==================== mem_bus_arbiter
mem_bus_arbiter/final_congestion.png
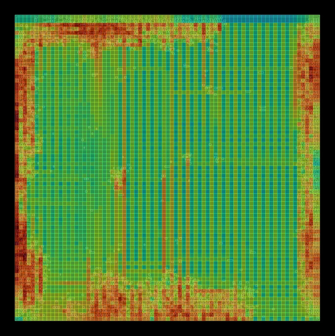
mem_bus_arbiter/met1.png
The bar under the picture is 200 um long. Supply wires on this layer in gray.
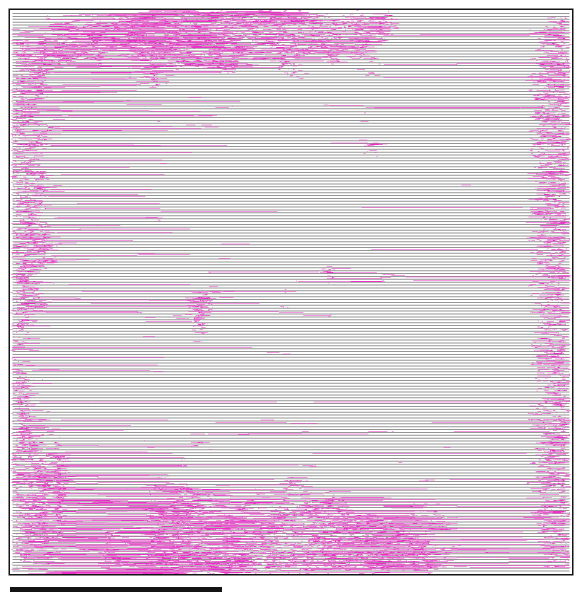
[config.mk]
export PLATFORM = sky130hd
export DESIGN_NAME = mem_bus_arbiter
export DESIGN_NICKNAME = d
export VERILOG_FILES = /design/src/rtl/mem_arb_pkg.sv /design/src/rtl/rr_arb_pick.sv /design/src/rtl/mem_bus_arbiter.sv
export SDC_FILE = /design/constraint.sdc
export NUM_CORES = 1
export LEC_CHECK = 0
export CORE_AREA = 2 2 527 529
export DETAILED_ROUTE_END_ITERATION = 7
export DIE_AREA = 0 0 529 531
export GPL_TIMING_DRIVEN = 0
export SYNTH_ARGS = -nofsm -noshare
export SYNTH_HDL_FRONTEND = slang
export SYNTH_SLANG_ARGS = --single-unit
[constraint.sdc]
create_clock -name Clk -period 24 [get_ports Clk]
set_input_delay 2.4 -clock Clk [delete_from_list [all_inputs] [get_ports Clk]]
set_output_delay 2.4 -clock Clk [all_outputs]
set_load 0.02 [all_outputs]
[src/rtl/mem_arb_pkg.sv]
// mem_arb_pkg: arbiter state encoding and default bus geometry for mem_bus_arbiter
package mem_arb_pkg;
  typedef enum logic [1:0] {IDLE, ACCESS, DONE} arb_state_t;
  localparam int ADDR_W_DEF = 16;
  localparam int DATA_W_DEF = 256;
  localparam int MEM_DEPTH_DEF = 14;
endpackage

[src/rtl/rr_arb_pick.sv]
// rr_arb_pick: combinational round-robin picker, searching upward from rrPtr+1 among unmasked requests
module rr_arb_pick #(
  parameter int N_REQ = 2
) (
  input  logic [N_REQ-1:0]         req,
  input  logic [N_REQ-1:0]         lockMask,
  input  logic [$clog2(N_REQ)-1:0] rrPtr,
  output logic [N_REQ-1:0]         gnt,
  output logic [$clog2(N_REQ)-1:0] idx,
  output logic                     valid
);
  localparam int PW = $clog2(N_REQ);
  logic [N_REQ-1:0] cand;
  logic [PW-1:0] c;
  assign cand = req & lockMask;
  // walk the ring backwards so the nearest candidate after rrPtr is written last
  always_comb begin
    idx = '0;
    valid = 1'b0;
    c = '0;
    for (int i = N_REQ; i >= 1; i--) begin
      c = PW'((int'(rrPtr) + i) % N_REQ);
      if (cand[c]) begin
        idx = c;
        valid = 1'b1;
      end
    end
  end
  assign gnt = valid ? N_REQ'(1) << idx : '0;
endmodule

[src/rtl/mem_bus_arbiter.sv]
// mem_bus_arbiter: round-robin arbiter/sequencer for the shared memory bus; define ARB_LOCK_EN to let an owner keep the bus while Lock is high
module mem_bus_arbiter
  import mem_arb_pkg::*;
#(
  parameter int N_REQ = 2,
  parameter int ADDR_W = ADDR_W_DEF,
  parameter int DATA_W = DATA_W_DEF,
  parameter int MEM_DEPTH = MEM_DEPTH_DEF,
  parameter int MEM_LATENCY = 2
) (
  input  logic                    Clk,
  input  logic                    Reset,
  input  logic [N_REQ-1:0]        Req,
  input  logic [N_REQ-1:0]        ReqWrite,
  input  logic [N_REQ*ADDR_W-1:0] ReqAddr,
  input  logic [N_REQ*DATA_W-1:0] ReqWData,
  input  logic [N_REQ-1:0]        Lock,
  output logic [N_REQ-1:0]        Grant,
  output logic [N_REQ-1:0]        Ack,
  output logic                    Err,
  output logic [DATA_W-1:0]       RdData,
  output logic                    Busy,
  output logic [ADDR_W-1:0]       BusAddr,
  output logic                    nRead,
  output logic                    nWrite,
  output logic [DATA_W-1:0]       BusWData,
  input  logic [DATA_W-1:0]       BusRData
);
  localparam int PW = $clog2(N_REQ);
  arb_state_t state;
  logic [2:0] cnt;
  logic [PW-1:0] rrPtr, owner, pickIdx, pickPtr;
  logic [N_REQ-1:0] ownerHot, lockMask, pickGnt;
  logic pickValid, opWrite, errQ, locked, keepLock, inRange;
  logic [ADDR_W-1:0] addrQ, pickAddr;
  logic [DATA_W-1:0] wdataQ;
`ifdef ARB_LOCK_EN
  assign keepLock = Lock[owner];
`else
  logic [N_REQ-1:0] unusedLock;
  assign unusedLock = Lock;
  assign keepLock = 1'b0;
`endif
  assign ownerHot = N_REQ'(1) << owner;
  assign pickPtr = locked ? owner : rrPtr;
  assign lockMask = locked && keepLock ? ownerHot : '1;
  assign pickAddr = ReqAddr[pickIdx*ADDR_W +: ADDR_W];
  assign inRange = pickAddr < ADDR_W'(MEM_DEPTH);
  rr_arb_pick #(.N_REQ(N_REQ)) picker (
    .req(Req),
    .lockMask(lockMask),
    .rrPtr(pickPtr),
    .gnt(pickGnt),
    .idx(pickIdx),
    .valid(pickValid)
  );
  // outputs decode straight from async-reset state so Reset releases the strobes at once
  assign Grant = state != IDLE || locked ? ownerHot : '0;
  assign Ack = state == DONE ? ownerHot : '0;
  assign Err = state == DONE && errQ;
  assign Busy = state != IDLE;
  assign nRead = !(state == ACCESS && !opWrite);
  assign nWrite = !(state == ACCESS && opWrite);
  assign BusAddr = state == ACCESS ? addrQ : '0;
  assign BusWData = state == ACCESS ? wdataQ : '0;
  always_ff @(posedge Clk or posedge Reset)
    if (Reset) begin
      state <= IDLE;
      cnt <= '0;
      rrPtr <= PW'(N_REQ - 1);
      owner <= '0;
      opWrite <= 1'b0;
      errQ <= 1'b0;
      locked <= 1'b0;
      addrQ <= '0;
      wdataQ <= '0;
      RdData <= '0;
    end else if (state == IDLE) begin
      if (locked && !keepLock) begin
        locked <= 1'b0;
        rrPtr <= owner;
      end
      if (pickValid) begin
        owner <= pickIdx;
        opWrite <= |(ReqWrite & pickGnt);
        addrQ <= pickAddr;
        wdataQ <= ReqWData[pickIdx*DATA_W +: DATA_W];
        errQ <= !inRange;
        cnt <= '0;
        state <= inRange ? ACCESS : DONE;
      end
    end else if (state == ACCESS) begin
      cnt <= cnt + 3'd1;
      if (cnt == 3'(MEM_LATENCY - 1)) begin
        state <= DONE;
        if (!opWrite) RdData <= BusRData;
      end
    end else begin
      state <= IDLE;
      locked <= keepLock;
      if (!keepLock) rrPtr <= owner;
    end
endmodule

==> deck_impl_summary.md <==
Implementation Results

Setup path
  – Path depth of the worst reg2reg path: 6
  – Critical path arrival: 4270 ps
  – R2r setup slk: 20600 ps
  – CP Class: flip-flop to output pin

Finish
  – Signal buffers: 1495
  – Post-Layout Cell Count: 7206
  – Biggest regs: RdData (256), wdataQ (256), addrQ (16)
  – Most frequent cells in the layout: clkdlybuf4s50_1, dfrtp_1, nand2_1, mux2i_1, and2_1
  – Flops: 537

Clock tree
  – CTS Hold Bufs: 0
  – Clock Path Buffers: 4
  – Sink Count: 537

Route
  – DR pass1 iterations: 5
  – Number of nets with antenna violations after routing: 0
  – WL/cell: 26.2 um

Synth
  – Synth area leaders: dfrtp_1, mux2_1, mux2i_1
  – Post-Syn Area per Cell: 11.7 um2
  – Simple Share, Synth: 11.9%
  – Syn Nets: 2890
  – Gate Count Post-Synth: 2080
  – Area leader share: 54.9%
  – Mux frac, synth: 23.3%
  – Register share after synthesis: 55.1%

Final timing
  – Cycle use final: 27.8%
  – Final setup vio count: 0

Pwr
  – Int Power: 0.00190 W
  – Worst vdd ir: 0.0455 mV
  – Total power: 0.00268 W
  – Clk power: 0.00114 W
  – Net Sw Frac: 29.3%

Die
  – Die width: 529 um
  – Core footprint: 0.275 mm2
  – Row count: 193

Flow run
  – Total tool warning count: 46

Placed design
  – Hpwl dp: 163 mm

Run status
  – Status: finished, final reports clean

Min path
  – Worst Hold Launch: wdataQ[196]$_DFFE_PP0P_
## Picture notes: mem_bus_arbiter/final_congestion.png
GR Layer Usage met1: 13.9%
met3 usage: 5.77%
GR Util met2: 21.5%
Final Util: 16.3%
most used routing layer: met2

## Picture notes: mem_bus_arbiter/met1.png
The layer carries 69.3 mm of wire. The layer holds 37% of the routed length. The wires run mostly horizontal. The longest straight run is 236 um. 3801 nets have wire on it.

==> critical path: stages, from the launching register on <==
cell	delay, ps
dfrtp_1	440
and2b_4	370
clkbuf_1	960
clkbuf_1	520
and2_1	440
clkdlybuf4s50_1	740
==> metal layers <==
layer / routed length (um) / GRT usage, % / vias up
li1: - / - / 9987
met5: 576 / 0.342 / -
met2: 88200 / 21.5 / 1398
met1: 69300 / 13.9 / 11200
met3: 21300 / 5.77 / 406
met4: 9380 / 5.60 / 90

==================== vga_sync_timing
vga_sync_timing/met1.png
The bar under the picture is 20 um long. Supply wires on this layer in gray.
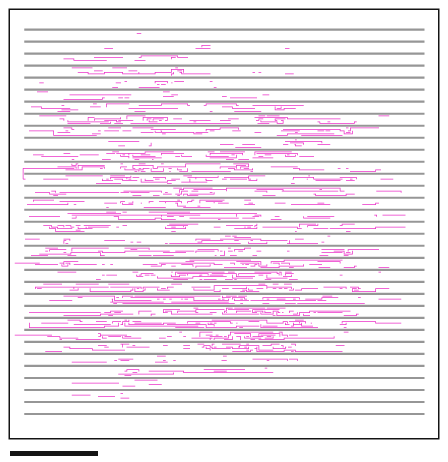
vga_sync_timing/met3.png
The bar under the picture is 20 um long.
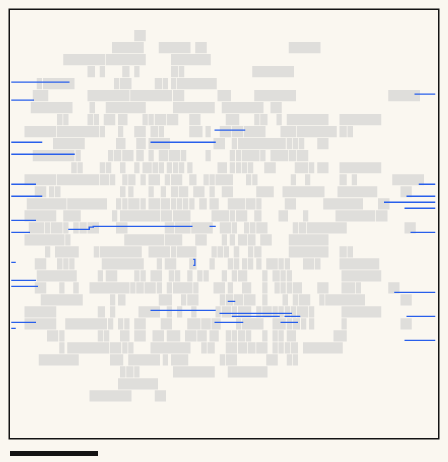
## config.mk

```make
export PLATFORM = sky130hd
export DESIGN_NAME = vga_sync_timing
export DESIGN_NICKNAME = d
export VERILOG_FILES = /design/src/rtl/vga_timing_pkg.sv /design/src/rtl/vga_axis_counter.sv /design/src/rtl/vga_sync_timing.sv
export SDC_FILE = /design/constraint.sdc
export NUM_CORES = 1
export LEC_CHECK = 0
export ABC_AREA = 1
export CAP_MARGIN = 25
export CORE_MARGIN = 3
export CORE_UTILIZATION = 30
export DETAILED_ROUTE_END_ITERATION = 7
export GPL_ROUTABILITY_DRIVEN = 0
export SLEW_MARGIN = 30
export SYNTH_ARGS = -nofsm -noshare
export SYNTH_HDL_FRONTEND = slang
export SYNTH_SLANG_ARGS = --single-unit
export TNS_END_PERCENT = 5
```

## constraint.sdc

```tcl
create_clock -name clk -period 1.64 [get_ports clk]
set_input_delay 0.328 -clock clk [delete_from_list [all_inputs] [get_ports clk]]
set_output_delay 0.328 -clock clk [all_outputs]
set_load 0.05 [all_outputs]
```

## src/rtl/vga_timing_pkg.sv

```systemverilog
// ---------------------------------------------------------------------------
// vga_timing_pkg
// Shared 640x480@60 raster constants for the VGA timing slice.
// Visible, front-porch, sync and back-porch widths for both axes, their
// totals, the default pixel prescale and sync polarity, and the counter width
// used for the pixel_x / pixel_y buses.
// ---------------------------------------------------------------------------
package vga_timing_pkg;

    // Horizontal timing, in pixels.
    localparam int VGA_H_VISIBLE = 640;
    localparam int VGA_H_FRONT   = 16;
    localparam int VGA_H_SYNC    = 96;
    localparam int VGA_H_BACK    = 48;
    localparam int VGA_H_TOTAL   = VGA_H_VISIBLE + VGA_H_FRONT + VGA_H_SYNC + VGA_H_BACK;

    // Vertical timing, in lines.
    localparam int VGA_V_VISIBLE = 480;
    localparam int VGA_V_FRONT   = 10;
    localparam int VGA_V_SYNC    = 2;
    localparam int VGA_V_BACK    = 33;
    localparam int VGA_V_TOTAL   = VGA_V_VISIBLE + VGA_V_FRONT + VGA_V_SYNC + VGA_V_BACK;

    // 100 MHz system clock / 4 = 25 MHz pixel clock.
    localparam int VGA_CLK_DIV   = 4;

    // Classic 640x480 uses negative-going sync pulses.
    localparam bit VGA_SYNC_POL  = 1'b0;

    // Wide enough for H_TOTAL-1 (799) and V_TOTAL-1 (524).
    localparam int VGA_CNT_W     = 10;

endpackage

```

## src/rtl/vga_axis_counter.sv

```systemverilog
// ---------------------------------------------------------------------------
// vga_axis_counter
// One raster axis (horizontal or vertical). Counts 0..TOTAL-1 on each step
// and wraps to 0. All decode outputs are taken from the next-state value so
// the parent can register them alongside the counter on the same edge.
//
// Ports
//   clk        in   system clock
//   reset      in   asynchronous, active-high; counter parks at TOTAL-1
//   step       in   advance the counter by one on this edge
//   cnt_next   out  counter value after this edge
//   wrap       out  this edge steps from TOTAL-1 back to 0
//   in_sync    out  cnt_next lies inside the sync pulse window
//   in_visible out  cnt_next lies inside the visible region
// ---------------------------------------------------------------------------
module vga_axis_counter #(
    parameter int CNT_W   = 10,
    parameter int VISIBLE = 640,
    parameter int FRONT   = 16,
    parameter int SYNC    = 96,
    parameter int BACK    = 48
) (
    input  logic             clk,
    input  logic             reset,
    input  logic             step,
    output logic [CNT_W-1:0] cnt_next,
    output logic             wrap,
    output logic             in_sync,
    output logic             in_visible
);

    localparam int TOTAL = VISIBLE + FRONT + SYNC + BACK;

    localparam logic [CNT_W-1:0] CNT_LAST   = CNT_W'(TOTAL - 1);
    localparam logic [CNT_W-1:0] SYNC_FIRST = CNT_W'(VISIBLE + FRONT);
    localparam logic [CNT_W-1:0] SYNC_LAST  = CNT_W'(VISIBLE + FRONT + SYNC - 1);
    localparam logic [CNT_W-1:0] VIS_LIMIT  = CNT_W'(VISIBLE);

    logic [CNT_W-1:0] cnt;

    // Next-state and decode. Parking at TOTAL-1 out of reset means the very
    // first step lands on 0 and reports a wrap.
    always_comb begin
        wrap     = step && (cnt == CNT_LAST);
        cnt_next = cnt;
        if (step) begin
            if (cnt == CNT_LAST) begin
                cnt_next = '0;
            end else begin
                cnt_next = cnt + CNT_W'(1);
            end
        end
        in_sync    = (cnt_next >= SYNC_FIRST) && (cnt_next <= SYNC_LAST);
        in_visible = (cnt_next < VIS_LIMIT);
    end

    always_ff @(posedge clk or posedge reset) begin
        if (reset) begin
            cnt <= CNT_LAST;
        end else begin
            cnt <= cnt_next;
        end
    end

endmodule

```

## src/rtl/vga_sync_timing.sv

```systemverilog
// ---------------------------------------------------------------------------
// vga_sync_timing
// 640x480@60 VGA raster timing generator. A prescaler turns the system clock
// into a pixel rate; two axis counters walk the raster; every output is a
// register loaded from next-state counter values so sync, blanking, strobes
// and coordinates always describe the same pixel.
//
// Ports
//   clk         in   system clock, single domain
//   reset       in   asynchronous, active-high (from the reset synchronizer)
//   enable      in   1 = run, 0 = freeze all state and suppress strobes
//   pixel_tick  out  one-clk pulse after each counter advance
//   pixel_x     out  horizontal position 0..H_TOTAL-1
//   pixel_y     out  vertical position 0..V_TOTAL-1
//   video_on    out  inside the visible window
//   hsync       out  horizontal sync, SYNC_POL when asserted
//   vsync       out  vertical sync, SYNC_POL when asserted
//   line_start  out  one-clk pulse when pixel_x becomes 0
//   frame_start out  one-clk pulse when (pixel_x, pixel_y) becomes (0, 0)
// ---------------------------------------------------------------------------
module vga_sync_timing
    import vga_timing_pkg::*;
#(
    parameter int H_VISIBLE = VGA_H_VISIBLE,
    parameter int H_FRONT   = VGA_H_FRONT,
    parameter int H_SYNC    = VGA_H_SYNC,
    parameter int H_BACK    = VGA_H_BACK,
    parameter int V_VISIBLE = VGA_V_VISIBLE,
    parameter int V_FRONT   = VGA_V_FRONT,
    parameter int V_SYNC    = VGA_V_SYNC,
    parameter int V_BACK    = VGA_V_BACK,
    parameter int CLK_DIV   = VGA_CLK_DIV,
    parameter bit SYNC_POL  = VGA_SYNC_POL,
    parameter int CNT_W     = VGA_CNT_W
) (
    input  logic             clk,
    input  logic             reset,
    input  logic             enable,
    output logic             pixel_tick,
    output logic [CNT_W-1:0] pixel_x,
    output logic [CNT_W-1:0] pixel_y,
    output logic             video_on,
    output logic             hsync,
    output logic             vsync,
    output logic             line_start,
    output logic             frame_start
);

    localparam int H_TOTAL = H_VISIBLE + H_FRONT + H_SYNC + H_BACK;
    localparam int V_TOTAL = V_VISIBLE + V_FRONT + V_SYNC + V_BACK;

    // A one-bit prescaler is kept even for CLK_DIV=1; it simply stays at 0
    // and every enabled edge becomes an advance edge.
    localparam int PRESC_W = (CLK_DIV > 1) ? $clog2(CLK_DIV) : 1;
    localparam logic [PRESC_W-1:0] PRESC_LAST = PRESC_W'(CLK_DIV - 1);

    localparam logic [CNT_W-1:0] H_LAST = CNT_W'(H_TOTAL - 1);
    localparam logic [CNT_W-1:0] V_LAST = CNT_W'(V_TOTAL - 1);

    logic [PRESC_W-1:0] presc;
    logic               advance;

    logic [CNT_W-1:0]   h_next;
    logic               h_wrap;
    logic               h_in_sync;
    logic               h_in_visible;

    logic [CNT_W-1:0]   v_next;
    logic               v_wrap;
    logic               v_in_sync;
    logic               v_in_visible;

    assign advance = enable && (presc == PRESC_LAST);

    // Prescaler only moves on enabled edges, so a pause resumes mid-count
    // and the pixel period across the pause is unchanged.
    always_ff @(posedge clk or posedge reset) begin
        if (reset) begin
            presc <= '0;
        end else if (enable) begin
            if (advance) begin
                presc <= '0;
            end else begin
                presc <= presc + PRESC_W'(1);
            end
        end
    end

    vga_axis_counter #(
        .CNT_W   (CNT_W),
        .VISIBLE (H_VISIBLE),
        .FRONT   (H_FRONT),
        .SYNC    (H_SYNC),
        .BACK    (H_BACK)
    ) u_h_counter (
        .clk        (clk),
        .reset      (reset),
        .step       (advance),
        .cnt_next   (h_next),
        .wrap       (h_wrap),
        .in_sync    (h_in_sync),
        .in_visible (h_in_visible)
    );

    // The vertical axis steps only on the edge where the line wraps, so both
    // axes wrap together at the end of a frame.
    vga_axis_counter #(
        .CNT_W   (CNT_W),
        .VISIBLE (V_VISIBLE),
        .FRONT   (V_FRONT),
        .SYNC    (V_SYNC),
        .BACK    (V_BACK)
    ) u_v_counter (
        .clk        (clk),
        .reset      (reset),
        .step       (h_wrap),
        .cnt_next   (v_next),
        .wrap       (v_wrap),
        .in_sync    (v_in_sync),
        .in_visible (v_in_visible)
    );

    // Output registers. Everything is loaded from next-state counter values
    // on the same edge, so there is no skew between coordinates and flags.
    // While disabled the level outputs hold and the strobes are cleared.
    always_ff @(posedge clk or posedge reset) begin
        if (reset) begin
            pixel_tick  <= 1'b0;
            line_start  <= 1'b0;
            frame_start <= 1'b0;
            pixel_x     <= H_LAST;
            pixel_y     <= V_LAST;
            video_on    <= 1'b0;
            hsync       <= ~SYNC_POL;
            vsync       <= ~SYNC_POL;
        end else if (enable) begin
            pixel_tick  <= advance;
            line_start  <= h_wrap;
            frame_start <= v_wrap;
            pixel_x     <= h_next;
            pixel_y     <= v_next;
            video_on    <= h_in_visible && v_in_visible;
            hsync       <= h_in_sync ? SYNC_POL : ~SYNC_POL;
            vsync       <= v_in_sync ? SYNC_POL : ~SYNC_POL;
        end else begin
            pixel_tick  <= 1'b0;
            line_start  <= 1'b0;
            frame_start <= 1'b0;
        end
    end

endmodule

```

==> deck_impl_summary.md <==
Implementation Results

Route
  – WL/cell: 11.3 um
  – Final wirelength: 5.82 mm
  – Met2 Wirelength: 2.57 mm
  – Iteration-0 DRC count of the detailed router: 87

Die
  – Core footprint: 0.00789 mm2

Global routing
  – Largest net degree at the start of global routing: 49
  – First-pass GRT wire length: 10.4 mm
  – Initial antenna violation count: 0
  – Vias in the first global route: 2274

Setup path
  – CP Class: flip-flop to flip-flop
  – Startpoint Class: flip-flop
  – Worst setup path startpoint: u_h_counter.cnt[1]$_DFF_PP1_

Pwr
  – Part of the power in the clock network: 24.7%
  – Int Power: 0.00249 W
  – Total power: 0.00373 W
  – Sequential Power: 0.00158 W

Placed design
  – Number of port buffers: 28

Flow run
  – Total tool warning count: 30

Synth
  – EDFF count, synth: 0
  – Most common cell in the synthesized netlist: nand2_1
  – Aoi share: 4.94%
  – Syn Nets: 332

Final timing
  – Final setup vio count: 17
  – TNS Setup: -1080 ps
  – Worst Setup Slack, final: -256 ps

Finish
  – Most frequent cells in the layout: nand2_1, buf_4, inv_1, nor2_1, dfrtp_1
  – Inserted Diodes: 0
  – Final Util: 45.6%

Run status
  – Failing checks: setup timing
  – Status: finished, violations left
Notes on vga_sync_timing/met1.png above:
The layer holds 50% of the routed length. 371 nets have wire on it. The longest straight run is 29.0 um. The wires run mostly horizontal. The layer carries 2920 um of wire.

Notes on vga_sync_timing/met3.png above:
29 nets have wire on it. The wires run mostly horizontal. The layer holds 4.2% of the routed length. The longest straight run is 22.3 um.

==> per-layer routing <==
layer  GRT usage (%)  vias up
met5               0        -
met4            3.89        0
met3            2.96        7
met2            20.8       42
met1            18.5     1060
li1                -     1180
==> cell type report <==
class,instances,area [um2],share of cell area [%]
Sequential cell,48,1230,34.1
Timing Repair Buffer,83,795,22.1
Inverter,48,184,5.11
Tap cell,102,128,3.55
Clock inverter,2,38.8,1.08
Multi-Input combinational cell,225,1140,31.7
Clock buffer,6,82.6,2.29

==================== rvsteel_spi_target
--- config.mk ---
export PLATFORM = sky130hd
export DESIGN_NAME = rvsteel_spi_target
export DESIGN_NICKNAME = d
export VERILOG_FILES = /design/src/rtl/rvsteel_spi_target_pkg.sv /design/src/rtl/rvsteel_spi_target_sync.sv /design/src/rtl/rvsteel_spi_target.sv
export SDC_FILE = /design/constraint.sdc
export NUM_CORES = 1
export LEC_CHECK = 0
export CAP_MARGIN = 25
export CORE_MARGIN = 4
export CORE_UTILIZATION = 45
export CTS_CLUSTER_SIZE = 24
export DETAILED_ROUTE_END_ITERATION = 12
export PLACE_DENSITY = 0.78
export SLEW_MARGIN = 20
export SYNTH_ARGS = -nofsm -noshare
export SYNTH_HDL_FRONTEND = slang
export SYNTH_HIERARCHICAL = 1
export SYNTH_SLANG_ARGS = --single-unit
--- constraint.sdc ---
create_clock -name clock -period 2.9 [get_ports clock]
set_clock_uncertainty 0.2 [all_clocks]
set_input_delay 0.725 -clock clock [delete_from_list [all_inputs] [get_ports clock]]
set_output_delay 0.725 -clock clock [all_outputs]
set_load 0.05 [all_outputs]
--- src/rtl/rvsteel_spi_target_pkg.sv ---
// Shared constants for the RISC-V Steel SPI target.
// Register offsets, STATUS bit positions, FSM encodings and the idle read value.
package rvsteel_spi_target_pkg;

    localparam logic [4:0] REG_CPOL       = 5'h00;
    localparam logic [4:0] REG_CPHA       = 5'h04;
    localparam logic [4:0] REG_WDATA      = 5'h08;
    localparam logic [4:0] REG_RDATA      = 5'h0c;
    localparam logic [4:0] REG_STATUS     = 5'h10;
    localparam logic [4:0] REG_IRQ_ENABLE = 5'h14;

    localparam int STATUS_RX_VALID = 0;
    localparam int STATUS_TX_FULL  = 1;
    localparam int STATUS_OVERRUN  = 2;
    localparam int STATUS_SELECTED = 3;

    localparam logic [2:0] ST_IDLE  = 3'b001;
    localparam logic [2:0] ST_LOAD  = 3'b010;
    localparam logic [2:0] ST_SHIFT = 3'b100;

    localparam logic [31:0] READ_DEFAULT = 32'hdeadbeef;

    function automatic logic [31:0] status_word(
        input logic rx_valid,
        input logic tx_full,
        input logic overrun,
        input logic selected
    );
        logic [31:0] w;
        w = 32'b0;
        w[STATUS_RX_VALID] = rx_valid;
        w[STATUS_TX_FULL]  = tx_full;
        w[STATUS_OVERRUN]  = overrun;
        w[STATUS_SELECTED] = selected;
        return w;
    endfunction

endpackage

--- src/rtl/rvsteel_spi_target_sync.sv ---
// Multi-flop synchronizer for one asynchronous SPI pad input.
// RESET_VALUE is the level presented while reset is asserted.
module rvsteel_spi_target_sync #(
    parameter int   SYNC_STAGES = 2,
    parameter logic RESET_VALUE = 1'b0
) (
    input  logic clock,
    input  logic reset,
    input  logic i_async,
    output logic o_sync
);

    logic [SYNC_STAGES-1:0] r_stages;

    always_ff @(posedge clock or negedge reset) begin
        if (!reset) begin
            r_stages <= {SYNC_STAGES{RESET_VALUE}};
        end else begin
            r_stages <= {r_stages[SYNC_STAGES-2:0], i_async};
        end
    end

    assign o_sync = r_stages[SYNC_STAGES-1];

endmodule

--- src/rtl/rvsteel_spi_target.sv ---
// SPI target for RISC-V Steel: oversampled SCLK/PICO/CS, 8-bit MSB-first frames.
// Define RVSTEEL_SPI_TARGET_IRQ_EN to add the irq output and IRQ_ENABLE register.
module rvsteel_spi_target
    import rvsteel_spi_target_pkg::*;
#(
    parameter int SYNC_STAGES = 2
) (
    input  logic        clock,
    input  logic        reset,
    input  logic [4:0]  rw_address,
    output logic [31:0] read_data,
    input  logic        read_request,
    output logic        read_response,
    input  logic [7:0]  write_data,
    input  logic [3:0]  write_strobe,
    input  logic        write_request,
    output logic        write_response,
    input  logic        sclk,
    input  logic        pico,
    input  logic        cs,
    output logic        poci,
    output logic        poci_oe
`ifdef RVSTEEL_SPI_TARGET_IRQ_EN
    ,
    output logic        irq
`endif
);

    logic w_sclk_sync;
    logic w_pico_sync;
    logic w_cs_sync;

    rvsteel_spi_target_sync #(.SYNC_STAGES(SYNC_STAGES), .RESET_VALUE(1'b0)) u_sync_sclk (
        .clock   (clock),
        .reset   (reset),
        .i_async (sclk),
        .o_sync  (w_sclk_sync)
    );

    rvsteel_spi_target_sync #(.SYNC_STAGES(SYNC_STAGES), .RESET_VALUE(1'b0)) u_sync_pico (
        .clock   (clock),
        .reset   (reset),
        .i_async (pico),
        .o_sync  (w_pico_sync)
    );

    rvsteel_spi_target_sync #(.SYNC_STAGES(SYNC_STAGES), .RESET_VALUE(1'b1)) u_sync_cs (
        .clock   (clock),
        .reset   (reset),
        .i_async (cs),
        .o_sync  (w_cs_sync)
    );

    logic       r_cpol;
    logic       r_cpha;
    logic [7:0] r_tx_data;
    logic       r_tx_full;
    logic [7:0] r_rx_data;
    logic       r_rx_valid;
    logic       r_overrun;
    logic       r_sclk_prev;
    logic [2:0] r_state;
    logic [2:0] r_bit_count;
    logic [7:0] r_shift_tx;
    logic [7:0] r_shift_rx;
    logic       r_poci;

    logic       w_edge;
    logic       w_leading;
    logic       w_trailing;
    logic       w_in_shift;
    logic       w_sample;
    logic       w_shift_out;
    logic       w_byte_done;
    logic       w_load;
    logic [7:0] w_load_byte;
    logic       w_wr_en;
    logic       w_rd_rdata;
    logic [31:0] w_read_mux;

    assign w_edge     = w_sclk_sync ^ r_sclk_prev;
    assign w_leading  = w_edge & (w_sclk_sync != r_cpol);
    assign w_trailing = w_edge & (w_sclk_sync == r_cpol);
    assign w_in_shift = (r_state == ST_SHIFT) & ~w_cs_sync;
    assign w_sample   = w_in_shift & (r_cpha ? w_trailing : w_leading);

    // Mode 0 skips the trailing edge that follows a byte's last sample.
    assign w_shift_out = w_in_shift &
                         (r_cpha ? w_leading : (w_trailing & (r_bit_count != 3'd0)));

    assign w_byte_done = w_sample & (r_bit_count == 3'd7);
    assign w_load      = (r_state == ST_LOAD) & ~w_cs_sync;
    assign w_load_byte = r_tx_full ? r_tx_data : 8'hff;
    assign w_wr_en     = write_request & (&write_strobe);
    assign w_rd_rdata  = read_request & (rw_address == REG_RDATA);

    assign poci    = r_poci;
    assign poci_oe = ~w_cs_sync;

    always_ff @(posedge clock or negedge reset) begin
        if (!reset) begin
            r_sclk_prev <= 1'b0;
            r_state     <= ST_IDLE;
            r_bit_count <= 3'd0;
            r_shift_tx  <= 8'hff;
            r_shift_rx  <= 8'h00;
            r_poci      <= 1'b1;
        end else begin
            r_sclk_prev <= w_sclk_sync;
            if (w_cs_sync) begin
                r_state     <= ST_IDLE;
                r_bit_count <= 3'd0;
                r_poci      <= 1'b1;
            end else begin
                case (r_state)
                    ST_IDLE: begin
                        r_bit_count <= 3'd0;
                        r_state     <= ST_LOAD;
                    end
                    ST_LOAD: begin
                        r_shift_tx  <= w_load_byte;
                        r_bit_count <= 3'd0;
                        if (!r_cpha) begin
                            r_poci <= w_load_byte[7];
                        end
                        r_state <= ST_SHIFT;
                    end
                    ST_SHIFT: begin
                        if (w_sample) begin
                            r_shift_rx  <= {r_shift_rx[6:0], w_pico_sync};
                            r_bit_count <= r_bit_count + 3'd1;
                            if (r_bit_count == 3'd7) begin
                                r_state <= ST_LOAD;
                            end
                        end
                        if (w_shift_out) begin
                            r_poci     <= r_cpha ? r_shift_tx[7] : r_shift_tx[6];
                            r_shift_tx <= {r_shift_tx[6:0], 1'b1};
                        end
                    end
                    default: begin
                        r_state <= ST_IDLE;
                    end
                endcase
            end
        end
    end

`ifdef RVSTEEL_SPI_TARGET_IRQ_EN
    logic [2:0] r_irq_enable;
    logic       r_irq;

    always_ff @(posedge clock or negedge reset) begin
        if (!reset) begin
            r_irq_enable <= 3'b000;
            r_irq        <= 1'b0;
        end else begin
            if (w_wr_en && rw_address == REG_IRQ_ENABLE) begin
                r_irq_enable <= write_data[2:0];
            end
            r_irq <= |(r_irq_enable & {r_overrun, ~r_tx_full, r_rx_valid});
        end
    end

    assign irq = r_irq;
`endif

    always_comb begin
        w_read_mux = READ_DEFAULT;
        case (rw_address)
            REG_CPOL:   w_read_mux = {31'b0, r_cpol};
            REG_CPHA:   w_read_mux = {31'b0, r_cpha};
            REG_WDATA:  w_read_mux = {24'b0, r_tx_data};
            REG_RDATA:  w_read_mux = {24'b0, r_rx_data};
            REG_STATUS: w_read_mux = status_word(r_rx_valid, r_tx_full,
                                                 r_overrun, ~w_cs_sync);
`ifdef RVSTEEL_SPI_TARGET_IRQ_EN
            REG_IRQ_ENABLE: w_read_mux = {29'b0, r_irq_enable};
`endif
            default:    w_read_mux = READ_DEFAULT;
        endcase
    end

    always_ff @(posedge clock or negedge reset) begin
        if (!reset) begin
            read_data      <= READ_DEFAULT;
            read_response  <= 1'b0;
            write_response <= 1'b0;
            r_cpol         <= 1'b0;
            r_cpha         <= 1'b0;
            r_tx_data      <= 8'hff;
            r_tx_full      <= 1'b0;
            r_rx_data      <= 8'h00;
            r_rx_valid     <= 1'b0;
            r_overrun      <= 1'b0;
        end else begin
            read_response  <= read_request;
            write_response <= write_request;
            read_data      <= read_request ? w_read_mux : READ_DEFAULT;

            if (w_wr_en && w_cs_sync && rw_address == REG_CPOL) begin
                r_cpol <= write_data[0];
            end
            if (w_wr_en && w_cs_sync && rw_address == REG_CPHA) begin
                r_cpha <= write_data[0];
            end

            // A WDATA write wins over the LOAD that consumes the old byte.
            if (w_wr_en && rw_address == REG_WDATA) begin
                r_tx_data <= write_data;
                r_tx_full <= 1'b1;
            end else if (w_load) begin
                r_tx_full <= 1'b0;
            end

            if (w_byte_done) begin
                r_rx_data  <= {r_shift_rx[6:0], w_pico_sync};
                r_rx_valid <= 1'b1;
            end else if (w_rd_rdata) begin
                r_rx_valid <= 1'b0;
            end

            if (w_byte_done && r_rx_valid) begin
                r_overrun <= 1'b1;
            end else if (w_wr_en && rw_address == REG_STATUS &&
                         write_data[STATUS_OVERRUN]) begin
                r_overrun <= 1'b0;
            end
        end
    end

endmodule

rvsteel_spi_target/final_congestion.png
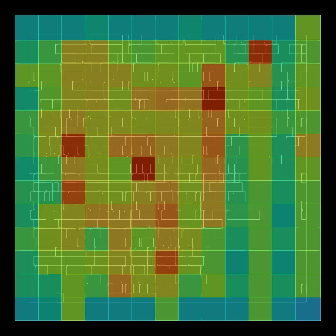
most used routing layer: met2
Final Util: 57.5%

rvsteel_spi_target/gate_families.png
The bar under the picture is 20 um long.
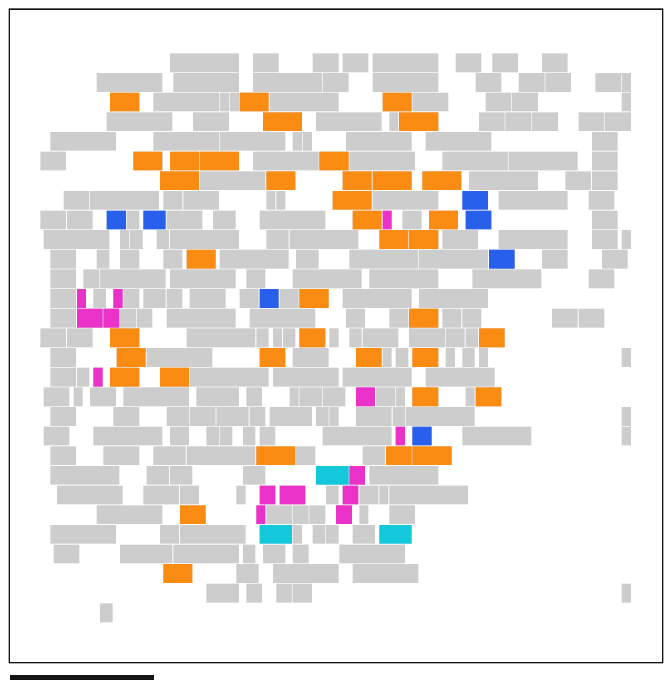
Cyan stands for adder and majority cells, cells 3. Orange stands for multiplexers, cells 38. Blue stands for AND-OR and OR-AND gates, cells 7. Magenta stands for NOR gates, cells 14.

==> deck_impl_summary.md <==
Implementation Results

Clock tree
  – Sink Count: 61
  – Latency at later pin: 330 ps

Finish
  – Fraction of layout cells with a size suffix above 1: 29.4%
  – CLK BUF: 13
  – Most numerous logic cell after layout: clkdlybuf4s50_1
  – Biggest Area Class: registers
  – Layout non-clock buf frac: 14.9%
  – Inserted Diodes: 0

Pwr
  – Combinational power: 0.000334 W

Synth
  – Synth warn: 6
  – Synth async-reset ratio: 100%

Setup path
  – Worst-path fanout max: 17
  – Critical path arrival: 1860 ps
  – Buffer and inverter count on the worst path: 1
  – CP required: 1980 ps

Final timing
  – Fmax achieved: 359 MHz
  – Hold violation count in the final report: 0
  – Worst Setup Slack, final: 112 ps

Route
  – Total vias in the final route: 1984

Die
  – Row count: 29
  – Fp util: 47.2%
  – Die width: 90.3 um

Min path
  – Worst Hold Launch: u_sync_sclk/r_stages[0]$_DFF_PN0_
  – Hold Crit Class: flip-flop to flip-flop

Run status
  – Status: finished, final reports clean

Global routing
  – GR Util met2: 23.5%

Placed design
  – Number of port buffers: 52
==> flip-flops by register name, indices dropped and copies added, names as in the netlist <==
| register | count |
|---|---|
| read_data | 9 |
| r_rx_data | 8 |
| r_shift_tx | 8 |
| r_tx_data | 8 |
| r_shift_rx | 7 |
| r_bit_count | 3 |
| r_state | 3 |
| u_sync_cs/r_stages | 2 |
| u_sync_pico/r_stages | 2 |
| u_sync_sclk/r_stages | 2 |
| poci | 1 |
| r_cpha | 1 |
| r_cpol | 1 |
| r_overrun | 1 |
| r_rx_valid | 1 |
| r_sclk_prev | 1 |
| r_tx_full | 1 |
| read_response | 1 |
| write_response | 1 |

==================== ex_div_unit_flat
## src/rtl/ex_div_unit_if.sv

```systemverilog
// rtl/ex_div_unit_if.sv - EX-stage divider request and HI/LO write bus
interface ex_div_unit_if #(
  parameter int DATA_W = 32
);
  logic              div_start;
  logic              div_signed;
  logic [DATA_W-1:0] div_dividend;
  logic [DATA_W-1:0] div_divisor;
  logic              div_cancel;
  logic              div_busy;
  logic              div_done;
  logic              div_stall_req;
  logic              ex_is_write_hi;
  logic              ex_is_write_lo;
  logic [DATA_W-1:0] ex_write_hi_value;
  logic [DATA_W-1:0] ex_write_lo_value;

  // EX pipeline side: issues operations, consumes the HI/LO write bus
  modport master (
    output div_start, div_signed, div_dividend, div_divisor, div_cancel,
    input  div_busy, div_done, div_stall_req,
    input  ex_is_write_hi, ex_is_write_lo, ex_write_hi_value, ex_write_lo_value
  );

  // Divider side
  modport slave (
    input  div_start, div_signed, div_dividend, div_divisor, div_cancel,
    output div_busy, div_done, div_stall_req,
    output ex_is_write_hi, ex_is_write_lo, ex_write_hi_value, ex_write_lo_value
  );
endinterface

```

## src/rtl/ex_div_unit.sv

```systemverilog
// rtl/ex_div_unit.sv - radix-2 restoring DIV/DIVU unit driving the EX HI/LO bus (option: DIV_SHORTCUT_EN)
module ex_div_unit #(
  parameter int DATA_W = 32,
  parameter int CNT_W  = 6
) (
  input  logic         clk,
  input  logic         resetn,
  ex_div_unit_if.slave div_if
);

  typedef enum logic [1:0] {
    S_IDLE   = 2'd0,
    S_CALC   = 2'd1,
    S_FINISH = 2'd2,
    S_DONE   = 2'd3
  } state_t;

  state_t            state_q, state_d;
  logic [CNT_W-1:0]  cnt_q, cnt_d;
  logic [DATA_W-1:0] rem_q, rem_d;
  logic [DATA_W-1:0] quo_q, quo_d;
  logic [DATA_W-1:0] dvs_q, dvs_d;
  logic              neg_quo_q, neg_quo_d;
  logic              neg_rem_q, neg_rem_d;
  logic [DATA_W-1:0] hi_q, hi_d;
  logic [DATA_W-1:0] lo_q, lo_d;
  logic              done_q, done_d;

  logic              a_neg, b_neg, b_zero;
  logic [DATA_W-1:0] a_abs, b_abs;
  logic [DATA_W:0]   shifted;
  logic              take_sub;
  logic [DATA_W-1:0] step_rem, step_quo;

  // Operand conditioning and one restoring step from the current remainder/quotient
  always_comb begin
    a_neg  = div_if.div_signed & div_if.div_dividend[DATA_W-1];
    b_neg  = div_if.div_signed & div_if.div_divisor[DATA_W-1];
    b_zero = (div_if.div_divisor == '0);
    // A zero divisor keeps the raw dividend so the 32 steps return it unchanged in HI
    a_abs  = (a_neg && !b_zero) ? ('0 - div_if.div_dividend) : div_if.div_dividend;
    b_abs  = b_neg ? ('0 - div_if.div_divisor) : div_if.div_divisor;

    shifted  = {rem_q, quo_q[DATA_W-1]};
    take_sub = (shifted >= {1'b0, dvs_q});
    step_rem = take_sub ? (shifted[DATA_W-1:0] - dvs_q) : shifted[DATA_W-1:0];
    step_quo = {quo_q[DATA_W-2:0], take_sub};
  end

  // Next-state and datapath update for the divider FSM
  always_comb begin
    state_d   = state_q;
    cnt_d     = cnt_q;
    rem_d     = rem_q;
    quo_d     = quo_q;
    dvs_d     = dvs_q;
    neg_quo_d = neg_quo_q;
    neg_rem_d = neg_rem_q;
    hi_d      = hi_q;
    lo_d      = lo_q;
    done_d    = 1'b0;

    if (div_if.div_cancel) begin
      state_d = S_IDLE;
    end else begin
      case (state_q)
        S_IDLE: begin
          if (div_if.div_start) begin
            state_d   = S_CALC;
            cnt_d     = '0;
            rem_d     = '0;
            quo_d     = a_abs;
            dvs_d     = b_abs;
            neg_quo_d = div_if.div_signed &
                        (div_if.div_dividend[DATA_W-1] ^ div_if.div_divisor[DATA_W-1]);
            neg_rem_d = a_neg;
`ifdef DIV_SHORTCUT_EN
            if (b_zero) begin
              state_d = S_FINISH;
              quo_d   = '1;
              rem_d   = div_if.div_dividend;
            end else if (a_abs < b_abs) begin
              state_d = S_FINISH;
              quo_d   = '0;
              rem_d   = a_abs;
            end
`endif
          end
        end
        S_CALC: begin
          rem_d = step_rem;
          quo_d = step_quo;
          cnt_d = cnt_q + 1'b1;
          if (cnt_q == CNT_W'(DATA_W - 1)) begin
            state_d = S_FINISH;
          end
        end
        S_FINISH: begin
          // Divide-by-zero results are already in final form, so no sign fix-up
          lo_d    = (neg_quo_q && dvs_q != '0) ? ('0 - quo_q) : quo_q;
          hi_d    = (neg_rem_q && dvs_q != '0) ? ('0 - rem_q) : rem_q;
          done_d  = 1'b1;
          state_d = S_DONE;
        end
        S_DONE: begin
          state_d = S_IDLE;
        end
        default: begin
          state_d = S_IDLE;
        end
      endcase
    end
  end

  // State and datapath registers, cleared asynchronously
  always_ff @(posedge clk or negedge resetn) begin
    if (!resetn) begin
      state_q   <= S_IDLE;
      cnt_q     <= '0;
      rem_q     <= '0;
      quo_q     <= '0;
      dvs_q     <= '0;
      neg_quo_q <= 1'b0;
      neg_rem_q <= 1'b0;
      hi_q      <= '0;
      lo_q      <= '0;
      done_q    <= 1'b0;
    end else begin
      state_q   <= state_d;
      cnt_q     <= cnt_d;
      rem_q     <= rem_d;
      quo_q     <= quo_d;
      dvs_q     <= dvs_d;
      neg_quo_q <= neg_quo_d;
      neg_rem_q <= neg_rem_d;
      hi_q      <= hi_d;
      lo_q      <= lo_d;
      done_q    <= done_d;
    end
  end

  assign div_if.div_busy          = (state_q != S_IDLE);
  assign div_if.div_done          = done_q;
  assign div_if.div_stall_req     = div_if.div_start & ~done_q;
  assign div_if.ex_is_write_hi    = done_q;
  assign div_if.ex_is_write_lo    = done_q;
  assign div_if.ex_write_hi_value = hi_q;
  assign div_if.ex_write_lo_value = lo_q;

endmodule

```

## src/flat_wrapper.sv

```systemverilog
// flat-port wrapper written by rule: the top's interface ports become plain ports
module ex_div_unit_flat 
#(
  parameter int DATA_W = 32,
  parameter int CNT_W  = 6
)
  (clk, resetn, div_if_div_start, div_if_div_signed, div_if_div_dividend, div_if_div_divisor, div_if_div_cancel, div_if_div_busy, div_if_div_done, div_if_div_stall_req, div_if_ex_is_write_hi, div_if_ex_is_write_lo, div_if_ex_write_hi_value, div_if_ex_write_lo_value);
  ex_div_unit_if #(.DATA_W(DATA_W)) div_if_i ();
  input  logic clk;
  input  logic resetn;
  input wire logic [$bits(div_if_i.div_start)-1:0] div_if_div_start;
  input wire logic [$bits(div_if_i.div_signed)-1:0] div_if_div_signed;
  input wire logic [$bits(div_if_i.div_dividend)-1:0] div_if_div_dividend;
  input wire logic [$bits(div_if_i.div_divisor)-1:0] div_if_div_divisor;
  input wire logic [$bits(div_if_i.div_cancel)-1:0] div_if_div_cancel;
  output wire logic [$bits(div_if_i.div_busy)-1:0] div_if_div_busy;
  output wire logic [$bits(div_if_i.div_done)-1:0] div_if_div_done;
  output wire logic [$bits(div_if_i.div_stall_req)-1:0] div_if_div_stall_req;
  output wire logic [$bits(div_if_i.ex_is_write_hi)-1:0] div_if_ex_is_write_hi;
  output wire logic [$bits(div_if_i.ex_is_write_lo)-1:0] div_if_ex_is_write_lo;
  output wire logic [$bits(div_if_i.ex_write_hi_value)-1:0] div_if_ex_write_hi_value;
  output wire logic [$bits(div_if_i.ex_write_lo_value)-1:0] div_if_ex_write_lo_value;
  assign div_if_i.div_start = div_if_div_start;
  assign div_if_i.div_signed = div_if_div_signed;
  assign div_if_i.div_dividend = div_if_div_dividend;
  assign div_if_i.div_divisor = div_if_div_divisor;
  assign div_if_i.div_cancel = div_if_div_cancel;
  assign div_if_div_busy = div_if_i.div_busy;
  assign div_if_div_done = div_if_i.div_done;
  assign div_if_div_stall_req = div_if_i.div_stall_req;
  assign div_if_ex_is_write_hi = div_if_i.ex_is_write_hi;
  assign div_if_ex_is_write_lo = div_if_i.ex_is_write_lo;
  assign div_if_ex_write_hi_value = div_if_i.ex_write_hi_value;
  assign div_if_ex_write_lo_value = div_if_i.ex_write_lo_value;
  ex_div_unit #(.DATA_W(DATA_W), .CNT_W(CNT_W)) u_core (.clk(clk), .resetn(resetn), .div_if(div_if_i));
endmodule
```

## config.mk

```make
export PLATFORM = sky130hd
export DESIGN_NAME = ex_div_unit_flat
export DESIGN_NICKNAME = d
export VERILOG_FILES = /design/src/rtl/ex_div_unit_if.sv /design/src/rtl/ex_div_unit.sv /design/src/flat_wrapper.sv
export SDC_FILE = /design/constraint.sdc
export NUM_CORES = 1
export LEC_CHECK = 0
export ABC_AREA = 0
export CORE_ASPECT_RATIO = 0.5
export CORE_MARGIN = 5
export CORE_UTILIZATION = 45
export CTS_BUF_LIST = sky130_fd_sc_hd__clkbuf_4
export DETAILED_ROUTE_END_ITERATION = 16
export PLACE_DENSITY = 0.76
export REMOVE_ABC_BUFFERS = 1
export SLEW_MARGIN = 20
export SYNTH_ARGS = -nofsm -noshare
export SYNTH_HDL_FRONTEND = slang
export SYNTH_SLANG_ARGS = --single-unit
```

## constraint.sdc

```tcl
create_clock -name clk -period 6.5 [get_ports clk]
set_input_delay 1.625 -clock clk [delete_from_list [all_inputs] [get_ports clk]]
set_output_delay 1.625 -clock clk [all_outputs]
set_load 0.02 [all_outputs]
```

ex_div_unit_flat/met3.png
The bar under the picture is 50 um long.
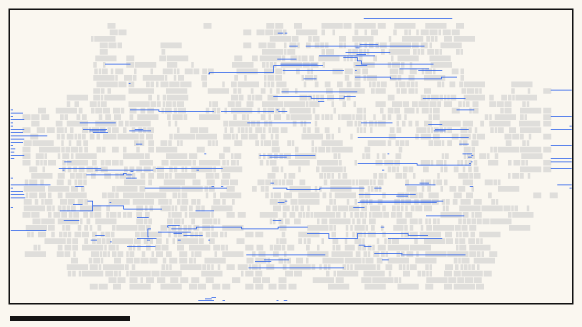
The longest straight run is 49.2 um. The wires run mostly horizontal. The layer holds 5.3% of the routed length.

==> deck_impl_summary.md <==
Implementation Results

Run status
  – Status: finished, final reports clean

Final timing
  – Fmax achieved: 219 MHz
  – Worst Setup Slack, final: 1930 ps

Synth
  – Synth area leaders: dfrtp_1, o21ai_0, nand2_1
  – Synth area leader: dfrtp_1
  – Register share after synthesis: 37.8%

Route
  – M1 WL: 15.0 mm
  – Final wirelength: 32.0 mm
  – Number of nets with antenna violations after routing: 0

Finish
  – Nets: 1572
  – Most numerous logic cell after layout: nand2_1

Setup path
  – Slowest cell on the critical path: clkdlybuf4s50_1
  – CP endpoint: div_if_div_stall_req
  – CP Cell Sequence: clkdlybuf4s50_1 > nor2b_1 > clkdlybuf4s50_1
  – Worst path depth: 3

Global routing
  – Initial antenna violation count: 1
  – GR Util met2: 36.7%

Pwr
  – Combinational power: 0.00395 W
  – Part of the power in the clock network: 9.3%

Placed design
  – Number of port buffers: 137

Clock tree
  – CTS Hold Bufs: 0
ex_div_unit_flat/met1.png
The bar under the picture is 50 um long. Supply wires on this layer in gray.
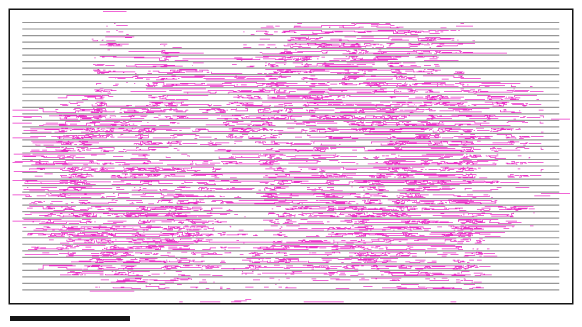
The layer carries 15000 um of wire. The layer holds 47% of the routed length. The longest straight run is 78.7 um.

-- layout make-up --
cell class / instances / area, um2 / share of cell area (%)
Inverter: 55 / 206 / 1.56
Clock buffer: 20 / 150 / 1.14
Timing Repair Buffer: 147 / 1450 / 11.0
Sequential cell: 171 / 4280 / 32.4
Multi-Input combinational cell: 1070 / 6580 / 49.8
Clock inverter: 12 / 105 / 0.796
Antenna cell: 1 / 2.50 / 0.0190
Tap cell: 344 / 430 / 3.26

==================== mdu_iterative
mdu_iterative/met1.png
The bar under the picture is 50 um long. Supply wires on this layer in gray.
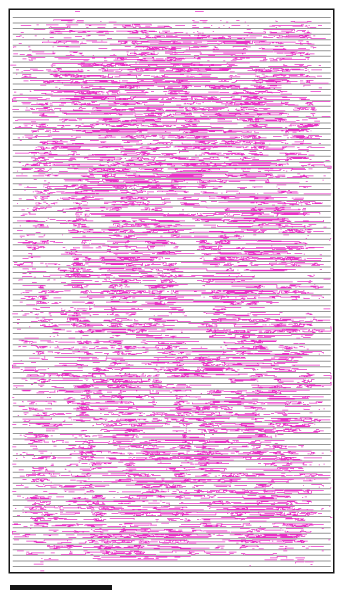
--- src/rtl/mdu_iterative.sv ---
// Iterative RV32M multiply/divide unit: radix-2 shift-add multiply and restoring
// divide on operand magnitudes, one bit per cycle, with sign fix-up at the end.
module mdu_iterative #(
  parameter int MDU_OP_WIDTH = 3
) (
  input  logic                    clk_i,
  input  logic                    rst_i,
  input  logic                    start_i,
  input  logic [MDU_OP_WIDTH-1:0] op_i,
  input  logic [31:0]             op_a_i,
  input  logic [31:0]             op_b_i,
  input  logic                    kill_i,
  output logic                    busy_o,
  output logic                    done_o,
  output logic [31:0]             result_o
);

  // state | meaning
  // IDLE  | waiting for start_i; operands latched on acceptance
  // PREP  | magnitudes/signs computed, accumulator cleared, div special cases resolved
  // CALC  | 32 iterations, one product/quotient bit per cycle
  // FIN   | sign correction, result_o registered, done_o pulsed

  localparam logic [MDU_OP_WIDTH-1:0] MDU_MUL    = MDU_OP_WIDTH'(0);
  localparam logic [MDU_OP_WIDTH-1:0] MDU_MULH   = MDU_OP_WIDTH'(1);
  localparam logic [MDU_OP_WIDTH-1:0] MDU_MULHSU = MDU_OP_WIDTH'(2);
  localparam logic [MDU_OP_WIDTH-1:0] MDU_MULHU  = MDU_OP_WIDTH'(3);
  localparam logic [MDU_OP_WIDTH-1:0] MDU_DIV    = MDU_OP_WIDTH'(4);
  localparam logic [MDU_OP_WIDTH-1:0] MDU_DIVU   = MDU_OP_WIDTH'(5);
  localparam logic [MDU_OP_WIDTH-1:0] MDU_REM    = MDU_OP_WIDTH'(6);
  localparam logic [MDU_OP_WIDTH-1:0] MDU_REMU   = MDU_OP_WIDTH'(7);

  typedef enum logic [1:0] {IDLE, PREP, CALC, FIN} state_t;

  state_t                  state;
  logic [MDU_OP_WIDTH-1:0] op_q;
  logic [31:0]             a_q, b_q;
  logic [31:0]             mag_a, mag_b;
  logic                    neg_q, neg_r, bypass;
  logic [63:0]             acc;
  logic [4:0]              cnt;

  logic        a_signed, b_signed, is_div, is_rem;
  logic        a_neg, b_neg, div_zero, div_ovf;
  logic [31:0] a_mag, b_mag, special_res;

  assign a_signed = op_q inside {MDU_MUL, MDU_MULH, MDU_MULHSU, MDU_DIV, MDU_REM};
  assign b_signed = op_q inside {MDU_MUL, MDU_MULH, MDU_DIV, MDU_REM};
  assign is_div   = op_q inside {MDU_DIV, MDU_DIVU, MDU_REM, MDU_REMU};
  assign is_rem   = op_q inside {MDU_REM, MDU_REMU};

  assign a_neg    = a_signed & a_q[31];
  assign b_neg    = b_signed & b_q[31];
  assign a_mag    = a_neg ? (~a_q + 32'd1) : a_q;
  assign b_mag    = b_neg ? (~b_q + 32'd1) : b_q;
  assign div_zero = is_div && (b_q == 32'd0);
  assign div_ovf  = (op_q inside {MDU_DIV, MDU_REM}) &&
                    (a_q == 32'h8000_0000) && (b_q == 32'hFFFF_FFFF);

  always_comb begin
    special_res = 32'd0;
    if (div_zero)
      special_res = is_rem ? a_q : 32'hFFFF_FFFF;
    else if (div_ovf)
      special_res = is_rem ? 32'd0 : 32'h8000_0000;
  end

  // Multiply: upper half accumulates, the whole accumulator shifts right each step.
  logic [32:0] mul_sum;
  assign mul_sum = {1'b0, acc[63:32]} + (mag_b[cnt] ? {1'b0, mag_a} : 33'd0);

  // Divide: partial remainder in acc[63:32], quotient bits shift into acc[31:0].
  logic [32:0] rem_sh;
  logic [31:0] rem_sub, rem_nx;
  logic        rem_ge;
  assign rem_sh  = {acc[63:32], mag_a[~cnt]};
  assign rem_ge  = rem_sh >= {1'b0, mag_b};
  assign rem_sub = rem_sh[31:0] - mag_b;
  assign rem_nx  = rem_ge ? rem_sub : rem_sh[31:0];

  logic [63:0] prod;
  logic [31:0] quo, remd, fin_res;
  assign prod = neg_q ? (~acc + 64'd1) : acc;
  assign quo  = neg_q ? (~acc[31:0] + 32'd1) : acc[31:0];
  assign remd = neg_r ? (~acc[63:32] + 32'd1) : acc[63:32];

  always_comb begin
    fin_res = prod[63:32];
    if (bypass)
      fin_res = acc[31:0];
    else if (is_rem)
      fin_res = remd;
    else if (is_div)
      fin_res = quo;
    else if (op_q == MDU_MUL)
      fin_res = prod[31:0];
  end

  always_ff @(posedge clk_i or posedge rst_i) begin
    if (rst_i) begin
      state    <= IDLE;
      op_q     <= '0;
      a_q      <= '0;
      b_q      <= '0;
      mag_a    <= '0;
      mag_b    <= '0;
      neg_q    <= 1'b0;
      neg_r    <= 1'b0;
      bypass   <= 1'b0;
      acc      <= '0;
      cnt      <= '0;
      busy_o   <= 1'b0;
      done_o   <= 1'b0;
      result_o <= '0;
    end else begin
      done_o <= 1'b0;
      case (state)
        IDLE: begin
          if (start_i && !kill_i) begin
            op_q   <= op_i;
            a_q    <= op_a_i;
            b_q    <= op_b_i;
            busy_o <= 1'b1;
            state  <= PREP;
          end
        end
        PREP: begin
          if (kill_i) begin
            busy_o <= 1'b0;
            state  <= IDLE;
          end else begin
            mag_a <= a_mag;
            mag_b <= b_mag;
            neg_q <= a_neg ^ b_neg;
            neg_r <= a_neg;
            cnt   <= '0;
            if (div_zero || div_ovf) begin
              bypass <= 1'b1;
              acc    <= {32'd0, special_res};
              state  <= FIN;
            end else begin
              bypass <= 1'b0;
              acc    <= '0;
              state  <= CALC;
            end
          end
        end
        CALC: begin
          if (kill_i) begin
            busy_o <= 1'b0;
            state  <= IDLE;
          end else begin
            acc <= is_div ? {rem_nx, acc[30:0], rem_ge} : {mul_sum, acc[31:1]};
            cnt <= cnt + 5'd1;
            if (cnt == 5'd31)
              state <= FIN;
          end
        end
        FIN: begin
          busy_o <= 1'b0;
          state  <= IDLE;
          if (!kill_i) begin
            result_o <= fin_res;
            done_o   <= 1'b1;
          end
        end
        default: begin
          busy_o <= 1'b0;
          state  <= IDLE;
        end
      endcase
    end
  end

endmodule
--- config.mk ---
export PLATFORM = sky130hd
export DESIGN_NAME = mdu_iterative
export DESIGN_NICKNAME = d
export VERILOG_FILES = /design/src/rtl/mdu_iterative.sv
export SDC_FILE = /design/constraint.sdc
export NUM_CORES = 1
export LEC_CHECK = 0
export CAP_MARGIN = 20
export CORE_ASPECT_RATIO = 1.75
export CORE_UTILIZATION = 44
export CTS_BUF_LIST = sky130_fd_sc_hd__clkbuf_2
export CTS_CLUSTER_DIAMETER = 150
export DETAILED_ROUTE_END_ITERATION = 7
export GPL_TIMING_DRIVEN = 0
export HOLD_SLACK_MARGIN = 0.1
export RECOVER_POWER = 50
export SLEW_MARGIN = 10
export SYNTH_ARGS = -nofsm -noshare
export SYNTH_HDL_FRONTEND = slang
export SYNTH_SLANG_ARGS = --single-unit
export TNS_END_PERCENT = 10
--- constraint.sdc ---
create_clock -name clk_i -period 12.7 [get_ports clk_i]
set_input_delay 3.81 -clock clk_i [delete_from_list [all_inputs] [get_ports clk_i]]
set_output_delay 3.81 -clock clk_i [all_outputs]
set_load 0.005 [all_outputs]
==> deck_impl_summary.md <==
Implementation Results

Finish
  – Design area: 0.0212 mm2
  – Post-Layout Cell Count: 2971
  – Most numerous logic cell after layout: dfrtp_1
  – Nets: 2521

Flow run
  – Max Cap Viol: 1

Die
  – Die width: 158 um
  – Chip Height: 276 um
  – Row count: 99
  – Core footprint: 0.0420 mm2
  – Fp util: 44.9%

Synth
  – Number of cells in Yosys stat: 2201
  – Gate Count Post-Synth: 2201
  – Simple Share, Synth: 17.7%
  – Top non-seq family: AND-OR/OR-AND gates
  – Area leader share: 31.8%
  – Cell Type Count: 87
  – Dominant flop cell: dfrtp_1

Pwr
  – Static leakage: 9.44 nW
  – PD cells: 251 mW/mm2
  – Part of the power in the clock network: 10.8%

Global routing
  – Total GRT Usage: 38.7%
  – GRT overflow: 0

Final timing
  – Post-route clock skew: 107 ps
  – Fmax achieved: 146 MHz
  – Final min period: 6870 ps
  – Max-slew violations: 96

Setup path
  – Top delay family on crit path: AND-OR/OR-AND gates
  – Worst path depth: 18
  – Critical path arrival: 7790 ps
  – Worst-path fanout max: 10
  – Buffer and inverter count on the worst path: 3
  – Worst setup path startpoint: cnt[0]$_DFFE_PP0P_

Placed design
  – Hpwl dp: 65.3 mm
  – GP Congestion: 1.02

Route
  – WL/cell: 27.9 um

Run status
  – Failing checks: capacitance limit, slew limit
  – Status: finished, violations left

Clock tree
  – Root Buffer: clkbuf_2
  – CTS HTree Levels: 2
  – CTS Hold Bufs: 0
## Picture notes: mdu_iterative/met1.png
The wires run mostly horizontal. 2335 nets have wire on it. The layer holds 32% of the routed length.

-- cell type report --
cell class / count / area, um2
inverter: 72 / 272
clock inverter: 17 / 125
fill: 4132 / 20800
tap: 555 / 694
antenna: 8 / 20.0
timing repair buffer: 107 / 1100
buffer: 168 / 667
clock buffer: 83 / 415
sequential: 239 / 5980
multi-input combinational: 1722 / 11900
-- routing by layer --
| layer | global-route usage [%] | share of wire (%) | wire, um |
|---|---|---|---|
| met4 | 39.4 | 12 | 10000 |
| met3 | 8.10 | 6.1 | 5060 |
| met1 | 36.9 | 32 | 26800 |
| met2 | 67.0 | 49 | 41000 |
| met5 | 0 | 0.016 | 13 |

==================== sprite_motion
[src/rtl/sprite_motion.sv]
// Per-frame sprite position generator: steps the sprite by a fixed velocity once per
// enabled frame, bounces it off the screen edges and commits both coordinates together.
module sprite_motion #(
    parameter int CORDW      = 16,
    parameter int H_RES      = 640,
    parameter int V_RES      = 480,
    parameter int SPR_WIDTH  = 32,
    parameter int SPR_HEIGHT = 20,
    parameter int SPR_SCALE  = 0,
    parameter int SPEED_X    = 2,
    parameter int SPEED_Y    = 1,
    parameter int FRAME_DIV  = 1,
    parameter int START_X    = 0,
    parameter int START_Y    = 0
) (
    input  logic                    clk,
    input  logic                    rst,
    input  logic                    frame,
    input  logic                    pause,
    output logic signed [CORDW-1:0] sprx,
    output logic signed [CORDW-1:0] spry,
    output logic                    dir_x,
    output logic                    dir_y,
    output logic                    bounce_x,
    output logic                    bounce_y,
    output logic                    busy
);

    typedef enum logic [1:0] {IDLE, UPD_X, UPD_Y, COMMIT} state_t;

    localparam int DIVW = (FRAME_DIV > 1) ? $clog2(FRAME_DIV) : 1;
    localparam logic [DIVW-1:0] DIV_LAST = DIVW'(FRAME_DIV - 1);

    // Wide signed constants keep the limit comparisons signed end to end.
    localparam logic signed [CORDW:0] LX   = (CORDW+1)'(H_RES - (SPR_WIDTH << SPR_SCALE));
    localparam logic signed [CORDW:0] LY   = (CORDW+1)'(V_RES - (SPR_HEIGHT << SPR_SCALE));
    localparam logic signed [CORDW:0] SPX  = (CORDW+1)'(SPEED_X);
    localparam logic signed [CORDW:0] SPY  = (CORDW+1)'(SPEED_Y);
    localparam logic signed [CORDW:0] ZERO = '0;

    state_t                  state;
    logic [DIVW-1:0]         div;

    logic signed [CORDW-1:0] nx_q, ny_q;
    logic                    ndx_q, ndy_q, bx_q, by_q;

    logic signed [CORDW:0]   x_wide, y_wide, x_sum, y_sum;
    logic signed [CORDW-1:0] nx_c, ny_c;
    logic                    ndx_c, ndy_c, bx_c, by_c;

    assign x_wide = {sprx[CORDW-1], sprx};
    assign y_wide = {spry[CORDW-1], spry};

    always_comb begin
        x_sum = dir_x ? (x_wide + SPX) : (x_wide - SPX);
        nx_c  = x_sum[CORDW-1:0];
        ndx_c = dir_x;
        bx_c  = 1'b0;
        if (dir_x && (x_sum >= LX)) begin
            nx_c  = LX[CORDW-1:0];
            ndx_c = 1'b0;
            bx_c  = 1'b1;
        end else if (!dir_x && (x_sum <= ZERO)) begin
            nx_c  = '0;
            ndx_c = 1'b1;
            bx_c  = 1'b1;
        end
    end

    always_comb begin
        y_sum = dir_y ? (y_wide + SPY) : (y_wide - SPY);
        ny_c  = y_sum[CORDW-1:0];
        ndy_c = dir_y;
        by_c  = 1'b0;
        if (dir_y && (y_sum >= LY)) begin
            ny_c  = LY[CORDW-1:0];
            ndy_c = 1'b0;
            by_c  = 1'b1;
        end else if (!dir_y && (y_sum <= ZERO)) begin
            ny_c  = '0;
            ndy_c = 1'b1;
            by_c  = 1'b1;
        end
    end

    // Frame pulses only count in IDLE, so pulses during an update are dropped.
    always_ff @(posedge clk) begin
        if (rst) begin
            state    <= IDLE;
            div      <= '0;
            sprx     <= CORDW'(START_X);
            spry     <= CORDW'(START_Y);
            dir_x    <= 1'b1;
            dir_y    <= 1'b1;
            bounce_x <= 1'b0;
            bounce_y <= 1'b0;
            busy     <= 1'b0;
            nx_q     <= '0;
            ny_q     <= '0;
            ndx_q    <= 1'b1;
            ndy_q    <= 1'b1;
            bx_q     <= 1'b0;
            by_q     <= 1'b0;
        end else begin
            bounce_x <= 1'b0;
            bounce_y <= 1'b0;
            case (state)
                IDLE: begin
                    if (frame && !pause) begin
                        if (div == DIV_LAST) begin
                            div   <= '0;
                            state <= UPD_X;
                            busy  <= 1'b1;
                        end else begin
                            div <= div + 1'b1;
                        end
                    end
                end
                UPD_X: begin
                    nx_q  <= nx_c;
                    ndx_q <= ndx_c;
                    bx_q  <= bx_c;
                    state <= UPD_Y;
                end
                UPD_Y: begin
                    ny_q  <= ny_c;
                    ndy_q <= ndy_c;
                    by_q  <= by_c;
                    state <= COMMIT;
                end
                COMMIT: begin
                    sprx     <= nx_q;
                    spry     <= ny_q;
                    dir_x    <= ndx_q;
                    dir_y    <= ndy_q;
                    bounce_x <= bx_q;
                    bounce_y <= by_q;
                    busy     <= 1'b0;
                    state    <= IDLE;
                end
                default: begin
                    state <= IDLE;
                    busy  <= 1'b0;
                end
            endcase
        end
    end

endmodule

[config.mk]
export PLATFORM = sky130hd
export DESIGN_NAME = sprite_motion
export DESIGN_NICKNAME = d
export VERILOG_FILES = /design/src/rtl/sprite_motion.sv
export SDC_FILE = /design/constraint.sdc
export NUM_CORES = 1
export LEC_CHECK = 0
export CORE_UTILIZATION = 58
export CTS_CLUSTER_DIAMETER = 50
export CTS_CLUSTER_SIZE = 16
export DETAILED_ROUTE_END_ITERATION = 12
export GPL_TIMING_DRIVEN = 0
export HOLD_SLACK_MARGIN = 0.1
export PLACE_DENSITY = 0.85
export SLEW_MARGIN = 30
export SYNTH_ARGS = -nofsm -noshare
export SYNTH_HDL_FRONTEND = slang
export SYNTH_SLANG_ARGS = --single-unit
[constraint.sdc]
create_clock -name clk -period 4.5 [get_ports clk]
set_input_delay 0.9 -clock clk [delete_from_list [all_inputs] [get_ports clk]]
set_output_delay 0.9 -clock clk [all_outputs]
set_load 0.02 [all_outputs]
sprite_motion/zoom.png
The bar under the picture is 10 um long. Window x 49 to 89, y 3 to 43 um. Cells in gray, sequential cells in the stronger gray; small squares are vias.
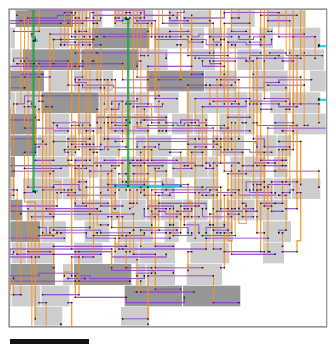
Cyan stands for met3. Purple stands for met1. Green stands for met4. Orange stands for met2.
Sequential cells in the window: 12. Most frequent: dfxtp_1 (12), nor2_1 (9). Netlist names of flops here include nx_q (6), sprx (5). 126 logic cells have their middle in the window.

==> deck_impl_summary.md <==
Implementation Results

Pwr
  – Register share of total power: 39.5%
  – Gate power share: 30.0%

Synth
  – Register share after synthesis: 31.9%
  – Mux frac, synth: 7.91%
  – Syn Nets: 563
  – Synth area leader: dfxtp_1
  – Number of cells in Yosys stat: 522
  – Synth cell count leaders: dfxtp_1, nor2_1, mux2i_1, ha_1, nand2_1

Final timing
  – Final setup vio count: 0
  – Final min period: 4090 ps
  – Max-slew violations: 0
  – Post-route clock skew: 6.26 ps
  – Slew HR: 45.2%

Finish
  – Design area: 0.00545 mm2
  – Nets: 614
  – Reg area: 0.00150 mm2
  – Fraction of layout cells with a size suffix above 1: 10.0%

Placed design
  – Hpwl dp: 8.11 mm
  – GP Congestion: 0.904
  – Setup WS pre-CTS: 513 ps

Route
  – Total vias in the final route: 4145

Min path
  – Hold Crit Class: flip-flop to flip-flop

Clock tree
  – CTS tree: done
  – CTS Hold Bufs: 0
  – Worst-path clk slew: 80 ps

Setup path
  – CP required: 4790 ps
  – Top delay family on crit path: simple AND/OR/NAND/NOR gates
  – Most used cell, CP: nor4_1
  – R2r endpoint: nx_q[13]$_SDFFE_PP0N_
  – Slowest cell on the critical path: fa_1
  – CP Class: flip-flop to flip-flop

Flow run
  – Total tool warning count: 31

Run status
  – Status: finished, final reports clean

Global routing
  – GR Layer Usage met1: 33.6%
==> final cells by class <==
class                           instances  share of cell area (%)
Clock buffer                            9                    2.27
Buffer                                 22                    2.23
Inverter                               19                    1.31
Multi-Input combinational cell        406                    55.2
Clock inverter                          7                    1.81
Sequential cell                        75                    27.5
Tap cell                              102                    2.34
Timing Repair Buffer                   40                    7.34
==> per-layer routing <==
metal	share of wire, %	up-vias
li1	-	2025
met5	0	-
met3	2.7	24
met1	44	2026
met4	2.1	0
met2	51	70

==================== exception_unit
exception_unit/met3.png
The bar under the picture is 20 um long.
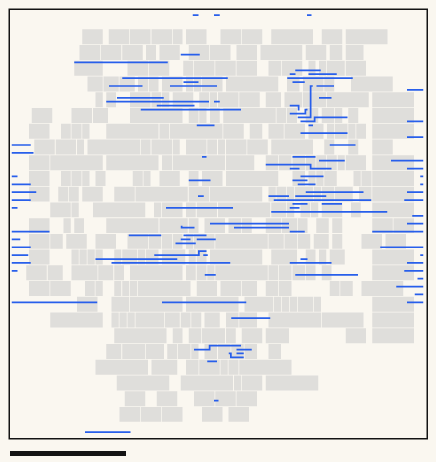
exception_unit/zoom.png
The bar under the picture is 10 um long. Window x 32 to 72, y 0 to 40 um. Cells in gray, sequential cells in the stronger gray; small squares are vias.
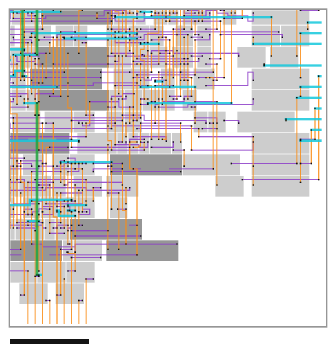
### config.mk
export PLATFORM = sky130hd
export DESIGN_NAME = exception_unit
export DESIGN_NICKNAME = d
export VERILOG_FILES = /design/src/rtl/exception_unit.sv
export SDC_FILE = /design/constraint.sdc
export NUM_CORES = 1
export LEC_CHECK = 0
export CORE_AREA = 2 2 70 72
export CTS_CLUSTER_DIAMETER = 200
export DETAILED_ROUTE_END_ITERATION = 8
export DIE_AREA = 0 0 72 74
export PLACE_DENSITY = 0.93
export SYNTH_ARGS = -nofsm -noshare
export SYNTH_HDL_FRONTEND = slang
export SYNTH_SLANG_ARGS = --single-unit
### constraint.sdc
create_clock -name clk -period 5.65 [get_ports clk]
set_clock_uncertainty 0.15 [all_clocks]
set_input_delay 1.4125 -clock clk [delete_from_list [all_inputs] [get_ports clk]]
set_output_delay 1.4125 -clock clk [all_outputs]
set_load 0.05 [all_outputs]
### src/rtl/exception_unit.sv
// exception_unit: collects EX/M error flags, selects the oldest, squashes the
// pipeline and redirects fetch to the handler in the same cycle. It records the
// faulting PC and cause, returns on eret, and halts on a double fault.
module exception_unit #(
  parameter logic [15:0] HANDLER_ADDR = 16'h0100
) (
  input  logic        clk,
  input  logic        reset,        // asynchronous, active-low
  input  logic [15:0] ex_pc,
  input  logic [15:0] m_pc,
  input  logic [2:0]  ex_err,       // bit0 overflow, bit1 div-by-zero, bit2 illegal
  input  logic        m_fault,
  input  logic        eret,
  output logic        force_flush,
  output logic        pc_override,
  output logic [15:0] pc_target,
  output logic [15:0] epc,
  output logic [3:0]  cause,
  output logic        in_handler,
  output logic        halted,
  output logic [7:0]  err_count
);

  localparam logic [3:0] CAUSE_OVF    = 4'h1;
  localparam logic [3:0] CAUSE_DIV0   = 4'h2;
  localparam logic [3:0] CAUSE_ILLEGAL = 4'h3;
  localparam logic [3:0] CAUSE_MEM    = 4'h4;
  localparam logic [3:0] CAUSE_DOUBLE = 4'hF;

  typedef enum logic [1:0] {
    S_IDLE    = 2'd0,
    S_HANDLER = 2'd1,
    S_HALT    = 2'd2
  } state_t;

  state_t      state_q, state_d;
  logic [15:0] epc_q, epc_d;
  logic [3:0]  cause_q, cause_d;
  logic [7:0]  cnt_q, cnt_d;

  logic        err_valid;
  logic [3:0]  err_code;
  logic [15:0] err_pc;

  logic        flush_c;
  logic        override_c;
  logic [15:0] target_c;

  // Oldest-first error selection: M is older than EX; within EX illegal beats
  // div-by-zero beats overflow. Lower-priority errors are simply dropped.
  always_comb begin
    err_valid = 1'b0;
    err_code  = 4'h0;
    err_pc    = 16'h0000;
    if (m_fault) begin
      err_valid = 1'b1;
      err_code  = CAUSE_MEM;
      err_pc    = m_pc;
    end else if (ex_err[2]) begin
      err_valid = 1'b1;
      err_code  = CAUSE_ILLEGAL;
      err_pc    = ex_pc;
    end else if (ex_err[1]) begin
      err_valid = 1'b1;
      err_code  = CAUSE_DIV0;
      err_pc    = ex_pc;
    end else if (ex_err[0]) begin
      err_valid = 1'b1;
      err_code  = CAUSE_OVF;
      err_pc    = ex_pc;
    end
  end

  // Next-state and same-cycle redirect decode for the IDLE/HANDLER/HALT FSM.
  always_comb begin
    state_d    = state_q;
    epc_d      = epc_q;
    cause_d    = cause_q;
    cnt_d      = cnt_q;
    flush_c    = 1'b0;
    override_c = 1'b0;
    target_c   = 16'h0000;
    unique case (state_q)
      S_IDLE: begin
        // eret outside the handler has no effect
        if (err_valid) begin
          flush_c    = 1'b1;
          override_c = 1'b1;
          target_c   = HANDLER_ADDR;
          epc_d      = err_pc;
          cause_d    = err_code;
          cnt_d      = (cnt_q == 8'hFF) ? cnt_q : cnt_q + 8'd1;
          state_d    = S_HANDLER;
        end
      end
      S_HANDLER: begin
        // an error wins over a simultaneous eret and becomes a double fault
        if (err_valid) begin
          flush_c    = 1'b1;
          override_c = 1'b1;
          target_c   = HANDLER_ADDR;
          epc_d      = err_pc;
          cause_d    = CAUSE_DOUBLE;
          cnt_d      = (cnt_q == 8'hFF) ? cnt_q : cnt_q + 8'd1;
          state_d    = S_HALT;
        end else if (eret) begin
          flush_c    = 1'b1;
          override_c = 1'b1;
          target_c   = epc_q + 16'd2;   // wraps naturally at 16 bits
          state_d    = S_IDLE;
        end
      end
      S_HALT: begin
        // park fetch on the faulting PC until reset
        flush_c    = 1'b1;
        override_c = 1'b1;
        target_c   = epc_q;
      end
      default: begin
        state_d = S_IDLE;
      end
    endcase
  end

  // State and exception record registers.
  always_ff @(posedge clk or negedge reset) begin
    if (!reset) begin
      state_q <= S_IDLE;
      epc_q   <= 16'h0000;
      cause_q <= 4'h0;
      cnt_q   <= 8'h00;
    end else begin
      state_q <= state_d;
      epc_q   <= epc_d;
      cause_q <= cause_d;
      cnt_q   <= cnt_d;
    end
  end

  // Control outputs are held low for the whole time reset is asserted.
  always_comb begin
    force_flush = reset & flush_c;
    pc_override = reset & override_c;
    pc_target   = reset ? target_c : 16'h0000;
    in_handler  = reset & (state_q == S_HANDLER);
    halted      = reset & (state_q == S_HALT);
  end

  assign epc       = epc_q;
  assign cause     = cause_q;
  assign err_count = cnt_q;

endmodule

==> deck_impl_summary.md <==
Implementation Results

Run status
  – Status: finished, final reports clean

Clock tree
  – PostCTS Resize Cnt: 0
  – CTS HTree Levels: 2

Finish
  – Most frequent cells in the layout: clkdlybuf4s50_1, nand2_1, dfrtp_1, nand3_1, a21oi_1
  – Biggest Area Class: combinational gates
  – CLK BUF: 7
  – Combinational Area: 0.00121 mm2

Min path
  – Hold Crit Class: flip-flop to flip-flop
  – Worst Hold Launch: cause[1]$_DFFE_PN0P_

Synth
  – Area leader share: 36.4%
  – Synth cell count leaders: nand2_1, dfrtp_1, a21oi_1, nand3_1, clkbuf_1
  – Cell Area, Synth: 0.00206 mm2
  – Synth area leader: dfrtp_1

Die
  – Die area: 0.00533 mm2
  – Fp util: 44.9%

Final timing
  – Hold WS: 343 ps
  – Worst Setup Slack, final: 541 ps
  – Fmax achieved: 196 MHz
  – RSZ-0062 raised after global routing: no

Pwr
  – Worst vdd ir: 0.337 mV

Global routing
  – Vias in the first global route: 2098

Route
  – Met2 Wirelength: 3.16 mm

Placed design
  – Area post-placement: 0.00313 mm2
## Picture notes: exception_unit/met3.png
The longest straight run is 20.2 um. 85 nets have wire on it. The layer holds 8.0% of the routed length. The wires run mostly horizontal. The layer carries 530 um of wire.

## Picture notes: exception_unit/zoom.png
Cyan stands for met3. Orange stands for met2. Purple stands for met1. Green stands for met4.
Sequential cells in the window: 9. Most frequent: clkdlybuf4s50_1 (14), dfrtp_1 (9), buf_12 (8). 91 logic cells have their middle in the window. Netlist names of flops here include err_count (5), epc (3).

cells by family after synthesis:
family,after synthesis,synth area share (%)
muxes,5,2.61
AOI/OAI and AO/OA,76,25.5
buffers and inverters,28,5.39
and+or+nand+nor,114,28.5
DFF,30,36.4
adders and majority gates,2,1.21
xor gates and xnor gates,1,0.424
state kept, by name, summed over array words and instances (netlist names):
register   count
epc           16
cause          4
state_q        2
err_count      8
power by group:
group          internal [W]  switching, W  leakage (nW)  total (W)
registers          0.000319      0.000217         0.361   0.000536
clock network     0.0000846     0.0000778        0.0383   0.000162
logic              0.000484      0.000746         0.888    0.00123
total              0.000887       0.00104          1.29    0.00193

==================== chip8_mem_loader
chip8_mem_loader/gate_families.png
The bar under the picture is 20 um long.
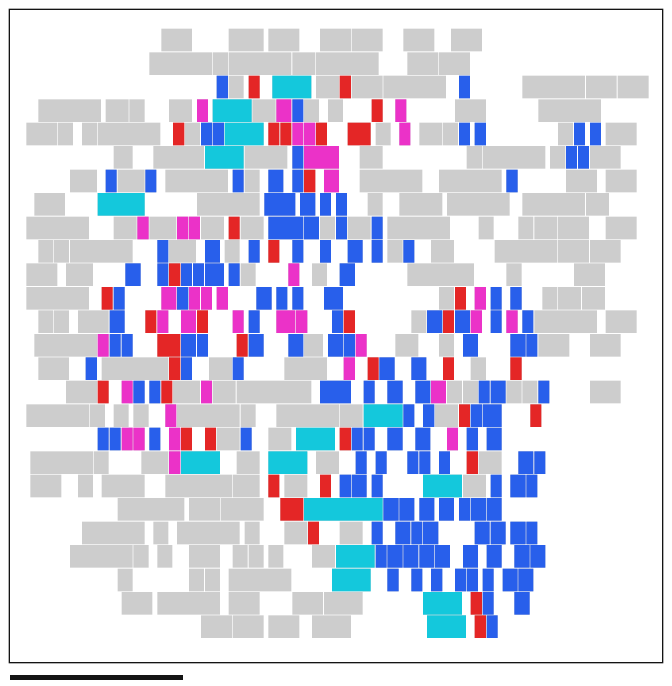
chip8_mem_loader/met3.png
The bar under the picture is 20 um long.
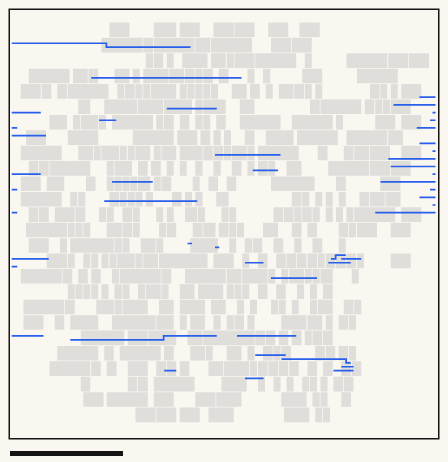
<file path="config.mk">
export PLATFORM = sky130hd
export DESIGN_NAME = chip8_mem_loader
export DESIGN_NICKNAME = d
export VERILOG_FILES = /design/src/rtl/chip8_mem_loader.sv
export SDC_FILE = /design/constraint.sdc
export NUM_CORES = 1
export LEC_CHECK = 0
export ABC_AREA = 1
export CAP_MARGIN = 20
export CORE_MARGIN = 1.5
export CORE_UTILIZATION = 44
export CTS_CLUSTER_DIAMETER = 40
export DETAILED_ROUTE_END_ITERATION = 10
export PLACE_DENSITY = 0.76
export SLEW_MARGIN = 25
export SYNTH_ARGS = -nofsm -noshare
export SYNTH_HDL_FRONTEND = slang
export SYNTH_SLANG_ARGS = --single-unit
</file>
<file path="constraint.sdc">
create_clock -name clk -period 1.8 [get_ports clk]
set_input_delay 0.45 -clock clk [delete_from_list [all_inputs] [get_ports clk]]
set_output_delay 0.45 -clock clk [all_outputs]
set_load 0.01 [all_outputs]
</file>
<file path="src/rtl/chip8_mem_loader.sv">
// rtl/chip8_mem_loader.sv - CHIP-8 boot loader: hex font, then program ROM, into main RAM
//
// Purpose: after reset (or a start pulse once loaded) writes the 80-byte hex
// font to RAM at FONT_BASE, then copies PROG_LEN bytes from the asynchronous
// program ROM to RAM at PROG_START, one byte per cycle with no gaps. The CPU
// is held in reset until the copy has finished.
//
// Ports:
//   clk          system clock, rising edge
//   reset_n      synchronous active-low reset
//   start        one-cycle pulse, reloads RAM when already done
//   rom_address  program ROM read address (combinational from the byte counter)
//   rom_data     program ROM data, valid in the same cycle as rom_address
//   ram_address  registered RAM write address
//   ram_data     registered RAM write data
//   ram_we       registered RAM write strobe, one byte per high cycle
//   done         RAM fully loaded
//   cpu_hold     CPU reset hold, always ~done
module chip8_mem_loader #(
  parameter logic [11:0] PROG_START = 12'h200,
  parameter int          PROG_LEN   = 256,
  parameter logic [11:0] FONT_BASE  = 12'h000,
  parameter bit          LOAD_FONT  = 1'b1
) (
  input  logic        clk,
  input  logic        reset_n,
  input  logic        start,
  output logic [11:0] rom_address,
  input  logic [7:0]  rom_data,
  output logic [11:0] ram_address,
  output logic [7:0]  ram_data,
  output logic        ram_we,
  output logic        done,
  output logic        cpu_hold
);

  typedef enum logic [1:0] {ST_FONT, ST_PROG, ST_FIN, ST_DONE} state_t;

  localparam state_t      LOAD_STATE = LOAD_FONT ? ST_FONT : ST_PROG;
  localparam logic [11:0] FONT_LAST  = 12'd79;
  localparam logic [11:0] PROG_LAST  = 12'(PROG_LEN - 1);

  // Glyphs 0..F, five rows each; font byte 0 sits in the top byte.
  localparam logic [639:0] FONT_BITS = {
    40'hF0909090F0, 40'h2060202070, 40'hF010F080F0, 40'hF010F010F0,
    40'h9090F01010, 40'hF080F010F0, 40'hF080F090F0, 40'hF010204040,
    40'hF090F090F0, 40'hF090F010F0, 40'hF090F09090, 40'hE090E090E0,
    40'hF0808080F0, 40'hE0909090E0, 40'hF080F080F0, 40'hF080F08080
  };

  state_t      state;
  logic [11:0] count;
  logic [9:0]  font_pos;
  logic [7:0]  font_byte;

  assign rom_address = PROG_START + count;
  assign cpu_hold    = ~done;

  // Bit offset of font[count] counted from the LSB of FONT_BITS; outside the
  // font range the counter is indexing program bytes, so return zero.
  always_comb begin
    font_pos  = {3'b000, 7'd79 - count[6:0]} << 3;
    font_byte = 8'h00;
    if (count <= FONT_LAST) begin
      font_byte = FONT_BITS[font_pos +: 8];
    end
  end

  always_ff @(posedge clk) begin
    if (!reset_n) begin
      state       <= LOAD_STATE;
      count       <= 12'd0;
      ram_we      <= 1'b0;
      ram_address <= 12'd0;
      ram_data    <= 8'd0;
      done        <= 1'b0;
    end else begin
      case (state)
        ST_FONT: begin
          ram_address <= FONT_BASE + count;
          ram_data    <= font_byte;
          ram_we      <= 1'b1;
          if (count == FONT_LAST) begin
            count <= 12'd0;
            state <= ST_PROG;
          end else begin
            count <= count + 12'd1;
          end
        end
        ST_PROG: begin
          ram_address <= rom_address;
          ram_data    <= rom_data;
          ram_we      <= 1'b1;
          if (count == PROG_LAST) begin
            state <= ST_FIN;
          end else begin
            count <= count + 12'd1;
          end
        end
        ST_FIN: begin
          ram_we <= 1'b0;
          done   <= 1'b1;
          state  <= ST_DONE;
        end
        ST_DONE: begin
          // Address and data hold their last values while idle.
          ram_we <= 1'b0;
          if (start) begin
            done  <= 1'b0;
            count <= 12'd0;
            state <= LOAD_STATE;
          end
        end
        default: begin
          ram_we <= 1'b0;
          state  <= LOAD_STATE;
        end
      endcase
    end
  end

endmodule

</file>
==> deck_impl_summary.md <==
Implementation Results

Run status
  – Status: finished, final reports clean

Global routing
  – GRT overflow: 0
  – Vias in the first global route: 2237
  – Initial antenna violation count: 0

Finish
  – Final Util: 59.7%
  – Synth-to-layout area growth: 31.6%

Setup path
  – Top delay family on crit path: buffers and inverters
  – Buffer and inverter count on the worst path: 1
  – Slowest cell on the critical path: clkdlybuf4s50_1
  – Reg-to-Reg Start: count[1]$_SDFFE_PN0P_
  – CP Class: flip-flop to output pin
  – Slowest stage delay, CP: 580 ps

Pwr
  – Net Sw Frac: 42.7%
  – Gate power share: 56.9%
  – Sequential Power: 0.00115 W
  – Register share of total power: 28.8%

Placed design
  – GP Congestion: 0.922
  – Placed cells: 470
  – Number of port buffers: 45

Die
  – Fp util: 45.4%
  – Row count: 26
  – Core footprint: 0.00511 mm2
  – Die area: 0.00571 mm2

Route
  – Residual DRC: 0
  – Via/cell ratio: 5.04

Clock tree
  – CTS buffer count: 5
  – Worst-path clk slew: 70 ps

Final timing
  – RSZ-0062 raised after global routing: yes
  – Max-slew violations: 0
  – TNS Setup: 0 ps
  – Worst Setup Slack, final: 49.6 ps
  – Post-route clock skew: 7.04 ps
  – Fmax achieved: 571 MHz
  – Cycle use final: 97.2%

Synth
  – Gate Count Post-Synth: 353
  – XOR/XNOR Area Share: 2.27%
  – Cell Type Count: 27
  – Dominant flop cell: dfxtp_1

Min path
  – WHS Endpoint: ram_data[2]$_SDFFE_PN0P_
  – Hold Crit Class: flip-flop to flip-flop
  – Hold Crit Depth: 2
Notes on chip8_mem_loader/gate_families.png above:
Cyan stands for adder and majority cells, cells 15. Red stands for inverters, cells 38. Blue stands for NAND gates, cells 143. Magenta stands for NOR gates, cells 36.

Notes on chip8_mem_loader/met3.png above:
The longest straight run is 26.2 um. The layer carries 278 um of wire. The layer holds 4.6% of the routed length. The wires run mostly horizontal. 41 nets have wire on it.

layer usage:
layer  up-vias  global-route usage, %  share of wire [%]
met2        63                   36.7                 47
met3         8                   4.63                4.6
met5         -                      0                  0
met4         0                   7.94                1.6
met1      1096                   28.8                 47
li1       1250                      -                  -
area by class of cell:
cell class                      count  area, um2
Tap cell                           70       87.6
Clock inverter                      3       18.8
Sequential cell                    36        729
Timing Repair Buffer               70        642
Fill cell                         496       2060
Clock buffer                        5       68.8
Timing Repair inverter              1       7.51
Inverter                           37        146
Multi-Input combinational cell    258       1350

==================== fill_counter_flat
fill_counter_flat/final_congestion.png
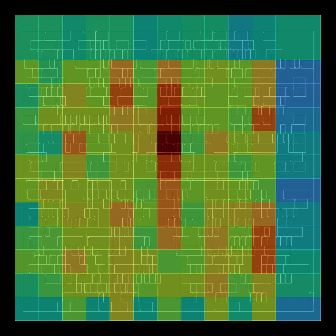
fill_counter_flat/met1.png
The bar under the picture is 20 um long. Supply wires on this layer in gray.
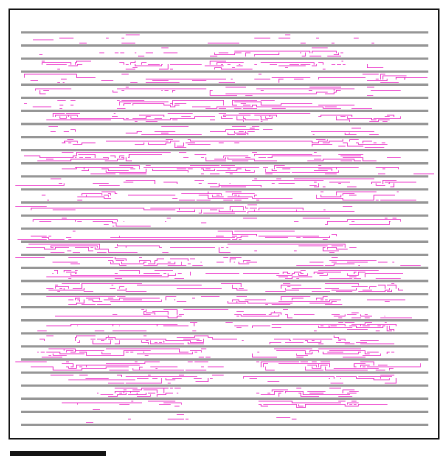
fill_counter_flat/gate_families.png
The bar under the picture is 20 um long.
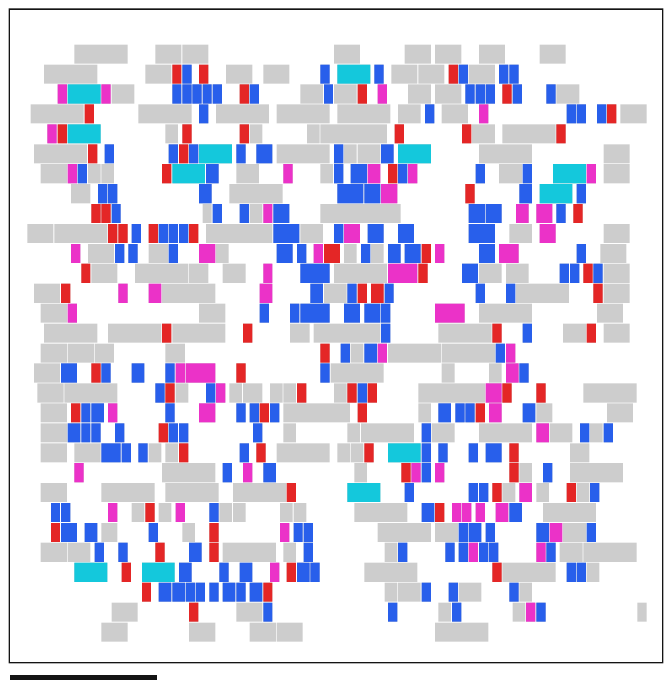
## src/rtl/fill_counter_pkg.sv

```systemverilog
`default_nettype none
// ============================================================================
//  Package     : fill_pkg
//  Description : Shared types, default timing constants and BCD helpers for
//                the fill_counter slice.
//  Revision    : 1.0  initial release
// ============================================================================
package fill_pkg;

    typedef enum logic [1:0] {
        IDLE    = 2'd0,
        FILLING = 2'd1,
        FULL    = 2'd2,
        DONE    = 2'd3
    } fill_state_t;

    typedef logic [3:0] bcd_digit_t;

    localparam int c_DEB_MS    = 5;
    localparam int c_STARVE_MS = 5000;

    // Three-digit BCD increment; 999 holds.
    function automatic logic [11:0] bcd_inc3(input logic [11:0] v);
        bcd_digit_t d0, d1, d2;
        logic [11:0] r;
        {d2, d1, d0} = v;
        if (v == 12'h999) begin
            r = v;
        end else begin
            if (d0 != 4'd9) begin
                d0 = d0 + 4'd1;
            end else begin
                d0 = 4'd0;
                if (d1 != 4'd9) begin
                    d1 = d1 + 4'd1;
                end else begin
                    d1 = 4'd0;
                    d2 = d2 + 4'd1;
                end
            end
            r = {d2, d1, d0};
        end
        return r;
    endfunction

    // Two-digit BCD increment; 99 holds.
    function automatic logic [7:0] bcd_inc2(input logic [7:0] v);
        bcd_digit_t d0, d1;
        logic [7:0] r;
        {d1, d0} = v;
        if (v == 8'h99) begin
            r = v;
        end else begin
            if (d0 != 4'd9) begin
                d0 = d0 + 4'd1;
            end else begin
                d0 = 4'd0;
                d1 = d1 + 4'd1;
            end
            r = {d1, d0};
        end
        return r;
    endfunction

endpackage
`default_nettype wire

```

## src/rtl/fill_counter_if.sv

```systemverilog
`default_nettype none
// ============================================================================
//  Interface   : fill_counter_if
//  Description : Sensor, controller and count/flag signals between the
//                bottling controller (master) and fill_counter (slave).
//  Revision    : 1.0  initial release
// ============================================================================
interface fill_counter_if;
    logic        pill_raw;
    logic        enable;
    logic        bottle_advance;
    logic [11:0] target_pills;
    logic [7:0]  target_bottles;
    logic [11:0] now_pills;
    logic [7:0]  now_bottles;
    logic        pill_strobe;
    logic        bottle_full;
    logic        batch_done;
    logic        starve;
    logic        overfill;

    modport master (
        output pill_raw, enable, bottle_advance, target_pills, target_bottles,
        input  now_pills, now_bottles, pill_strobe, bottle_full, batch_done,
               starve, overfill
    );

    modport slave (
        input  pill_raw, enable, bottle_advance, target_pills, target_bottles,
        output now_pills, now_bottles, pill_strobe, bottle_full, batch_done,
               starve, overfill
    );
endinterface
`default_nettype wire

```

## src/rtl/fill_counter_pulse_debounce.sv

```systemverilog
`default_nettype none
// ============================================================================
//  Module      : pulse_debounce
//  Description : 2-flop synchroniser, DEB_MS-sample stability filter and a
//                registered one-cycle strobe on each accepted rising edge.
//  Revision    : 1.0  initial release
// ============================================================================
module pulse_debounce
    import fill_pkg::*;
#(
    parameter int DEB_MS = c_DEB_MS
) (
    input  wire logic clk,
    input  wire logic rst,
    input  wire logic i_raw,
    output logic      o_rise
);

    localparam int c_CW = (DEB_MS > 1) ? $clog2(DEB_MS) : 1;

    logic            r_s1;
    logic            r_s2;
    logic            r_level;
    logic            r_level_d;
    logic            r_rise;
    logic [c_CW-1:0] r_cnt;

    always_ff @(posedge clk) begin
        if (rst) begin
            r_s1      <= 1'b0;
            r_s2      <= 1'b0;
            r_level   <= 1'b0;
            r_level_d <= 1'b0;
            r_rise    <= 1'b0;
            r_cnt     <= '0;
        end else begin
            r_s1      <= i_raw;
            r_s2      <= r_s1;
            r_level_d <= r_level;
            r_rise    <= r_level & ~r_level_d;
            // Any sample that agrees with the accepted level restarts the run.
            if (r_s2 == r_level) begin
                r_cnt <= '0;
            end else if (r_cnt == c_CW'(DEB_MS - 1)) begin
                r_level <= r_s2;
                r_cnt   <= '0;
            end else begin
                r_cnt <= r_cnt + 1'b1;
            end
        end
    end

    assign o_rise = r_rise;

endmodule
`default_nettype wire

```

## src/rtl/fill_counter.sv

```systemverilog
`default_nettype none
// ============================================================================
//  Module      : fill_counter
//  Description : Pill/bottle BCD counting stage with starvation timeout.
//                Optional overfill detect: FILL_COUNTER_OVERFILL_DET_EN.
//  Revision    : 1.0  initial release
// ============================================================================
module fill_counter
    import fill_pkg::*;
#(
    parameter int DEB_MS    = c_DEB_MS,
    parameter int STARVE_MS = c_STARVE_MS,
    parameter int TW        = 13
) (
    input  wire logic     clk_1khz,
    input  wire logic     clr,
    fill_counter_if.slave bus
);

    localparam logic [TW-1:0] c_STARVE = TW'(STARVE_MS);

    fill_state_t   r_state;
    fill_state_t   w_state_nx;
    logic [11:0]   r_pills;
    logic [11:0]   w_pills_nx;
    logic [7:0]    r_bottles;
    logic [7:0]    w_bottles_nx;
    logic [7:0]    w_bottles_inc;
    logic [TW-1:0] r_timer;
    logic [TW-1:0] w_timer_nx;
    logic          w_strobe;

    pulse_debounce #(
        .DEB_MS (DEB_MS)
    ) u_deb (
        .clk    (clk_1khz),
        .rst    (clr),
        .i_raw  (bus.pill_raw),
        .o_rise (w_strobe)
    );

    assign w_bottles_inc = bcd_inc2(r_bottles);

    always_ff @(posedge clk_1khz) begin
        if (clr) begin
            r_state   <= IDLE;
            r_pills   <= '0;
            r_bottles <= '0;
            r_timer   <= '0;
        end else begin
            r_state   <= w_state_nx;
            r_pills   <= w_pills_nx;
            r_bottles <= w_bottles_nx;
            r_timer   <= w_timer_nx;
        end
    end

    always_comb begin
        w_state_nx   = r_state;
        w_pills_nx   = r_pills;
        w_bottles_nx = r_bottles;
        case (r_state)
            IDLE: begin
                if (bus.enable) w_state_nx = FILLING;
            end
            FILLING: begin
                // Target match wins over a coincident pill, which is dropped.
                if (bus.enable) begin
                    if (r_pills == bus.target_pills) begin
                        w_bottles_nx = w_bottles_inc;
                        w_state_nx   = (w_bottles_inc == bus.target_bottles) ? DONE : FULL;
                    end else if (w_strobe) begin
                        w_pills_nx = bcd_inc3(r_pills);
                    end
                end
            end
            FULL: begin
                if (bus.bottle_advance) begin
                    w_pills_nx = '0;
                    w_state_nx = FILLING;
                end
            end
            DONE: begin
                w_state_nx = DONE;
            end
            default: begin
                w_state_nx = IDLE;
            end
        endcase
    end

    always_comb begin
        w_timer_nx = r_timer;
        if (w_strobe || bus.bottle_advance) begin
            w_timer_nx = '0;
        end else if ((r_state == FILLING) && bus.enable && (r_timer != c_STARVE)) begin
            w_timer_nx = r_timer + 1'b1;
        end
    end

`ifdef FILL_COUNTER_OVERFILL_DET_EN
    logic r_overfill;

    always_ff @(posedge clk_1khz) begin
        if (clr) begin
            r_overfill <= 1'b0;
        end else if (w_strobe && (((r_state == FULL) && !bus.bottle_advance) ||
                                  (r_state == DONE))) begin
            r_overfill <= 1'b1;
        end
    end

    assign bus.overfill = r_overfill;
`else
    assign bus.overfill = 1'b0;
`endif

    assign bus.now_pills   = r_pills;
    assign bus.now_bottles = r_bottles;
    assign bus.pill_strobe = w_strobe;
    assign bus.bottle_full = (r_state == FULL) || (r_state == DONE);
    assign bus.batch_done  = (r_state == DONE);
    assign bus.starve      = (r_timer == c_STARVE);

endmodule
`default_nettype wire

```

## src/flat_wrapper.sv

```systemverilog
// flat-port wrapper written by rule: the top's interface ports become plain ports
module fill_counter_flat import fill_pkg::*;
#(
    parameter int DEB_MS    = c_DEB_MS,
    parameter int STARVE_MS = c_STARVE_MS,
    parameter int TW        = 13
)
  (clk_1khz, clr, bus_pill_raw, bus_enable, bus_bottle_advance, bus_target_pills, bus_target_bottles, bus_now_pills, bus_now_bottles, bus_pill_strobe, bus_bottle_full, bus_batch_done, bus_starve, bus_overfill);
  fill_counter_if bus_i ();
  input  wire logic clk_1khz;
  input  wire logic clr;
  input wire logic [$bits(bus_i.pill_raw)-1:0] bus_pill_raw;
  input wire logic [$bits(bus_i.enable)-1:0] bus_enable;
  input wire logic [$bits(bus_i.bottle_advance)-1:0] bus_bottle_advance;
  input wire logic [$bits(bus_i.target_pills)-1:0] bus_target_pills;
  input wire logic [$bits(bus_i.target_bottles)-1:0] bus_target_bottles;
  output wire logic [$bits(bus_i.now_pills)-1:0] bus_now_pills;
  output wire logic [$bits(bus_i.now_bottles)-1:0] bus_now_bottles;
  output wire logic [$bits(bus_i.pill_strobe)-1:0] bus_pill_strobe;
  output wire logic [$bits(bus_i.bottle_full)-1:0] bus_bottle_full;
  output wire logic [$bits(bus_i.batch_done)-1:0] bus_batch_done;
  output wire logic [$bits(bus_i.starve)-1:0] bus_starve;
  output wire logic [$bits(bus_i.overfill)-1:0] bus_overfill;
  assign bus_i.pill_raw = bus_pill_raw;
  assign bus_i.enable = bus_enable;
  assign bus_i.bottle_advance = bus_bottle_advance;
  assign bus_i.target_pills = bus_target_pills;
  assign bus_i.target_bottles = bus_target_bottles;
  assign bus_now_pills = bus_i.now_pills;
  assign bus_now_bottles = bus_i.now_bottles;
  assign bus_pill_strobe = bus_i.pill_strobe;
  assign bus_bottle_full = bus_i.bottle_full;
  assign bus_batch_done = bus_i.batch_done;
  assign bus_starve = bus_i.starve;
  assign bus_overfill = bus_i.overfill;
  fill_counter #(.DEB_MS(DEB_MS), .STARVE_MS(STARVE_MS), .TW(TW)) u_core (.clk_1khz(clk_1khz), .clr(clr), .bus(bus_i));
endmodule
```

## config.mk

```make
export PLATFORM = sky130hd
export DESIGN_NAME = fill_counter_flat
export DESIGN_NICKNAME = d
export VERILOG_FILES = /design/src/rtl/fill_counter_pkg.sv /design/src/rtl/fill_counter_if.sv /design/src/rtl/fill_counter_pulse_debounce.sv /design/src/rtl/fill_counter.sv /design/src/flat_wrapper.sv
export SDC_FILE = /design/constraint.sdc
export NUM_CORES = 1
export LEC_CHECK = 0
export ABC_AREA = 1
export CAP_MARGIN = 20
export CELL_PAD_IN_SITES_DETAIL_PLACEMENT = 0
export CELL_PAD_IN_SITES_GLOBAL_PLACEMENT = 1
export CORE_MARGIN = 2
export CORE_UTILIZATION = 40
export CTS_BUF_LIST = sky130_fd_sc_hd__clkbuf_16
export DETAILED_ROUTE_END_ITERATION = 8
export PLACE_DENSITY_LB_ADDON = 0.1
export REMOVE_ABC_BUFFERS = 1
export SYNTH_ARGS = -nofsm -noshare
export SYNTH_HDL_FRONTEND = slang
export SYNTH_HIERARCHICAL = 1
export SYNTH_SLANG_ARGS = --single-unit
```

## constraint.sdc

```tcl
create_clock -name clk_1khz -period 2.45 [get_ports clk_1khz]
set_input_delay 0.245 -clock clk_1khz [delete_from_list [all_inputs] [get_ports clk_1khz]]
set_output_delay 0.245 -clock clk_1khz [all_outputs]
set_load 0.01 [all_outputs]
```

==> deck_impl_summary.md <==
Implementation Results

Run status
  – Status: finished, final reports clean

Synth
  – Aoi share: 10.9%
  – Mux frac, synth: 0%
  – Gate Count Post-Synth: 451

Setup path
  – Slowest stage delay, CP: 530 ps
  – Reg-to-Reg Start: u_core/bus.now_pills[4]$_SDFFE_PP0P_
  – Worst-path fanout max: 4
  – Slowest cell on the critical path: clkdlybuf4s50_1

Final timing
  – Max-slew violations: 0
  – Fmax achieved: 475 MHz

Finish
  – Max reg flops: 13
  – Flops: 43
  – Most frequent cells in the layout: nand2_1, inv_1, clkdlybuf4s50_1, dfxtp_1, nor2_1
  – Most numerous logic cell after layout: nand2_1
  – Reg area: 861 um2

Placed design
  – Area post-placement: 0.00348 mm2

Global routing
  – Initial antenna violation count: 0
  – Vias in the first global route: 2502

Route
  – Final wirelength: 6.77 mm
  – Total vias in the final route: 2835

Die
  – Die width: 89.0 um
  – Top Ports: 50
  – Die area: 0.00792 mm2

Pwr
  – PD cells: 468 mW/mm2
About fill_counter_flat/final_congestion.png:
GR Layer Usage met1: 25.7%
Final Util: 52.8%
WL/cell: 11.3 um
Total GRT Usage: 17.9%
met3 usage: 3.88%

About fill_counter_flat/met1.png:
The longest straight run is 33.6 um. The layer holds 51% of the routed length. 486 nets have wire on it. The layer carries 3470 um of wire.

About fill_counter_flat/gate_families.png:
Blue stands for NAND gates, cells 183, where all over the die. Red stands for inverters, cells 74, where all over the die. Cyan stands for adder and majority cells, cells 12, where all over the die. Magenta stands for NOR gates, cells 56.

==> worst reg2reg max path, delay by kind of cell (launching register included) <==
family,cells,cell delay (ps)
AOI/OAI and AO/OA,1,130
adders and majority gates,1,190
DFF,1,460
and+or+nand+nor,7,990
==> final timing paths <==
check / to / slack, ps / cells after the start
max: bus_starve / 350 / 6
max reg2reg: u_core/bus.now_pills[5]$_SDFFE_PP0P_ / 630 / 9
min reg2reg: u_core/u_deb/o_rise$_SDFF_PP0_ / 400 / 1
min: u_core/u_deb/o_rise$_SDFF_PP0_ / 400 / 1

==================== irq_gate
irq_gate/gate_families.png
The bar under the picture is 20 um long.
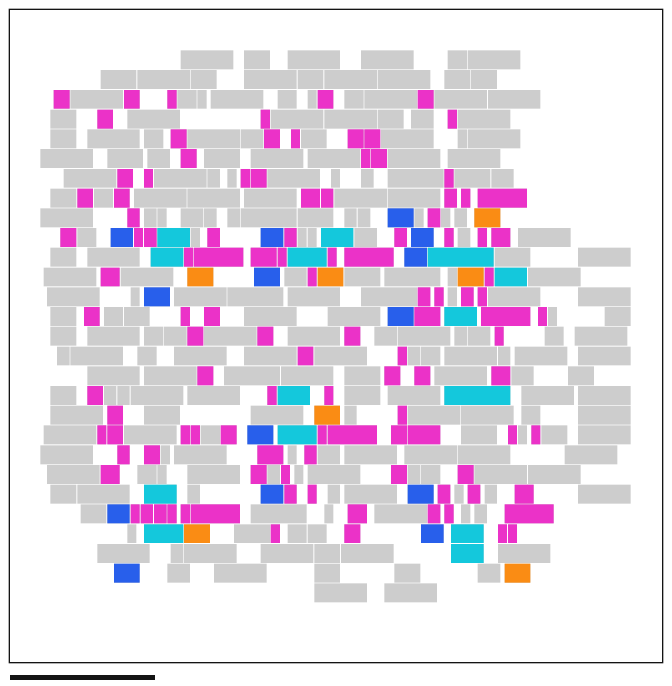
irq_gate/met1.png
The bar under the picture is 20 um long. Supply wires on this layer in gray.
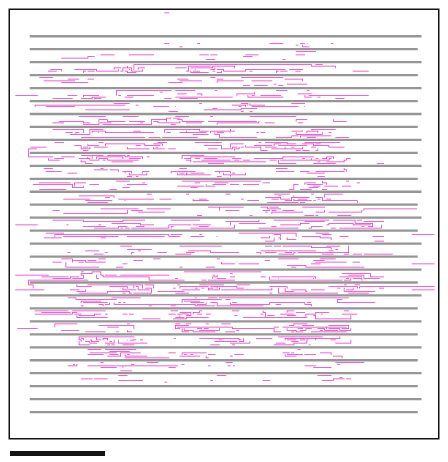
## config.mk

```make
export PLATFORM = sky130hd
export DESIGN_NAME = irq_gate
export DESIGN_NICKNAME = d
export VERILOG_FILES = /design/src/rtl/irq_gate_pkg.sv /design/src/rtl/irq_gate_line.sv /design/src/rtl/irq_gate.sv
export SDC_FILE = /design/constraint.sdc
export NUM_CORES = 1
export LEC_CHECK = 0
export CORE_MARGIN = 4
export CORE_UTILIZATION = 48
export DETAILED_ROUTE_END_ITERATION = 16
export GPL_ROUTABILITY_DRIVEN = 0
export PLACE_DENSITY = 0.79
export SYNTH_ARGS = -nofsm -noshare
export SYNTH_HDL_FRONTEND = slang
export SYNTH_SLANG_ARGS = --single-unit
```

## constraint.sdc

```tcl
create_clock -name clk -period 1.55 [get_ports clk]
set_clock_uncertainty 0.2 [all_clocks]
set_input_delay 0.31 -clock clk [delete_from_list [all_inputs] [get_ports clk]]
set_output_delay 0.31 -clock clk [all_outputs]
set_load 0.05 [all_outputs]
```

## src/rtl/irq_gate_pkg.sv

```systemverilog
// Shared constants and types for the irq_gate interrupt conditioner.
// Optional level-trigger support is enabled with IRQ_GATE_LEVEL_MODE_EN.
package irq_gate_pkg;

    localparam int IRQ_NLINES      = 7;
    localparam int IRQ_HOLDOFF_W   = 4;
    localparam int IRQ_HOLDOFF_DEF = 4;

    typedef logic [IRQ_NLINES-1:0]    irq_vec_t;
    typedef logic [IRQ_HOLDOFF_W-1:0] irq_cnt_t;

endpackage

```

## src/rtl/irq_gate_line.sv

```systemverilog
// One request line: sync chain, edge detect, hold-off counter,
// pending and sticky overrun.
module irq_gate_line
    import irq_gate_pkg::*;
#(
    parameter int HOLDOFF_W = IRQ_HOLDOFF_W,
    parameter int HOLDOFF   = IRQ_HOLDOFF_DEF
) (
    input  logic clk,
    input  logic rst,
    input  logic raw,
    input  logic mask,
    input  logic mask_clr,
    input  logic clr,
    input  logic level,
    output logic pulse,
    output logic pending,
    output logic overrun
);

    localparam logic [HOLDOFF_W-1:0] LOAD = HOLDOFF_W'(HOLDOFF);

    logic                 s1;
    logic                 s2;
    logic                 s3;
    logic [HOLDOFF_W-1:0] cnt;
    logic                 edge_hit;
    logic                 idle;
    logic                 fire;

    // Level lines ignore the previous sample, so a held level re-fires.
    assign edge_hit = s2 & (level | ~s3) & mask;
    assign idle     = (cnt == '0);
    assign fire     = (edge_hit | pending) & idle;

    always_ff @(posedge clk) begin
        if (rst) begin
            s1      <= 1'b0;
            s2      <= 1'b0;
            s3      <= 1'b0;
            cnt     <= '0;
            pulse   <= 1'b0;
            pending <= 1'b0;
            overrun <= 1'b0;
        end else begin
            s1    <= raw;
            s2    <= s1;
            s3    <= s2;
            pulse <= fire;

            if (fire) begin
                cnt <= LOAD;
            end else if (!idle) begin
                cnt <= cnt - 1'b1;
            end

            if (mask_clr || fire) begin
                pending <= 1'b0;
            end else if (edge_hit && !idle) begin
                pending <= 1'b1;
            end

            // A new overrun beats a simultaneous clear.
            if (edge_hit && pending) begin
                overrun <= 1'b1;
            end else if (clr) begin
                overrun <= 1'b0;
            end
        end
    end

endmodule

```

## src/rtl/irq_gate.sv

```systemverilog
// Interrupt source conditioner feeding the round-robin IRQ collector.
// Define IRQ_GATE_LEVEL_MODE_EN to add per-line level triggering.
module irq_gate
    import irq_gate_pkg::*;
#(
    parameter int                NLINES    = IRQ_NLINES,
    parameter int                HOLDOFF_W = IRQ_HOLDOFF_W,
    parameter int                HOLDOFF   = IRQ_HOLDOFF_DEF,
    parameter logic [NLINES-1:0] MASK_RST  = '1
) (
    input  logic              clk,
    input  logic              rst,
    input  logic [NLINES-1:0] irq_raw,
`ifdef IRQ_GATE_LEVEL_MODE_EN
    input  logic [NLINES-1:0] level_sel,
`endif
    input  logic              mask_wr,
    input  logic [NLINES-1:0] mask_data,
    input  logic              clr_wr,
    input  logic [NLINES-1:0] clr_data,
    output logic [NLINES-1:0] irq_pulse,
    output logic [NLINES-1:0] irq_mask,
    output logic [NLINES-1:0] irq_pending,
    output logic [NLINES-1:0] overrun
);

    logic [NLINES-1:0] mask_q;
    logic [NLINES-1:0] level_q;
    logic [NLINES-1:0] mask_clr;
    logic [NLINES-1:0] clr;

    always_ff @(posedge clk) begin
        if (rst) begin
            mask_q <= MASK_RST;
        end else if (mask_wr) begin
            mask_q <= mask_data;
        end
    end

`ifdef IRQ_GATE_LEVEL_MODE_EN
    always_ff @(posedge clk) begin
        if (rst) begin
            level_q <= '0;
        end else begin
            level_q <= level_sel;
        end
    end
`else
    assign level_q = '0;
`endif

    // Disabling a line drops any deferred pulse it was holding.
    assign mask_clr = {NLINES{mask_wr}} & ~mask_data;
    assign clr      = {NLINES{clr_wr}} & clr_data;
    assign irq_mask = mask_q;

    for (genvar i = 0; i < NLINES; i++) begin : g_line
        irq_gate_line #(
            .HOLDOFF_W (HOLDOFF_W),
            .HOLDOFF   (HOLDOFF)
        ) u_line (
            .clk      (clk),
            .rst      (rst),
            .raw      (irq_raw[i]),
            .mask     (mask_q[i]),
            .mask_clr (mask_clr[i]),
            .clr      (clr[i]),
            .level    (level_q[i]),
            .pulse    (irq_pulse[i]),
            .pending  (irq_pending[i]),
            .overrun  (overrun[i])
        );
    end

endmodule
```

==> deck_impl_summary.md <==
Implementation Results

Finish
  – Signal buffers: 65
  – Clock network contribution to total cell area: 4.23%
  – Combinational Area: 0.00141 mm2
  – Post-Layout Cell Count: 445
  – Final Util: 65.5%
  – Comb gates: 196

Synth
  – Adders+Majority by Area: 5.45%
  – Synth Register Bits: 77
  – Area leader share: 48.0%
  – Yosys stat chip area: 0.00321 mm2
  – Dominant flop cell: dfxtp_1
  – EDFF count, synth: 0
  – Synth area leaders: dfxtp_1, buf_4, ha_1

Placed design
  – Placed cells: 424
  – Setup WS pre-CTS: -95.8 ps

Pwr
  – Static leakage: 1.73 nW

Setup path
  – Slowest stage delay, CP: 340 ps
  – Path depth of the worst reg2reg path: 5
  – CP Capture Type: flip-flop
  – Buffer and inverter count on the worst path: 1
  – Critical path arrival: 1590 ps
  – CP Class: flip-flop to flip-flop

Clock tree
  – CTS buffer count: 9
  – CTS HTree Levels: 3
  – CTS Hold Bufs: 0
  – Root Buffer: clkbuf_8
  – PostCTS Resize Cnt: 0

Route
  – DR pass1 iterations: 4
  – Total vias in the final route: 2330
  – Met3 wire len: 338 um

Final timing
  – Worst slew pin tran: 388 ps
  – Worst Setup Slack, final: -7.56 ps
  – Final setup vio count: 1
  – RSZ-0062 raised after global routing: yes
  – Cycle use final: 100%

Die
  – Tap Cells: 77

Global routing
  – GR Layer Usage met1: 18.1%
  – GRT overflow: 0
  – Met3 usage: 6.09%

Flow run
  – Max Cap Viol: 0

Run status
  – Status: finished, violations left
  – Failing checks: setup timing
Notes on irq_gate/gate_families.png above:
Blue stands for AND-OR and OR-AND gates, cells 14. Magenta stands for NOR gates, cells 112. Cyan stands for adder and majority cells, cells 14. Orange stands for multiplexers, cells 7.

Notes on irq_gate/met1.png above:
The layer holds 45% of the routed length. The layer carries 2710 um of wire. The longest straight run is 37.3 um. The wires run mostly horizontal.

[power by group]
group / switching [W] / leakage, nW / internal, W
combinational: 0.00120 / 1.00 / 0.00135
sequential: 0.000370 / 0.635 / 0.00236
clock: 0.000664 / 0.0926 / 0.000703
total: 0.00223 / 1.73 / 0.00442
[registers in the layout (all words and copies together) (netlist names)]
register               cells
g_line.u_line.pulse        7
g_line.u_line.overrun      7
irq_mask                   7
g_line.u_line.s3           7
g_line.u_line.s1           7
g_line.u_line.cnt         28
g_line.u_line.pending      7
g_line.u_line.s2           7

==================== wb_stage_q
===== src/rtl/wb_stage_q.sv =====
// Registered write-back stage: aligns LSU load data, queues results in a FIFO and
// drains them into the register-file port. Define WB_FWD_EN to enable forwarding from queued results.
module wb_stage_q #(
    parameter int XLEN  = 32,
    parameter int RA_W  = 5,
    parameter int DEPTH = 2,
    parameter int CNT_W = 32
) (
    input  logic              CLK,
    input  logic              RST,
    input  logic              in_vld,
    output logic              in_rdy,
    input  logic [XLEN-1:0]   in_alu_data,
    input  logic              in_mem_sel,
    input  logic [XLEN-1:0]   in_mem_rdata,
    input  logic [XLEN/8-1:0] in_rstrb,
    input  logic              in_lsign,
    input  logic [RA_W-1:0]   in_rd,
    input  logic              in_rd_wen,
    input  logic              wb_stall,
    output logic [RA_W-1:0]   wb_rd,
    output logic [XLEN-1:0]   wb_rd_data,
    output logic              wb_rd_wen,
    output logic              wb_align_err,
    output logic [CNT_W-1:0]  retire_cnt,
    input  logic [RA_W-1:0]   fwd_rs,
    output logic              fwd_hit,
    output logic [XLEN-1:0]   fwd_data
);

    localparam int SW     = XLEN / 8;
    localparam int LOG_SW = $clog2(SW);
    localparam int PW     = $clog2(DEPTH);

    logic [RA_W-1:0]  mem_rd   [DEPTH];
    logic [XLEN-1:0]  mem_data [DEPTH];
    logic             mem_wen  [DEPTH];

    logic [PW-1:0]    wr_ptr;
    logic [PW-1:0]    rd_ptr;
    logic [PW:0]      count;
    logic [CNT_W-1:0] retire_q;
    logic             align_err_q;

    logic             full;
    logic             empty;
    logic             push;
    logic             pop;

    logic [XLEN-1:0]  aligned;
    logic             strb_ok;
    logic [SW-1:0]    lane_mask;
    logic [XLEN-1:0]  shifted;
    logic [XLEN-1:0]  fmask;
    logic             msb;

    assign full   = (count == (PW+1)'(DEPTH));
    assign empty  = (count == '0);
    assign in_rdy = ~full & ~RST;
    assign push   = in_vld & in_rdy;
    assign pop    = ~empty & ~wb_stall & ~RST;

    // Only a single naturally aligned run of 1/2/4(/8) lanes is a legal partial strobe.
    always_comb begin
        aligned   = in_mem_rdata;
        strb_ok   = 1'b0;
        lane_mask = '0;
        shifted   = '0;
        fmask     = '0;
        msb       = 1'b0;
        if (!in_mem_sel) begin
            aligned = in_alu_data;
            strb_ok = 1'b1;
        end else if (in_rstrb == '0 || in_rstrb == '1) begin
            strb_ok = 1'b1;
        end else begin
            for (int k = 0; k < LOG_SW; k++) begin
                for (int off = 0; off < SW; off++) begin
                    lane_mask = SW'((1 << (1 << k)) - 1) << off;
                    if ((off % (1 << k)) == 0 && in_rstrb == lane_mask) begin
                        shifted = in_mem_rdata >> (8 * off);
                        fmask   = {XLEN{1'b1}} >> (XLEN - 8 * (1 << k));
                        msb     = |(shifted & fmask & ~(fmask >> 1));
                        aligned = (shifted & fmask) | ((in_lsign && msb) ? ~fmask : '0);
                        strb_ok = 1'b1;
                    end
                end
            end
        end
    end

    always_ff @(posedge CLK) begin
        if (RST) begin
            wr_ptr      <= '0;
            rd_ptr      <= '0;
            count       <= '0;
            retire_q    <= '0;
            align_err_q <= 1'b0;
        end else begin
            if (push) wr_ptr <= wr_ptr + PW'(1);
            if (pop) begin
                rd_ptr   <= rd_ptr + PW'(1);
                retire_q <= retire_q + CNT_W'(1);
            end
            count       <= count + (PW+1)'(push) - (PW+1)'(pop);
            align_err_q <= push & ~strb_ok;
        end
    end

    // Storage needs no reset: count alone decides which slots are valid.
    always_ff @(posedge CLK) begin
        if (push) begin
            mem_rd[wr_ptr]   <= in_rd;
            mem_data[wr_ptr] <= aligned;
            mem_wen[wr_ptr]  <= in_rd_wen & (in_rd != '0);
        end
    end

    assign wb_rd        = (empty || RST) ? '0 : mem_rd[rd_ptr];
    assign wb_rd_data   = (empty || RST) ? '0 : mem_data[rd_ptr];
    assign wb_rd_wen    = pop & mem_wen[rd_ptr];
    assign wb_align_err = align_err_q & ~RST;
    assign retire_cnt   = retire_q;

`ifdef WB_FWD_EN
    logic            fwd_hit_c;
    logic [XLEN-1:0] fwd_data_c;
    logic [PW-1:0]   fwd_idx;

    // Walk oldest to youngest so the youngest matching entry wins.
    always_comb begin
        fwd_hit_c  = 1'b0;
        fwd_data_c = '0;
        fwd_idx    = '0;
        for (int i = 0; i < DEPTH; i++) begin
            fwd_idx = rd_ptr + PW'(i);
            if ((PW+1)'(i) < count && mem_wen[fwd_idx] &&
                mem_rd[fwd_idx] == fwd_rs && fwd_rs != '0) begin
                fwd_hit_c  = 1'b1;
                fwd_data_c = mem_data[fwd_idx];
            end
        end
    end

    assign fwd_hit  = fwd_hit_c & ~RST;
    assign fwd_data = RST ? '0 : fwd_data_c;
`else
    logic unused_fwd_rs;
    assign unused_fwd_rs = ^fwd_rs;
    assign fwd_hit       = 1'b0;
    assign fwd_data      = '0;
`endif

endmodule


===== config.mk =====
export PLATFORM = sky130hd
export DESIGN_NAME = wb_stage_q
export DESIGN_NICKNAME = d
export VERILOG_FILES = /design/src/rtl/wb_stage_q.sv
export SDC_FILE = /design/constraint.sdc
export NUM_CORES = 1
export LEC_CHECK = 0
export CAP_MARGIN = 10
export CORE_UTILIZATION = 33
export DETAILED_ROUTE_END_ITERATION = 8
export GPL_TIMING_DRIVEN = 0
export PLACE_DENSITY = 0.6
export SLEW_MARGIN = 20
export SYNTH_ARGS = -nofsm -noshare
export SYNTH_HDL_FRONTEND = slang
export SYNTH_SLANG_ARGS = --single-unit

===== constraint.sdc =====
create_clock -name CLK -period 2.9 [get_ports CLK]
set_input_delay 0.435 -clock CLK [delete_from_list [all_inputs] [get_ports CLK]]
set_output_delay 0.435 -clock CLK [all_outputs]
set_load 0.02 [all_outputs]

wb_stage_q/gate_families.png
The bar under the picture is 50 um long.
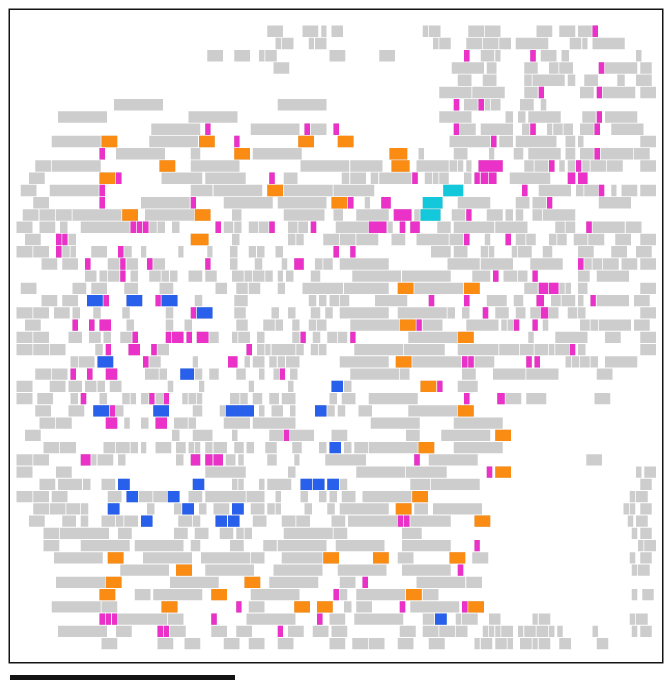
Magenta stands for NOR gates, cells 139, where all over the die. Cyan stands for adder and majority cells, cells 3. Blue stands for AND-OR and OR-AND gates, cells 26. Orange stands for multiplexers, cells 41.

==> deck_impl_summary.md <==
Implementation Results

Run status
  – Status: finished, final reports clean

Die
  – Die width: 145 um
  – Die area: 0.0210 mm2
  – Chip Height: 145 um
  – Core footprint: 0.0197 mm2

Synth
  – Aoi share: 19.8%
  – Post-Syn Area per Cell: 9.52 um2
  – Synth Register Bits: 114
  – Synth warn: 0
  – Top non-seq family: AND-OR/OR-AND gates
  – Simple Share, Synth: 16.3%
  – EDFF count, synth: 76
  – Gate Count Post-Synth: 707
  – Synth cell count leaders: nor2_1, edfxtp_1, o21ai_0, a21oi_1
  – XOR/XNOR Area Share: 4.17%

Route
  – Met3 wire len: 1.44 mm
  – M1 WL: 8.98 mm
  – WL/cell: 16.3 um
  – Total vias in the final route: 5992
  – Met2 Wirelength: 8.77 mm
  – Number of nets with antenna violations after routing: 0

Setup path
  – CP Capture Type: output pin
  – Reg-to-Reg Start: count[0]$_SDFF_PP0_
  – Slowest stage delay, CP: 620 ps
  – Worst setup path startpoint: RST
  – R2r endpoint: mem_data[1][25]$_DFFE_PP_
  – Worst path depth: 6
  – Buffer and inverter count on the worst path: 4

Placed design
  – Placed cells: 1156
  – Hpwl dp: 14.6 mm

Pwr
  – Combinational power: 0.00108 W
  – Register share of total power: 38.3%
  – Part of the power in the clock network: 39.4%

Finish
  – Inserted Diodes: 0

Final timing
  – Final setup vio count: 0
  – Post-route clock skew: 12.2 ps
  – TNS Setup: 0 ps
  – RSZ-0062 raised after global routing: no
  – Slew HR: 48.4%
  – Worst Setup Slack, final: 61.8 ps

Global routing
  – GR Util met2: 28.9%
  – GR Layer Usage met1: 26.8%

Flow run
  – Total tool warning count: 32

Clock tree
  – PostCTS Resize Cnt: 9
  – CTS buffer count: 17
wb_stage_q/met3.png
The bar under the picture is 50 um long.
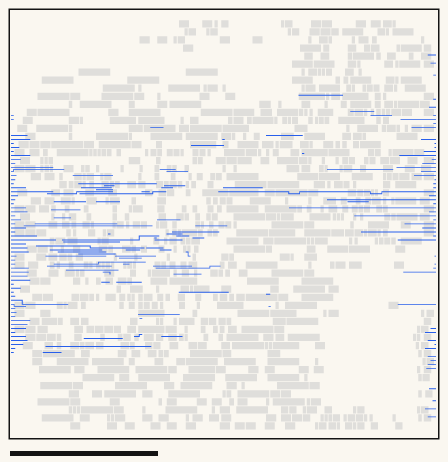
The longest straight run is 49.5 um. The layer carries 1440 um of wire. The wires run mostly horizontal.

==> final cells by class <==
cell class | count | area (um2) | share of cell area [%]
repair buffers | 152 | 1570 | 16.8
flip-flops and latches | 114 | 3040 | 32.6
clock buffers | 18 | 439 | 4.71
inverters | 12 | 45.0 | 0.483
multi-input cells | 530 | 3310 | 35.5
plain buffers | 83 | 490 | 5.26
clock inverters | 14 | 101 | 1.09
well taps | 265 | 332 | 3.55
==> registers in the layout (all words and copies together) (netlist names), named ones only <==
signal       count
align_err_q      1
count            2
mem_data        64
mem_rd          10
mem_wen          2
rd_ptr           1
retire_cnt      32
wr_ptr           1

==================== sram_xbar_n_flat
sram_xbar_n_flat/met3.png
The bar under the picture is 100 um long.
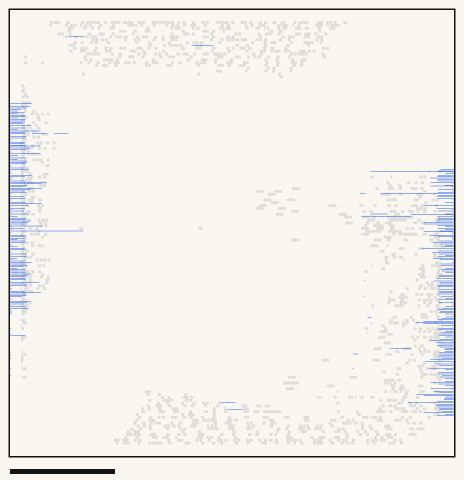
sram_xbar_n_flat/pdn.png
Pins as bars on the die edge.
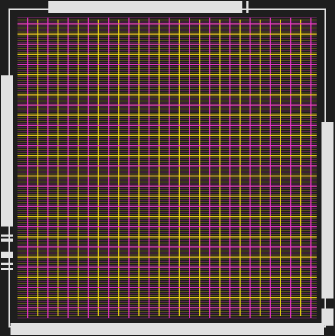
sram_xbar_n_flat/final_congestion.png
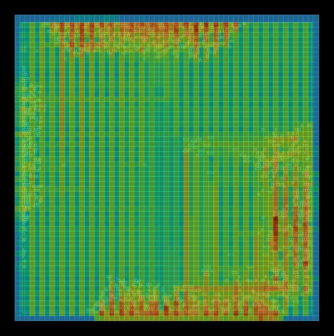
`config.mk`:
```
export PLATFORM = sky130hd
export DESIGN_NAME = sram_xbar_n_flat
export DESIGN_NICKNAME = d
export VERILOG_FILES = /design/src/rtl/sram_xbar_n_if.sv /design/src/rtl/sram_xbar_n.sv /design/src/flat_wrapper.sv
export SDC_FILE = /design/constraint.sdc
export NUM_CORES = 1
export LEC_CHECK = 0
export ABC_AREA = 1
export CAP_MARGIN = 30
export CORE_AREA = 10 10 412 414
export CTS_CLUSTER_DIAMETER = 80
export DETAILED_ROUTE_END_ITERATION = 6
export DIE_AREA = 0 0 422 424
export GPL_ROUTABILITY_DRIVEN = 0
export GPL_TIMING_DRIVEN = 0
export PLACE_DENSITY = 0.3
export SYNTH_ARGS = -nofsm -noshare
export SYNTH_HDL_FRONTEND = slang
export SYNTH_SLANG_ARGS = --single-unit
```
`constraint.sdc`:
```
create_clock -name clk -period 1.3 [get_ports clk]
set_clock_uncertainty 0.1 [all_clocks]
set_input_delay 0.26 -clock clk [delete_from_list [all_inputs] [get_ports clk]]
set_output_delay 0.26 -clock clk [all_outputs]
set_load 0.05 [all_outputs]
```
`src/rtl/sram_xbar_n_if.sv`:
```
// Bus bundle between the pipeline data port, the crossbar and its N SRAM-style slaves.
// The crossbar takes the slave modport; the environment driving it takes the master modport.
interface sram_xbar_n_if #(
    parameter int unsigned LEN_ADDR = 64,
    parameter int unsigned LEN_DATA = 64,
    parameter int unsigned N_SLAVE  = 4
);
    logic [LEN_ADDR-1:0]            master_addra;
    logic [LEN_DATA-1:0]            master_dina;
    logic [LEN_DATA-1:0]            master_douta;
    logic                           master_ena;
    logic [LEN_DATA/8-1:0]          master_wea;
    logic [N_SLAVE*LEN_ADDR-1:0]    slave_addra;
    logic [N_SLAVE*LEN_DATA-1:0]    slave_dina;
    logic [N_SLAVE*LEN_DATA-1:0]    slave_douta;
    logic [N_SLAVE-1:0]             slave_ena;
    logic [N_SLAVE*LEN_DATA/8-1:0]  slave_wea;

    modport slave (
        input  master_addra, master_dina, master_ena, master_wea, slave_douta,
        output master_douta, slave_addra, slave_dina, slave_ena, slave_wea
    );

    modport master (
        output master_addra, master_dina, master_ena, master_wea, slave_douta,
        input  master_douta, slave_addra, slave_dina, slave_ena, slave_wea
    );
endinterface

```
`src/rtl/sram_xbar_n.sv`:
```
// 1-master / N-slave SRAM-style interconnect: base/mask decode with lowest-index priority,
// registered response select matching 1-cycle read latency, sticky decode-miss reporting.
module sram_xbar_n #(
    parameter int unsigned                LEN_ADDR      = 64,
    parameter int unsigned                LEN_DATA      = 64,
    parameter int unsigned                N_SLAVE       = 4,
    parameter logic [N_SLAVE*LEN_ADDR-1:0] SLAVE_BASE   = '0,
    parameter logic [N_SLAVE*LEN_ADDR-1:0] SLAVE_MASK   = '0,
    parameter logic [LEN_DATA-1:0]        DEFAULT_RDATA = '1
) (
    input  logic                clk,
    input  logic                rst,
    sram_xbar_n_if.slave        bus,
    input  logic                err_clr,
    output logic                decode_err,
    output logic [LEN_ADDR-1:0] err_addr,
    output logic [7:0]          err_count
);
    localparam int unsigned LEN_STRB = LEN_DATA / 8;
    localparam int unsigned LEN_SEL  = (N_SLAVE > 1) ? $clog2(N_SLAVE) : 1;

    logic [N_SLAVE-1:0]  hit_s;
    logic [LEN_SEL-1:0]  sel_s;
    logic                miss_s;
    logic                access_s;
    logic [LEN_DATA-1:0] douta_s;

    logic [LEN_SEL-1:0]  sel_d, sel_q;
    logic                miss_d, miss_q;
    logic                decode_err_d, decode_err_q;
    logic [LEN_ADDR-1:0] err_addr_d, err_addr_q;
    logic [7:0]          err_count_d, err_count_q;

    // Address decode: per-slave base/mask match, lowest index wins where regions overlap.
    always_comb begin
        hit_s = '0;
        sel_s = '0;
        for (int i = 0; i < N_SLAVE; i++) begin
            hit_s[i] = (bus.master_addra & SLAVE_MASK[i*LEN_ADDR +: LEN_ADDR]) ==
                       (SLAVE_BASE[i*LEN_ADDR +: LEN_ADDR] & SLAVE_MASK[i*LEN_ADDR +: LEN_ADDR]);
        end
        for (int i = N_SLAVE - 1; i >= 0; i--) begin
            if (hit_s[i]) begin
                sel_s = LEN_SEL'(i);
            end else begin
                sel_s = sel_s;
            end
        end
    end

    assign miss_s   = ~|hit_s;
    assign access_s = bus.master_ena & ~rst;

    // Request forwarding: broadcast address/data, steer enable and strobes to the selected slave only.
    always_comb begin
        bus.slave_addra = {N_SLAVE{bus.master_addra}};
        bus.slave_dina  = {N_SLAVE{bus.master_dina}};
        bus.slave_ena   = '0;
        bus.slave_wea   = '0;
        for (int i = 0; i < N_SLAVE; i++) begin
            if (access_s && !miss_s && (sel_s == LEN_SEL'(i))) begin
                bus.slave_ena[i]                      = 1'b1;
                bus.slave_wea[i*LEN_STRB +: LEN_STRB] = bus.master_wea;
            end else begin
                bus.slave_ena[i] = 1'b0;
            end
        end
    end

    // Next-state for the response select and the error bookkeeping; a miss outranks err_clr.
    always_comb begin
        sel_d        = sel_q;
        miss_d       = miss_q;
        decode_err_d = decode_err_q;
        err_addr_d   = err_addr_q;
        err_count_d  = err_count_q;
        if (bus.master_ena) begin
            sel_d  = sel_s;
            miss_d = miss_s;
        end else begin
            sel_d  = sel_q;
        end
        if (bus.master_ena && miss_s) begin
            decode_err_d = 1'b1;
            if (err_clr || !decode_err_q) begin
                err_addr_d = bus.master_addra;
            end else begin
                err_addr_d = err_addr_q;
            end
            if (err_clr) begin
                err_count_d = 8'd1;
            end else if (err_count_q != 8'hFF) begin
                err_count_d = err_count_q + 8'd1;
            end else begin
                err_count_d = err_count_q;
            end
        end else if (err_clr) begin
            decode_err_d = 1'b0;
            err_addr_d   = '0;
            err_count_d  = 8'd0;
        end else begin
            decode_err_d = decode_err_q;
        end
    end

    // State registers; reset leaves the response path pointing at the miss value.
    always_ff @(posedge clk) begin
        if (rst) begin
            sel_q        <= '0;
            miss_q       <= 1'b1;
            decode_err_q <= 1'b0;
            err_addr_q   <= '0;
            err_count_q  <= 8'd0;
        end else begin
            sel_q        <= sel_d;
            miss_q       <= miss_d;
            decode_err_q <= decode_err_d;
            err_addr_q   <= err_addr_d;
            err_count_q  <= err_count_d;
        end
    end

    // Response mux: holding sel_q keeps the last slave output visible, like an SRAM.
    always_comb begin
        douta_s = DEFAULT_RDATA;
        for (int i = 0; i < N_SLAVE; i++) begin
            if (!miss_q && (sel_q == LEN_SEL'(i))) begin
                douta_s = bus.slave_douta[i*LEN_DATA +: LEN_DATA];
            end else begin
                douta_s = douta_s;
            end
        end
    end

    assign bus.master_douta = douta_s;
    assign decode_err       = decode_err_q;
    assign err_addr         = err_addr_q;
    assign err_count        = err_count_q;
endmodule
```
`src/flat_wrapper.sv`:
```
// flat-port wrapper written by rule: the top's interface ports become plain ports
module sram_xbar_n_flat 
#(
    parameter int unsigned                LEN_ADDR      = 64,
    parameter int unsigned                LEN_DATA      = 64,
    parameter int unsigned                N_SLAVE       = 4,
    parameter logic [N_SLAVE*LEN_ADDR-1:0] SLAVE_BASE   = '0,
    parameter logic [N_SLAVE*LEN_ADDR-1:0] SLAVE_MASK   = '0,
    parameter logic [LEN_DATA-1:0]        DEFAULT_RDATA = '1
)
  (clk, rst, err_clr, decode_err, err_addr, err_count, bus_master_addra, bus_master_dina, bus_master_ena, bus_master_wea, bus_slave_douta, bus_master_douta, bus_slave_addra, bus_slave_dina, bus_slave_ena, bus_slave_wea);
  sram_xbar_n_if #(.LEN_ADDR(LEN_ADDR), .LEN_DATA(LEN_DATA), .N_SLAVE(N_SLAVE)) bus_i ();
  input  logic clk;
  input  logic rst;
  input  logic err_clr;
  output logic decode_err;
  output logic [LEN_ADDR-1:0] err_addr;
  output logic [7:0] err_count;
  input wire logic [$bits(bus_i.master_addra)-1:0] bus_master_addra;
  input wire logic [$bits(bus_i.master_dina)-1:0] bus_master_dina;
  input wire logic [$bits(bus_i.master_ena)-1:0] bus_master_ena;
  input wire logic [$bits(bus_i.master_wea)-1:0] bus_master_wea;
  input wire logic [$bits(bus_i.slave_douta)-1:0] bus_slave_douta;
  output wire logic [$bits(bus_i.master_douta)-1:0] bus_master_douta;
  output wire logic [$bits(bus_i.slave_addra)-1:0] bus_slave_addra;
  output wire logic [$bits(bus_i.slave_dina)-1:0] bus_slave_dina;
  output wire logic [$bits(bus_i.slave_ena)-1:0] bus_slave_ena;
  output wire logic [$bits(bus_i.slave_wea)-1:0] bus_slave_wea;
  assign bus_i.master_addra = bus_master_addra;
  assign bus_i.master_dina = bus_master_dina;
  assign bus_i.master_ena = bus_master_ena;
  assign bus_i.master_wea = bus_master_wea;
  assign bus_i.slave_douta = bus_slave_douta;
  assign bus_master_douta = bus_i.master_douta;
  assign bus_slave_addra = bus_i.slave_addra;
  assign bus_slave_dina = bus_i.slave_dina;
  assign bus_slave_ena = bus_i.slave_ena;
  assign bus_slave_wea = bus_i.slave_wea;
  sram_xbar_n #(.LEN_ADDR(LEN_ADDR), .LEN_DATA(LEN_DATA), .N_SLAVE(N_SLAVE), .SLAVE_BASE(SLAVE_BASE), .SLAVE_MASK(SLAVE_MASK), .DEFAULT_RDATA(DEFAULT_RDATA)) u_core (.clk(clk), .rst(rst), .bus(bus_i), .err_clr(err_clr), .decode_err(decode_err), .err_addr(err_addr), .err_count(err_count));
endmodule
```
==> deck_impl_summary.md <==
Implementation Results

Run status
  – Status: finished, violations left
  – Failing checks: setup timing

Global routing
  – GRT overflow: 0
  – Met3 usage: 1.67%

Finish
  – Synth-to-layout area growth: 195%
  – Post-Layout Cell Count: 3662
  – Most numerous logic cell after layout: buf_4

Final timing
  – Worst Setup Slack, final: -184 ps
  – Final setup vio count: 63

Synth
  – Yosys stat chip area: 0.00518 mm2
  – Synth cell count leaders: buf_4, or2_1, inv_1, nor2_1, buf_6
  – Adders+Majority by Area: 0%

Placed design
  – Number of port buffers: 659

Die
  – Die area: 0.179 mm2

Route
  – M1 WL: 24.6 mm
Notes on sram_xbar_n_flat/met3.png above:
339 nets have wire on it. The longest straight run is 78.0 um.

Notes on sram_xbar_n_flat/pdn.png above:
Yellow stands for VDD. Magenta stands for VSS.
149 met1 rails follow the rows. 1081 signal pins sit on the boundary. 29 straps on met5.

Notes on sram_xbar_n_flat/final_congestion.png above:
most used routing layer: met2
GR Util met2: 13.7%
GR Layer Usage met1: 7.45%

==> cell type report <==
type	instances	area (um2)
plain buffers	620	4720
well taps	2175	2720
inverters	11	46.3
multi-input cells	176	1040
diodes	9	22.5
fillers	18900	146000
repair buffers	670	6690
flip-flops and latches	1	23.8
==> tightest hold or removal path: stages <==
cell and delay (ps):
buf_2 130, clkinv_4 90, nand2_1 60
==> report_power, final <==
group          switching [W]  leakage, nW    internal [W]
Combinational        0.00532         7.51         0.00269
Clock                      0    0.0000570  0.000000000951
Sequential        0.00000602      0.00860       0.0000332

==================== cdb_arbiter_flat
cdb_arbiter_flat/final_congestion.png
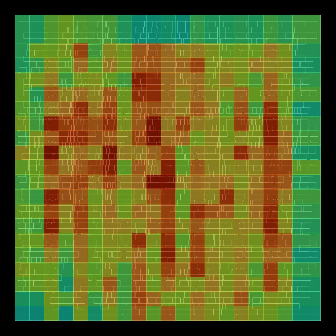
cdb_arbiter_flat/met1.png
The bar under the picture is 50 um long. Supply wires on this layer in gray.
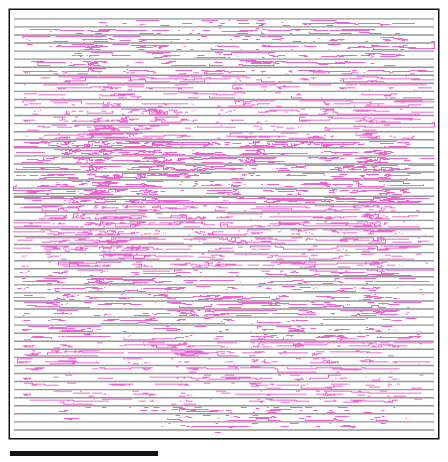
[config.mk]
export PLATFORM = sky130hd
export DESIGN_NAME = cdb_arbiter_flat
export DESIGN_NICKNAME = d
export VERILOG_FILES = /design/src/rtl/cdb_arbiter_pkg.sv /design/src/rtl/cdb_arbiter_if.sv /design/src/rtl/cdb_src_fifo.sv /design/src/rtl/cdb_arbiter.sv /design/src/flat_wrapper.sv
export SDC_FILE = /design/constraint.sdc
export NUM_CORES = 1
export LEC_CHECK = 0
export ABC_AREA = 1
export ABC_CLOCK_PERIOD_IN_PS = 4000
export CAP_MARGIN = 5
export CORE_UTILIZATION = 54
export CTS_CLUSTER_SIZE = 30
export DETAILED_ROUTE_END_ITERATION = 7
export PLACE_DENSITY_LB_ADDON = 0.08
export RECOVER_POWER = 50
export SYNTH_ARGS = -nofsm -noshare
export SYNTH_HDL_FRONTEND = slang
export SYNTH_SLANG_ARGS = --single-unit
[constraint.sdc]
create_clock -name clk -period 4 [get_ports clk]
set_clock_uncertainty 0.1 [all_clocks]
set_input_delay 0.4 -clock clk [delete_from_list [all_inputs] [get_ports clk]]
set_output_delay 0.4 -clock clk [all_outputs]
set_load 0.05 [all_outputs]
[src/rtl/cdb_arbiter_pkg.sv]
// Shared CDB definitions: tag/data widths, the empty-tag marker and a round-robin helper.
// Imported by every cdb_arbiter file; nothing here is redefined locally.
package cdb_arbiter_pkg;

  localparam int tagWidth  = 5;
  localparam int dataWidth = 32;

  // Tag value that means "no broadcast" (ROB has 16 entries, tags 0..15).
  localparam logic [tagWidth-1:0] emptyTag = 5'b10000;

  function automatic logic [1:0] rr_advance(input logic [1:0] idx, input int n);
    return (int'(idx) == n - 1) ? 2'd0 : idx + 2'd1;
  endfunction

endpackage

[src/rtl/cdb_arbiter_if.sv]
// Producer-side and broadcast-side bus of the CDB arbiter.
// Handshake: a source's result is taken on a clk edge where src_valid=1 and src_ready=1
// (and rdy=1, clear=0); src_ready does not depend on src_valid, and a refused producer holds its values.
interface cdb_arbiter_if
  import cdb_arbiter_pkg::*;
#(
  parameter int NUM_SRC = 3
) ();

  logic [NUM_SRC-1:0]           src_valid;
  logic [NUM_SRC*tagWidth-1:0]  src_tag;
  logic [NUM_SRC*dataWidth-1:0] src_data;
  logic [NUM_SRC-1:0]           src_ready;
  logic [tagWidth-1:0]          cdb_tag;
  logic [dataWidth-1:0]         cdb_data;
  logic [1:0]                   cdb_src;

  modport master (
    output src_valid, src_tag, src_data,
    input  src_ready, cdb_tag, cdb_data, cdb_src
  );

  modport slave (
    input  src_valid, src_tag, src_data,
    output src_ready, cdb_tag, cdb_data, cdb_src
  );

endinterface

[src/rtl/cdb_src_fifo.sv]
// Per-source holding buffer for (tag, data) results; DEPTH must be a power of two >= 2.
// The caller guarantees push only when not full and pop only when not empty.
module cdb_src_fifo
  import cdb_arbiter_pkg::*;
#(
  parameter  int DEPTH = 2,
  localparam int PW    = $clog2(DEPTH),
  localparam int CW    = PW + 1
) (
  input  logic                 clk,
  input  logic                 rst,
  input  logic                 flush,
  input  logic                 push,
  input  logic                 pop,
  input  logic [tagWidth-1:0]  push_tag,
  input  logic [dataWidth-1:0] push_data,
  output logic [tagWidth-1:0]  head_tag,
  output logic [dataWidth-1:0] head_data,
  output logic [CW-1:0]        count
);

  logic [tagWidth-1:0]  tag_mem  [DEPTH];
  logic [dataWidth-1:0] data_mem [DEPTH];
  logic [PW-1:0]        wr_ptr;
  logic [PW-1:0]        rd_ptr;

  always_ff @(posedge clk) begin
    if (push) begin
      tag_mem[wr_ptr]  <= push_tag;
      data_mem[wr_ptr] <= push_data;
    end
  end

  // Pointers wrap naturally because DEPTH is a power of two.
  always_ff @(posedge clk) begin
    if (rst || flush) begin
      wr_ptr <= '0;
      rd_ptr <= '0;
      count  <= '0;
    end else begin
      if (push) wr_ptr <= wr_ptr + PW'(1);
      if (pop)  rd_ptr <= rd_ptr + PW'(1);
      case ({push, pop})
        2'b10:   count <= count + CW'(1);
        2'b01:   count <= count - CW'(1);
        default: count <= count;
      endcase
    end
  end

  assign head_tag  = tag_mem[rd_ptr];
  assign head_data = data_mem[rd_ptr];

endmodule

[src/rtl/cdb_arbiter.sv]
// Round-robin common-data-bus arbiter: buffers results per source and broadcasts one per cycle.
// Optional statistics outputs grant_cnt/stall_cnt are built when CDB_STATS_EN is defined.
module cdb_arbiter
  import cdb_arbiter_pkg::*;
#(
  parameter int NUM_SRC    = 3,
  parameter int FIFO_DEPTH = 2
) (
  input  logic               clk,
  input  logic               rst,
  input  logic               rdy,
  input  logic               clear,
  cdb_arbiter_if.slave       bus,
  output logic [1:0]         dbg_rr_ptr
`ifdef CDB_STATS_EN
  ,
  output logic [NUM_SRC*32-1:0] grant_cnt,
  output logic [NUM_SRC*32-1:0] stall_cnt
`endif
);

  localparam int CW = $clog2(FIFO_DEPTH) + 1;

  logic [CW-1:0]        count     [NUM_SRC];
  logic [tagWidth-1:0]  head_tag  [NUM_SRC];
  logic [dataWidth-1:0] head_data [NUM_SRC];

  logic [NUM_SRC-1:0]   ready_vec;
  logic [NUM_SRC-1:0]   nonempty;
  logic [NUM_SRC-1:0]   push;
  logic [NUM_SRC-1:0]   pop;
  logic                 flush;
  logic                 active;
  logic                 found;
  logic [1:0]           win;
  logic [tagWidth-1:0]  win_tag;
  logic [dataWidth-1:0] win_data;

  logic [1:0]           rr_ptr;
  logic [tagWidth-1:0]  cdb_tag_q;
  logic [dataWidth-1:0] cdb_data_q;
  logic [1:0]           cdb_src_q;

  assign flush  = rdy & clear;
  assign active = rdy & ~clear;

  always_comb begin
    ready_vec = '0;
    nonempty  = '0;
    push      = '0;
    for (int i = 0; i < NUM_SRC; i++) begin
      ready_vec[i] = (count[i] < CW'(FIFO_DEPTH));
      nonempty[i]  = (count[i] != '0);
      push[i]      = active & bus.src_valid[i] & ready_vec[i] &
                     (bus.src_tag[i*tagWidth +: tagWidth] != emptyTag);
    end
  end

  // Scan from rr_ptr; eligibility uses pre-edge buffer contents only.
  always_comb begin
    found = 1'b0;
    win   = '0;
    for (int off = 0; off < NUM_SRC; off++) begin
      for (int i = 0; i < NUM_SRC; i++) begin
        if (!found && nonempty[i] && (((int'(rr_ptr) + off) % NUM_SRC) == i)) begin
          found = 1'b1;
          win   = 2'(i);
        end
      end
    end
  end

  always_comb begin
    win_tag  = emptyTag;
    win_data = '0;
    pop      = '0;
    for (int i = 0; i < NUM_SRC; i++) begin
      if (win == 2'(i)) begin
        win_tag  = head_tag[i];
        win_data = head_data[i];
      end
      pop[i] = active & found & (win == 2'(i));
    end
  end

  for (genvar g = 0; g < NUM_SRC; g++) begin : g_fifo
    cdb_src_fifo #(
      .DEPTH (FIFO_DEPTH)
    ) u_fifo (
      .clk       (clk),
      .rst       (rst),
      .flush     (flush),
      .push      (push[g]),
      .pop       (pop[g]),
      .push_tag  (bus.src_tag[g*tagWidth +: tagWidth]),
      .push_data (bus.src_data[g*dataWidth +: dataWidth]),
      .head_tag  (head_tag[g]),
      .head_data (head_data[g]),
      .count     (count[g])
    );
  end

  always_ff @(posedge clk) begin
    if (rst) begin
      rr_ptr     <= '0;
      cdb_tag_q  <= emptyTag;
      cdb_data_q <= '0;
      cdb_src_q  <= '0;
    end else if (rdy) begin
      if (clear) begin
        rr_ptr     <= '0;
        cdb_tag_q  <= emptyTag;
        cdb_data_q <= '0;
        cdb_src_q  <= '0;
      end else if (found) begin
        rr_ptr     <= rr_advance(win, NUM_SRC);
        cdb_tag_q  <= win_tag;
        cdb_data_q <= win_data;
        cdb_src_q  <= win;
      end else begin
        cdb_tag_q  <= emptyTag;
        cdb_data_q <= '0;
        cdb_src_q  <= '0;
      end
    end
  end

  assign bus.src_ready = ready_vec;
  assign bus.cdb_tag   = cdb_tag_q;
  assign bus.cdb_data  = cdb_data_q;
  assign bus.cdb_src   = cdb_src_q;
  assign dbg_rr_ptr    = rr_ptr;

`ifdef CDB_STATS_EN
  // Survive clear so flush storms remain visible; wrap at 2^32.
  always_ff @(posedge clk) begin
    if (rst) begin
      grant_cnt <= '0;
      stall_cnt <= '0;
    end else if (rdy) begin
      for (int i = 0; i < NUM_SRC; i++) begin
        if (pop[i])
          grant_cnt[i*32 +: 32] <= grant_cnt[i*32 +: 32] + 32'd1;
        if (bus.src_valid[i] && !ready_vec[i])
          stall_cnt[i*32 +: 32] <= stall_cnt[i*32 +: 32] + 32'd1;
      end
    end
  end
`endif

endmodule

[src/flat_wrapper.sv]
// flat-port wrapper written by rule: the top's interface ports become plain ports
module cdb_arbiter_flat import cdb_arbiter_pkg::*;
#(
  parameter int NUM_SRC    = 3,
  parameter int FIFO_DEPTH = 2
)
  (clk, rst, rdy, clear, dbg_rr_ptr, bus_src_valid, bus_src_tag, bus_src_data, bus_src_ready, bus_cdb_tag, bus_cdb_data, bus_cdb_src);
  cdb_arbiter_if #(.NUM_SRC(NUM_SRC)) bus_i ();
  input  logic clk;
  input  logic rst;
  input  logic rdy;
  input  logic clear;
  output logic [1:0] dbg_rr_ptr;
  input wire logic [$bits(bus_i.src_valid)-1:0] bus_src_valid;
  input wire logic [$bits(bus_i.src_tag)-1:0] bus_src_tag;
  input wire logic [$bits(bus_i.src_data)-1:0] bus_src_data;
  output wire logic [$bits(bus_i.src_ready)-1:0] bus_src_ready;
  output wire logic [$bits(bus_i.cdb_tag)-1:0] bus_cdb_tag;
  output wire logic [$bits(bus_i.cdb_data)-1:0] bus_cdb_data;
  output wire logic [$bits(bus_i.cdb_src)-1:0] bus_cdb_src;
  assign bus_i.src_valid = bus_src_valid;
  assign bus_i.src_tag = bus_src_tag;
  assign bus_i.src_data = bus_src_data;
  assign bus_src_ready = bus_i.src_ready;
  assign bus_cdb_tag = bus_i.cdb_tag;
  assign bus_cdb_data = bus_i.cdb_data;
  assign bus_cdb_src = bus_i.cdb_src;
  cdb_arbiter #(.NUM_SRC(NUM_SRC), .FIFO_DEPTH(FIFO_DEPTH)) u_core (.clk(clk), .rst(rst), .rdy(rdy), .clear(clear), .bus(bus_i), .dbg_rr_ptr(dbg_rr_ptr));
endmodule
==> deck_impl_summary.md <==
Implementation Results

Die
  – Tap Cells: 265
  – Die width: 144 um

Pwr
  – Register share of total power: 51.2%
  – Part of the power in the clock network: 42.0%

Run status
  – Failing checks: capacitance limit, slew limit
  – Status: finished, violations left

Clock tree
  – Worst-path clk slew: 60 ps
  – Latency at later pin: 530 ps

Placed design
  – Placed cells: 1195
  – Hpwl dp: 16.9 mm

Synth
  – Cell Type Count: 37
  – Aoi share: 5.84%
  – Dominant flop cell: edfxtp_1
  – Area leader share: 60.9%
  – Synth warn: 0
  – Synth async-reset ratio: 0%

Flow run
  – Max Cap Viol: 2
  – Total tool warning count: 27

Setup path
  – Worst setup path startpoint: u_core.dbg_rr_ptr[0]$_SDFFE_PP0P_
  – Worst path depth: 17
  – Startpoint Class: flip-flop
  – R2r endpoint: u_core.g_fifo[1].u_fifo.count[1]$_SDFFE_PP0P_
  – Top delay family on crit path: simple AND/OR/NAND/NOR gates

Final timing
  – Slew HR: -4.50%
  – Worst slew pin tran: 1560 ps
  – Max-slew violations: 18
  – Hold violation count in the final report: 0
  – RSZ-0062 raised after global routing: no
  – Worst Setup Slack, final: 840 ps

Min path
  – WHS Endpoint: u_core.bus.cdb_data[14]$_SDFFE_PP0P_

Finish
  – Signal buffers: 173
  – Comb gates: 451
  – Layout non-clock buf frac: 12.6%
  – Multi-input combinational area share: 20.8%
  – Combinational Area: 0.00287 mm2
  – Filler cells: 1417

Route
  – Number of nets with antenna violations after routing: 0
  – WL/cell: 20.0 um
  – Iteration-0 DRC count of the detailed router: 402
About cdb_arbiter_flat/final_congestion.png:
GR Util met2: 46.1%
Final Util: 70.2%
Total GRT Usage: 24.7%

About cdb_arbiter_flat/met1.png:
The wires run mostly horizontal. The longest straight run is 35.0 um.

-- flip-flops by register name (all words and copies together) (netlist names), named ones only --
signal                         count
u_core.bus.cdb_data               32
u_core.g_fifo.u_fifo.tag_mem      30
u_core.dbg_rr_ptr                  2
u_core.g_fifo.u_fifo.rd_ptr        3
u_core.bus.cdb_src                 2
u_core.g_fifo.u_fifo.data_mem    192
u_core.g_fifo.u_fifo.count         6
u_core.g_fifo.u_fifo.wr_ptr        3
u_core.bus.cdb_tag                 5

==================== interval_timer
### config.mk
export PLATFORM = sky130hd
export DESIGN_NAME = interval_timer
export DESIGN_NICKNAME = d
export VERILOG_FILES = /design/src/rtl/interval_timer.sv
export SDC_FILE = /design/constraint.sdc
export NUM_CORES = 1
export LEC_CHECK = 0
export CELL_PAD_IN_SITES_DETAIL_PLACEMENT = 0
export CELL_PAD_IN_SITES_GLOBAL_PLACEMENT = 1
export CORE_MARGIN = 3
export CORE_UTILIZATION = 40
export DETAILED_ROUTE_END_ITERATION = 10
export GPL_TIMING_DRIVEN = 0
export PLACE_DENSITY_LB_ADDON = 0.1
export SYNTH_ARGS = -nofsm -noshare
export SYNTH_HDL_FRONTEND = slang
export SYNTH_SLANG_ARGS = --single-unit
### constraint.sdc
create_clock -name clk_i -period 5.4 [get_ports clk_i]
set_input_delay 1.35 -clock clk_i [delete_from_list [all_inputs] [get_ports clk_i]]
set_output_delay 1.35 -clock clk_i [all_outputs]
set_load 0.05 [all_outputs]
### src/rtl/interval_timer.sv
// Memory-mapped 32-bit interval timer: prescaled tick, one-shot or periodic compare,
// W1C pending flag and a registered level interrupt (pending && irq_en).
module interval_timer #(
   parameter int PRESCALE_WIDTH = 16
) (
   input  logic        clk_i,
   input  logic        reset_i,
   output logic        interrupt_o,
   input  logic        chip_select_i,
   input  logic [3:0]  addr_i,
   input  logic        read_enable_i,
   output logic [31:0] read_data_o,
   input  logic [31:0] write_data_i,
   input  logic [3:0]  write_mask_i
);

   localparam logic [3:0] ADDR_CTRL     = 4'd0;
   localparam logic [3:0] ADDR_PRESCALE = 4'd1;
   localparam logic [3:0] ADDR_COUNT    = 4'd2;
   localparam logic [3:0] ADDR_COMPARE  = 4'd3;
   localparam logic [3:0] ADDR_STATUS   = 4'd4;

   logic                      enable;
   logic                      periodic;
   logic                      irq_en;
   logic                      pending;
   logic [PRESCALE_WIDTH-1:0] prescale;
   logic [PRESCALE_WIDTH-1:0] pre;
   logic [31:0]               count;
   logic [31:0]               compare;

   logic                      write;
   logic                      read;
   logic                      wr_ctrl;
   logic                      wr_prescale;
   logic                      wr_count;
   logic                      wr_compare;
   logic                      wr_status;
   logic                      tick;
   logic                      match;
   logic                      enable_next;
   logic [31:0]               count_tick;
   logic [31:0]               rdata;
   logic [PRESCALE_WIDTH-1:0] prescale_merged;

   function automatic logic [31:0] merge_bytes(input logic [31:0] old,
                                               input logic [31:0] data,
                                               input logic [3:0]  mask);
      logic [31:0] result;
      result = old;
      for (int i = 0; i < 4; i++) begin
         if (mask[i]) result[8*i +: 8] = data[8*i +: 8];
      end
      return result;
   endfunction

   assign write       = chip_select_i && (write_mask_i != 4'b0000);
   assign read        = chip_select_i && read_enable_i;
   assign wr_ctrl     = write && (addr_i == ADDR_CTRL);
   assign wr_prescale = write && (addr_i == ADDR_PRESCALE);
   assign wr_count    = write && (addr_i == ADDR_COUNT);
   assign wr_compare  = write && (addr_i == ADDR_COMPARE);
   assign wr_status   = write && (addr_i == ADDR_STATUS);

   assign tick  = enable && (pre == prescale);
   assign match = tick && (count == compare);

   always_comb begin
      prescale_merged = prescale;
      for (int b = 0; b < PRESCALE_WIDTH; b++) begin
         if (write_mask_i[b/8]) prescale_merged[b] = write_data_i[b];
      end
   end

   // A written enable bit overrides the one-shot self-disable on the same edge.
   always_comb begin
      enable_next = enable;
      if (match && !periodic) enable_next = 1'b0;
      if (wr_ctrl && write_mask_i[0]) enable_next = write_data_i[0];
   end

   always_comb begin
      count_tick = count;
      if (tick) begin
         if (match) count_tick = periodic ? 32'd0 : count;
         else       count_tick = count + 32'd1;
      end
   end

   always_comb begin
      rdata = 32'd0;
      case (addr_i)
         ADDR_CTRL:     rdata = {29'd0, irq_en, periodic, enable};
         ADDR_PRESCALE: rdata = 32'(prescale);
         ADDR_COUNT:    rdata = count;
         ADDR_COMPARE:  rdata = compare;
         ADDR_STATUS:   rdata = {31'd0, pending};
         default:       rdata = 32'd0;
      endcase
   end

   always_ff @(posedge clk_i or posedge reset_i) begin
      if (reset_i) begin
         enable      <= 1'b0;
         periodic    <= 1'b0;
         irq_en      <= 1'b0;
         pending     <= 1'b0;
         prescale    <= '0;
         pre         <= '0;
         count       <= 32'd0;
         compare     <= 32'd0;
         read_data_o <= 32'd0;
         interrupt_o <= 1'b0;
      end else begin
         enable <= enable_next;
         if (wr_ctrl && write_mask_i[0]) begin
            periodic <= write_data_i[1];
            irq_en   <= write_data_i[2];
         end

         if (wr_prescale) prescale <= prescale_merged;

         if (wr_prescale || (wr_ctrl && !enable_next)) pre <= '0;
         else if (enable) pre <= tick ? '0 : pre + PRESCALE_WIDTH'(1);

         // Written COUNT bytes win; unwritten bytes keep the tick result.
         count <= wr_count ? merge_bytes(count_tick, write_data_i, write_mask_i) : count_tick;

         if (wr_compare) compare <= merge_bytes(compare, write_data_i, write_mask_i);

         if (match) pending <= 1'b1;
         else if (wr_status && write_mask_i[0] && write_data_i[0]) pending <= 1'b0;

         if (read) read_data_o <= rdata;
         interrupt_o <= pending && irq_en;
      end
   end

endmodule

interval_timer/gate_families.png
The bar under the picture is 50 um long.
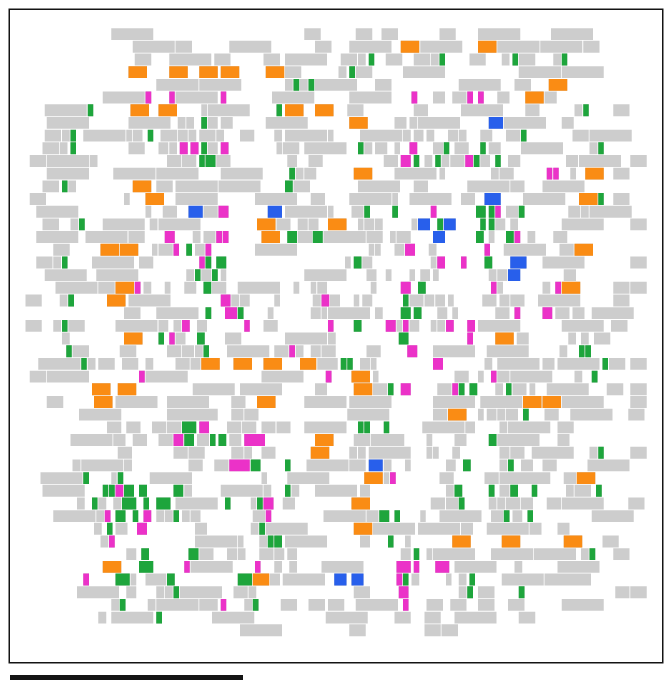
Orange stands for multiplexers, cells 54, where all over the die. Magenta stands for NOR gates, cells 76. Green stands for NAND gates, cells 139, where all over the die. Blue stands for AND-OR and OR-AND gates, cells 12.

## per-stage QoR
step | power [W] | setup TNS, ps | hold WS (ps) | instances
5_1_grt | 0.00318 | 0 | 506 | 1084
3_5_place_dp | 0.00189 | 0 | 469 | 1052
3_3_place_gp | 0.00187 | -197800 | 461 | 1051
2_1_floorplan | 0.00166 | 0 | 459 | 751
4_1_cts | 0.00306 | 0 | 483 | 1084
6_report | 0.00304 | 0 | 479 | 1084
## flip-flops by register name, summed over array words and instances (netlist names), 16 cells and up
register     flops
read_data_o     32
count           32
prescale        16
compare         32
pre             16
==> deck_impl_summary.md <==
Implementation Results

Global routing
  – First-pass GRT wire length: 36.4 mm
  – GR Layer Usage met1: 32.7%

Run status
  – Status: finished, final reports clean

Finish
  – Inserted Diodes: 0

Die
  – Die area: 0.0195 mm2
  – Chip Height: 140 um

Placed design
  – GP Congestion: 0.905

Flow run
  – Total tool warning count: 26

Min path
  – WHS Endpoint: read_data_o[21]$_DFFE_PP0P_

Pwr
  – P_sw: 0.000970 W
  – Sequential Power: 0.00131 W
  – PD cells: 345 mW/mm2

Setup path
  – R2r setup slk: 1730 ps
  – Critical path arrival: 4010 ps

Synth
  – Aoi share: 16.6%
  – Top non-seq family: simple AND/OR/NAND/NOR gates

==================== uart_rx
**src/rtl/uart_pkg.sv**
```systemverilog
// Shared UART constants: frame shape, state encoding and baud divider helpers.
package uart_pkg;

    // Frame shape: 8N1
    localparam int unsigned DATA_BITS = 8;
    localparam int unsigned STOP_BITS = 1;

    // Smallest divider that still leaves a usable mid-bit sample point
    localparam int unsigned MIN_DIVIDER = 4;

    // State encoding, 8 bits wide to match the transmitter side
    typedef enum logic [7:0] {
        IDLE       = 8'h00,
        START_BIT  = 8'h01,
        DATA_BIT   = 8'h02,
        STOP_BIT   = 8'h03,
        BREAK_WAIT = 8'h04
    } uart_state_t;

    // Clocks per serial bit
    function automatic int unsigned calc_divider(input int unsigned fclk,
                                                 input int unsigned fuart);
        return fclk / fuart;
    endfunction

    // Baud counter width: one spare bit above what the divider needs
    function automatic int unsigned calc_cnt_width(input int unsigned divider);
        return $clog2(divider) + 1;
    endfunction

endpackage

```
**src/rtl/uart_rx_sync.sv**
```systemverilog
// Two-flop synchronizer for the asynchronous Rx line; resets to the idle level.
module uart_rx_sync (
    input  logic clk,
    input  logic reset,
    input  logic d,
    output logic q
);

    logic meta;

    // Two-stage capture; both stages come out of reset high so no false start is seen
    always_ff @(posedge clk) begin
        if (reset) begin
            meta <= 1'b1;
            q    <= 1'b1;
        end else begin
            meta <= d;
            q    <= meta;
        end
    end

endmodule

```
**src/rtl/uart_rx.sv**
```systemverilog
// 8N1 UART receiver: mid-bit sampling, one-cycle valid strobe, framing-error strobe.
module uart_rx
    import uart_pkg::*;
#(
    parameter int unsigned Fclk  = 50000000,
    parameter int unsigned Fuart = 9600
) (
    input  logic       clk_Rx,
    input  logic       reset,
    input  logic       Rx_in,
    output logic [7:0] data_out,
    output logic       data_valid,
    output logic       frame_err,
    output logic       busy
);

    localparam int unsigned DIVIDER  = calc_divider(Fclk, Fuart);
    localparam int unsigned HALF_DIV = DIVIDER / 2;
    localparam int unsigned CNT_W    = calc_cnt_width(DIVIDER);
    localparam int unsigned BIT_W    = $clog2(DATA_BITS);

    uart_state_t          state;
    logic                 rx_s;
    logic [CNT_W-1:0]     cnt;
    logic [BIT_W-1:0]     bit_cnt;
    logic [DATA_BITS-1:0] shift_reg;
    logic                 half_hit;
    logic                 bit_hit;
    logic                 last_bit;

    // Bring the serial line into the clock domain
    uart_rx_sync u_sync (
        .clk   (clk_Rx),
        .reset (reset),
        .d     (Rx_in),
        .q     (rx_s)
    );

    // Sample-point decodes of the baud counter
    always_comb begin
        half_hit = (cnt == CNT_W'(HALF_DIV - 1));
        bit_hit  = (cnt == CNT_W'(DIVIDER - 1));
        last_bit = (bit_cnt == BIT_W'(DATA_BITS - 1));
    end

    // Receiver FSM with datapath and registered strobes
    always_ff @(posedge clk_Rx) begin
        if (reset) begin
            state      <= IDLE;
            cnt        <= '0;
            bit_cnt    <= '0;
            shift_reg  <= '0;
            data_out   <= 8'h00;
            data_valid <= 1'b0;
            frame_err  <= 1'b0;
            busy       <= 1'b0;
        end else begin
            data_valid <= 1'b0;
            frame_err  <= 1'b0;
            case (state)
                IDLE: begin
                    cnt <= '0;
                    if (!rx_s) begin
                        state <= START_BIT;
                        busy  <= 1'b1;
                    end
                end
                START_BIT: begin
                    if (half_hit) begin
                        cnt <= '0;
                        if (rx_s) begin
                            // Line came back high before mid start bit: glitch
                            state <= IDLE;
                            busy  <= 1'b0;
                        end else begin
                            state   <= DATA_BIT;
                            bit_cnt <= '0;
                        end
                    end else begin
                        cnt <= cnt + CNT_W'(1);
                    end
                end
                DATA_BIT: begin
                    if (bit_hit) begin
                        cnt       <= '0;
                        shift_reg <= {rx_s, shift_reg[DATA_BITS-1:1]};
                        bit_cnt   <= bit_cnt + BIT_W'(1);
                        if (last_bit) begin
                            state <= STOP_BIT;
                        end
                    end else begin
                        cnt <= cnt + CNT_W'(1);
                    end
                end
                STOP_BIT: begin
                    if (bit_hit) begin
                        cnt <= '0;
                        if (rx_s) begin
                            data_out   <= shift_reg;
                            data_valid <= 1'b1;
                            state      <= IDLE;
                            busy       <= 1'b0;
                        end else begin
                            frame_err <= 1'b1;
                            state     <= BREAK_WAIT;
                        end
                    end else begin
                        cnt <= cnt + CNT_W'(1);
                    end
                end
                BREAK_WAIT: begin
                    // Hold off until the line idles so a break is not read as a start bit
                    if (rx_s) begin
                        cnt   <= '0;
                        state <= IDLE;
                        busy  <= 1'b0;
                    end else begin
                        cnt <= cnt + CNT_W'(1);
                    end
                end
                default: begin
                    cnt   <= '0;
                    state <= IDLE;
                    busy  <= 1'b0;
                end
            endcase
        end
    end

endmodule
```
**config.mk**
```make
export PLATFORM = sky130hd
export DESIGN_NAME = uart_rx
export DESIGN_NICKNAME = d
export VERILOG_FILES = /design/src/rtl/uart_pkg.sv /design/src/rtl/uart_rx_sync.sv /design/src/rtl/uart_rx.sv
export SDC_FILE = /design/constraint.sdc
export NUM_CORES = 1
export LEC_CHECK = 0
export CORE_UTILIZATION = 51
export DETAILED_ROUTE_END_ITERATION = 6
export GPL_ROUTABILITY_DRIVEN = 0
export PLACE_DENSITY = 0.81
export SKIP_LAST_GASP = 1
export SLEW_MARGIN = 5
export SYNTH_ARGS = -nofsm -noshare
export SYNTH_HDL_FRONTEND = slang
export SYNTH_HIERARCHICAL = 1
export SYNTH_SLANG_ARGS = --single-unit
```
**constraint.sdc**
```tcl
create_clock -name clk_Rx -period 2.2 [get_ports clk_Rx]
set_input_delay 0.22 -clock clk_Rx [delete_from_list [all_inputs] [get_ports clk_Rx]]
set_output_delay 0.22 -clock clk_Rx [all_outputs]
set_load 0.05 [all_outputs]
```
uart_rx/gate_families.png
The bar under the picture is 20 um long.
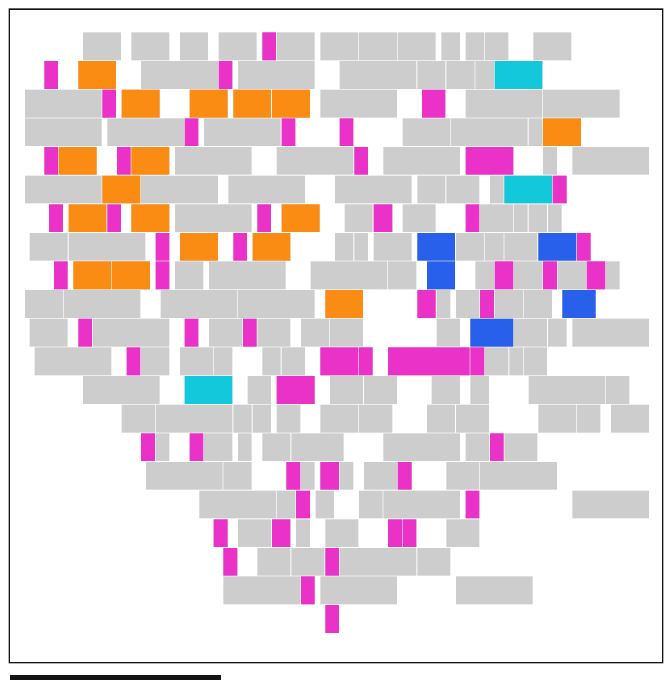
Orange stands for multiplexers, cells 17. Magenta stands for NOR gates, cells 53. Cyan stands for adder and majority cells, cells 3. Blue stands for AND-OR and OR-AND gates, cells 5, where right middle.

uart_rx/met1.png
The bar under the picture is 20 um long. Supply wires on this layer in gray.
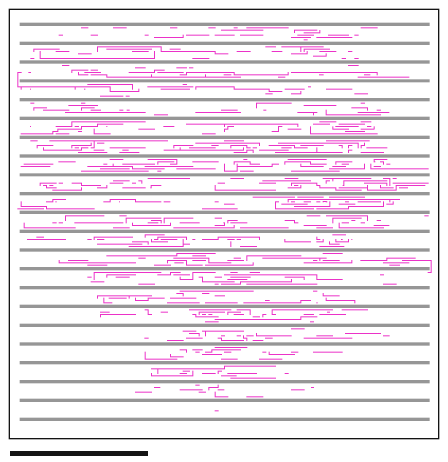
The longest straight run is 19.3 um. The layer carries 1610 um of wire.

## metal layers
metal / up-vias / GRT usage [%] / part of all wire, %
li1: 721 / - / -
met1: 658 / 25.8 / 49
met2: 26 / 29.8 / 45
met3: 6 / 6.42 / 4.4
met4: 0 / 7.30 / 1.4
met5: - / 0 / 0
## repair_timing
action                                  CTS  global route
endpoints found under the setup margin    1             9
pin swaps                                 0             2
setup buffers                             0             0
endpoints found under the hold margin     0             0
gates resized                             1             0
==> deck_impl_summary.md <==
Implementation Results

Die
  – Row count: 21
  – Top Ports: 14
  – Die width: 61.9 um

Final timing
  – Hold violation count in the final report: 0
  – Post-route clock skew: 10.4 ps
  – Cycle use final: 94.7%
  – Worst Setup Slack, final: 117 ps
  – Hold WS: 422 ps
  – Slew HR: 66.8%
  – Max-slew violations: 0

Placed design
  – Hpwl dp: 2.26 mm
  – Number of port buffers: 13

Synth
  – Synth warn: 6
  – Register share after synthesis: 44.8%
  – Syn Nets: 205
  – Gate Count Post-Synth: 199
  – Number of cells in Yosys stat: 199
  – Synth area leader: dfxtp_1
  – Synth Register Bits: 41
  – Synth area leaders: dfxtp_1, mux2i_1, nor2_1

Pwr
  – Combinational power: 0.000217 W
  – Register share of total power: 55.9%
  – Net Sw Frac: 29.7%
  – P_sw: 0.000419 W
  – Leading power group: sequential cells

Global routing
  – Vias in the first global route: 1229
  – First-pass GRT wire length: 5.44 mm
  – Total GRT Usage: 19.5%
  – GRT overflow: 0

Setup path
  – CP required: 2480 ps
  – Worst-path fanout max: 3

Run status
  – Status: finished, final reports clean

Finish
  – Final Util: 62.7%
  – Filler cells: 272
  – Reg area: 821 um2
  – Flops: 41
  – Post-Layout Cell Count: 266
  – Inverters: 4

Flow run
  – Total tool warning count: 27

Route
  – Via/cell ratio: 5.30

Clock tree
  – Root Buffer: clkbuf_4

==================== dds_mod_scheduler
dds_mod_scheduler/zoom.png
The bar under the picture is 10 um long. Window x 140 to 180, y 34 to 74 um. Cells in gray, sequential cells in the stronger gray; small squares are vias.
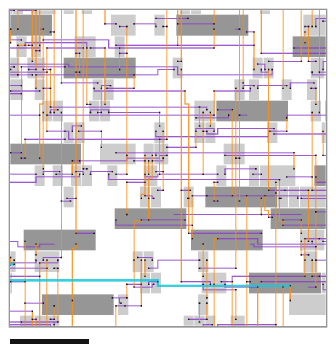
dds_mod_scheduler/met3.png
The bar under the picture is 50 um long.
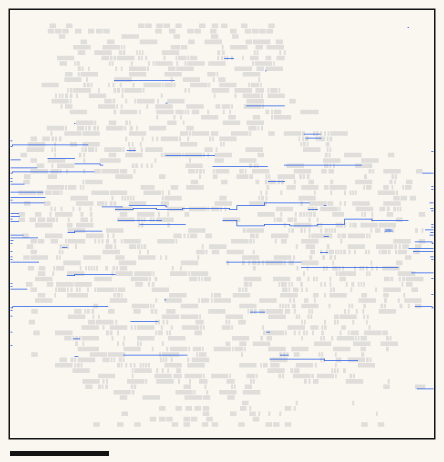
dds_mod_scheduler/final_congestion.png
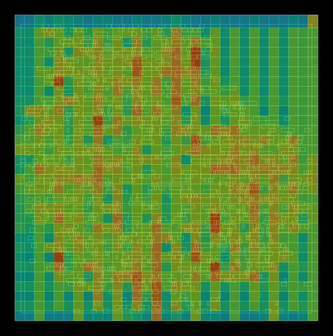
<file path="src/rtl/dds_mod_pkg.sv">
// dds_mod_pkg: mode codes, state encoding and default LFSR constants for the DDS modulation chain
package dds_mod_pkg;
  typedef enum logic [1:0] {MODE_RAW = 2'd0, MODE_ASK = 2'd1, MODE_BPSK = 2'd2, MODE_FSK = 2'd3} mode_e;
  typedef enum logic {IDLE = 1'b0, RUN = 1'b1} state_e;
  localparam logic [4:0] LFSR_TAPS_DEF = 5'b10100;
  localparam logic [4:0] LFSR_SEED_DEF = 5'b00001;
endpackage

</file>
<file path="src/rtl/dds_lfsr.sv">
// dds_lfsr: Fibonacci PRBS LFSR that shifts left one place per step with the feedback bit entering bit 0
module dds_lfsr
  import dds_mod_pkg::*;
#(
  parameter int W = 5,
  parameter logic [W-1:0] TAPS = LFSR_TAPS_DEF,
  parameter logic [W-1:0] SEED = LFSR_SEED_DEF
) (
  input  logic         clk,
  input  logic         reset_n,
  input  logic         step,
  output logic [W-1:0] q
);
  localparam logic [W-1:0] S = (SEED == '0) ? {{(W-1){1'b0}}, 1'b1} : SEED;
  logic [W-1:0] q_d, q_q;
  always_comb q_d = (q_q == '0) ? S : step ? {q_q[W-2:0], ^(q_q & TAPS)} : q_q;
  always_ff @(posedge clk or negedge reset_n)
    if (!reset_n) q_q <= S;
    else q_q <= q_d;
  assign q = q_q;
endmodule

</file>
<file path="src/rtl/dds_mod_scheduler.sv">
// dds_mod_scheduler: symbol-rate sequencer dividing the DDS sample strobe and stepping a PRBS per symbol
module dds_mod_scheduler
  import dds_mod_pkg::*;
#(
  parameter int DIV_W = 20,
  parameter int LFSR_W = 5,
  parameter logic [LFSR_W-1:0] LFSR_TAPS = LFSR_TAPS_DEF,
  parameter logic [LFSR_W-1:0] LFSR_SEED = LFSR_SEED_DEF,
  parameter int PINC_W = 32
) (
  input  logic              clk,
  input  logic              reset_n,
  input  logic              enable,
  input  logic              sample_en,
  input  logic              cfg_valid,
  output logic              cfg_ready,
  input  logic [1:0]        cfg_mode,
  input  logic [DIV_W-1:0]  cfg_div,
  input  logic [PINC_W-1:0] cfg_pinc0,
  input  logic [PINC_W-1:0] cfg_pinc1,
  output logic              sym_strobe,
  output logic              lfsr_bit,
  output logic [1:0]        mod_sel,
  output logic              ask_gate,
  output logic [PINC_W-1:0] phase_inc,
  output logic              busy
);
  localparam logic [LFSR_W-1:0] SEED_F = (LFSR_SEED == '0) ? {{(LFSR_W-1){1'b0}}, 1'b1} : LFSR_SEED;
  typedef struct packed {
    mode_e             mode;
    logic [DIV_W-1:0]  div;
    logic [PINC_W-1:0] pinc0;
    logic [PINC_W-1:0] pinc1;
  } cfg_t;
  state_e            state_q, state_d;
  logic [DIV_W-1:0]  count_q, count_d;
  cfg_t              act_q, act_d, shd_q, shd_d, cfg_in;
  logic              shv_q, shv_d, sym_q, sym_d, gate_q, gate_d;
  logic [PINC_W-1:0] pinc_q, pinc_d;
  logic [LFSR_W-1:0] lfsr_q;
  logic              run, boundary, hs, commit, bit_d;
  dds_lfsr #(.W(LFSR_W), .TAPS(LFSR_TAPS), .SEED(SEED_F)) u_lfsr (
    .clk(clk), .reset_n(reset_n), .step(boundary), .q(lfsr_q)
  );
  always_comb begin
    run = state_q == RUN;
    boundary = run & sample_en & (count_q == act_q.div);
    cfg_ready = !run | !shv_q;
    hs = cfg_valid & cfg_ready;
    commit = shv_q & (boundary | !enable | !run);
    cfg_in = '{mode: mode_e'(cfg_mode), div: cfg_div, pinc0: cfg_pinc0, pinc1: cfg_pinc1};
    state_d = enable ? RUN : IDLE;
    count_d = (!run | !enable | boundary) ? '0 : count_q + DIV_W'(sample_en);
    shv_d = run & (hs | (shv_q & !commit));
    shd_d = (run & hs) ? cfg_in : shd_q;
    act_d = (!run & hs) ? cfg_in : commit ? shd_q : act_q;
    sym_d = boundary;
    bit_d = (lfsr_q == '0) ? SEED_F[0] : boundary ? ^(lfsr_q & LFSR_TAPS) : lfsr_q[0];
    gate_d = (state_d == RUN) & ((act_d.mode == MODE_ASK) ? bit_d : 1'b1);
    pinc_d = (state_d != RUN) ? '0 : (act_d.mode == MODE_FSK && bit_d) ? act_d.pinc1 : act_d.pinc0;
  end
  always_ff @(posedge clk or negedge reset_n)
    if (!reset_n) begin
      state_q <= IDLE;
      count_q <= '0;
      act_q <= '0;
      shd_q <= '0;
      shv_q <= 1'b0;
      sym_q <= 1'b0;
      gate_q <= 1'b0;
      pinc_q <= '0;
    end else begin
      state_q <= state_d;
      count_q <= count_d;
      act_q <= act_d;
      shd_q <= shd_d;
      shv_q <= shv_d;
      sym_q <= sym_d;
      gate_q <= gate_d;
      pinc_q <= pinc_d;
    end
  assign sym_strobe = sym_q;
  assign lfsr_bit = lfsr_q[0];
  assign mod_sel = act_q.mode;
  assign ask_gate = gate_q;
  assign phase_inc = pinc_q;
  assign busy = state_q == RUN;
endmodule

</file>
<file path="config.mk">
export PLATFORM = sky130hd
export DESIGN_NAME = dds_mod_scheduler
export DESIGN_NICKNAME = d
export VERILOG_FILES = /design/src/rtl/dds_mod_pkg.sv /design/src/rtl/dds_lfsr.sv /design/src/rtl/dds_mod_scheduler.sv
export SDC_FILE = /design/constraint.sdc
export NUM_CORES = 1
export LEC_CHECK = 0
export ABC_AREA = 1
export CORE_AREA = 4 4 210 212
export DETAILED_ROUTE_END_ITERATION = 7
export DIE_AREA = 0 0 214 216
export PLACE_DENSITY = 0.39
export SLEW_MARGIN = 20
export SYNTH_ARGS = -nofsm -noshare
export SYNTH_HDL_FRONTEND = slang
export SYNTH_HIERARCHICAL = 1
export SYNTH_SLANG_ARGS = --single-unit
export TNS_END_PERCENT = 20
</file>
<file path="constraint.sdc">
create_clock -name clk -period 4.8 [get_ports clk]
set_input_delay 0.72 -clock clk [delete_from_list [all_inputs] [get_ports clk]]
set_output_delay 0.72 -clock clk [all_outputs]
set_load 0.005 [all_outputs]
</file>
==> deck_impl_summary.md <==
Implementation Results

Min path
  – Hold Crit Class: primary input to asynchronous set/reset pin

Route
  – Met2 Wirelength: 13.6 mm
  – Via/cell ratio: 4.31
  – Number of nets with antenna violations after routing: 0
  – Met3 wire len: 1.10 mm
  – DR pass1 iterations: 5

Final timing
  – Final min period: 3400 ps
  – Worst slew pin tran: 918 ps
  – Post-route clock skew: 28.3 ps

Setup path
  – CP Cell Sequence: clkdlybuf4s50_1 > nand2_1 > inv_1 > nand2_1 > nor2_1 > nand2_1 > nor2_1 > nand3_2 > nand2_4 > nand2_4 > nand2_1 > nand3_1 > nand2_2 > nand3_4 > buf_4 > nor2_1 > nor2_1
  – Path depth of the worst reg2reg path: 16
  – Top delay family on crit path: simple AND/OR/NAND/NOR gates
  – Slowest stage delay, CP: 540 ps
  – Startpoint Class: primary input
  – Reg-to-Reg Start: busy$_DFF_PN0_
  – CP endpoint: phase_inc[27]$_DFF_PN0_

Die
  – Chip Height: 216 um
  – Die area: 0.0462 mm2
  – Die width: 214 um
  – Core footprint: 0.0419 mm2
  – Top Ports: 130

Placed design
  – Hpwl dp: 19.0 mm
  – Area post-placement: 0.0122 mm2
  – Setup WS pre-CTS: 708 ps

Pwr
  – Static leakage: 6.01 nW
  – Clk power: 0.00228 W
  – PD cells: 434 mW/mm2
  – Register share of total power: 42.7%

Finish
  – Max reg flops: 86
  – Synth-to-layout area growth: 26.7%
  – Filler cells: 4342
  – Most frequent cells in the layout: nand2_1, dfrtp_1, nor2_1, clkdlybuf4s50_1, inv_1
  – Multi-input combinational area share: 29.6%
  – Flops: 233

Run status
  – Status: finished, final reports clean

Synth
  – Synth cell count leaders: nand2_1, dfrtp_1, nor2_1, inv_1, nand3_1
  – Most common cell in the synthesized netlist: nand2_1
  – Dominant flop cell: dfrtp_1
  – Register share after synthesis: 55.8%

Clock tree
  – # Post-CTS Setup Buffers: 0
  – Latency at later pin: 570 ps

Global routing
  – First-pass GRT wire length: 47.7 mm
  – GRT overflow: 0
About dds_mod_scheduler/zoom.png:
Orange stands for met2. Purple stands for met1. Cyan stands for met3.
Netlist names of flops here include count_q (7), act_q (4). 84 logic cells have their middle in the window. Sequential cells in the window: 12. Most frequent: nand2_1 (27), inv_1 (13), dfrtp_1 (12).

About dds_mod_scheduler/met3.png:
The layer holds 3.7% of the routed length. The longest straight run is 48.8 um.

About dds_mod_scheduler/final_congestion.png:
GR Layer Usage met1: 18.4%
Final Util: 31.6%
GR Util met2: 20.4%
WL/cell: 16.6 um
met3 usage: 2.46%

[kinds of logic (layout without fill, tap and decap cells)]
family | count (synthesis) | after routing | synth area share, %
AND-OR/OR-AND | 118 | 118 | 8.68
flip-flops | 233 | 233 | 55.8
AND/OR/NAND/NOR | 527 | 527 | 20.5
multiplexers | 64 | 64 | 6.90
XOR/XNOR | 12 | 12 | 1.01
adder cells (fa/ha/maj) | 2 | 2 | 0.239
buffers and inverters | 166 | 297 | 6.83

==================== trap_ctrl
[src/rtl/trap_ctrl.sv]
// Trap sequencer: accepts exceptions, MRET and machine interrupts from write-back,
// then serialises the CSR updates and a PC redirect. Optional macro: TRAP_VECTORED_EN.
module trap_ctrl #(
    parameter logic [31:0] RESET_PC = 32'h0000_0000
) (
    input  logic        clk_i,
    input  logic        rst_i,
    input  logic        wb_valid_i,
    input  logic [31:0] wb_pc_i,
    input  logic        exc_i,
    input  logic [3:0]  exc_cause_i,
    input  logic [31:0] exc_tval_i,
    input  logic        xret_i,
    input  logic        xint_meip_i,
    input  logic        xint_msip_i,
    input  logic        xint_mtip_i,
    input  logic [31:0] mstatus_i,
    input  logic [31:0] mie_i,
    input  logic [31:0] mtvec_i,
    input  logic [31:0] mepc_i,
    output logic        take_o,
    output logic        stall_o,
    output logic        csr_we_o,
    output logic [11:0] csr_addr_o,
    output logic [31:0] csr_wdata_o,
    output logic        redirect_o,
    output logic [31:0] redirect_pc_o
);

    typedef enum logic [2:0] {IDLE, W_MEPC, W_MCAUSE, W_MTVAL, W_MSTAT, REDIRECT} state_t;

    state_t      state_q, state_d;
    logic [31:0] pc_q, pc_d, cause_q, cause_d, tval_q, tval_d;
    logic [31:0] mstat_q, mstat_d, tgt_q, tgt_d;
    logic        xret_q, xret_d;
    logic        csr_we_q, csr_we_d;
    logic [11:0] csr_addr_q, csr_addr_d;
    logic [31:0] csr_wdata_q, csr_wdata_d;

    logic        irq_mei, irq_msi, irq_mti, irq_any, take;
    logic [3:0]  irq_code;
    logic [31:0] base, mstat_new;
    logic        unused_bits;

    assign unused_bits = &{1'b0, mie_i[31:12], mie_i[10:8], mie_i[6:4], mie_i[2:0], mtvec_i[1:0]};

    assign irq_mei  = mstatus_i[3] & xint_meip_i & mie_i[11];
    assign irq_msi  = mstatus_i[3] & xint_msip_i & mie_i[3];
    assign irq_mti  = mstatus_i[3] & xint_mtip_i & mie_i[7];
    assign irq_any  = irq_mei | irq_msi | irq_mti;
    assign irq_code = irq_mei ? 4'd11 : (irq_msi ? 4'd3 : 4'd7);
    assign take     = (state_q == IDLE) & wb_valid_i & (exc_i | xret_i | irq_any);
    assign base     = {mtvec_i[31:2], 2'b00};

    always_comb begin
        state_d = state_q;
        pc_d    = pc_q;
        cause_d = cause_q;
        tval_d  = tval_q;
        mstat_d = mstat_q;
        tgt_d   = tgt_q;
        xret_d  = xret_q;
        case (state_q)
            IDLE: begin
                if (take) begin
                    pc_d    = wb_pc_i;
                    mstat_d = mstatus_i;
                    xret_d  = ~exc_i & xret_i;
                    if (exc_i) begin
                        cause_d = {28'b0, exc_cause_i};
                        tval_d  = exc_tval_i;
                        tgt_d   = base;
                    end else if (xret_i) begin
                        cause_d = cause_q;
                        tval_d  = tval_q;
                        tgt_d   = mepc_i;
                    end else begin
                        cause_d = {1'b1, 27'b0, irq_code};
                        tval_d  = 32'h0;
`ifdef TRAP_VECTORED_EN
                        tgt_d   = (mtvec_i[1:0] == 2'b01) ? base + {26'b0, irq_code, 2'b00} : base;
`else
                        tgt_d   = base;
`endif
                    end
                    state_d = (~exc_i & xret_i) ? W_MSTAT : W_MEPC;
                end
            end
            W_MEPC:   state_d = W_MCAUSE;
            W_MCAUSE: state_d = W_MTVAL;
            W_MTVAL:  state_d = W_MSTAT;
            W_MSTAT:  state_d = REDIRECT;
            REDIRECT: state_d = IDLE;
            default:  state_d = IDLE;
        endcase
    end

    // New mstatus: MIE/MPIE swap direction depends on trap vs return; MPP forced to M.
    always_comb begin
        mstat_new        = mstat_d;
        mstat_new[12:11] = 2'b11;
        if (xret_d) begin
            mstat_new[3] = mstat_d[7];
            mstat_new[7] = 1'b1;
        end else begin
            mstat_new[7] = mstat_d[3];
            mstat_new[3] = 1'b0;
        end
    end

    // Write port is registered, so it is decoded from the state being entered.
    always_comb begin
        csr_we_d    = 1'b0;
        csr_addr_d  = 12'h000;
        csr_wdata_d = 32'h0;
        case (state_d)
            W_MEPC:   begin csr_we_d = 1'b1; csr_addr_d = 12'h341; csr_wdata_d = pc_d;      end
            W_MCAUSE: begin csr_we_d = 1'b1; csr_addr_d = 12'h342; csr_wdata_d = cause_d;   end
            W_MTVAL:  begin csr_we_d = 1'b1; csr_addr_d = 12'h343; csr_wdata_d = tval_d;    end
            W_MSTAT:  begin csr_we_d = 1'b1; csr_addr_d = 12'h300; csr_wdata_d = mstat_new; end
            default:  begin csr_we_d = 1'b0; end
        endcase
    end

    always_ff @(posedge clk_i or negedge rst_i) begin
        if (!rst_i) begin
            state_q     <= IDLE;
            pc_q        <= 32'h0;
            cause_q     <= 32'h0;
            tval_q      <= 32'h0;
            mstat_q     <= 32'h0;
            tgt_q       <= 32'h0;
            xret_q      <= 1'b0;
            csr_we_q    <= 1'b0;
            csr_addr_q  <= 12'h000;
            csr_wdata_q <= 32'h0;
        end else begin
            state_q     <= state_d;
            pc_q        <= pc_d;
            cause_q     <= cause_d;
            tval_q      <= tval_d;
            mstat_q     <= mstat_d;
            tgt_q       <= tgt_d;
            xret_q      <= xret_d;
            csr_we_q    <= csr_we_d;
            csr_addr_q  <= csr_addr_d;
            csr_wdata_q <= csr_wdata_d;
        end
    end

    assign take_o        = rst_i & take;
    assign stall_o       = take_o | (state_q != IDLE);
    assign csr_we_o      = csr_we_q;
    assign csr_addr_o    = csr_addr_q;
    assign csr_wdata_o   = csr_wdata_q;
    assign redirect_o    = (state_q == REDIRECT);
    assign redirect_pc_o = (state_q == REDIRECT) ? tgt_q : RESET_PC;

endmodule

[config.mk]
export PLATFORM = sky130hd
export DESIGN_NAME = trap_ctrl
export DESIGN_NICKNAME = d
export VERILOG_FILES = /design/src/rtl/trap_ctrl.sv
export SDC_FILE = /design/constraint.sdc
export NUM_CORES = 1
export LEC_CHECK = 0
export ABC_AREA = 1
export ABC_CLOCK_PERIOD_IN_PS = 1750
export CORE_ASPECT_RATIO = 1.4
export CORE_MARGIN = 3
export CORE_UTILIZATION = 40
export CTS_CLUSTER_DIAMETER = 50
export DETAILED_ROUTE_END_ITERATION = 8
export PLACE_DENSITY = 0.72
export SYNTH_ARGS = -nofsm -noshare
export SYNTH_HDL_FRONTEND = slang
export SYNTH_SLANG_ARGS = --single-unit
[constraint.sdc]
create_clock -name clk_i -period 1.75 [get_ports clk_i]
set_input_delay 0.35 -clock clk_i [delete_from_list [all_inputs] [get_ports clk_i]]
set_output_delay 0.35 -clock clk_i [all_outputs]
set_load 0.02 [all_outputs]
trap_ctrl/met3.png
The bar under the picture is 50 um long.
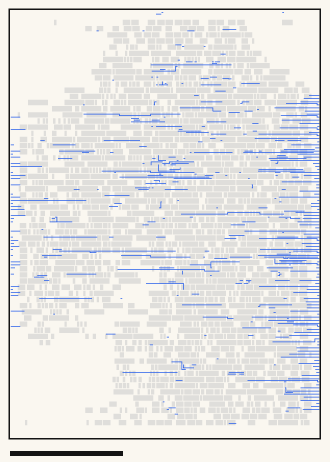
The layer holds 6.4% of the routed length. The wires run mostly horizontal.

==> deck_impl_summary.md <==
Implementation Results

Run status
  – Status: finished, violations left
  – Failing checks: setup timing

Finish
  – Reg area: 0.00496 mm2
  – Fraction of layout cells with a size suffix above 1: 35.2%
  – Seq area share: 30.1%
  – Post-Layout Cell Count: 1897
  – Flops: 198

Die
  – Tap Cells: 306
  – Row count: 66

Final timing
  – Worst Setup Slack, final: -361 ps
  – Final setup vio count: 206
  – Hold WS: 102 ps

Clock tree
  – CTS Hold Bufs: 0
  – PostCTS Resize Cnt: 494

Global routing
  – Total GRT Usage: 27.2%
  – GR Util met2: 50.2%
  – Met3 usage: 5.24%

Pwr
  – Int Power: 0.0145 W

Synth
  – Number of cells in Yosys stat: 1241

Route
  – Residual DRC: 0
trap_ctrl/met1.png
The bar under the picture is 50 um long. Supply wires on this layer in gray.
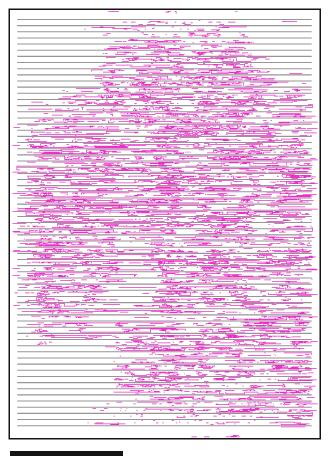
The wires run mostly horizontal. The layer holds 34% of the routed length. The longest straight run is 51.1 um. 1602 nets have wire on it. The layer carries 13300 um of wire.

-- power by group through the flow --
stage          logic, W  clock network (W)  registers (W)
2_1_floorplan   0.00481                  0        0.00730
3_3_place_gp    0.00822                  0        0.00705
3_5_place_dp    0.00839                  0        0.00711
4_1_cts          0.0114            0.00409        0.00703
5_1_grt          0.0141            0.00427        0.00727
6_report         0.0132            0.00404        0.00714
-- logic make-up after synthesis --
kind of cell / Yosys count / share of synthesized area (%)
AND/OR/NAND/NOR: 648 / 29.2
AND-OR/OR-AND: 89 / 5.90
flip-flops: 198 / 51.7
buffers and inverters: 305 / 13.2
other: 1 / 0.0391

==================== param_micro_cpu
param_micro_cpu/zoom.png
The bar under the picture is 10 um long. Window x 137 to 177, y 8 to 48 um. Cells in gray, sequential cells in the stronger gray; small squares are vias.
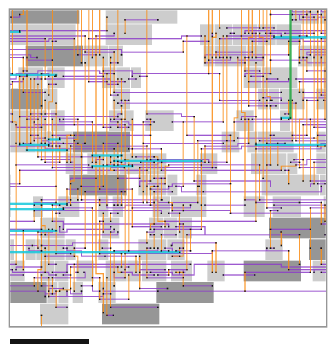
param_micro_cpu/final_congestion.png
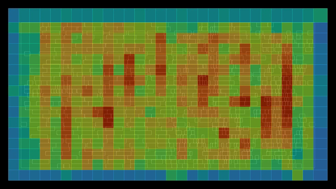
param_micro_cpu/met1.png
The bar under the picture is 50 um long. Supply wires on this layer in gray.
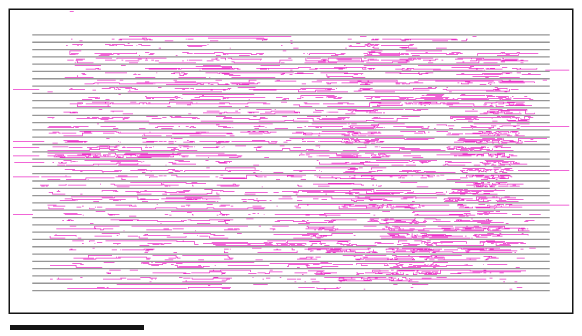
## src/rtl/param_micro_cpu.sv

```systemverilog
// ============================================================================
// Module   : param_micro_cpu
// Desc     : Parametrised single-clock microprogrammed CPU with flags, jumps and
//            vectored maskable interrupts. Define SHIFT_OPS_EN to add SHL/SHR.
// Revision : 1.0 - initial release
// ============================================================================
`timescale 1ns/1ps
`default_nettype none

module param_micro_cpu #(
  parameter int          DW      = 8,
  parameter int          AW      = 4,
  parameter int unsigned INT_VEC = 4'hE
) (
  input  logic          clk,
  input  logic          reset,
  input  logic          run,
  input  logic          prog_we,
  input  logic [AW-1:0] prog_addr,
  input  logic [7:0]    prog_data,
  input  logic          interrupt,
  input  logic [DW-1:0] in_data,
  output logic [DW-1:0] out_data,
  output logic          out_valid,
  output logic          int_ack,
  output logic [AW-1:0] pc,
  output logic [7:0]    ir,
  output logic          halted,
  output logic          zflag,
  output logic          cflag
);

  localparam logic [2:0] c_st_idle  = 3'd0;
  localparam logic [2:0] c_st_fetch = 3'd1;
  localparam logic [2:0] c_st_exec  = 3'd2;
  localparam logic [2:0] c_st_opnd  = 3'd3;
  localparam logic [2:0] c_st_int   = 3'd4;
  localparam logic [2:0] c_st_halt  = 3'd5;

  localparam logic [3:0] c_op_in   = 4'h0;
  localparam logic [3:0] c_op_out  = 4'h1;
  localparam logic [3:0] c_op_mov  = 4'h2;
  localparam logic [3:0] c_op_add  = 4'h3;
  localparam logic [3:0] c_op_sub  = 4'h4;
  localparam logic [3:0] c_op_and  = 4'h5;
  localparam logic [3:0] c_op_ldi  = 4'h6;
  localparam logic [3:0] c_op_jmp  = 4'h7;
  localparam logic [3:0] c_op_jz   = 4'h8;
  localparam logic [3:0] c_op_ei   = 4'h9;
  localparam logic [3:0] c_op_di   = 4'hA;
  localparam logic [3:0] c_op_reti = 4'hB;
`ifdef SHIFT_OPS_EN
  localparam logic [3:0] c_op_shl  = 4'hC;
  localparam logic [3:0] c_op_shr  = 4'hD;
`endif
  localparam logic [3:0] c_op_nop  = 4'hE;
  localparam logic [3:0] c_op_halt = 4'hF;

  localparam logic [AW-1:0] c_pc_one  = AW'(1);
  localparam logic [AW-1:0] c_int_vec = AW'(INT_VEC);

  logic [7:0]    r_mem [2**AW];
  logic [DW-1:0] r_regs [4];
  logic [2:0]    r_state;
  logic [AW-1:0] r_pc;
  logic [AW-1:0] r_epc;
  logic [7:0]    r_ir;
  logic [DW-1:0] r_out_data;
  logic          r_out_valid;
  logic          r_z;
  logic          r_c;
  logic          r_ie;
  logic          r_ei_block;

  logic [7:0]    w_mem_rd;
  logic [3:0]    w_op;
  logic [1:0]    w_rd;
  logic [1:0]    w_rs;
  logic [DW-1:0] w_rd_val;
  logic [DW-1:0] w_rs_val;
  logic [DW-1:0] w_imm;
  logic [AW-1:0] w_jaddr;
  logic [AW-1:0] w_pc_inc;
  logic          w_int_req;
  logic [DW-1:0] w_alu_res;
  logic          w_alu_c;
  logic          w_alu_wr;
  logic          w_alu_zwr;
  logic          w_alu_cwr;
  logic          w_alu_zero;

  assign w_mem_rd   = r_mem[r_pc];
  assign w_op       = r_ir[7:4];
  assign w_rd       = r_ir[3:2];
  assign w_rs       = r_ir[1:0];
  assign w_rd_val   = r_regs[w_rd];
  assign w_rs_val   = r_regs[w_rs];
  assign w_imm      = DW'(w_mem_rd);
  assign w_jaddr    = AW'(w_mem_rd);
  assign w_pc_inc   = r_pc + c_pc_one;
  assign w_alu_zero = (w_alu_res == '0);

  // EI arms r_ei_block so the instruction after it completes before an interrupt is taken
  assign w_int_req  = r_ie & ~r_ei_block & interrupt;

  always_ff @(posedge clk) begin
    if (prog_we) begin
      r_mem[prog_addr] <= prog_data;
    end
  end

  always_comb begin
    w_alu_res = '0;
    w_alu_c   = 1'b0;
    w_alu_wr  = 1'b0;
    w_alu_zwr = 1'b0;
    w_alu_cwr = 1'b0;
    case (w_op)
      c_op_in: begin
        w_alu_res = in_data;
        w_alu_wr  = 1'b1;
      end
      c_op_mov: begin
        w_alu_res = w_rs_val;
        w_alu_wr  = 1'b1;
      end
      c_op_add: begin
        {w_alu_c, w_alu_res} = {1'b0, w_rd_val} + {1'b0, w_rs_val};
        w_alu_wr  = 1'b1;
        w_alu_zwr = 1'b1;
        w_alu_cwr = 1'b1;
      end
      c_op_sub: begin
        {w_alu_c, w_alu_res} = {1'b0, w_rd_val} - {1'b0, w_rs_val};
        w_alu_wr  = 1'b1;
        w_alu_zwr = 1'b1;
        w_alu_cwr = 1'b1;
      end
      c_op_and: begin
        w_alu_res = w_rd_val & w_rs_val;
        w_alu_wr  = 1'b1;
        w_alu_zwr = 1'b1;
      end
`ifdef SHIFT_OPS_EN
      c_op_shl: begin
        w_alu_res = {w_rd_val[DW-2:0], 1'b0};
        w_alu_c   = w_rd_val[DW-1];
        w_alu_wr  = 1'b1;
        w_alu_zwr = 1'b1;
        w_alu_cwr = 1'b1;
      end
      c_op_shr: begin
        w_alu_res = {1'b0, w_rd_val[DW-1:1]};
        w_alu_c   = w_rd_val[0];
        w_alu_wr  = 1'b1;
        w_alu_zwr = 1'b1;
        w_alu_cwr = 1'b1;
      end
`endif
      default: ;
    endcase
  end

  always_ff @(posedge clk) begin
    if (!reset) begin
      for (int i = 0; i < 4; i++) begin
        r_regs[i] <= '0;
      end
      r_state     <= c_st_idle;
      r_pc        <= '0;
      r_epc       <= '0;
      r_ir        <= '0;
      r_out_data  <= '0;
      r_out_valid <= 1'b0;
      r_z         <= 1'b0;
      r_c         <= 1'b0;
      r_ie        <= 1'b0;
      r_ei_block  <= 1'b0;
    end else begin
      r_out_valid <= 1'b0;
      case (r_state)
        c_st_idle: begin
          if (run) begin
            r_state <= c_st_fetch;
          end
        end
        c_st_fetch: begin
          if (!run) begin
            r_state <= c_st_idle;
          end else if (w_int_req) begin
            r_state <= c_st_int;
          end else begin
            r_ir       <= w_mem_rd;
            r_pc       <= w_pc_inc;
            r_ei_block <= 1'b0;
            r_state    <= c_st_exec;
          end
        end
        c_st_exec: begin
          r_state <= c_st_fetch;
          if (w_alu_wr) begin
            r_regs[w_rd] <= w_alu_res;
          end
          if (w_alu_zwr) begin
            r_z <= w_alu_zero;
          end
          if (w_alu_cwr) begin
            r_c <= w_alu_c;
          end
          case (w_op)
            c_op_out: begin
              r_out_data  <= w_rs_val;
              r_out_valid <= 1'b1;
            end
            c_op_ldi, c_op_jmp, c_op_jz: begin
              r_state <= c_st_opnd;
            end
            c_op_ei: begin
              r_ie       <= 1'b1;
              r_ei_block <= 1'b1;
            end
            c_op_di: begin
              r_ie <= 1'b0;
            end
            c_op_reti: begin
              r_pc <= r_epc;
              r_ie <= 1'b1;
            end
            c_op_halt: begin
              r_state <= c_st_halt;
            end
            c_op_nop: ;
            default: ;
          endcase
        end
        c_st_opnd: begin
          r_pc    <= w_pc_inc;
          r_state <= c_st_fetch;
          case (w_op)
            c_op_ldi: r_regs[w_rd] <= w_imm;
            c_op_jmp: r_pc <= w_jaddr;
            c_op_jz: begin
              if (r_z) begin
                r_pc <= w_jaddr;
              end
            end
            default: ;
          endcase
        end
        c_st_int: begin
          r_epc   <= r_pc;
          r_pc    <= c_int_vec;
          r_ie    <= 1'b0;
          r_state <= c_st_fetch;
        end
        c_st_halt: begin
          if (w_int_req) begin
            r_state <= c_st_int;
          end
        end
        default: begin
          r_state <= c_st_idle;
        end
      endcase
    end
  end

  assign out_data  = r_out_data;
  assign out_valid = r_out_valid;
  assign int_ack   = (r_state == c_st_int);
  assign pc        = r_pc;
  assign ir        = r_ir;
  assign halted    = (r_state == c_st_halt);
  assign zflag     = r_z;
  assign cflag     = r_c;

endmodule

`default_nettype wire

```

## config.mk

```make
export PLATFORM = sky130hd
export DESIGN_NAME = param_micro_cpu
export DESIGN_NICKNAME = d
export VERILOG_FILES = /design/src/rtl/param_micro_cpu.sv
export SDC_FILE = /design/constraint.sdc
export NUM_CORES = 1
export LEC_CHECK = 0
export CAP_MARGIN = 20
export CORE_ASPECT_RATIO = 0.5
export CORE_MARGIN = 8
export CORE_UTILIZATION = 50
export CTS_CLUSTER_SIZE = 30
export DETAILED_ROUTE_END_ITERATION = 7
export PLACE_DENSITY_LB_ADDON = 0.05
export SYNTH_ARGS = -nofsm -noshare
export SYNTH_HDL_FRONTEND = slang
export SYNTH_SLANG_ARGS = --single-unit
```

## constraint.sdc

```tcl
create_clock -name clk -period 10.3 [get_ports clk]
set_input_delay 1.03 -clock clk [delete_from_list [all_inputs] [get_ports clk]]
set_output_delay 1.03 -clock clk [all_outputs]
set_load 0.01 [all_outputs]
```

==> deck_impl_summary.md <==
Implementation Results

Run status
  – Status: finished, final reports clean

Final timing
  – Hold violation count in the final report: 0
  – Max-slew violations: 0
  – Hold WS: 525 ps

Synth
  – Cell Area, Synth: 0.00934 mm2
  – Synth async-reset ratio: 0%
  – Top non-seq family: multiplexers
  – Synth Register Bits: 200

Clock tree
  – Worst-path clk slew: 80 ps
  – # Post-CTS Setup Buffers: 0
  – Root Buffer: clkbuf_16
  – Latency at later pin: 440 ps

Finish
  – Largest Register: r_mem
  – Flops: 200
  – CLK BUF: 17

Die
  – Chip Height: 113 um
  – Core footprint: 0.0183 mm2
  – Tap Cells: 240

Setup path
  – Most used cell, CP: a21oi_1
  – Startpoint Class: flip-flop

Placed design
  – Area post-placement: 0.0100 mm2
  – Placed cells: 900

Route
  – DR pass1 iterations: 5
  – Residual DRC: 0
About param_micro_cpu/zoom.png:
Orange stands for met2. Green stands for met4. Purple stands for met1. Cyan stands for met3.
104 logic cells have their middle in the window. Most frequent: nand2_1 (12), dfxtp_1 (9). Sequential cells in the window: 10. Netlist names of flops here include r_state (3).

About param_micro_cpu/final_congestion.png:
most used routing layer: met2
GR Util met2: 28.9%

About param_micro_cpu/met1.png:
689 nets have wire on it. The layer holds 46% of the routed length. The layer carries 9590 um of wire. The wires run mostly horizontal. The longest straight run is 60.3 um.

[routing by layer]
metal  track usage, %  vias to the layer above  routed length (um)
met2             28.9                      185                9890
met5                0                        -                   0
li1                 -                     2574                   -
met4             3.64                        0                 178
met1             24.6                     2844                9590
met3             4.26                       15                1270
[critical path: cells and delay by family (launching register included)]
family	cells	cell delay, ps
compound gates	6	1420
fa+ha+maj	2	670
flops	1	650
mux	1	650
simple gates	1	180

==================== mem_bridge_sched
[src/rtl/mem_bridge_pkg.sv]
// Shared types and constants for the MainBus<->MemData bridge scheduler.
// Imported by mem_bridge_arb and mem_bridge_sched.
package mem_bridge_pkg;

    typedef enum logic [2:0] {
        IDLE  = 3'd0,
        TURN  = 3'd1,
        RD    = 3'd2,
        WR_SU = 3'd3,
        WR_P  = 3'd4,
        WR_H  = 3'd5
    } state_t;

    localparam logic DIR_RD = 1'b0;
    localparam logic DIR_WR = 1'b1;

    localparam logic REQ_CPU = 1'b0;
    localparam logic REQ_DMA = 1'b1;

    typedef struct packed {
        logic a_membridge_n;
        logic d_membridge_n;
        logic mem_oe_n;
        logic mem_we_n;
        logic busy;
    } strobe_t;

    // Memory strobes only ever assert inside the matching bridge direction.
    function automatic strobe_t decode_strobes(input state_t st);
        strobe_t s;
        s.a_membridge_n = 1'b1;
        s.d_membridge_n = 1'b1;
        s.mem_oe_n      = 1'b1;
        s.mem_we_n      = 1'b1;
        s.busy          = 1'b1;
        case (st)
            IDLE: s.busy = 1'b0;
            TURN: ;
            RD: begin
                s.a_membridge_n = 1'b0;
                s.mem_oe_n      = 1'b0;
            end
            WR_SU, WR_H: s.d_membridge_n = 1'b0;
            WR_P: begin
                s.d_membridge_n = 1'b0;
                s.mem_we_n      = 1'b0;
            end
            default: s.busy = 1'b0;
        endcase
        return s;
    endfunction

endpackage

[src/rtl/mem_bridge_arb.sv]
// Two-way arbiter between CPU and DMA requests. Fixed CPU priority by default;
// define MEM_BRIDGE_RR_EN for round-robin with a last-grant pointer.
module mem_bridge_arb
    import mem_bridge_pkg::*;
(
`ifdef MEM_BRIDGE_RR_EN
    input  logic       clk,
    input  logic       rst_n,
`endif
    input  logic [1:0] req,
    input  logic       grant_en,
    output logic       grant_id,
    output logic       grant_valid
);

    assign grant_valid = grant_en && (req != 2'b00);

`ifdef MEM_BRIDGE_RR_EN
    logic last_grant;

    // On a tie the requester that was not served last wins.
    always_comb begin
        if (req[REQ_CPU] && req[REQ_DMA]) begin
            grant_id = (last_grant == REQ_CPU) ? REQ_DMA : REQ_CPU;
        end else begin
            grant_id = req[REQ_CPU] ? REQ_CPU : REQ_DMA;
        end
    end

    always_ff @(posedge clk or negedge rst_n) begin
        if (!rst_n) begin
            last_grant <= REQ_DMA;
        end else if (grant_valid) begin
            last_grant <= grant_id;
        end
    end
`else
    assign grant_id = req[REQ_CPU] ? REQ_CPU : REQ_DMA;
`endif

endmodule

[src/rtl/mem_bridge_sched.sv]
// Scheduler for the MainBus<->MemData bridge and memory strobes, with a dead
// TURN cycle on every bridge direction change. MEM_BRIDGE_RR_EN selects round-robin arbitration.
module mem_bridge_sched
    import mem_bridge_pkg::*;
#(
    parameter int READ_WAIT = 0,
    parameter int WE_PULSE  = 1
) (
    input  logic clk,
    input  logic rst_n,
    input  logic cpu_req,
    input  logic cpu_we,
    output logic cpu_ack,
    input  logic dma_req,
    input  logic dma_we,
    output logic dma_ack,
    output logic addr_sel,
    output logic a_membridge_n,
    output logic d_membridge_n,
    output logic mem_oe_n,
    output logic mem_we_n,
    output logic busy
);

    localparam logic [1:0] RD_LAST = 2'(READ_WAIT);
    localparam logic [1:0] WP_LAST = 2'(WE_PULSE - 1);

    state_t     state;
    state_t     state_nxt;
    logic [1:0] cnt;
    logic [1:0] cnt_nxt;
    logic       cur_we;
    logic       we_nxt;
    logic       last_dir;
    logic       dir_nxt;
    logic       sel_nxt;
    logic       ack_nxt;
    logic       grant_id;
    logic       grant_valid;
    logic       grant_we;
    strobe_t    strobes_nxt;

    mem_bridge_arb u_arb (
`ifdef MEM_BRIDGE_RR_EN
        .clk         (clk),
        .rst_n       (rst_n),
`endif
        .req         ({dma_req, cpu_req}),
        .grant_en    (state == IDLE),
        .grant_id    (grant_id),
        .grant_valid (grant_valid)
    );

    assign grant_we = (grant_id == REQ_DMA) ? dma_we : cpu_we;

    // Next-state logic; the counter never passes its last value, so it cannot wrap.
    always_comb begin
        state_nxt = state;
        cnt_nxt   = cnt;
        sel_nxt   = addr_sel;
        we_nxt    = cur_we;
        dir_nxt   = last_dir;
        case (state)
            IDLE: begin
                if (grant_valid) begin
                    sel_nxt = grant_id;
                    we_nxt  = grant_we;
                    cnt_nxt = '0;
                    if (grant_we != last_dir) begin
                        state_nxt = TURN;
                    end else if (grant_we == DIR_WR) begin
                        state_nxt = WR_SU;
                    end else begin
                        state_nxt = RD;
                    end
                end
            end
            TURN: begin
                dir_nxt   = cur_we;
                state_nxt = (cur_we == DIR_WR) ? WR_SU : RD;
            end
            RD: begin
                if (cnt == RD_LAST) begin
                    state_nxt = IDLE;
                    cnt_nxt   = '0;
                end else begin
                    cnt_nxt = cnt + 2'd1;
                end
            end
            WR_SU: begin
                state_nxt = WR_P;
                cnt_nxt   = '0;
            end
            WR_P: begin
                if (cnt == WP_LAST) begin
                    state_nxt = WR_H;
                    cnt_nxt   = '0;
                end else begin
                    cnt_nxt = cnt + 2'd1;
                end
            end
            WR_H: begin
                state_nxt = IDLE;
                cnt_nxt   = '0;
            end
            default: begin
                state_nxt = IDLE;
                cnt_nxt   = '0;
            end
        endcase
    end

    assign strobes_nxt = decode_strobes(state_nxt);
    assign ack_nxt     = ((state_nxt == RD) && (cnt_nxt == RD_LAST)) || (state_nxt == WR_H);

    // Outputs are registered from the next state so they are glitch-free and
    // drop to their inactive levels the instant rst_n falls.
    always_ff @(posedge clk or negedge rst_n) begin
        if (!rst_n) begin
            state         <= IDLE;
            cnt           <= '0;
            cur_we        <= DIR_RD;
            last_dir      <= DIR_RD;
            addr_sel      <= REQ_CPU;
            a_membridge_n <= 1'b1;
            d_membridge_n <= 1'b1;
            mem_oe_n      <= 1'b1;
            mem_we_n      <= 1'b1;
            busy          <= 1'b0;
            cpu_ack       <= 1'b0;
            dma_ack       <= 1'b0;
        end else begin
            state         <= state_nxt;
            cnt           <= cnt_nxt;
            cur_we        <= we_nxt;
            last_dir      <= dir_nxt;
            addr_sel      <= sel_nxt;
            a_membridge_n <= strobes_nxt.a_membridge_n;
            d_membridge_n <= strobes_nxt.d_membridge_n;
            mem_oe_n      <= strobes_nxt.mem_oe_n;
            mem_we_n      <= strobes_nxt.mem_we_n;
            busy          <= strobes_nxt.busy;
            cpu_ack       <= ack_nxt && (sel_nxt == REQ_CPU);
            dma_ack       <= ack_nxt && (sel_nxt == REQ_DMA);
        end
    end

endmodule

[config.mk]
export PLATFORM = sky130hd
export DESIGN_NAME = mem_bridge_sched
export DESIGN_NICKNAME = d
export VERILOG_FILES = /design/src/rtl/mem_bridge_pkg.sv /design/src/rtl/mem_bridge_arb.sv /design/src/rtl/mem_bridge_sched.sv
export SDC_FILE = /design/constraint.sdc
export NUM_CORES = 1
export LEC_CHECK = 0
export CORE_ASPECT_RATIO = 0.7
export CORE_MARGIN = 2
export CORE_UTILIZATION = 25
export DETAILED_ROUTE_END_ITERATION = 8
export GPL_TIMING_DRIVEN = 1
export PLACE_DENSITY = 0.5
export SYNTH_ARGS = -nofsm -noshare
export SYNTH_HDL_FRONTEND = slang
export SYNTH_SLANG_ARGS = --single-unit
[constraint.sdc]
create_clock -name clk -period 2.1 [get_ports clk]
set_clock_uncertainty 0.05 [all_clocks]
set_input_delay 0.63 -clock clk [delete_from_list [all_inputs] [get_ports clk]]
set_output_delay 0.63 -clock clk [all_outputs]
set_load 0.03 [all_outputs]
mem_bridge_sched/pdn.png
Pins as bars on the die edge.
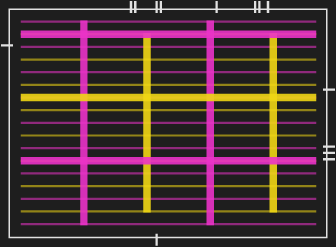
Yellow stands for VDD. Magenta stands for VSS.
The core has 16 rows. 17 met1 rails follow the rows.

mem_bridge_sched/final_congestion.png
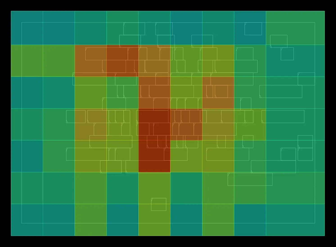
Total GRT Usage: 11.3%
GR Layer Usage met1: 15.8%
Final Util: 35.3%
GR Util met2: 13.7%

==> deck_impl_summary.md <==
Implementation Results

Setup path
  – Critical path arrival: 2130 ps
  – CP Capture Type: flip-flop

Synth
  – Register share after synthesis: 49.6%
  – EDFF count, synth: 0
  – Yosys stat chip area: 714 um2

Route
  – Iteration-0 DRC count of the detailed router: 32

Pwr
  – Worst vdd ir: 0.367 mV

Finish
  – Combinational Area: 342 um2
  – Most numerous logic cell after layout: dfrtp_1
  – Layout non-clock buf frac: 16.8%

Global routing
  – Initial antenna violation count: 0
  – First-pass GRT wire length: 2.62 mm

Run status
  – Status: finished, final reports clean

Clock tree
  – CTS HTree Levels: 1
  – PostCTS Resize Cnt: 8

Flow run
  – Total tool warning count: 27

Die
  – Fp util: 25.9%
## metrics by stage
step / std cells / setup TNS, ps
detailed placement: 114 / -2450
CTS: 118 / 0
finish: 118 / 0
global route: 118 / 0
global placement: 114 / -2320
floorplan: 64 / 0
## per-layer routing
layer	track usage [%]	routed length (um)
met5	0	0
met4	6.00	33
met3	5.58	77
met2	13.7	664
met1	15.8	780
## where the power goes
group	switching (W)	internal [W]	total, W
registers	0.000112	0.000388	0.000500
logic	0.000390	0.000338	0.000728
clock network	0.000105	0.000166	0.000271
total	0.000607	0.000893	0.00150

==================== neuron_accumulator
neuron_accumulator/gate_families.png
The bar under the picture is 20 um long.
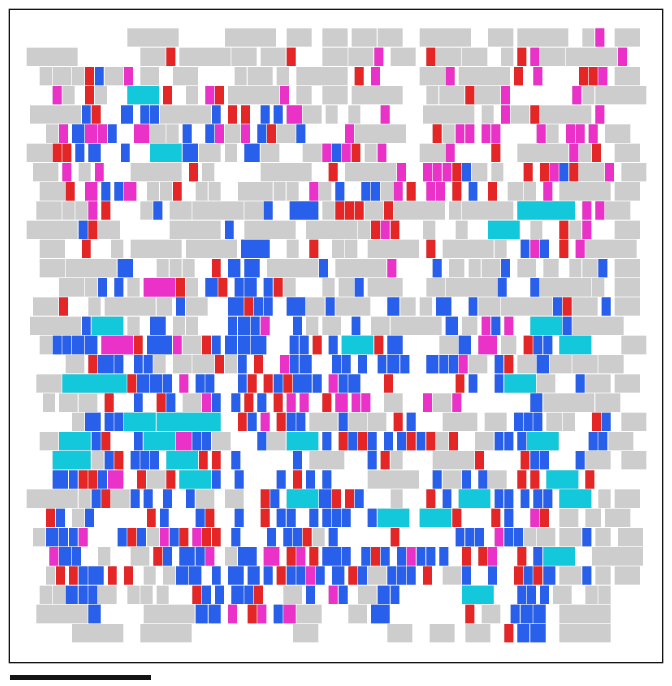
neuron_accumulator/final_congestion.png
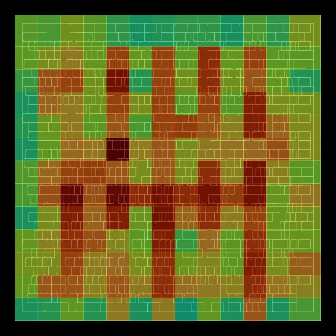
neuron_accumulator/met3.png
The bar under the picture is 20 um long.
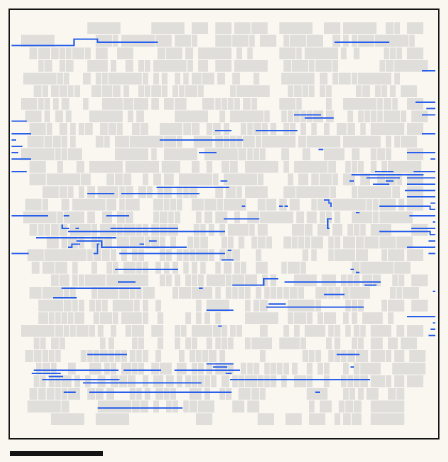
--- config.mk ---
export PLATFORM = sky130hd
export DESIGN_NAME = neuron_accumulator
export DESIGN_NICKNAME = d
export VERILOG_FILES = /design/src/rtl/neuron_accumulator.sv
export SDC_FILE = /design/constraint.sdc
export NUM_CORES = 1
export LEC_CHECK = 0
export ABC_AREA = 1
export CAP_MARGIN = 30
export CORE_MARGIN = 2
export CORE_UTILIZATION = 55
export DETAILED_ROUTE_END_ITERATION = 12
export PLACE_DENSITY_LB_ADDON = 0.1
export SYNTH_ARGS = -nofsm -noshare
export SYNTH_HDL_FRONTEND = slang
export SYNTH_SLANG_ARGS = --single-unit
--- constraint.sdc ---
create_clock -name clk -period 2.4 [get_ports clk]
set_clock_uncertainty 0.15 [all_clocks]
set_input_delay 0.48 -clock clk [delete_from_list [all_inputs] [get_ports clk]]
set_output_delay 0.48 -clock clk [all_outputs]
set_load 0.05 [all_outputs]
--- src/rtl/neuron_accumulator.sv ---
// neuron_accumulator: sums the partial sums of one output neuron, adds a bias,
// saturates to 16 bits, applies the activation and offers the result on a
// valid/ready handshake.
module neuron_accumulator #(
   parameter int unsigned MAX_CHUNKS = 255,
   parameter int unsigned ACT_MODE   = 0,
   parameter int unsigned ACC_W      = 25
) (
   input  logic        clk,
   input  logic        rst,
   input  logic        start,
   input  logic [7:0]  num_chunks,
   input  logic [15:0] bias,
   input  logic [15:0] partial_in,
   input  logic        partial_valid,
   input  logic        out_ready,
   output logic        busy,
   output logic [15:0] neuron_out,
   output logic        neuron_valid,
   output logic        sat
);

   localparam int unsigned DATA_W    = 16;
   localparam int unsigned CNT_W     = 8;
   localparam int unsigned MIN_ACC_W = 17 + $clog2(MAX_CHUNKS + 1);
   localparam int unsigned HI_W      = ACC_W - DATA_W + 1;

   // Reject accumulator widths that could wrap on a full-length neuron
   if (ACC_W < MIN_ACC_W) begin : g_bad_acc_w
      $error("neuron_accumulator: ACC_W too small for MAX_CHUNKS");
   end

   typedef enum logic [1:0] {
      IDLE  = 2'd0,
      ACCUM = 2'd1,
      ACT   = 2'd2,
      OUT   = 2'd3
   } state_t;

   state_t              state_q, state_d;
   logic [ACC_W-1:0]    acc_q, acc_d;
   logic [CNT_W-1:0]    cnt_q, cnt_d;
   logic [DATA_W-1:0]   out_q, out_d;
   logic                valid_q, valid_d;
   logic                sat_q, sat_d;
   logic                busy_q, busy_d;

   logic [HI_W-1:0]     acc_hi;
   logic                clip;
   logic [DATA_W-1:0]   sat_val;
   logic [DATA_W-1:0]   act_val;

   // Saturate: the value fits in 16 bits only if the bits above bit 14 are all equal
   always_comb begin
      acc_hi  = acc_q[ACC_W-1:DATA_W-1];
      clip    = !((&acc_hi) || !(|acc_hi));
      sat_val = acc_q[DATA_W-1:0];
      if (clip) begin
         sat_val = acc_q[ACC_W-1] ? 16'h8000 : 16'h7FFF;
      end
      if (ACT_MODE == 0) begin
         act_val = sat_val[DATA_W-1] ? 16'h0000 : sat_val;
      end else begin
         act_val = sat_val[DATA_W-1] ? 16'hFFFF : 16'h0001;
      end
   end

   // Next-state and datapath update for the IDLE/ACCUM/ACT/OUT sequence
   always_comb begin
      state_d = state_q;
      acc_d   = acc_q;
      cnt_d   = cnt_q;
      out_d   = out_q;
      valid_d = valid_q;
      sat_d   = sat_q;
      case (state_q)
         IDLE: begin
            if (start) begin
               acc_d   = {{(ACC_W-DATA_W){bias[DATA_W-1]}}, bias};
               cnt_d   = num_chunks;
               state_d = (num_chunks != 8'd0) ? ACCUM : ACT;
            end
         end
         ACCUM: begin
            if (partial_valid) begin
               acc_d = acc_q + {{(ACC_W-DATA_W){partial_in[DATA_W-1]}}, partial_in};
               cnt_d = cnt_q - 8'd1;
               if (cnt_q == 8'd1) begin
                  state_d = ACT;
               end
            end
         end
         ACT: begin
            out_d   = act_val;
            sat_d   = clip;
            valid_d = 1'b1;
            state_d = OUT;
         end
         OUT: begin
            if (out_ready) begin
               valid_d = 1'b0;
               state_d = IDLE;
            end
         end
         default: state_d = IDLE;
      endcase
      busy_d = (state_d != IDLE);
   end

   // State and output registers with synchronous active-low reset
   always_ff @(posedge clk) begin
      if (!rst) begin
         state_q <= IDLE;
         acc_q   <= '0;
         cnt_q   <= '0;
         out_q   <= '0;
         valid_q <= 1'b0;
         sat_q   <= 1'b0;
         busy_q  <= 1'b0;
      end else begin
         state_q <= state_d;
         acc_q   <= acc_d;
         cnt_q   <= cnt_d;
         out_q   <= out_d;
         valid_q <= valid_d;
         sat_q   <= sat_d;
         busy_q  <= busy_d;
      end
   end

   assign busy         = busy_q;
   assign neuron_out   = out_q;
   assign neuron_valid = valid_q;
   assign sat          = sat_q;

endmodule
==> deck_impl_summary.md <==
Implementation Results

Run status
  – Status: finished, final reports clean

Flow run
  – Max Cap Viol: 0
  – Total tool warning count: 27

Global routing
  – Largest net degree at the start of global routing: 42
  – GR Util met2: 55.5%
  – GRT overflow: 0

Min path
  – Hold Crit Depth: 2

Placed design
  – Area post-placement: 0.00530 mm2
  – GP Congestion: 1.01

Route
  – DR pass1 iterations: 5
  – Number of nets with antenna violations after routing: 0
  – Iteration-0 DRC count of the detailed router: 273

Pwr
  – Sequential Power: 0.00104 W
  – Clk power: 0.000565 W
  – Part of the power in the clock network: 19.3%
  – Register share of total power: 35.7%
  – PD cells: 536 mW/mm2

Synth
  – Syn Nets: 814
  – Synth Register Bits: 53
  – EDFF count, synth: 0
  – Synth cell count leaders: nand2_1, inv_1, nor2_1, dfxtp_1, o21ai_0
  – Cell Area, Synth: 0.00429 mm2
  – Synth warn: 0

Setup path
  – Worst-path fanout max: 9
  – Path depth of the worst reg2reg path: 9
  – Top delay family on crit path: simple AND/OR/NAND/NOR gates
  – Buffer and inverter count on the worst path: 3
  – Worst setup path startpoint: partial_in[15]
  – Most used cell, CP: nand2_1
  – Reg-to-Reg Start: acc_q[9]$_SDFFE_PN0P_

Die
  – Core footprint: 0.00765 mm2
  – Fp util: 56.1%

Clock tree
  – CTS HTree Levels: 2
  – CTS tree: done
  – # Post-CTS Setup Buffers: 0
  – Worst-path clk slew: 110 ps

Final timing
  – TNS Setup: 0 ps
  – Slew HR: 55.7%
  – Max-slew violations: 0

Finish
  – Max reg flops: 25
  – Most numerous logic cell after layout: nand2_1
  – Fraction of layout cells with a size suffix above 1: 8.82%
  – Design area: 0.00546 mm2
Notes on neuron_accumulator/gate_families.png above:
Cyan stands for adder and majority cells, cells 27. Magenta stands for NOR gates, cells 99, where all over the die. Red stands for inverters, cells 138, where all over the die. Blue stands for NAND gates, cells 280.

Notes on neuron_accumulator/final_congestion.png above:
WL/cell: 13.6 um
Total GRT Usage: 30.2%
met3 usage: 3.34%
Final Util: 71.4%
most used routing layer: met2

Notes on neuron_accumulator/met3.png above:
The layer carries 733 um of wire. The longest straight run is 33.6 um. The layer holds 5.7% of the routed length. 80 nets have wire on it.

-- cell type report --
class / count / area, um2
Timing Repair Buffer: 109 / 986
Inverter: 138 / 518
Clock inverter: 3 / 26.3
Fill cell: 682 / 2190
Multi-Input combinational cell: 531 / 2670
Clock buffer: 5 / 68.8
Tap cell: 102 / 128
Sequential cell: 53 / 1060
-- cell families after synthesis --
kind of cell,after synthesis,share of synthesized area (%)
other,1,0.0874
buffers and inverters,158,14.3
xor gates and xnor gates,10,2.04
AOI/OAI and AO/OA,110,13.4
and+or+nand+nor,383,37.4
adders and majority gates,27,8.05
DFF,53,24.7

==================== alu_arbiter_flat
$ cat config.mk
export PLATFORM = sky130hd
export DESIGN_NAME = alu_arbiter_flat
export DESIGN_NICKNAME = d
export VERILOG_FILES = /design/src/rtl/alu_arbiter_pkg.sv /design/src/rtl/alu_arbiter_if.sv /design/src/rtl/alu_arbiter_rr_arb2.sv /design/src/rtl/alu_arbiter.sv /design/src/flat_wrapper.sv
export SDC_FILE = /design/constraint.sdc
export NUM_CORES = 1
export LEC_CHECK = 0
export ABC_AREA = 1
export CELL_PAD_IN_SITES_DETAIL_PLACEMENT = 1
export CELL_PAD_IN_SITES_GLOBAL_PLACEMENT = 1
export CORE_MARGIN = 4
export CORE_UTILIZATION = 24
export CTS_CLUSTER_SIZE = 20
export DETAILED_ROUTE_END_ITERATION = 10
export GPL_ROUTABILITY_DRIVEN = 1
export PLACE_DENSITY = 0.77
export SKIP_CTS_REPAIR_TIMING = 1
export SLEW_MARGIN = 10
export SYNTH_ARGS = -nofsm -noshare
export SYNTH_HDL_FRONTEND = slang
export SYNTH_HIERARCHICAL = 1
export SYNTH_SLANG_ARGS = --single-unit
$ cat constraint.sdc
create_clock -name CLK -period 1.6 [get_ports CLK]
set_clock_uncertainty 0.2 [all_clocks]
set_input_delay 0.16 -clock CLK [delete_from_list [all_inputs] [get_ports CLK]]
set_output_delay 0.16 -clock CLK [all_outputs]
set_load 0.03 [all_outputs]
$ cat src/rtl/alu_arbiter_pkg.sv
// Shared definitions for the two-requester ALU arbiter: FSM states,
// ALU operation codes and the bit positions of the {N,Z,C,V} flags.
package alu_arbiter_pkg;

  typedef enum logic [1:0] {
    ST_IDLE = 2'd0,
    ST_EXEC = 2'd1,
    ST_RESP = 2'd2
  } state_t;

  localparam int FLAGS_W = 4;

  localparam logic [1:0] OP_ADD = 2'd0;
  localparam logic [1:0] OP_SUB = 2'd1;
  localparam logic [1:0] OP_AND = 2'd2;
  localparam logic [1:0] OP_ORR = 2'd3;

  localparam int FLAG_N = 3;
  localparam int FLAG_Z = 2;
  localparam int FLAG_C = 1;
  localparam int FLAG_V = 0;

  // Pulls the carry bit out of an ALU flag vector
  function automatic logic flag_carry(input logic [FLAGS_W-1:0] flags);
    return flags[FLAG_C];
  endfunction

endpackage

$ cat src/rtl/alu_arbiter_if.sv
// Bundle of the request, ALU and response signals around the arbiter.
// The slave view is the arbiter itself; the master view is everything
// around it (both requesters plus the ALU).
interface alu_arbiter_if #(
  parameter int WIDTH  = 32,
  parameter int CTRL_W = 2
);
  import alu_arbiter_pkg::*;

  logic              req0_valid;
  logic              req0_ready;
  logic [WIDTH-1:0]  req0_src_a;
  logic [WIDTH-1:0]  req0_src_b;
  logic [CTRL_W-1:0] req0_ctrl;

  logic              req1_valid;
  logic              req1_ready;
  logic [WIDTH-1:0]  req1_src_a;
  logic [WIDTH-1:0]  req1_src_b;
  logic [CTRL_W-1:0] req1_ctrl;

  logic [WIDTH-1:0]  alu_src_a;
  logic [WIDTH-1:0]  alu_src_b;
  logic [CTRL_W-1:0] alu_ctrl;
  logic              alu_carry;
  logic [WIDTH-1:0]  alu_result;
  logic [FLAGS_W-1:0] alu_flags;

  logic              rsp0_valid;
  logic              rsp1_valid;
  logic [WIDTH-1:0]  rsp_result;
  logic [FLAGS_W-1:0] rsp_flags;

  modport slave (
    input  req0_valid, req0_src_a, req0_src_b, req0_ctrl,
    output req0_ready,
    input  req1_valid, req1_src_a, req1_src_b, req1_ctrl,
    output req1_ready,
    output alu_src_a, alu_src_b, alu_ctrl, alu_carry,
    input  alu_result, alu_flags,
    output rsp0_valid, rsp1_valid, rsp_result, rsp_flags
  );

  modport master (
    output req0_valid, req0_src_a, req0_src_b, req0_ctrl,
    input  req0_ready,
    output req1_valid, req1_src_a, req1_src_b, req1_ctrl,
    input  req1_ready,
    input  alu_src_a, alu_src_b, alu_ctrl, alu_carry,
    output alu_result, alu_flags,
    input  rsp0_valid, rsp1_valid, rsp_result, rsp_flags
  );

endinterface

$ cat src/rtl/alu_arbiter_rr_arb2.sv
// Two-way round-robin grant. Purely combinational: when both requesters
// are valid the one that did not win last time gets the grant. The
// last_grant history register belongs to the caller.
module rr_arb2 (
  input  logic       valid0,
  input  logic       valid1,
  input  logic       last_grant,
  output logic [1:0] grant,
  output logic       grant_id
);

  // Pick the winner id, then expand it to a one-hot grant if anyone asked
  always_comb begin
    grant_id = 1'b0;
    if (valid0 && valid1) begin
      grant_id = ~last_grant;
    end else if (valid1) begin
      grant_id = 1'b1;
    end
    grant = {grant_id, ~grant_id} & {2{valid0 | valid1}};
  end

endmodule

$ cat src/rtl/alu_arbiter.sv
// Shares one ALU between two requesters. An accepted op is registered,
// presented to the ALU for one cycle, and its result/flags come back as a
// one-cycle response pulse to the owner. Each requester keeps its own saved
// carry so add-with-carry chains from one never leak into the other.
module alu_arbiter
  import alu_arbiter_pkg::*;
#(
  parameter int WIDTH  = 32,
  parameter int CTRL_W = 2
) (
  input  logic          CLK,
  input  logic          RESET_N,
  input  logic          clr,
  alu_arbiter_if.slave  bus
);

  state_t              state;
  logic                owner;
  logic                last_grant;
  logic [WIDTH-1:0]    op_a;
  logic [WIDTH-1:0]    op_b;
  logic [CTRL_W-1:0]   op_ctrl;
  logic [1:0]          saved_carry;
  logic [WIDTH-1:0]    result_q;
  logic [FLAGS_W-1:0]  flags_q;
  logic                rsp0_q;
  logic                rsp1_q;
  logic [1:0]          grant;
  logic                grant_id;
  logic                can_accept;

  rr_arb2 u_rr_arb2 (
    .valid0     (bus.req0_valid),
    .valid1     (bus.req1_valid),
    .last_grant (last_grant),
    .grant      (grant),
    .grant_id   (grant_id)
  );

  // Ready only ever goes to the winner, only in IDLE, never during reset or clr
  assign can_accept     = RESET_N && !clr && (state == ST_IDLE);
  assign bus.req0_ready = can_accept && grant[0];
  assign bus.req1_ready = can_accept && grant[1];

  assign bus.alu_src_a  = op_a;
  assign bus.alu_src_b  = op_b;
  assign bus.alu_ctrl   = op_ctrl;
  assign bus.alu_carry  = (state == ST_EXEC) ? saved_carry[owner] : 1'b0;

  assign bus.rsp0_valid = rsp0_q;
  assign bus.rsp1_valid = rsp1_q;
  assign bus.rsp_result = result_q;
  assign bus.rsp_flags  = flags_q;

  // Control FSM plus all operand, result and carry registers
  always_ff @(posedge CLK or negedge RESET_N) begin
    if (!RESET_N) begin
      state       <= ST_IDLE;
      owner       <= 1'b0;
      last_grant  <= 1'b1;
      op_a        <= '0;
      op_b        <= '0;
      op_ctrl     <= '0;
      saved_carry <= 2'b00;
      result_q    <= '0;
      flags_q     <= '0;
      rsp0_q      <= 1'b0;
      rsp1_q      <= 1'b0;
    end else if (clr) begin
      state       <= ST_IDLE;
      saved_carry <= 2'b00;
      rsp0_q      <= 1'b0;
      rsp1_q      <= 1'b0;
    end else begin
      case (state)
        ST_IDLE: begin
          rsp0_q <= 1'b0;
          rsp1_q <= 1'b0;
          if (grant != 2'b00) begin
            if (grant_id) begin
              op_a    <= bus.req1_src_a;
              op_b    <= bus.req1_src_b;
              op_ctrl <= bus.req1_ctrl;
            end else begin
              op_a    <= bus.req0_src_a;
              op_b    <= bus.req0_src_b;
              op_ctrl <= bus.req0_ctrl;
            end
            owner <= grant_id;
            state <= ST_EXEC;
          end
        end
        ST_EXEC: begin
          result_q           <= bus.alu_result;
          flags_q            <= bus.alu_flags;
          saved_carry[owner] <= flag_carry(bus.alu_flags);
          rsp0_q             <= ~owner;
          rsp1_q             <= owner;
          state              <= ST_RESP;
        end
        ST_RESP: begin
          rsp0_q     <= 1'b0;
          rsp1_q     <= 1'b0;
          last_grant <= owner;
          state      <= ST_IDLE;
        end
        default: begin
          state <= ST_IDLE;
        end
      endcase
    end
  end

endmodule

$ cat src/flat_wrapper.sv
// flat-port wrapper written by rule: the top's interface ports become plain ports
module alu_arbiter_flat import alu_arbiter_pkg::*;
#(
  parameter int WIDTH  = 32,
  parameter int CTRL_W = 2
)
  (CLK, RESET_N, clr, bus_req0_valid, bus_req0_src_a, bus_req0_src_b, bus_req0_ctrl, bus_req0_ready, bus_req1_valid, bus_req1_src_a, bus_req1_src_b, bus_req1_ctrl, bus_req1_ready, bus_alu_src_a, bus_alu_src_b, bus_alu_ctrl, bus_alu_carry, bus_alu_result, bus_alu_flags, bus_rsp0_valid, bus_rsp1_valid, bus_rsp_result, bus_rsp_flags);
  alu_arbiter_if #(.WIDTH(WIDTH), .CTRL_W(CTRL_W)) bus_i ();
  input  logic CLK;
  input  logic RESET_N;
  input  logic clr;
  input wire logic [$bits(bus_i.req0_valid)-1:0] bus_req0_valid;
  input wire logic [$bits(bus_i.req0_src_a)-1:0] bus_req0_src_a;
  input wire logic [$bits(bus_i.req0_src_b)-1:0] bus_req0_src_b;
  input wire logic [$bits(bus_i.req0_ctrl)-1:0] bus_req0_ctrl;
  output wire logic [$bits(bus_i.req0_ready)-1:0] bus_req0_ready;
  input wire logic [$bits(bus_i.req1_valid)-1:0] bus_req1_valid;
  input wire logic [$bits(bus_i.req1_src_a)-1:0] bus_req1_src_a;
  input wire logic [$bits(bus_i.req1_src_b)-1:0] bus_req1_src_b;
  input wire logic [$bits(bus_i.req1_ctrl)-1:0] bus_req1_ctrl;
  output wire logic [$bits(bus_i.req1_ready)-1:0] bus_req1_ready;
  output wire logic [$bits(bus_i.alu_src_a)-1:0] bus_alu_src_a;
  output wire logic [$bits(bus_i.alu_src_b)-1:0] bus_alu_src_b;
  output wire logic [$bits(bus_i.alu_ctrl)-1:0] bus_alu_ctrl;
  output wire logic [$bits(bus_i.alu_carry)-1:0] bus_alu_carry;
  input wire logic [$bits(bus_i.alu_result)-1:0] bus_alu_result;
  input wire logic [$bits(bus_i.alu_flags)-1:0] bus_alu_flags;
  output wire logic [$bits(bus_i.rsp0_valid)-1:0] bus_rsp0_valid;
  output wire logic [$bits(bus_i.rsp1_valid)-1:0] bus_rsp1_valid;
  output wire logic [$bits(bus_i.rsp_result)-1:0] bus_rsp_result;
  output wire logic [$bits(bus_i.rsp_flags)-1:0] bus_rsp_flags;
  assign bus_i.req0_valid = bus_req0_valid;
  assign bus_i.req0_src_a = bus_req0_src_a;
  assign bus_i.req0_src_b = bus_req0_src_b;
  assign bus_i.req0_ctrl = bus_req0_ctrl;
  assign bus_req0_ready = bus_i.req0_ready;
  assign bus_i.req1_valid = bus_req1_valid;
  assign bus_i.req1_src_a = bus_req1_src_a;
  assign bus_i.req1_src_b = bus_req1_src_b;
  assign bus_i.req1_ctrl = bus_req1_ctrl;
  assign bus_req1_ready = bus_i.req1_ready;
  assign bus_alu_src_a = bus_i.alu_src_a;
  assign bus_alu_src_b = bus_i.alu_src_b;
  assign bus_alu_ctrl = bus_i.alu_ctrl;
  assign bus_alu_carry = bus_i.alu_carry;
  assign bus_i.alu_result = bus_alu_result;
  assign bus_i.alu_flags = bus_alu_flags;
  assign bus_rsp0_valid = bus_i.rsp0_valid;
  assign bus_rsp1_valid = bus_i.rsp1_valid;
  assign bus_rsp_result = bus_i.rsp_result;
  assign bus_rsp_flags = bus_i.rsp_flags;
  alu_arbiter #(.WIDTH(WIDTH), .CTRL_W(CTRL_W)) u_core (.CLK(CLK), .RESET_N(RESET_N), .clr(clr), .bus(bus_i));
endmodule
alu_arbiter_flat/final_congestion.png
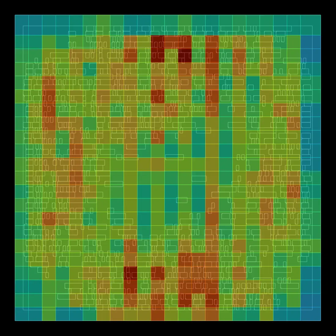
GR Util met2: 27.9%
most used routing layer: met2

alu_arbiter_flat/zoom.png
The bar under the picture is 10 um long. Window x 96 to 136, y 19 to 59 um. Cells in gray, sequential cells in the stronger gray; small squares are vias.
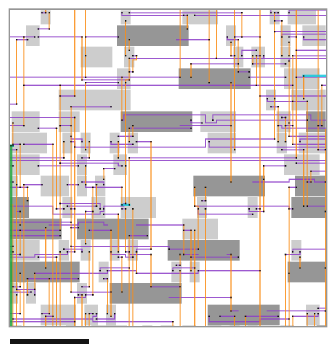
Orange stands for met2. Cyan stands for met3. Green stands for met4. Purple stands for met1.
72 logic cells have their middle in the window. Most frequent: nand2_1 (33), dfrtp_1 (11), dlymetal6s2s_1 (9). Netlist names of flops here include u_core/bus.alu_src_b (10), u_core/bus.alu_src_a (1). Sequential cells in the window: 11.

alu_arbiter_flat/met1.png
The bar under the picture is 50 um long. Supply wires on this layer in gray.
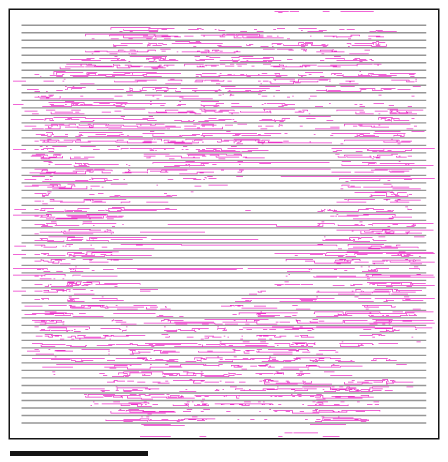
The wires run mostly horizontal. 1003 nets have wire on it. The layer carries 8960 um of wire. The longest straight run is 66.2 um.

## critical path, stage by stage, from the launching register on
cell and delay [ps]:
dfstp_2 600, a21oi_1 100, inv_1 120, buf_4 120
nor2_2 30, buf_6 140
## stage by stage
stage,setup TNS [ps],power [W],utilization (%)
2_1_floorplan,-207,0.00882,-
3_3_place_gp,-21660,0.0127,40.0
3_5_place_dp,-22520,0.0128,40.0
4_1_cts,-28150,0.0151,41.4
5_1_grt,-16010,0.0158,43.4
6_report,-9170,0.0148,43.4
## layer usage
layer,wire length [um],vias up
li1,-,2737
met1,8960,2664
met2,10100,176
met3,1590,27
met4,503,0
met5,0,-
==> deck_impl_summary.md <==
Implementation Results

Finish
  – Most frequent cells in the layout: nand2_1, clkdlybuf4s50_1, dfrtp_1, dlymetal6s2s_1, nand3_1
  – Seq area share: 30.0%
  – Clock network contribution to total cell area: 3.08%
  – Most numerous logic cell after layout: nand2_1
  – Inverters: 10
  – Comb gates: 541
  – Inserted Diodes: 0

Pwr
  – Gate power share: 53.6%
  – Part of the power in the clock network: 15.0%
  – Worst vdd ir: 0.542 mV
  – Static leakage: 5.72 nW
  – PD cells: 1620 mW/mm2

Clock tree
  – Sink Count: 110
  – Root Buffer: clkbuf_16
  – CTS tree: done

Synth
  – Register share after synthesis: 53.0%
  – Cell Type Count: 17
  – Mux frac, synth: 0%
  – Post-Syn Area per Cell: 7.37 um2
  – Area leader share: 52.5%
  – EDFF count, synth: 0
  – XOR/XNOR Area Share: 0%
  – Synth Register Bits: 110
  – Synth cell count leaders: nand2_1, dfrtp_1, nand3_1, clkbuf_1, buf_2

Setup path
  – Path depth of the worst reg2reg path: 8
  – CP endpoint: bus_req1_ready
  – Worst-path fanout max: 4

Global routing
  – Met3 usage: 4.70%
  – First-pass GRT wire length: 32.1 mm

Final timing
  – RSZ-0062 raised after global routing: yes
  – Hold WS: 138 ps
  – Final setup vio count: 71
  – Worst Setup Slack, final: -215 ps

Run status
  – Status: finished, violations left
  – Failing checks: setup timing

Flow run
  – Max Cap Viol: 0
  – Total tool warning count: 30

Die
  – Core footprint: 0.0212 mm2
  – Row count: 53
  – Fp util: 24.6%
  – Die area: 0.0241 mm2

Placed design
  – Area post-placement: 0.00847 mm2

Route
  – Number of nets with antenna violations after routing: 0
  – Via/cell ratio: 4.41

Min path
  – Hold Crit Depth: 3

==================== text_console_writer
File: config.mk
export PLATFORM = sky130hd
export DESIGN_NAME = text_console_writer
export DESIGN_NICKNAME = d
export VERILOG_FILES = /design/src/rtl/text_console_writer.sv
export SDC_FILE = /design/constraint.sdc
export NUM_CORES = 1
export LEC_CHECK = 0
export ABC_CLOCK_PERIOD_IN_PS = 2660
export CAP_MARGIN = 10
export CORE_MARGIN = 5
export CORE_UTILIZATION = 50
export DETAILED_ROUTE_END_ITERATION = 16
export GPL_ROUTABILITY_DRIVEN = 0
export GPL_TIMING_DRIVEN = 1
export PLACE_DENSITY = 0.75
export REMOVE_ABC_BUFFERS = 1
export SYNTH_ARGS = -nofsm -noshare
export SYNTH_HDL_FRONTEND = slang
export SYNTH_SLANG_ARGS = --single-unit
File: constraint.sdc
create_clock -name px_clk -period 2.66 [get_ports px_clk]
set_clock_uncertainty 0.05 [all_clocks]
set_input_delay 0.532 -clock px_clk [delete_from_list [all_inputs] [get_ports px_clk]]
set_output_delay 0.532 -clock px_clk [all_outputs]
set_load 0.05 [all_outputs]
File: src/rtl/text_console_writer.sv
// Write side of the VGA text character RAM: turns a byte stream into cell writes,
// tracks the text cursor and handles CR/LF/BS/FF plus line and screen clears.
module text_console_writer #(
    parameter int COLS   = 20,
    parameter int ROWS   = 15,
    parameter int ADDR_W = 9
) (
    input  logic              px_clk,
    input  logic              rstn,
    input  logic [7:0]        din,
    input  logic              din_valid,
    output logic              din_ready,
    output logic [ADDR_W-1:0] waddr,
    output logic [7:0]        wdata,
    output logic              write_en,
    output logic [4:0]        cursor_x,
    output logic [3:0]        cursor_y,
    output logic              busy
);

    typedef enum logic [1:0] {
        CLR_ALL  = 2'd0,
        IDLE     = 2'd1,
        CLR_LINE = 2'd2
    } state_t;

    localparam logic [ADDR_W:0] CELLS    = (ADDR_W+1)'(COLS * ROWS);
    localparam logic [ADDR_W:0] LINE     = (ADDR_W+1)'(COLS);
    localparam logic [ADDR_W:0] CNT_ONE  = (ADDR_W+1)'(1);
    localparam logic [4:0]      LAST_COL = 5'(COLS - 1);
    localparam logic [3:0]      LAST_ROW = 4'(ROWS - 1);
    localparam logic [7:0]      SPACE    = 8'h20;

    state_t            state, state_d;
    logic [ADDR_W:0]   cnt, cnt_d;
    logic [4:0]        col, col_d;
    logic [3:0]        row, row_d;
    logic              we_d;
    logic [ADDR_W-1:0] waddr_d;
    logic [7:0]        wdata_d;
    logic [3:0]        row_adv;

    function automatic logic [ADDR_W-1:0] cell_addr(input logic [3:0] r, input logic [4:0] c);
        return ADDR_W'(r) * ADDR_W'(COLS) + ADDR_W'(c);
    endfunction

    function automatic logic [3:0] next_row(input logic [3:0] r);
        return (r == LAST_ROW) ? 4'd0 : r + 4'd1;
    endfunction

    assign din_ready = (state == IDLE);
    assign busy      = ~din_ready;
    assign cursor_x  = col;
    assign cursor_y  = row;
    assign row_adv   = next_row(row);

    // Clear states issue one write per count and spend one extra count returning to IDLE,
    // so din_ready rises only after the last clear write has left the outputs.
    always_comb begin
        state_d = state;
        cnt_d   = cnt;
        col_d   = col;
        row_d   = row;
        we_d    = 1'b0;
        waddr_d = waddr;
        wdata_d = wdata;
        case (state)
            CLR_ALL: begin
                if (cnt == CELLS) begin
                    state_d = IDLE;
                end else begin
                    we_d    = 1'b1;
                    waddr_d = cnt[ADDR_W-1:0];
                    wdata_d = SPACE;
                    cnt_d   = cnt + CNT_ONE;
                end
            end
            CLR_LINE: begin
                if (cnt == LINE) begin
                    state_d = IDLE;
                end else begin
                    we_d    = 1'b1;
                    waddr_d = cell_addr(row, cnt[4:0]);
                    wdata_d = SPACE;
                    cnt_d   = cnt + CNT_ONE;
                end
            end
            IDLE: begin
                if (din_valid) begin
                    if (din >= 8'h20 && din <= 8'h7E) begin
                        we_d    = 1'b1;
                        waddr_d = cell_addr(row, col);
                        wdata_d = din;
                        if (col == LAST_COL) begin
                            col_d   = 5'd0;
                            row_d   = row_adv;
                            cnt_d   = '0;
                            state_d = CLR_LINE;
                        end else begin
                            col_d = col + 5'd1;
                        end
                    end else if (din == 8'h0A) begin
                        // First cell of the new line is written straight from IDLE.
                        col_d   = 5'd0;
                        row_d   = row_adv;
                        we_d    = 1'b1;
                        waddr_d = cell_addr(row_adv, 5'd0);
                        wdata_d = SPACE;
                        cnt_d   = CNT_ONE;
                        state_d = CLR_LINE;
                    end else if (din == 8'h0D) begin
                        col_d = 5'd0;
                    end else if (din == 8'h08) begin
                        if (col != 5'd0) begin
                            col_d   = col - 5'd1;
                            we_d    = 1'b1;
                            waddr_d = cell_addr(row, col - 5'd1);
                            wdata_d = SPACE;
                        end
                    end else if (din == 8'h0C) begin
                        col_d   = 5'd0;
                        row_d   = 4'd0;
                        we_d    = 1'b1;
                        waddr_d = '0;
                        wdata_d = SPACE;
                        cnt_d   = CNT_ONE;
                        state_d = CLR_ALL;
                    end
                end
            end
            default: state_d = CLR_ALL;
        endcase
    end

    always_ff @(posedge px_clk or negedge rstn) begin
        if (!rstn) begin
            state    <= CLR_ALL;
            cnt      <= '0;
            col      <= 5'd0;
            row      <= 4'd0;
            write_en <= 1'b0;
            waddr    <= '0;
            wdata    <= 8'h00;
        end else begin
            state    <= state_d;
            cnt      <= cnt_d;
            col      <= col_d;
            row      <= row_d;
            write_en <= we_d;
            waddr    <= waddr_d;
            wdata    <= wdata_d;
        end
    end

endmodule

text_console_writer/met3.png
The bar under the picture is 20 um long.
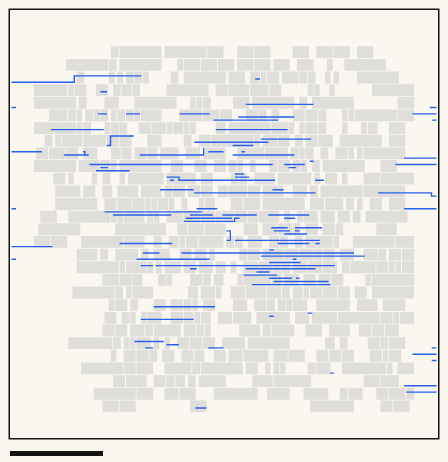
69 nets have wire on it. The layer holds 7.2% of the routed length. The layer carries 739 um of wire. The longest straight run is 39.1 um. The wires run mostly horizontal.

text_console_writer/met1.png
The bar under the picture is 20 um long. Supply wires on this layer in gray.
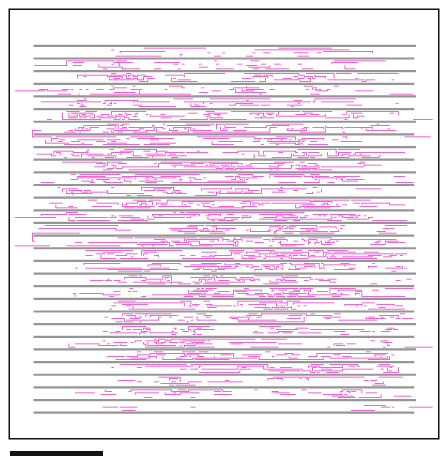
The longest straight run is 30.8 um. 490 nets have wire on it. The wires run mostly horizontal. The layer carries 4190 um of wire.

text_console_writer/gate_families.png
The bar under the picture is 20 um long.
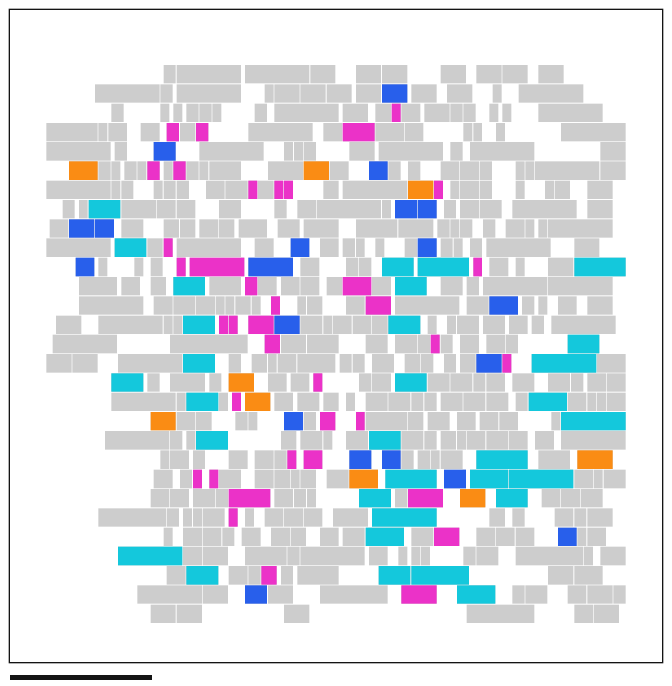
Orange stands for multiplexers, cells 9. Cyan stands for adder and majority cells, cells 32. Blue stands for AND-OR and OR-AND gates, cells 20. Magenta stands for NOR gates, cells 38.

worst reg2reg max path: stages, from the launching register on:
cell	delay (ps)
dfrtp_1	420
buf_6	170
o21ai_0	90
nand2_1	70
o21a_1	170
inv_2	50
ha_2	190
ha_4	170
fa_1	500
a221o_1	360
a31oi_1	220
o21ai_1	90
sequential cells by signal (all words and copies together) (netlist names):
signal,flops
cnt,10
waddr,9
wdata,8
cursor_x,5
cursor_y,4
state,2
write_en,1
==> deck_impl_summary.md <==
Implementation Results

Run status
  – Status: finished, final reports clean

Setup path
  – Worst path depth: 11
  – Slowest stage delay, CP: 500 ps
  – CP Class: flip-flop to flip-flop

Pwr
  – Total power: 0.00404 W
  – PD cells: 882 mW/mm2

Finish
  – Inserted Diodes: 0
  – Inverters: 19
  – Layout non-clock buf frac: 20.4%
  – Filler cells: 509
  – Biggest Area Class: combinational gates
  – Clock network contribution to total cell area: 2.46%
  – Flops: 39

Min path
  – Hold Crit Class: primary input to asynchronous set/reset pin

Placed design
  – Hpwl dp: 7.53 mm

Die
  – Top Ports: 40
  – Row count: 29
  – Core footprint: 0.00646 mm2
  – Fp util: 52.1%

Synth
  – Register share after synthesis: 29.0%

Route
  – Residual DRC: 0
  – Via/cell ratio: 6.05

Final timing
  – Final setup vio count: 0
  – TNS Setup: 0 ps
  – RSZ-0062 raised after global routing: yes

Clock tree
  – Clock Path Buffers: 2
  – Root Buffer: clkbuf_8

Flow run
  – Total tool warning count: 34

Global routing
  – GR Layer Usage met1: 31.4%
  – Met3 usage: 4.91%

==================== mem_arb_flat
mem_arb_flat/zoom.png
The bar under the picture is 10 um long. Window x 68 to 108, y 10 to 50 um. Cells in gray, sequential cells in the stronger gray; small squares are vias.
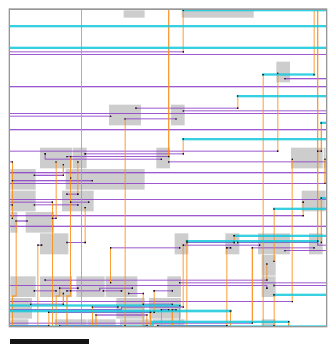
mem_arb_flat/gate_families.png
The bar under the picture is 20 um long.
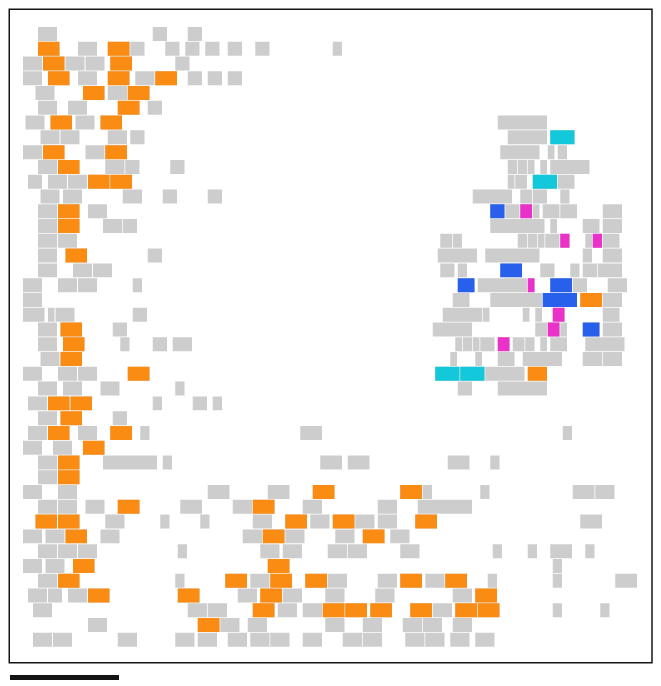
mem_arb_flat/met1.png
The bar under the picture is 20 um long. Supply wires on this layer in gray.
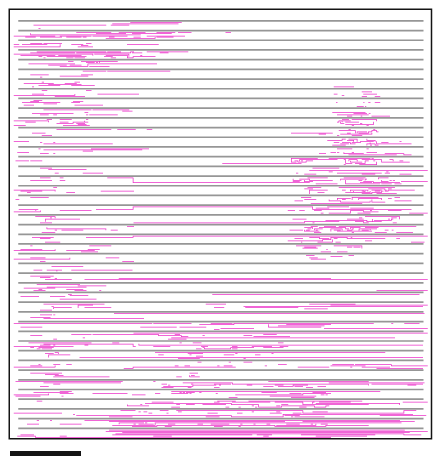
<file path="config.mk">
export PLATFORM = sky130hd
export DESIGN_NAME = mem_arb_flat
export DESIGN_NICKNAME = d
export VERILOG_FILES = /design/src/rtl/mem_arb_if.sv /design/src/rtl/mem_arb.sv /design/src/flat_wrapper.sv
export SDC_FILE = /design/constraint.sdc
export NUM_CORES = 1
export LEC_CHECK = 0
export CAP_MARGIN = 20
export CORE_AREA = 2 2 116 118
export CTS_CLUSTER_DIAMETER = 200
export DETAILED_ROUTE_END_ITERATION = 8
export DIE_AREA = 0 0 118 120
export GPL_TIMING_DRIVEN = 0
export MAX_ROUTING_LAYER = met4
export REMOVE_ABC_BUFFERS = 1
export SLEW_MARGIN = 15
export SYNTH_ARGS = -nofsm -noshare
export SYNTH_HDL_FRONTEND = slang
export SYNTH_SLANG_ARGS = --single-unit
</file>
<file path="constraint.sdc">
create_clock -name i_clk -period 3.5 [get_ports i_clk]
set_clock_uncertainty 0.1 [all_clocks]
set_input_delay 0.525 -clock i_clk [delete_from_list [all_inputs] [get_ports i_clk]]
set_output_delay 0.525 -clock i_clk [all_outputs]
set_load 0.1 [all_outputs]
</file>
<file path="src/rtl/mem_arb_if.sv">
// Bus bundle between the two requesters, the arbiter and the single-port data memory.
// Signal directions are named from the arbiter's point of view.
interface mem_arb_if;
    // ctrl encoding: [1]=read, [0]=write
    typedef logic [1:0] mem_ctrl_t;

    logic        i_m0_req;
    logic [31:0] i_m0_addr;
    logic [31:0] i_m0_wdata;
    mem_ctrl_t   i_m0_ctrl;
    logic        o_m0_gnt;
    logic        o_m0_rvalid;
    logic [31:0] o_m0_rdata;

    logic        i_m1_req;
    logic [31:0] i_m1_addr;
    logic [31:0] i_m1_wdata;
    mem_ctrl_t   i_m1_ctrl;
    logic        o_m1_gnt;
    logic        o_m1_rvalid;
    logic [31:0] o_m1_rdata;

    logic [31:0] o_mem_addr;
    logic [31:0] o_mem_wdata;
    logic        o_mem_we;
    logic        o_mem_re;
    logic [31:0] i_mem_rdata;

    logic        o_proto_err;

    modport slave (
        input  i_m0_req, i_m0_addr, i_m0_wdata, i_m0_ctrl,
        output o_m0_gnt, o_m0_rvalid, o_m0_rdata,
        input  i_m1_req, i_m1_addr, i_m1_wdata, i_m1_ctrl,
        output o_m1_gnt, o_m1_rvalid, o_m1_rdata,
        output o_mem_addr, o_mem_wdata, o_mem_we, o_mem_re,
        input  i_mem_rdata,
        output o_proto_err
    );

    modport master (
        output i_m0_req, i_m0_addr, i_m0_wdata, i_m0_ctrl,
        input  o_m0_gnt, o_m0_rvalid, o_m0_rdata,
        output i_m1_req, i_m1_addr, i_m1_wdata, i_m1_ctrl,
        input  o_m1_gnt, o_m1_rvalid, o_m1_rdata,
        input  o_mem_addr, o_mem_wdata, o_mem_we, o_mem_re,
        output i_mem_rdata,
        input  o_proto_err
    );
endinterface

</file>
<file path="src/rtl/mem_arb.sv">
// Two-requester arbiter/sequencer for the single-port data memory: fixed m0 priority
// with a bounded-starvation override for m1, and tracking of one outstanding read.
module mem_arb #(
    parameter int RD_LATENCY    = 1,
    parameter int MAX_M0_STREAK = 4
) (
    input  logic        i_clk,
    input  logic        i_reset,
    mem_arb_if.slave    bus
);

    localparam logic [2:0] LAT        = 3'(RD_LATENCY);
    localparam logic [3:0] STREAK_MAX = 4'(MAX_M0_STREAK);

    typedef enum logic {
        IDLE    = 1'b0,
        RD_WAIT = 1'b1
    } state_t;

    state_t      r_state, w_state_next;
    logic [2:0]  r_rd_cnt, w_rd_cnt_next;
    logic        r_rd_owner, w_rd_owner_next;
    logic [3:0]  r_streak, w_streak_next;
    logic        r_proto_err, w_proto_err_next;

    logic        w_req   [2];
    logic [31:0] w_addr  [2];
    logic [31:0] w_wdata [2];
    logic [1:0]  w_ctrl  [2];
    logic        w_gnt   [2];
    logic        w_rvalid[2];

    logic        w_complete;
    logic        w_arb_en;
    logic        w_sel;
    logic        w_any_gnt;
    logic [1:0]  w_sel_ctrl;
    logic        w_mem_we;
    logic        w_mem_re;

    assign w_req[0]   = bus.i_m0_req;
    assign w_addr[0]  = bus.i_m0_addr;
    assign w_wdata[0] = bus.i_m0_wdata;
    assign w_ctrl[0]  = bus.i_m0_ctrl;
    assign w_req[1]   = bus.i_m1_req;
    assign w_addr[1]  = bus.i_m1_addr;
    assign w_wdata[1] = bus.i_m1_wdata;
    assign w_ctrl[1]  = bus.i_m1_ctrl;

    // The completion cycle of a read doubles as an arbitration slot so back-to-back
    // reads run at one per RD_LATENCY cycles.
    assign w_complete = (r_state == RD_WAIT) && (r_rd_cnt == 3'd1);
    assign w_arb_en   = !i_reset && ((r_state == IDLE) || w_complete);

    always_comb begin
        w_gnt[0]         = 1'b0;
        w_gnt[1]         = 1'b0;
        w_state_next     = r_state;
        w_rd_cnt_next    = r_rd_cnt;
        w_rd_owner_next  = r_rd_owner;
        w_streak_next    = r_streak;
        w_proto_err_next = r_proto_err;

        if (w_arb_en) begin
            if (w_req[0] && w_req[1]) begin
                if (r_streak == STREAK_MAX)
                    w_gnt[1] = 1'b1;
                else
                    w_gnt[0] = 1'b1;
            end else if (w_req[0]) begin
                w_gnt[0] = 1'b1;
            end else if (w_req[1]) begin
                w_gnt[1] = 1'b1;
            end
        end

        w_sel      = w_gnt[1];
        w_any_gnt  = w_gnt[0] | w_gnt[1];
        w_sel_ctrl = w_ctrl[w_sel];
        // ctrl 11 behaves as a write; only a pure 10 strobes a read
        w_mem_we   = w_any_gnt & w_sel_ctrl[0];
        w_mem_re   = w_any_gnt & w_sel_ctrl[1] & ~w_sel_ctrl[0];

        if (r_state == RD_WAIT) begin
            w_rd_cnt_next = r_rd_cnt - 3'd1;
            if (w_complete)
                w_state_next = IDLE;
        end
        if (w_mem_re) begin
            w_state_next    = RD_WAIT;
            w_rd_cnt_next   = LAT;
            w_rd_owner_next = w_sel;
        end

        if (!w_req[1] || w_gnt[1])
            w_streak_next = 4'd0;
        else if (w_gnt[0] && (r_streak != STREAK_MAX))
            w_streak_next = r_streak + 4'd1;

        if (w_any_gnt && (w_sel_ctrl == 2'b11))
            w_proto_err_next = 1'b1;
    end

    always_ff @(posedge i_clk) begin
        if (i_reset) begin
            r_state     <= IDLE;
            r_rd_cnt    <= 3'd0;
            r_rd_owner  <= 1'b0;
            r_streak    <= 4'd0;
            r_proto_err <= 1'b0;
        end else begin
            r_state     <= w_state_next;
            r_rd_cnt    <= w_rd_cnt_next;
            r_rd_owner  <= w_rd_owner_next;
            r_streak    <= w_streak_next;
            r_proto_err <= w_proto_err_next;
        end
    end

    genvar gi;
    generate
        for (gi = 0; gi < 2; gi++) begin : g_resp
            assign w_rvalid[gi] = w_complete && !i_reset && (r_rd_owner == gi[0]);
        end
    endgenerate

    assign bus.o_m0_gnt    = w_gnt[0];
    assign bus.o_m1_gnt    = w_gnt[1];
    assign bus.o_m0_rvalid = w_rvalid[0];
    assign bus.o_m1_rvalid = w_rvalid[1];
    assign bus.o_m0_rdata  = bus.i_mem_rdata;
    assign bus.o_m1_rdata  = bus.i_mem_rdata;

    // With no grant w_sel is 0, so the address/data lines idle on m0's values.
    assign bus.o_mem_addr  = w_addr[w_sel];
    assign bus.o_mem_wdata = w_wdata[w_sel];
    assign bus.o_mem_we    = w_mem_we;
    assign bus.o_mem_re    = w_mem_re;
    assign bus.o_proto_err = r_proto_err;

endmodule

</file>
<file path="src/flat_wrapper.sv">
// flat-port wrapper written by rule: the top's interface ports become plain ports
module mem_arb_flat 
#(
    parameter int RD_LATENCY    = 1,
    parameter int MAX_M0_STREAK = 4
)
  (i_clk, i_reset, bus_i_m0_req, bus_i_m0_addr, bus_i_m0_wdata, bus_i_m0_ctrl, bus_o_m0_gnt, bus_o_m0_rvalid, bus_o_m0_rdata, bus_i_m1_req, bus_i_m1_addr, bus_i_m1_wdata, bus_i_m1_ctrl, bus_o_m1_gnt, bus_o_m1_rvalid, bus_o_m1_rdata, bus_o_mem_addr, bus_o_mem_wdata, bus_o_mem_we, bus_o_mem_re, bus_i_mem_rdata, bus_o_proto_err);
  mem_arb_if bus_i ();
  input  logic i_clk;
  input  logic i_reset;
  input wire logic [$bits(bus_i.i_m0_req)-1:0] bus_i_m0_req;
  input wire logic [$bits(bus_i.i_m0_addr)-1:0] bus_i_m0_addr;
  input wire logic [$bits(bus_i.i_m0_wdata)-1:0] bus_i_m0_wdata;
  input wire logic [$bits(bus_i.i_m0_ctrl)-1:0] bus_i_m0_ctrl;
  output wire logic [$bits(bus_i.o_m0_gnt)-1:0] bus_o_m0_gnt;
  output wire logic [$bits(bus_i.o_m0_rvalid)-1:0] bus_o_m0_rvalid;
  output wire logic [$bits(bus_i.o_m0_rdata)-1:0] bus_o_m0_rdata;
  input wire logic [$bits(bus_i.i_m1_req)-1:0] bus_i_m1_req;
  input wire logic [$bits(bus_i.i_m1_addr)-1:0] bus_i_m1_addr;
  input wire logic [$bits(bus_i.i_m1_wdata)-1:0] bus_i_m1_wdata;
  input wire logic [$bits(bus_i.i_m1_ctrl)-1:0] bus_i_m1_ctrl;
  output wire logic [$bits(bus_i.o_m1_gnt)-1:0] bus_o_m1_gnt;
  output wire logic [$bits(bus_i.o_m1_rvalid)-1:0] bus_o_m1_rvalid;
  output wire logic [$bits(bus_i.o_m1_rdata)-1:0] bus_o_m1_rdata;
  output wire logic [$bits(bus_i.o_mem_addr)-1:0] bus_o_mem_addr;
  output wire logic [$bits(bus_i.o_mem_wdata)-1:0] bus_o_mem_wdata;
  output wire logic [$bits(bus_i.o_mem_we)-1:0] bus_o_mem_we;
  output wire logic [$bits(bus_i.o_mem_re)-1:0] bus_o_mem_re;
  input wire logic [$bits(bus_i.i_mem_rdata)-1:0] bus_i_mem_rdata;
  output wire logic [$bits(bus_i.o_proto_err)-1:0] bus_o_proto_err;
  assign bus_i.i_m0_req = bus_i_m0_req;
  assign bus_i.i_m0_addr = bus_i_m0_addr;
  assign bus_i.i_m0_wdata = bus_i_m0_wdata;
  assign bus_i.i_m0_ctrl = bus_i_m0_ctrl;
  assign bus_o_m0_gnt = bus_i.o_m0_gnt;
  assign bus_o_m0_rvalid = bus_i.o_m0_rvalid;
  assign bus_o_m0_rdata = bus_i.o_m0_rdata;
  assign bus_i.i_m1_req = bus_i_m1_req;
  assign bus_i.i_m1_addr = bus_i_m1_addr;
  assign bus_i.i_m1_wdata = bus_i_m1_wdata;
  assign bus_i.i_m1_ctrl = bus_i_m1_ctrl;
  assign bus_o_m1_gnt = bus_i.o_m1_gnt;
  assign bus_o_m1_rvalid = bus_i.o_m1_rvalid;
  assign bus_o_m1_rdata = bus_i.o_m1_rdata;
  assign bus_o_mem_addr = bus_i.o_mem_addr;
  assign bus_o_mem_wdata = bus_i.o_mem_wdata;
  assign bus_o_mem_we = bus_i.o_mem_we;
  assign bus_o_mem_re = bus_i.o_mem_re;
  assign bus_i.i_mem_rdata = bus_i_mem_rdata;
  assign bus_o_proto_err = bus_i.o_proto_err;
  mem_arb #(.RD_LATENCY(RD_LATENCY), .MAX_M0_STREAK(MAX_M0_STREAK)) u_core (.i_clk(i_clk), .i_reset(i_reset), .bus(bus_i));
endmodule
</file>
==> deck_impl_summary.md <==
Implementation Results

Clock tree
  – Sink Count: 10
  – Worst-path clk slew: 40 ps
  – CTS Hold Bufs: 0
  – CTS tree: done
  – Latency at later pin: 240 ps
  – # Post-CTS Setup Buffers: 0

Die
  – Die width: 118 um
  – Core footprint: 0.0130 mm2
  – Row count: 42
  – Top Ports: 303

Run status
  – Status: finished, final reports clean

Final timing
  – Fmax achieved: 294 MHz
  – Max-slew violations: 0
  – Cycle use final: 97.3%
  – Final min period: 3410 ps
  – Slew HR: 35.2%
  – Hold violation count in the final report: 0

Setup path
  – CP required: 2870 ps
  – R2r endpoint: u_core.r_rd_cnt[1]$_SDFFE_PP0P_
  – CP Class: primary input to output pin

Route
  – Via/cell ratio: 4.18
  – Highest routed layer: met4

Min path
  – WHS Endpoint: u_core.bus.o_proto_err$_SDFFE_PP0P_
  – Hold Crit Class: flip-flop to flip-flop

Finish
  – Inverters: 8
  – Fraction of layout cells with a size suffix above 1: 39.8%
  – Post-Layout Cell Count: 533

Synth
  – Area leader share: 37.0%
  – Top non-seq family: multiplexers
  – Cell Area, Synth: 0.00198 mm2
  – Adders+Majority by Area: 2.53%
  – EDFF count, synth: 0
  – Synth warn: 0

Pwr
  – Clk power: 0.000201 W
  – Int Power: 0.000527 W
  – Combinational power: 0.000825 W
  – Part of the power in the clock network: 17.5%

Global routing
  – Initial antenna violation count: 0
  – First-pass GRT wire length: 18.8 mm

Flow run
  – Total tool warning count: 27
Notes on mem_arb_flat/zoom.png above:
Cyan stands for met3. Orange stands for met2. Purple stands for met1.
28 logic cells have their middle in the window. Most frequent: clkbuf_2 (9), clkdlybuf4s50_1 (8), mux2_2 (5). Sequential cells in the window: 0.

Notes on mem_arb_flat/gate_families.png above:
Orange stands for multiplexers, cells 66. Magenta stands for NOR gates, cells 7, where right middle. Cyan stands for adder and majority cells, cells 4. Blue stands for AND-OR and OR-AND gates, cells 6, where right middle.

Notes on mem_arb_flat/met1.png above:
437 nets have wire on it. The layer carries 5600 um of wire. The wires run mostly horizontal. The longest straight run is 96.1 um.

## worst max-delay path: cells and delay by family
kind | cells | cell delay [ps]
buffers and inverters | 4 | 1530
AND/OR/NAND/NOR | 1 | 280
multiplexers | 1 | 230
AND-OR/OR-AND | 1 | 180
## cell usage after synthesis (2+ instances only)
library cell,count
dfxtp_1,10
nor4_1,2
nor3_1,2
buf_4,70
nand4b_1,2
inv_1,8
a211oi_1,3
o21ai_0,3
o211ai_1,2
a21oi_1,5
buf_2,2
mux2_2,65
nor2b_1,2
nand2_1,10
ha_1,4
nand3_1,4


==> layout pictures side by side <==
Metal 3.
picture 1
The bar under the picture is 20 um long.
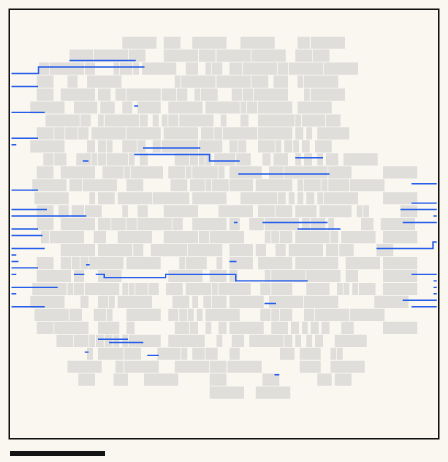
picture 2
The bar under the picture is 50 um long.
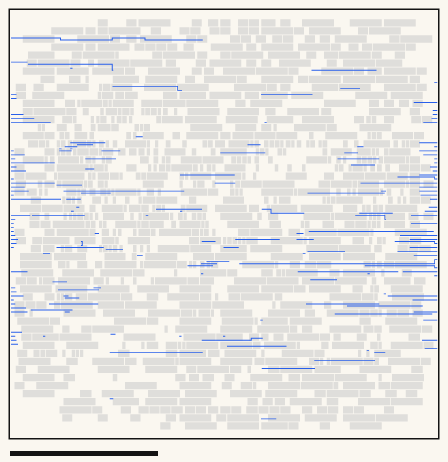
picture 3
The bar under the picture is 20 um long.
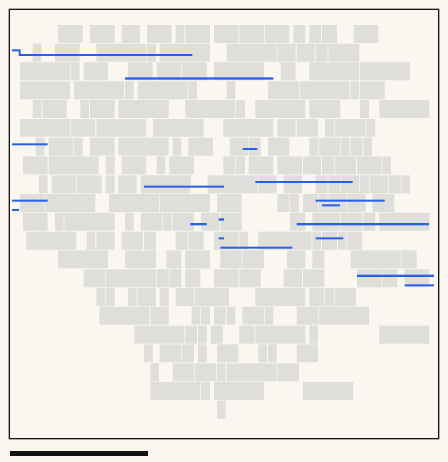
picture 4
The bar under the picture is 20 um long.
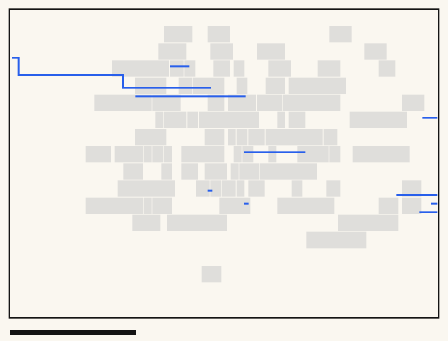
picture 5
The bar under the picture is 50 um long.
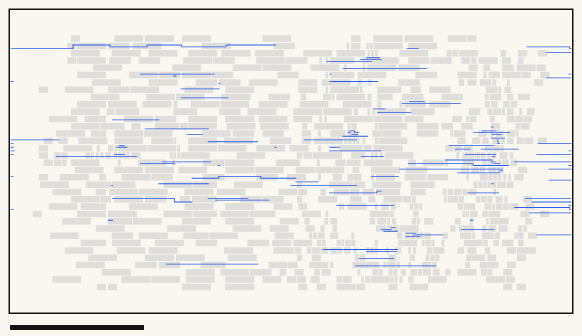
picture 6
The bar under the picture is 20 um long.
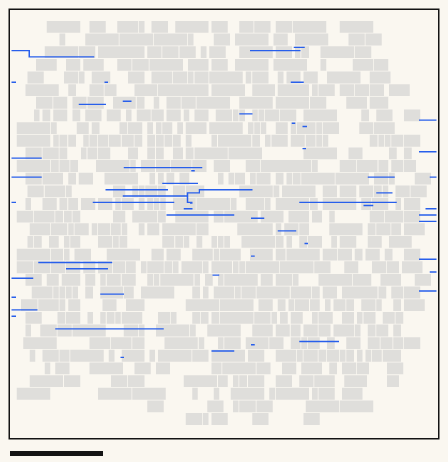
| from | picture |
|---|---|
| param_micro_cpu | picture 5 |
| mem_bridge_sched | picture 4 |
| irq_gate | picture 1 |
| uart_rx | picture 3 |
| cdb_arbiter_flat | picture 2 |
| sprite_motion | picture 6 |
Of these, smallest die: picture 4

Key to picture 3:
The longest straight run is 24.8 um. 11 nets have wire on it.


## Gallery

Metal 3.
panel A
The bar under the picture is 50 um long.
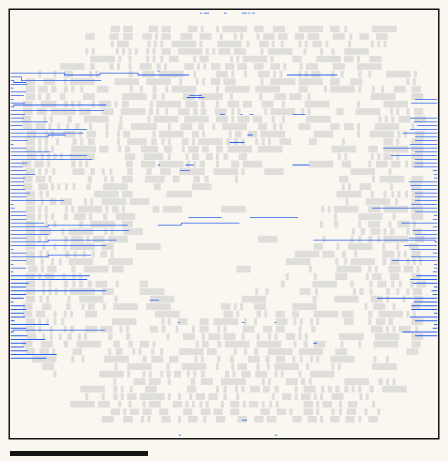
panel B
The bar under the picture is 50 um long.
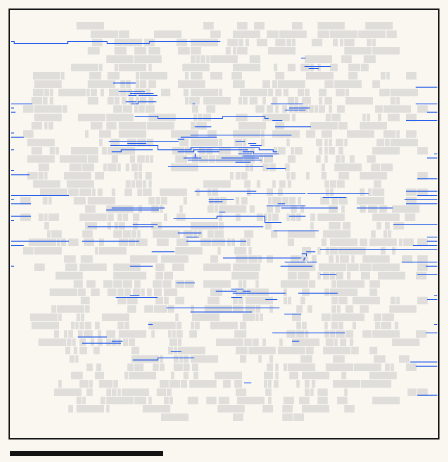
panel C
The bar under the picture is 20 um long.
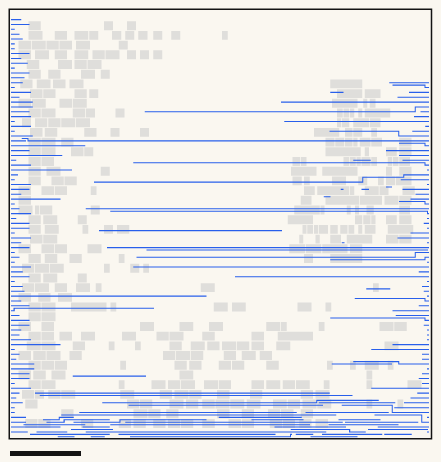
panel D
The bar under the picture is 50 um long.
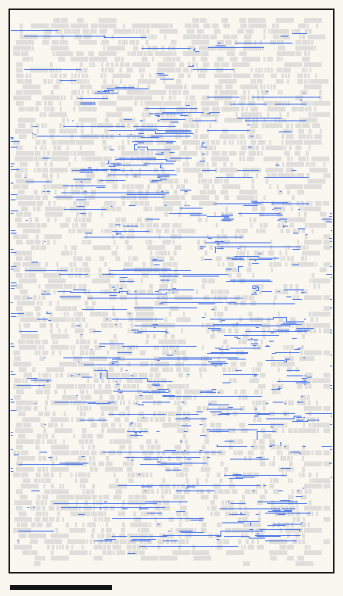
panel E
The bar under the picture is 20 um long.
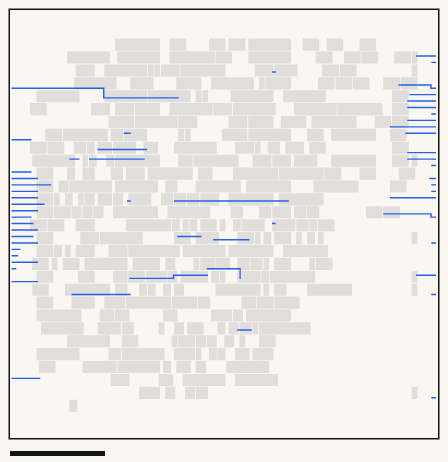
panel F
The bar under the picture is 20 um long.
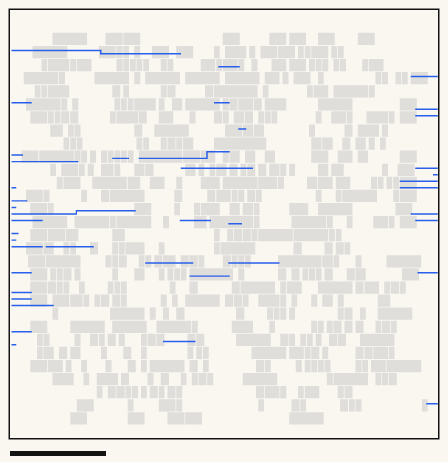
- panel E = rvsteel_spi_target
- panel F = fill_counter_flat
- panel A = alu_arbiter_flat
- panel D = mdu_iterative
- panel C = mem_arb_flat
- panel B = interval_timer
Of these, largest die: panel D

Key to panel C:
174 nets have wire on it. The layer carries 3070 um of wire. The wires run mostly horizontal. The layer holds 22% of the routed length. The longest straight run is 112 um.

No activity file was given, so power comes from the tool's default toggle rates.
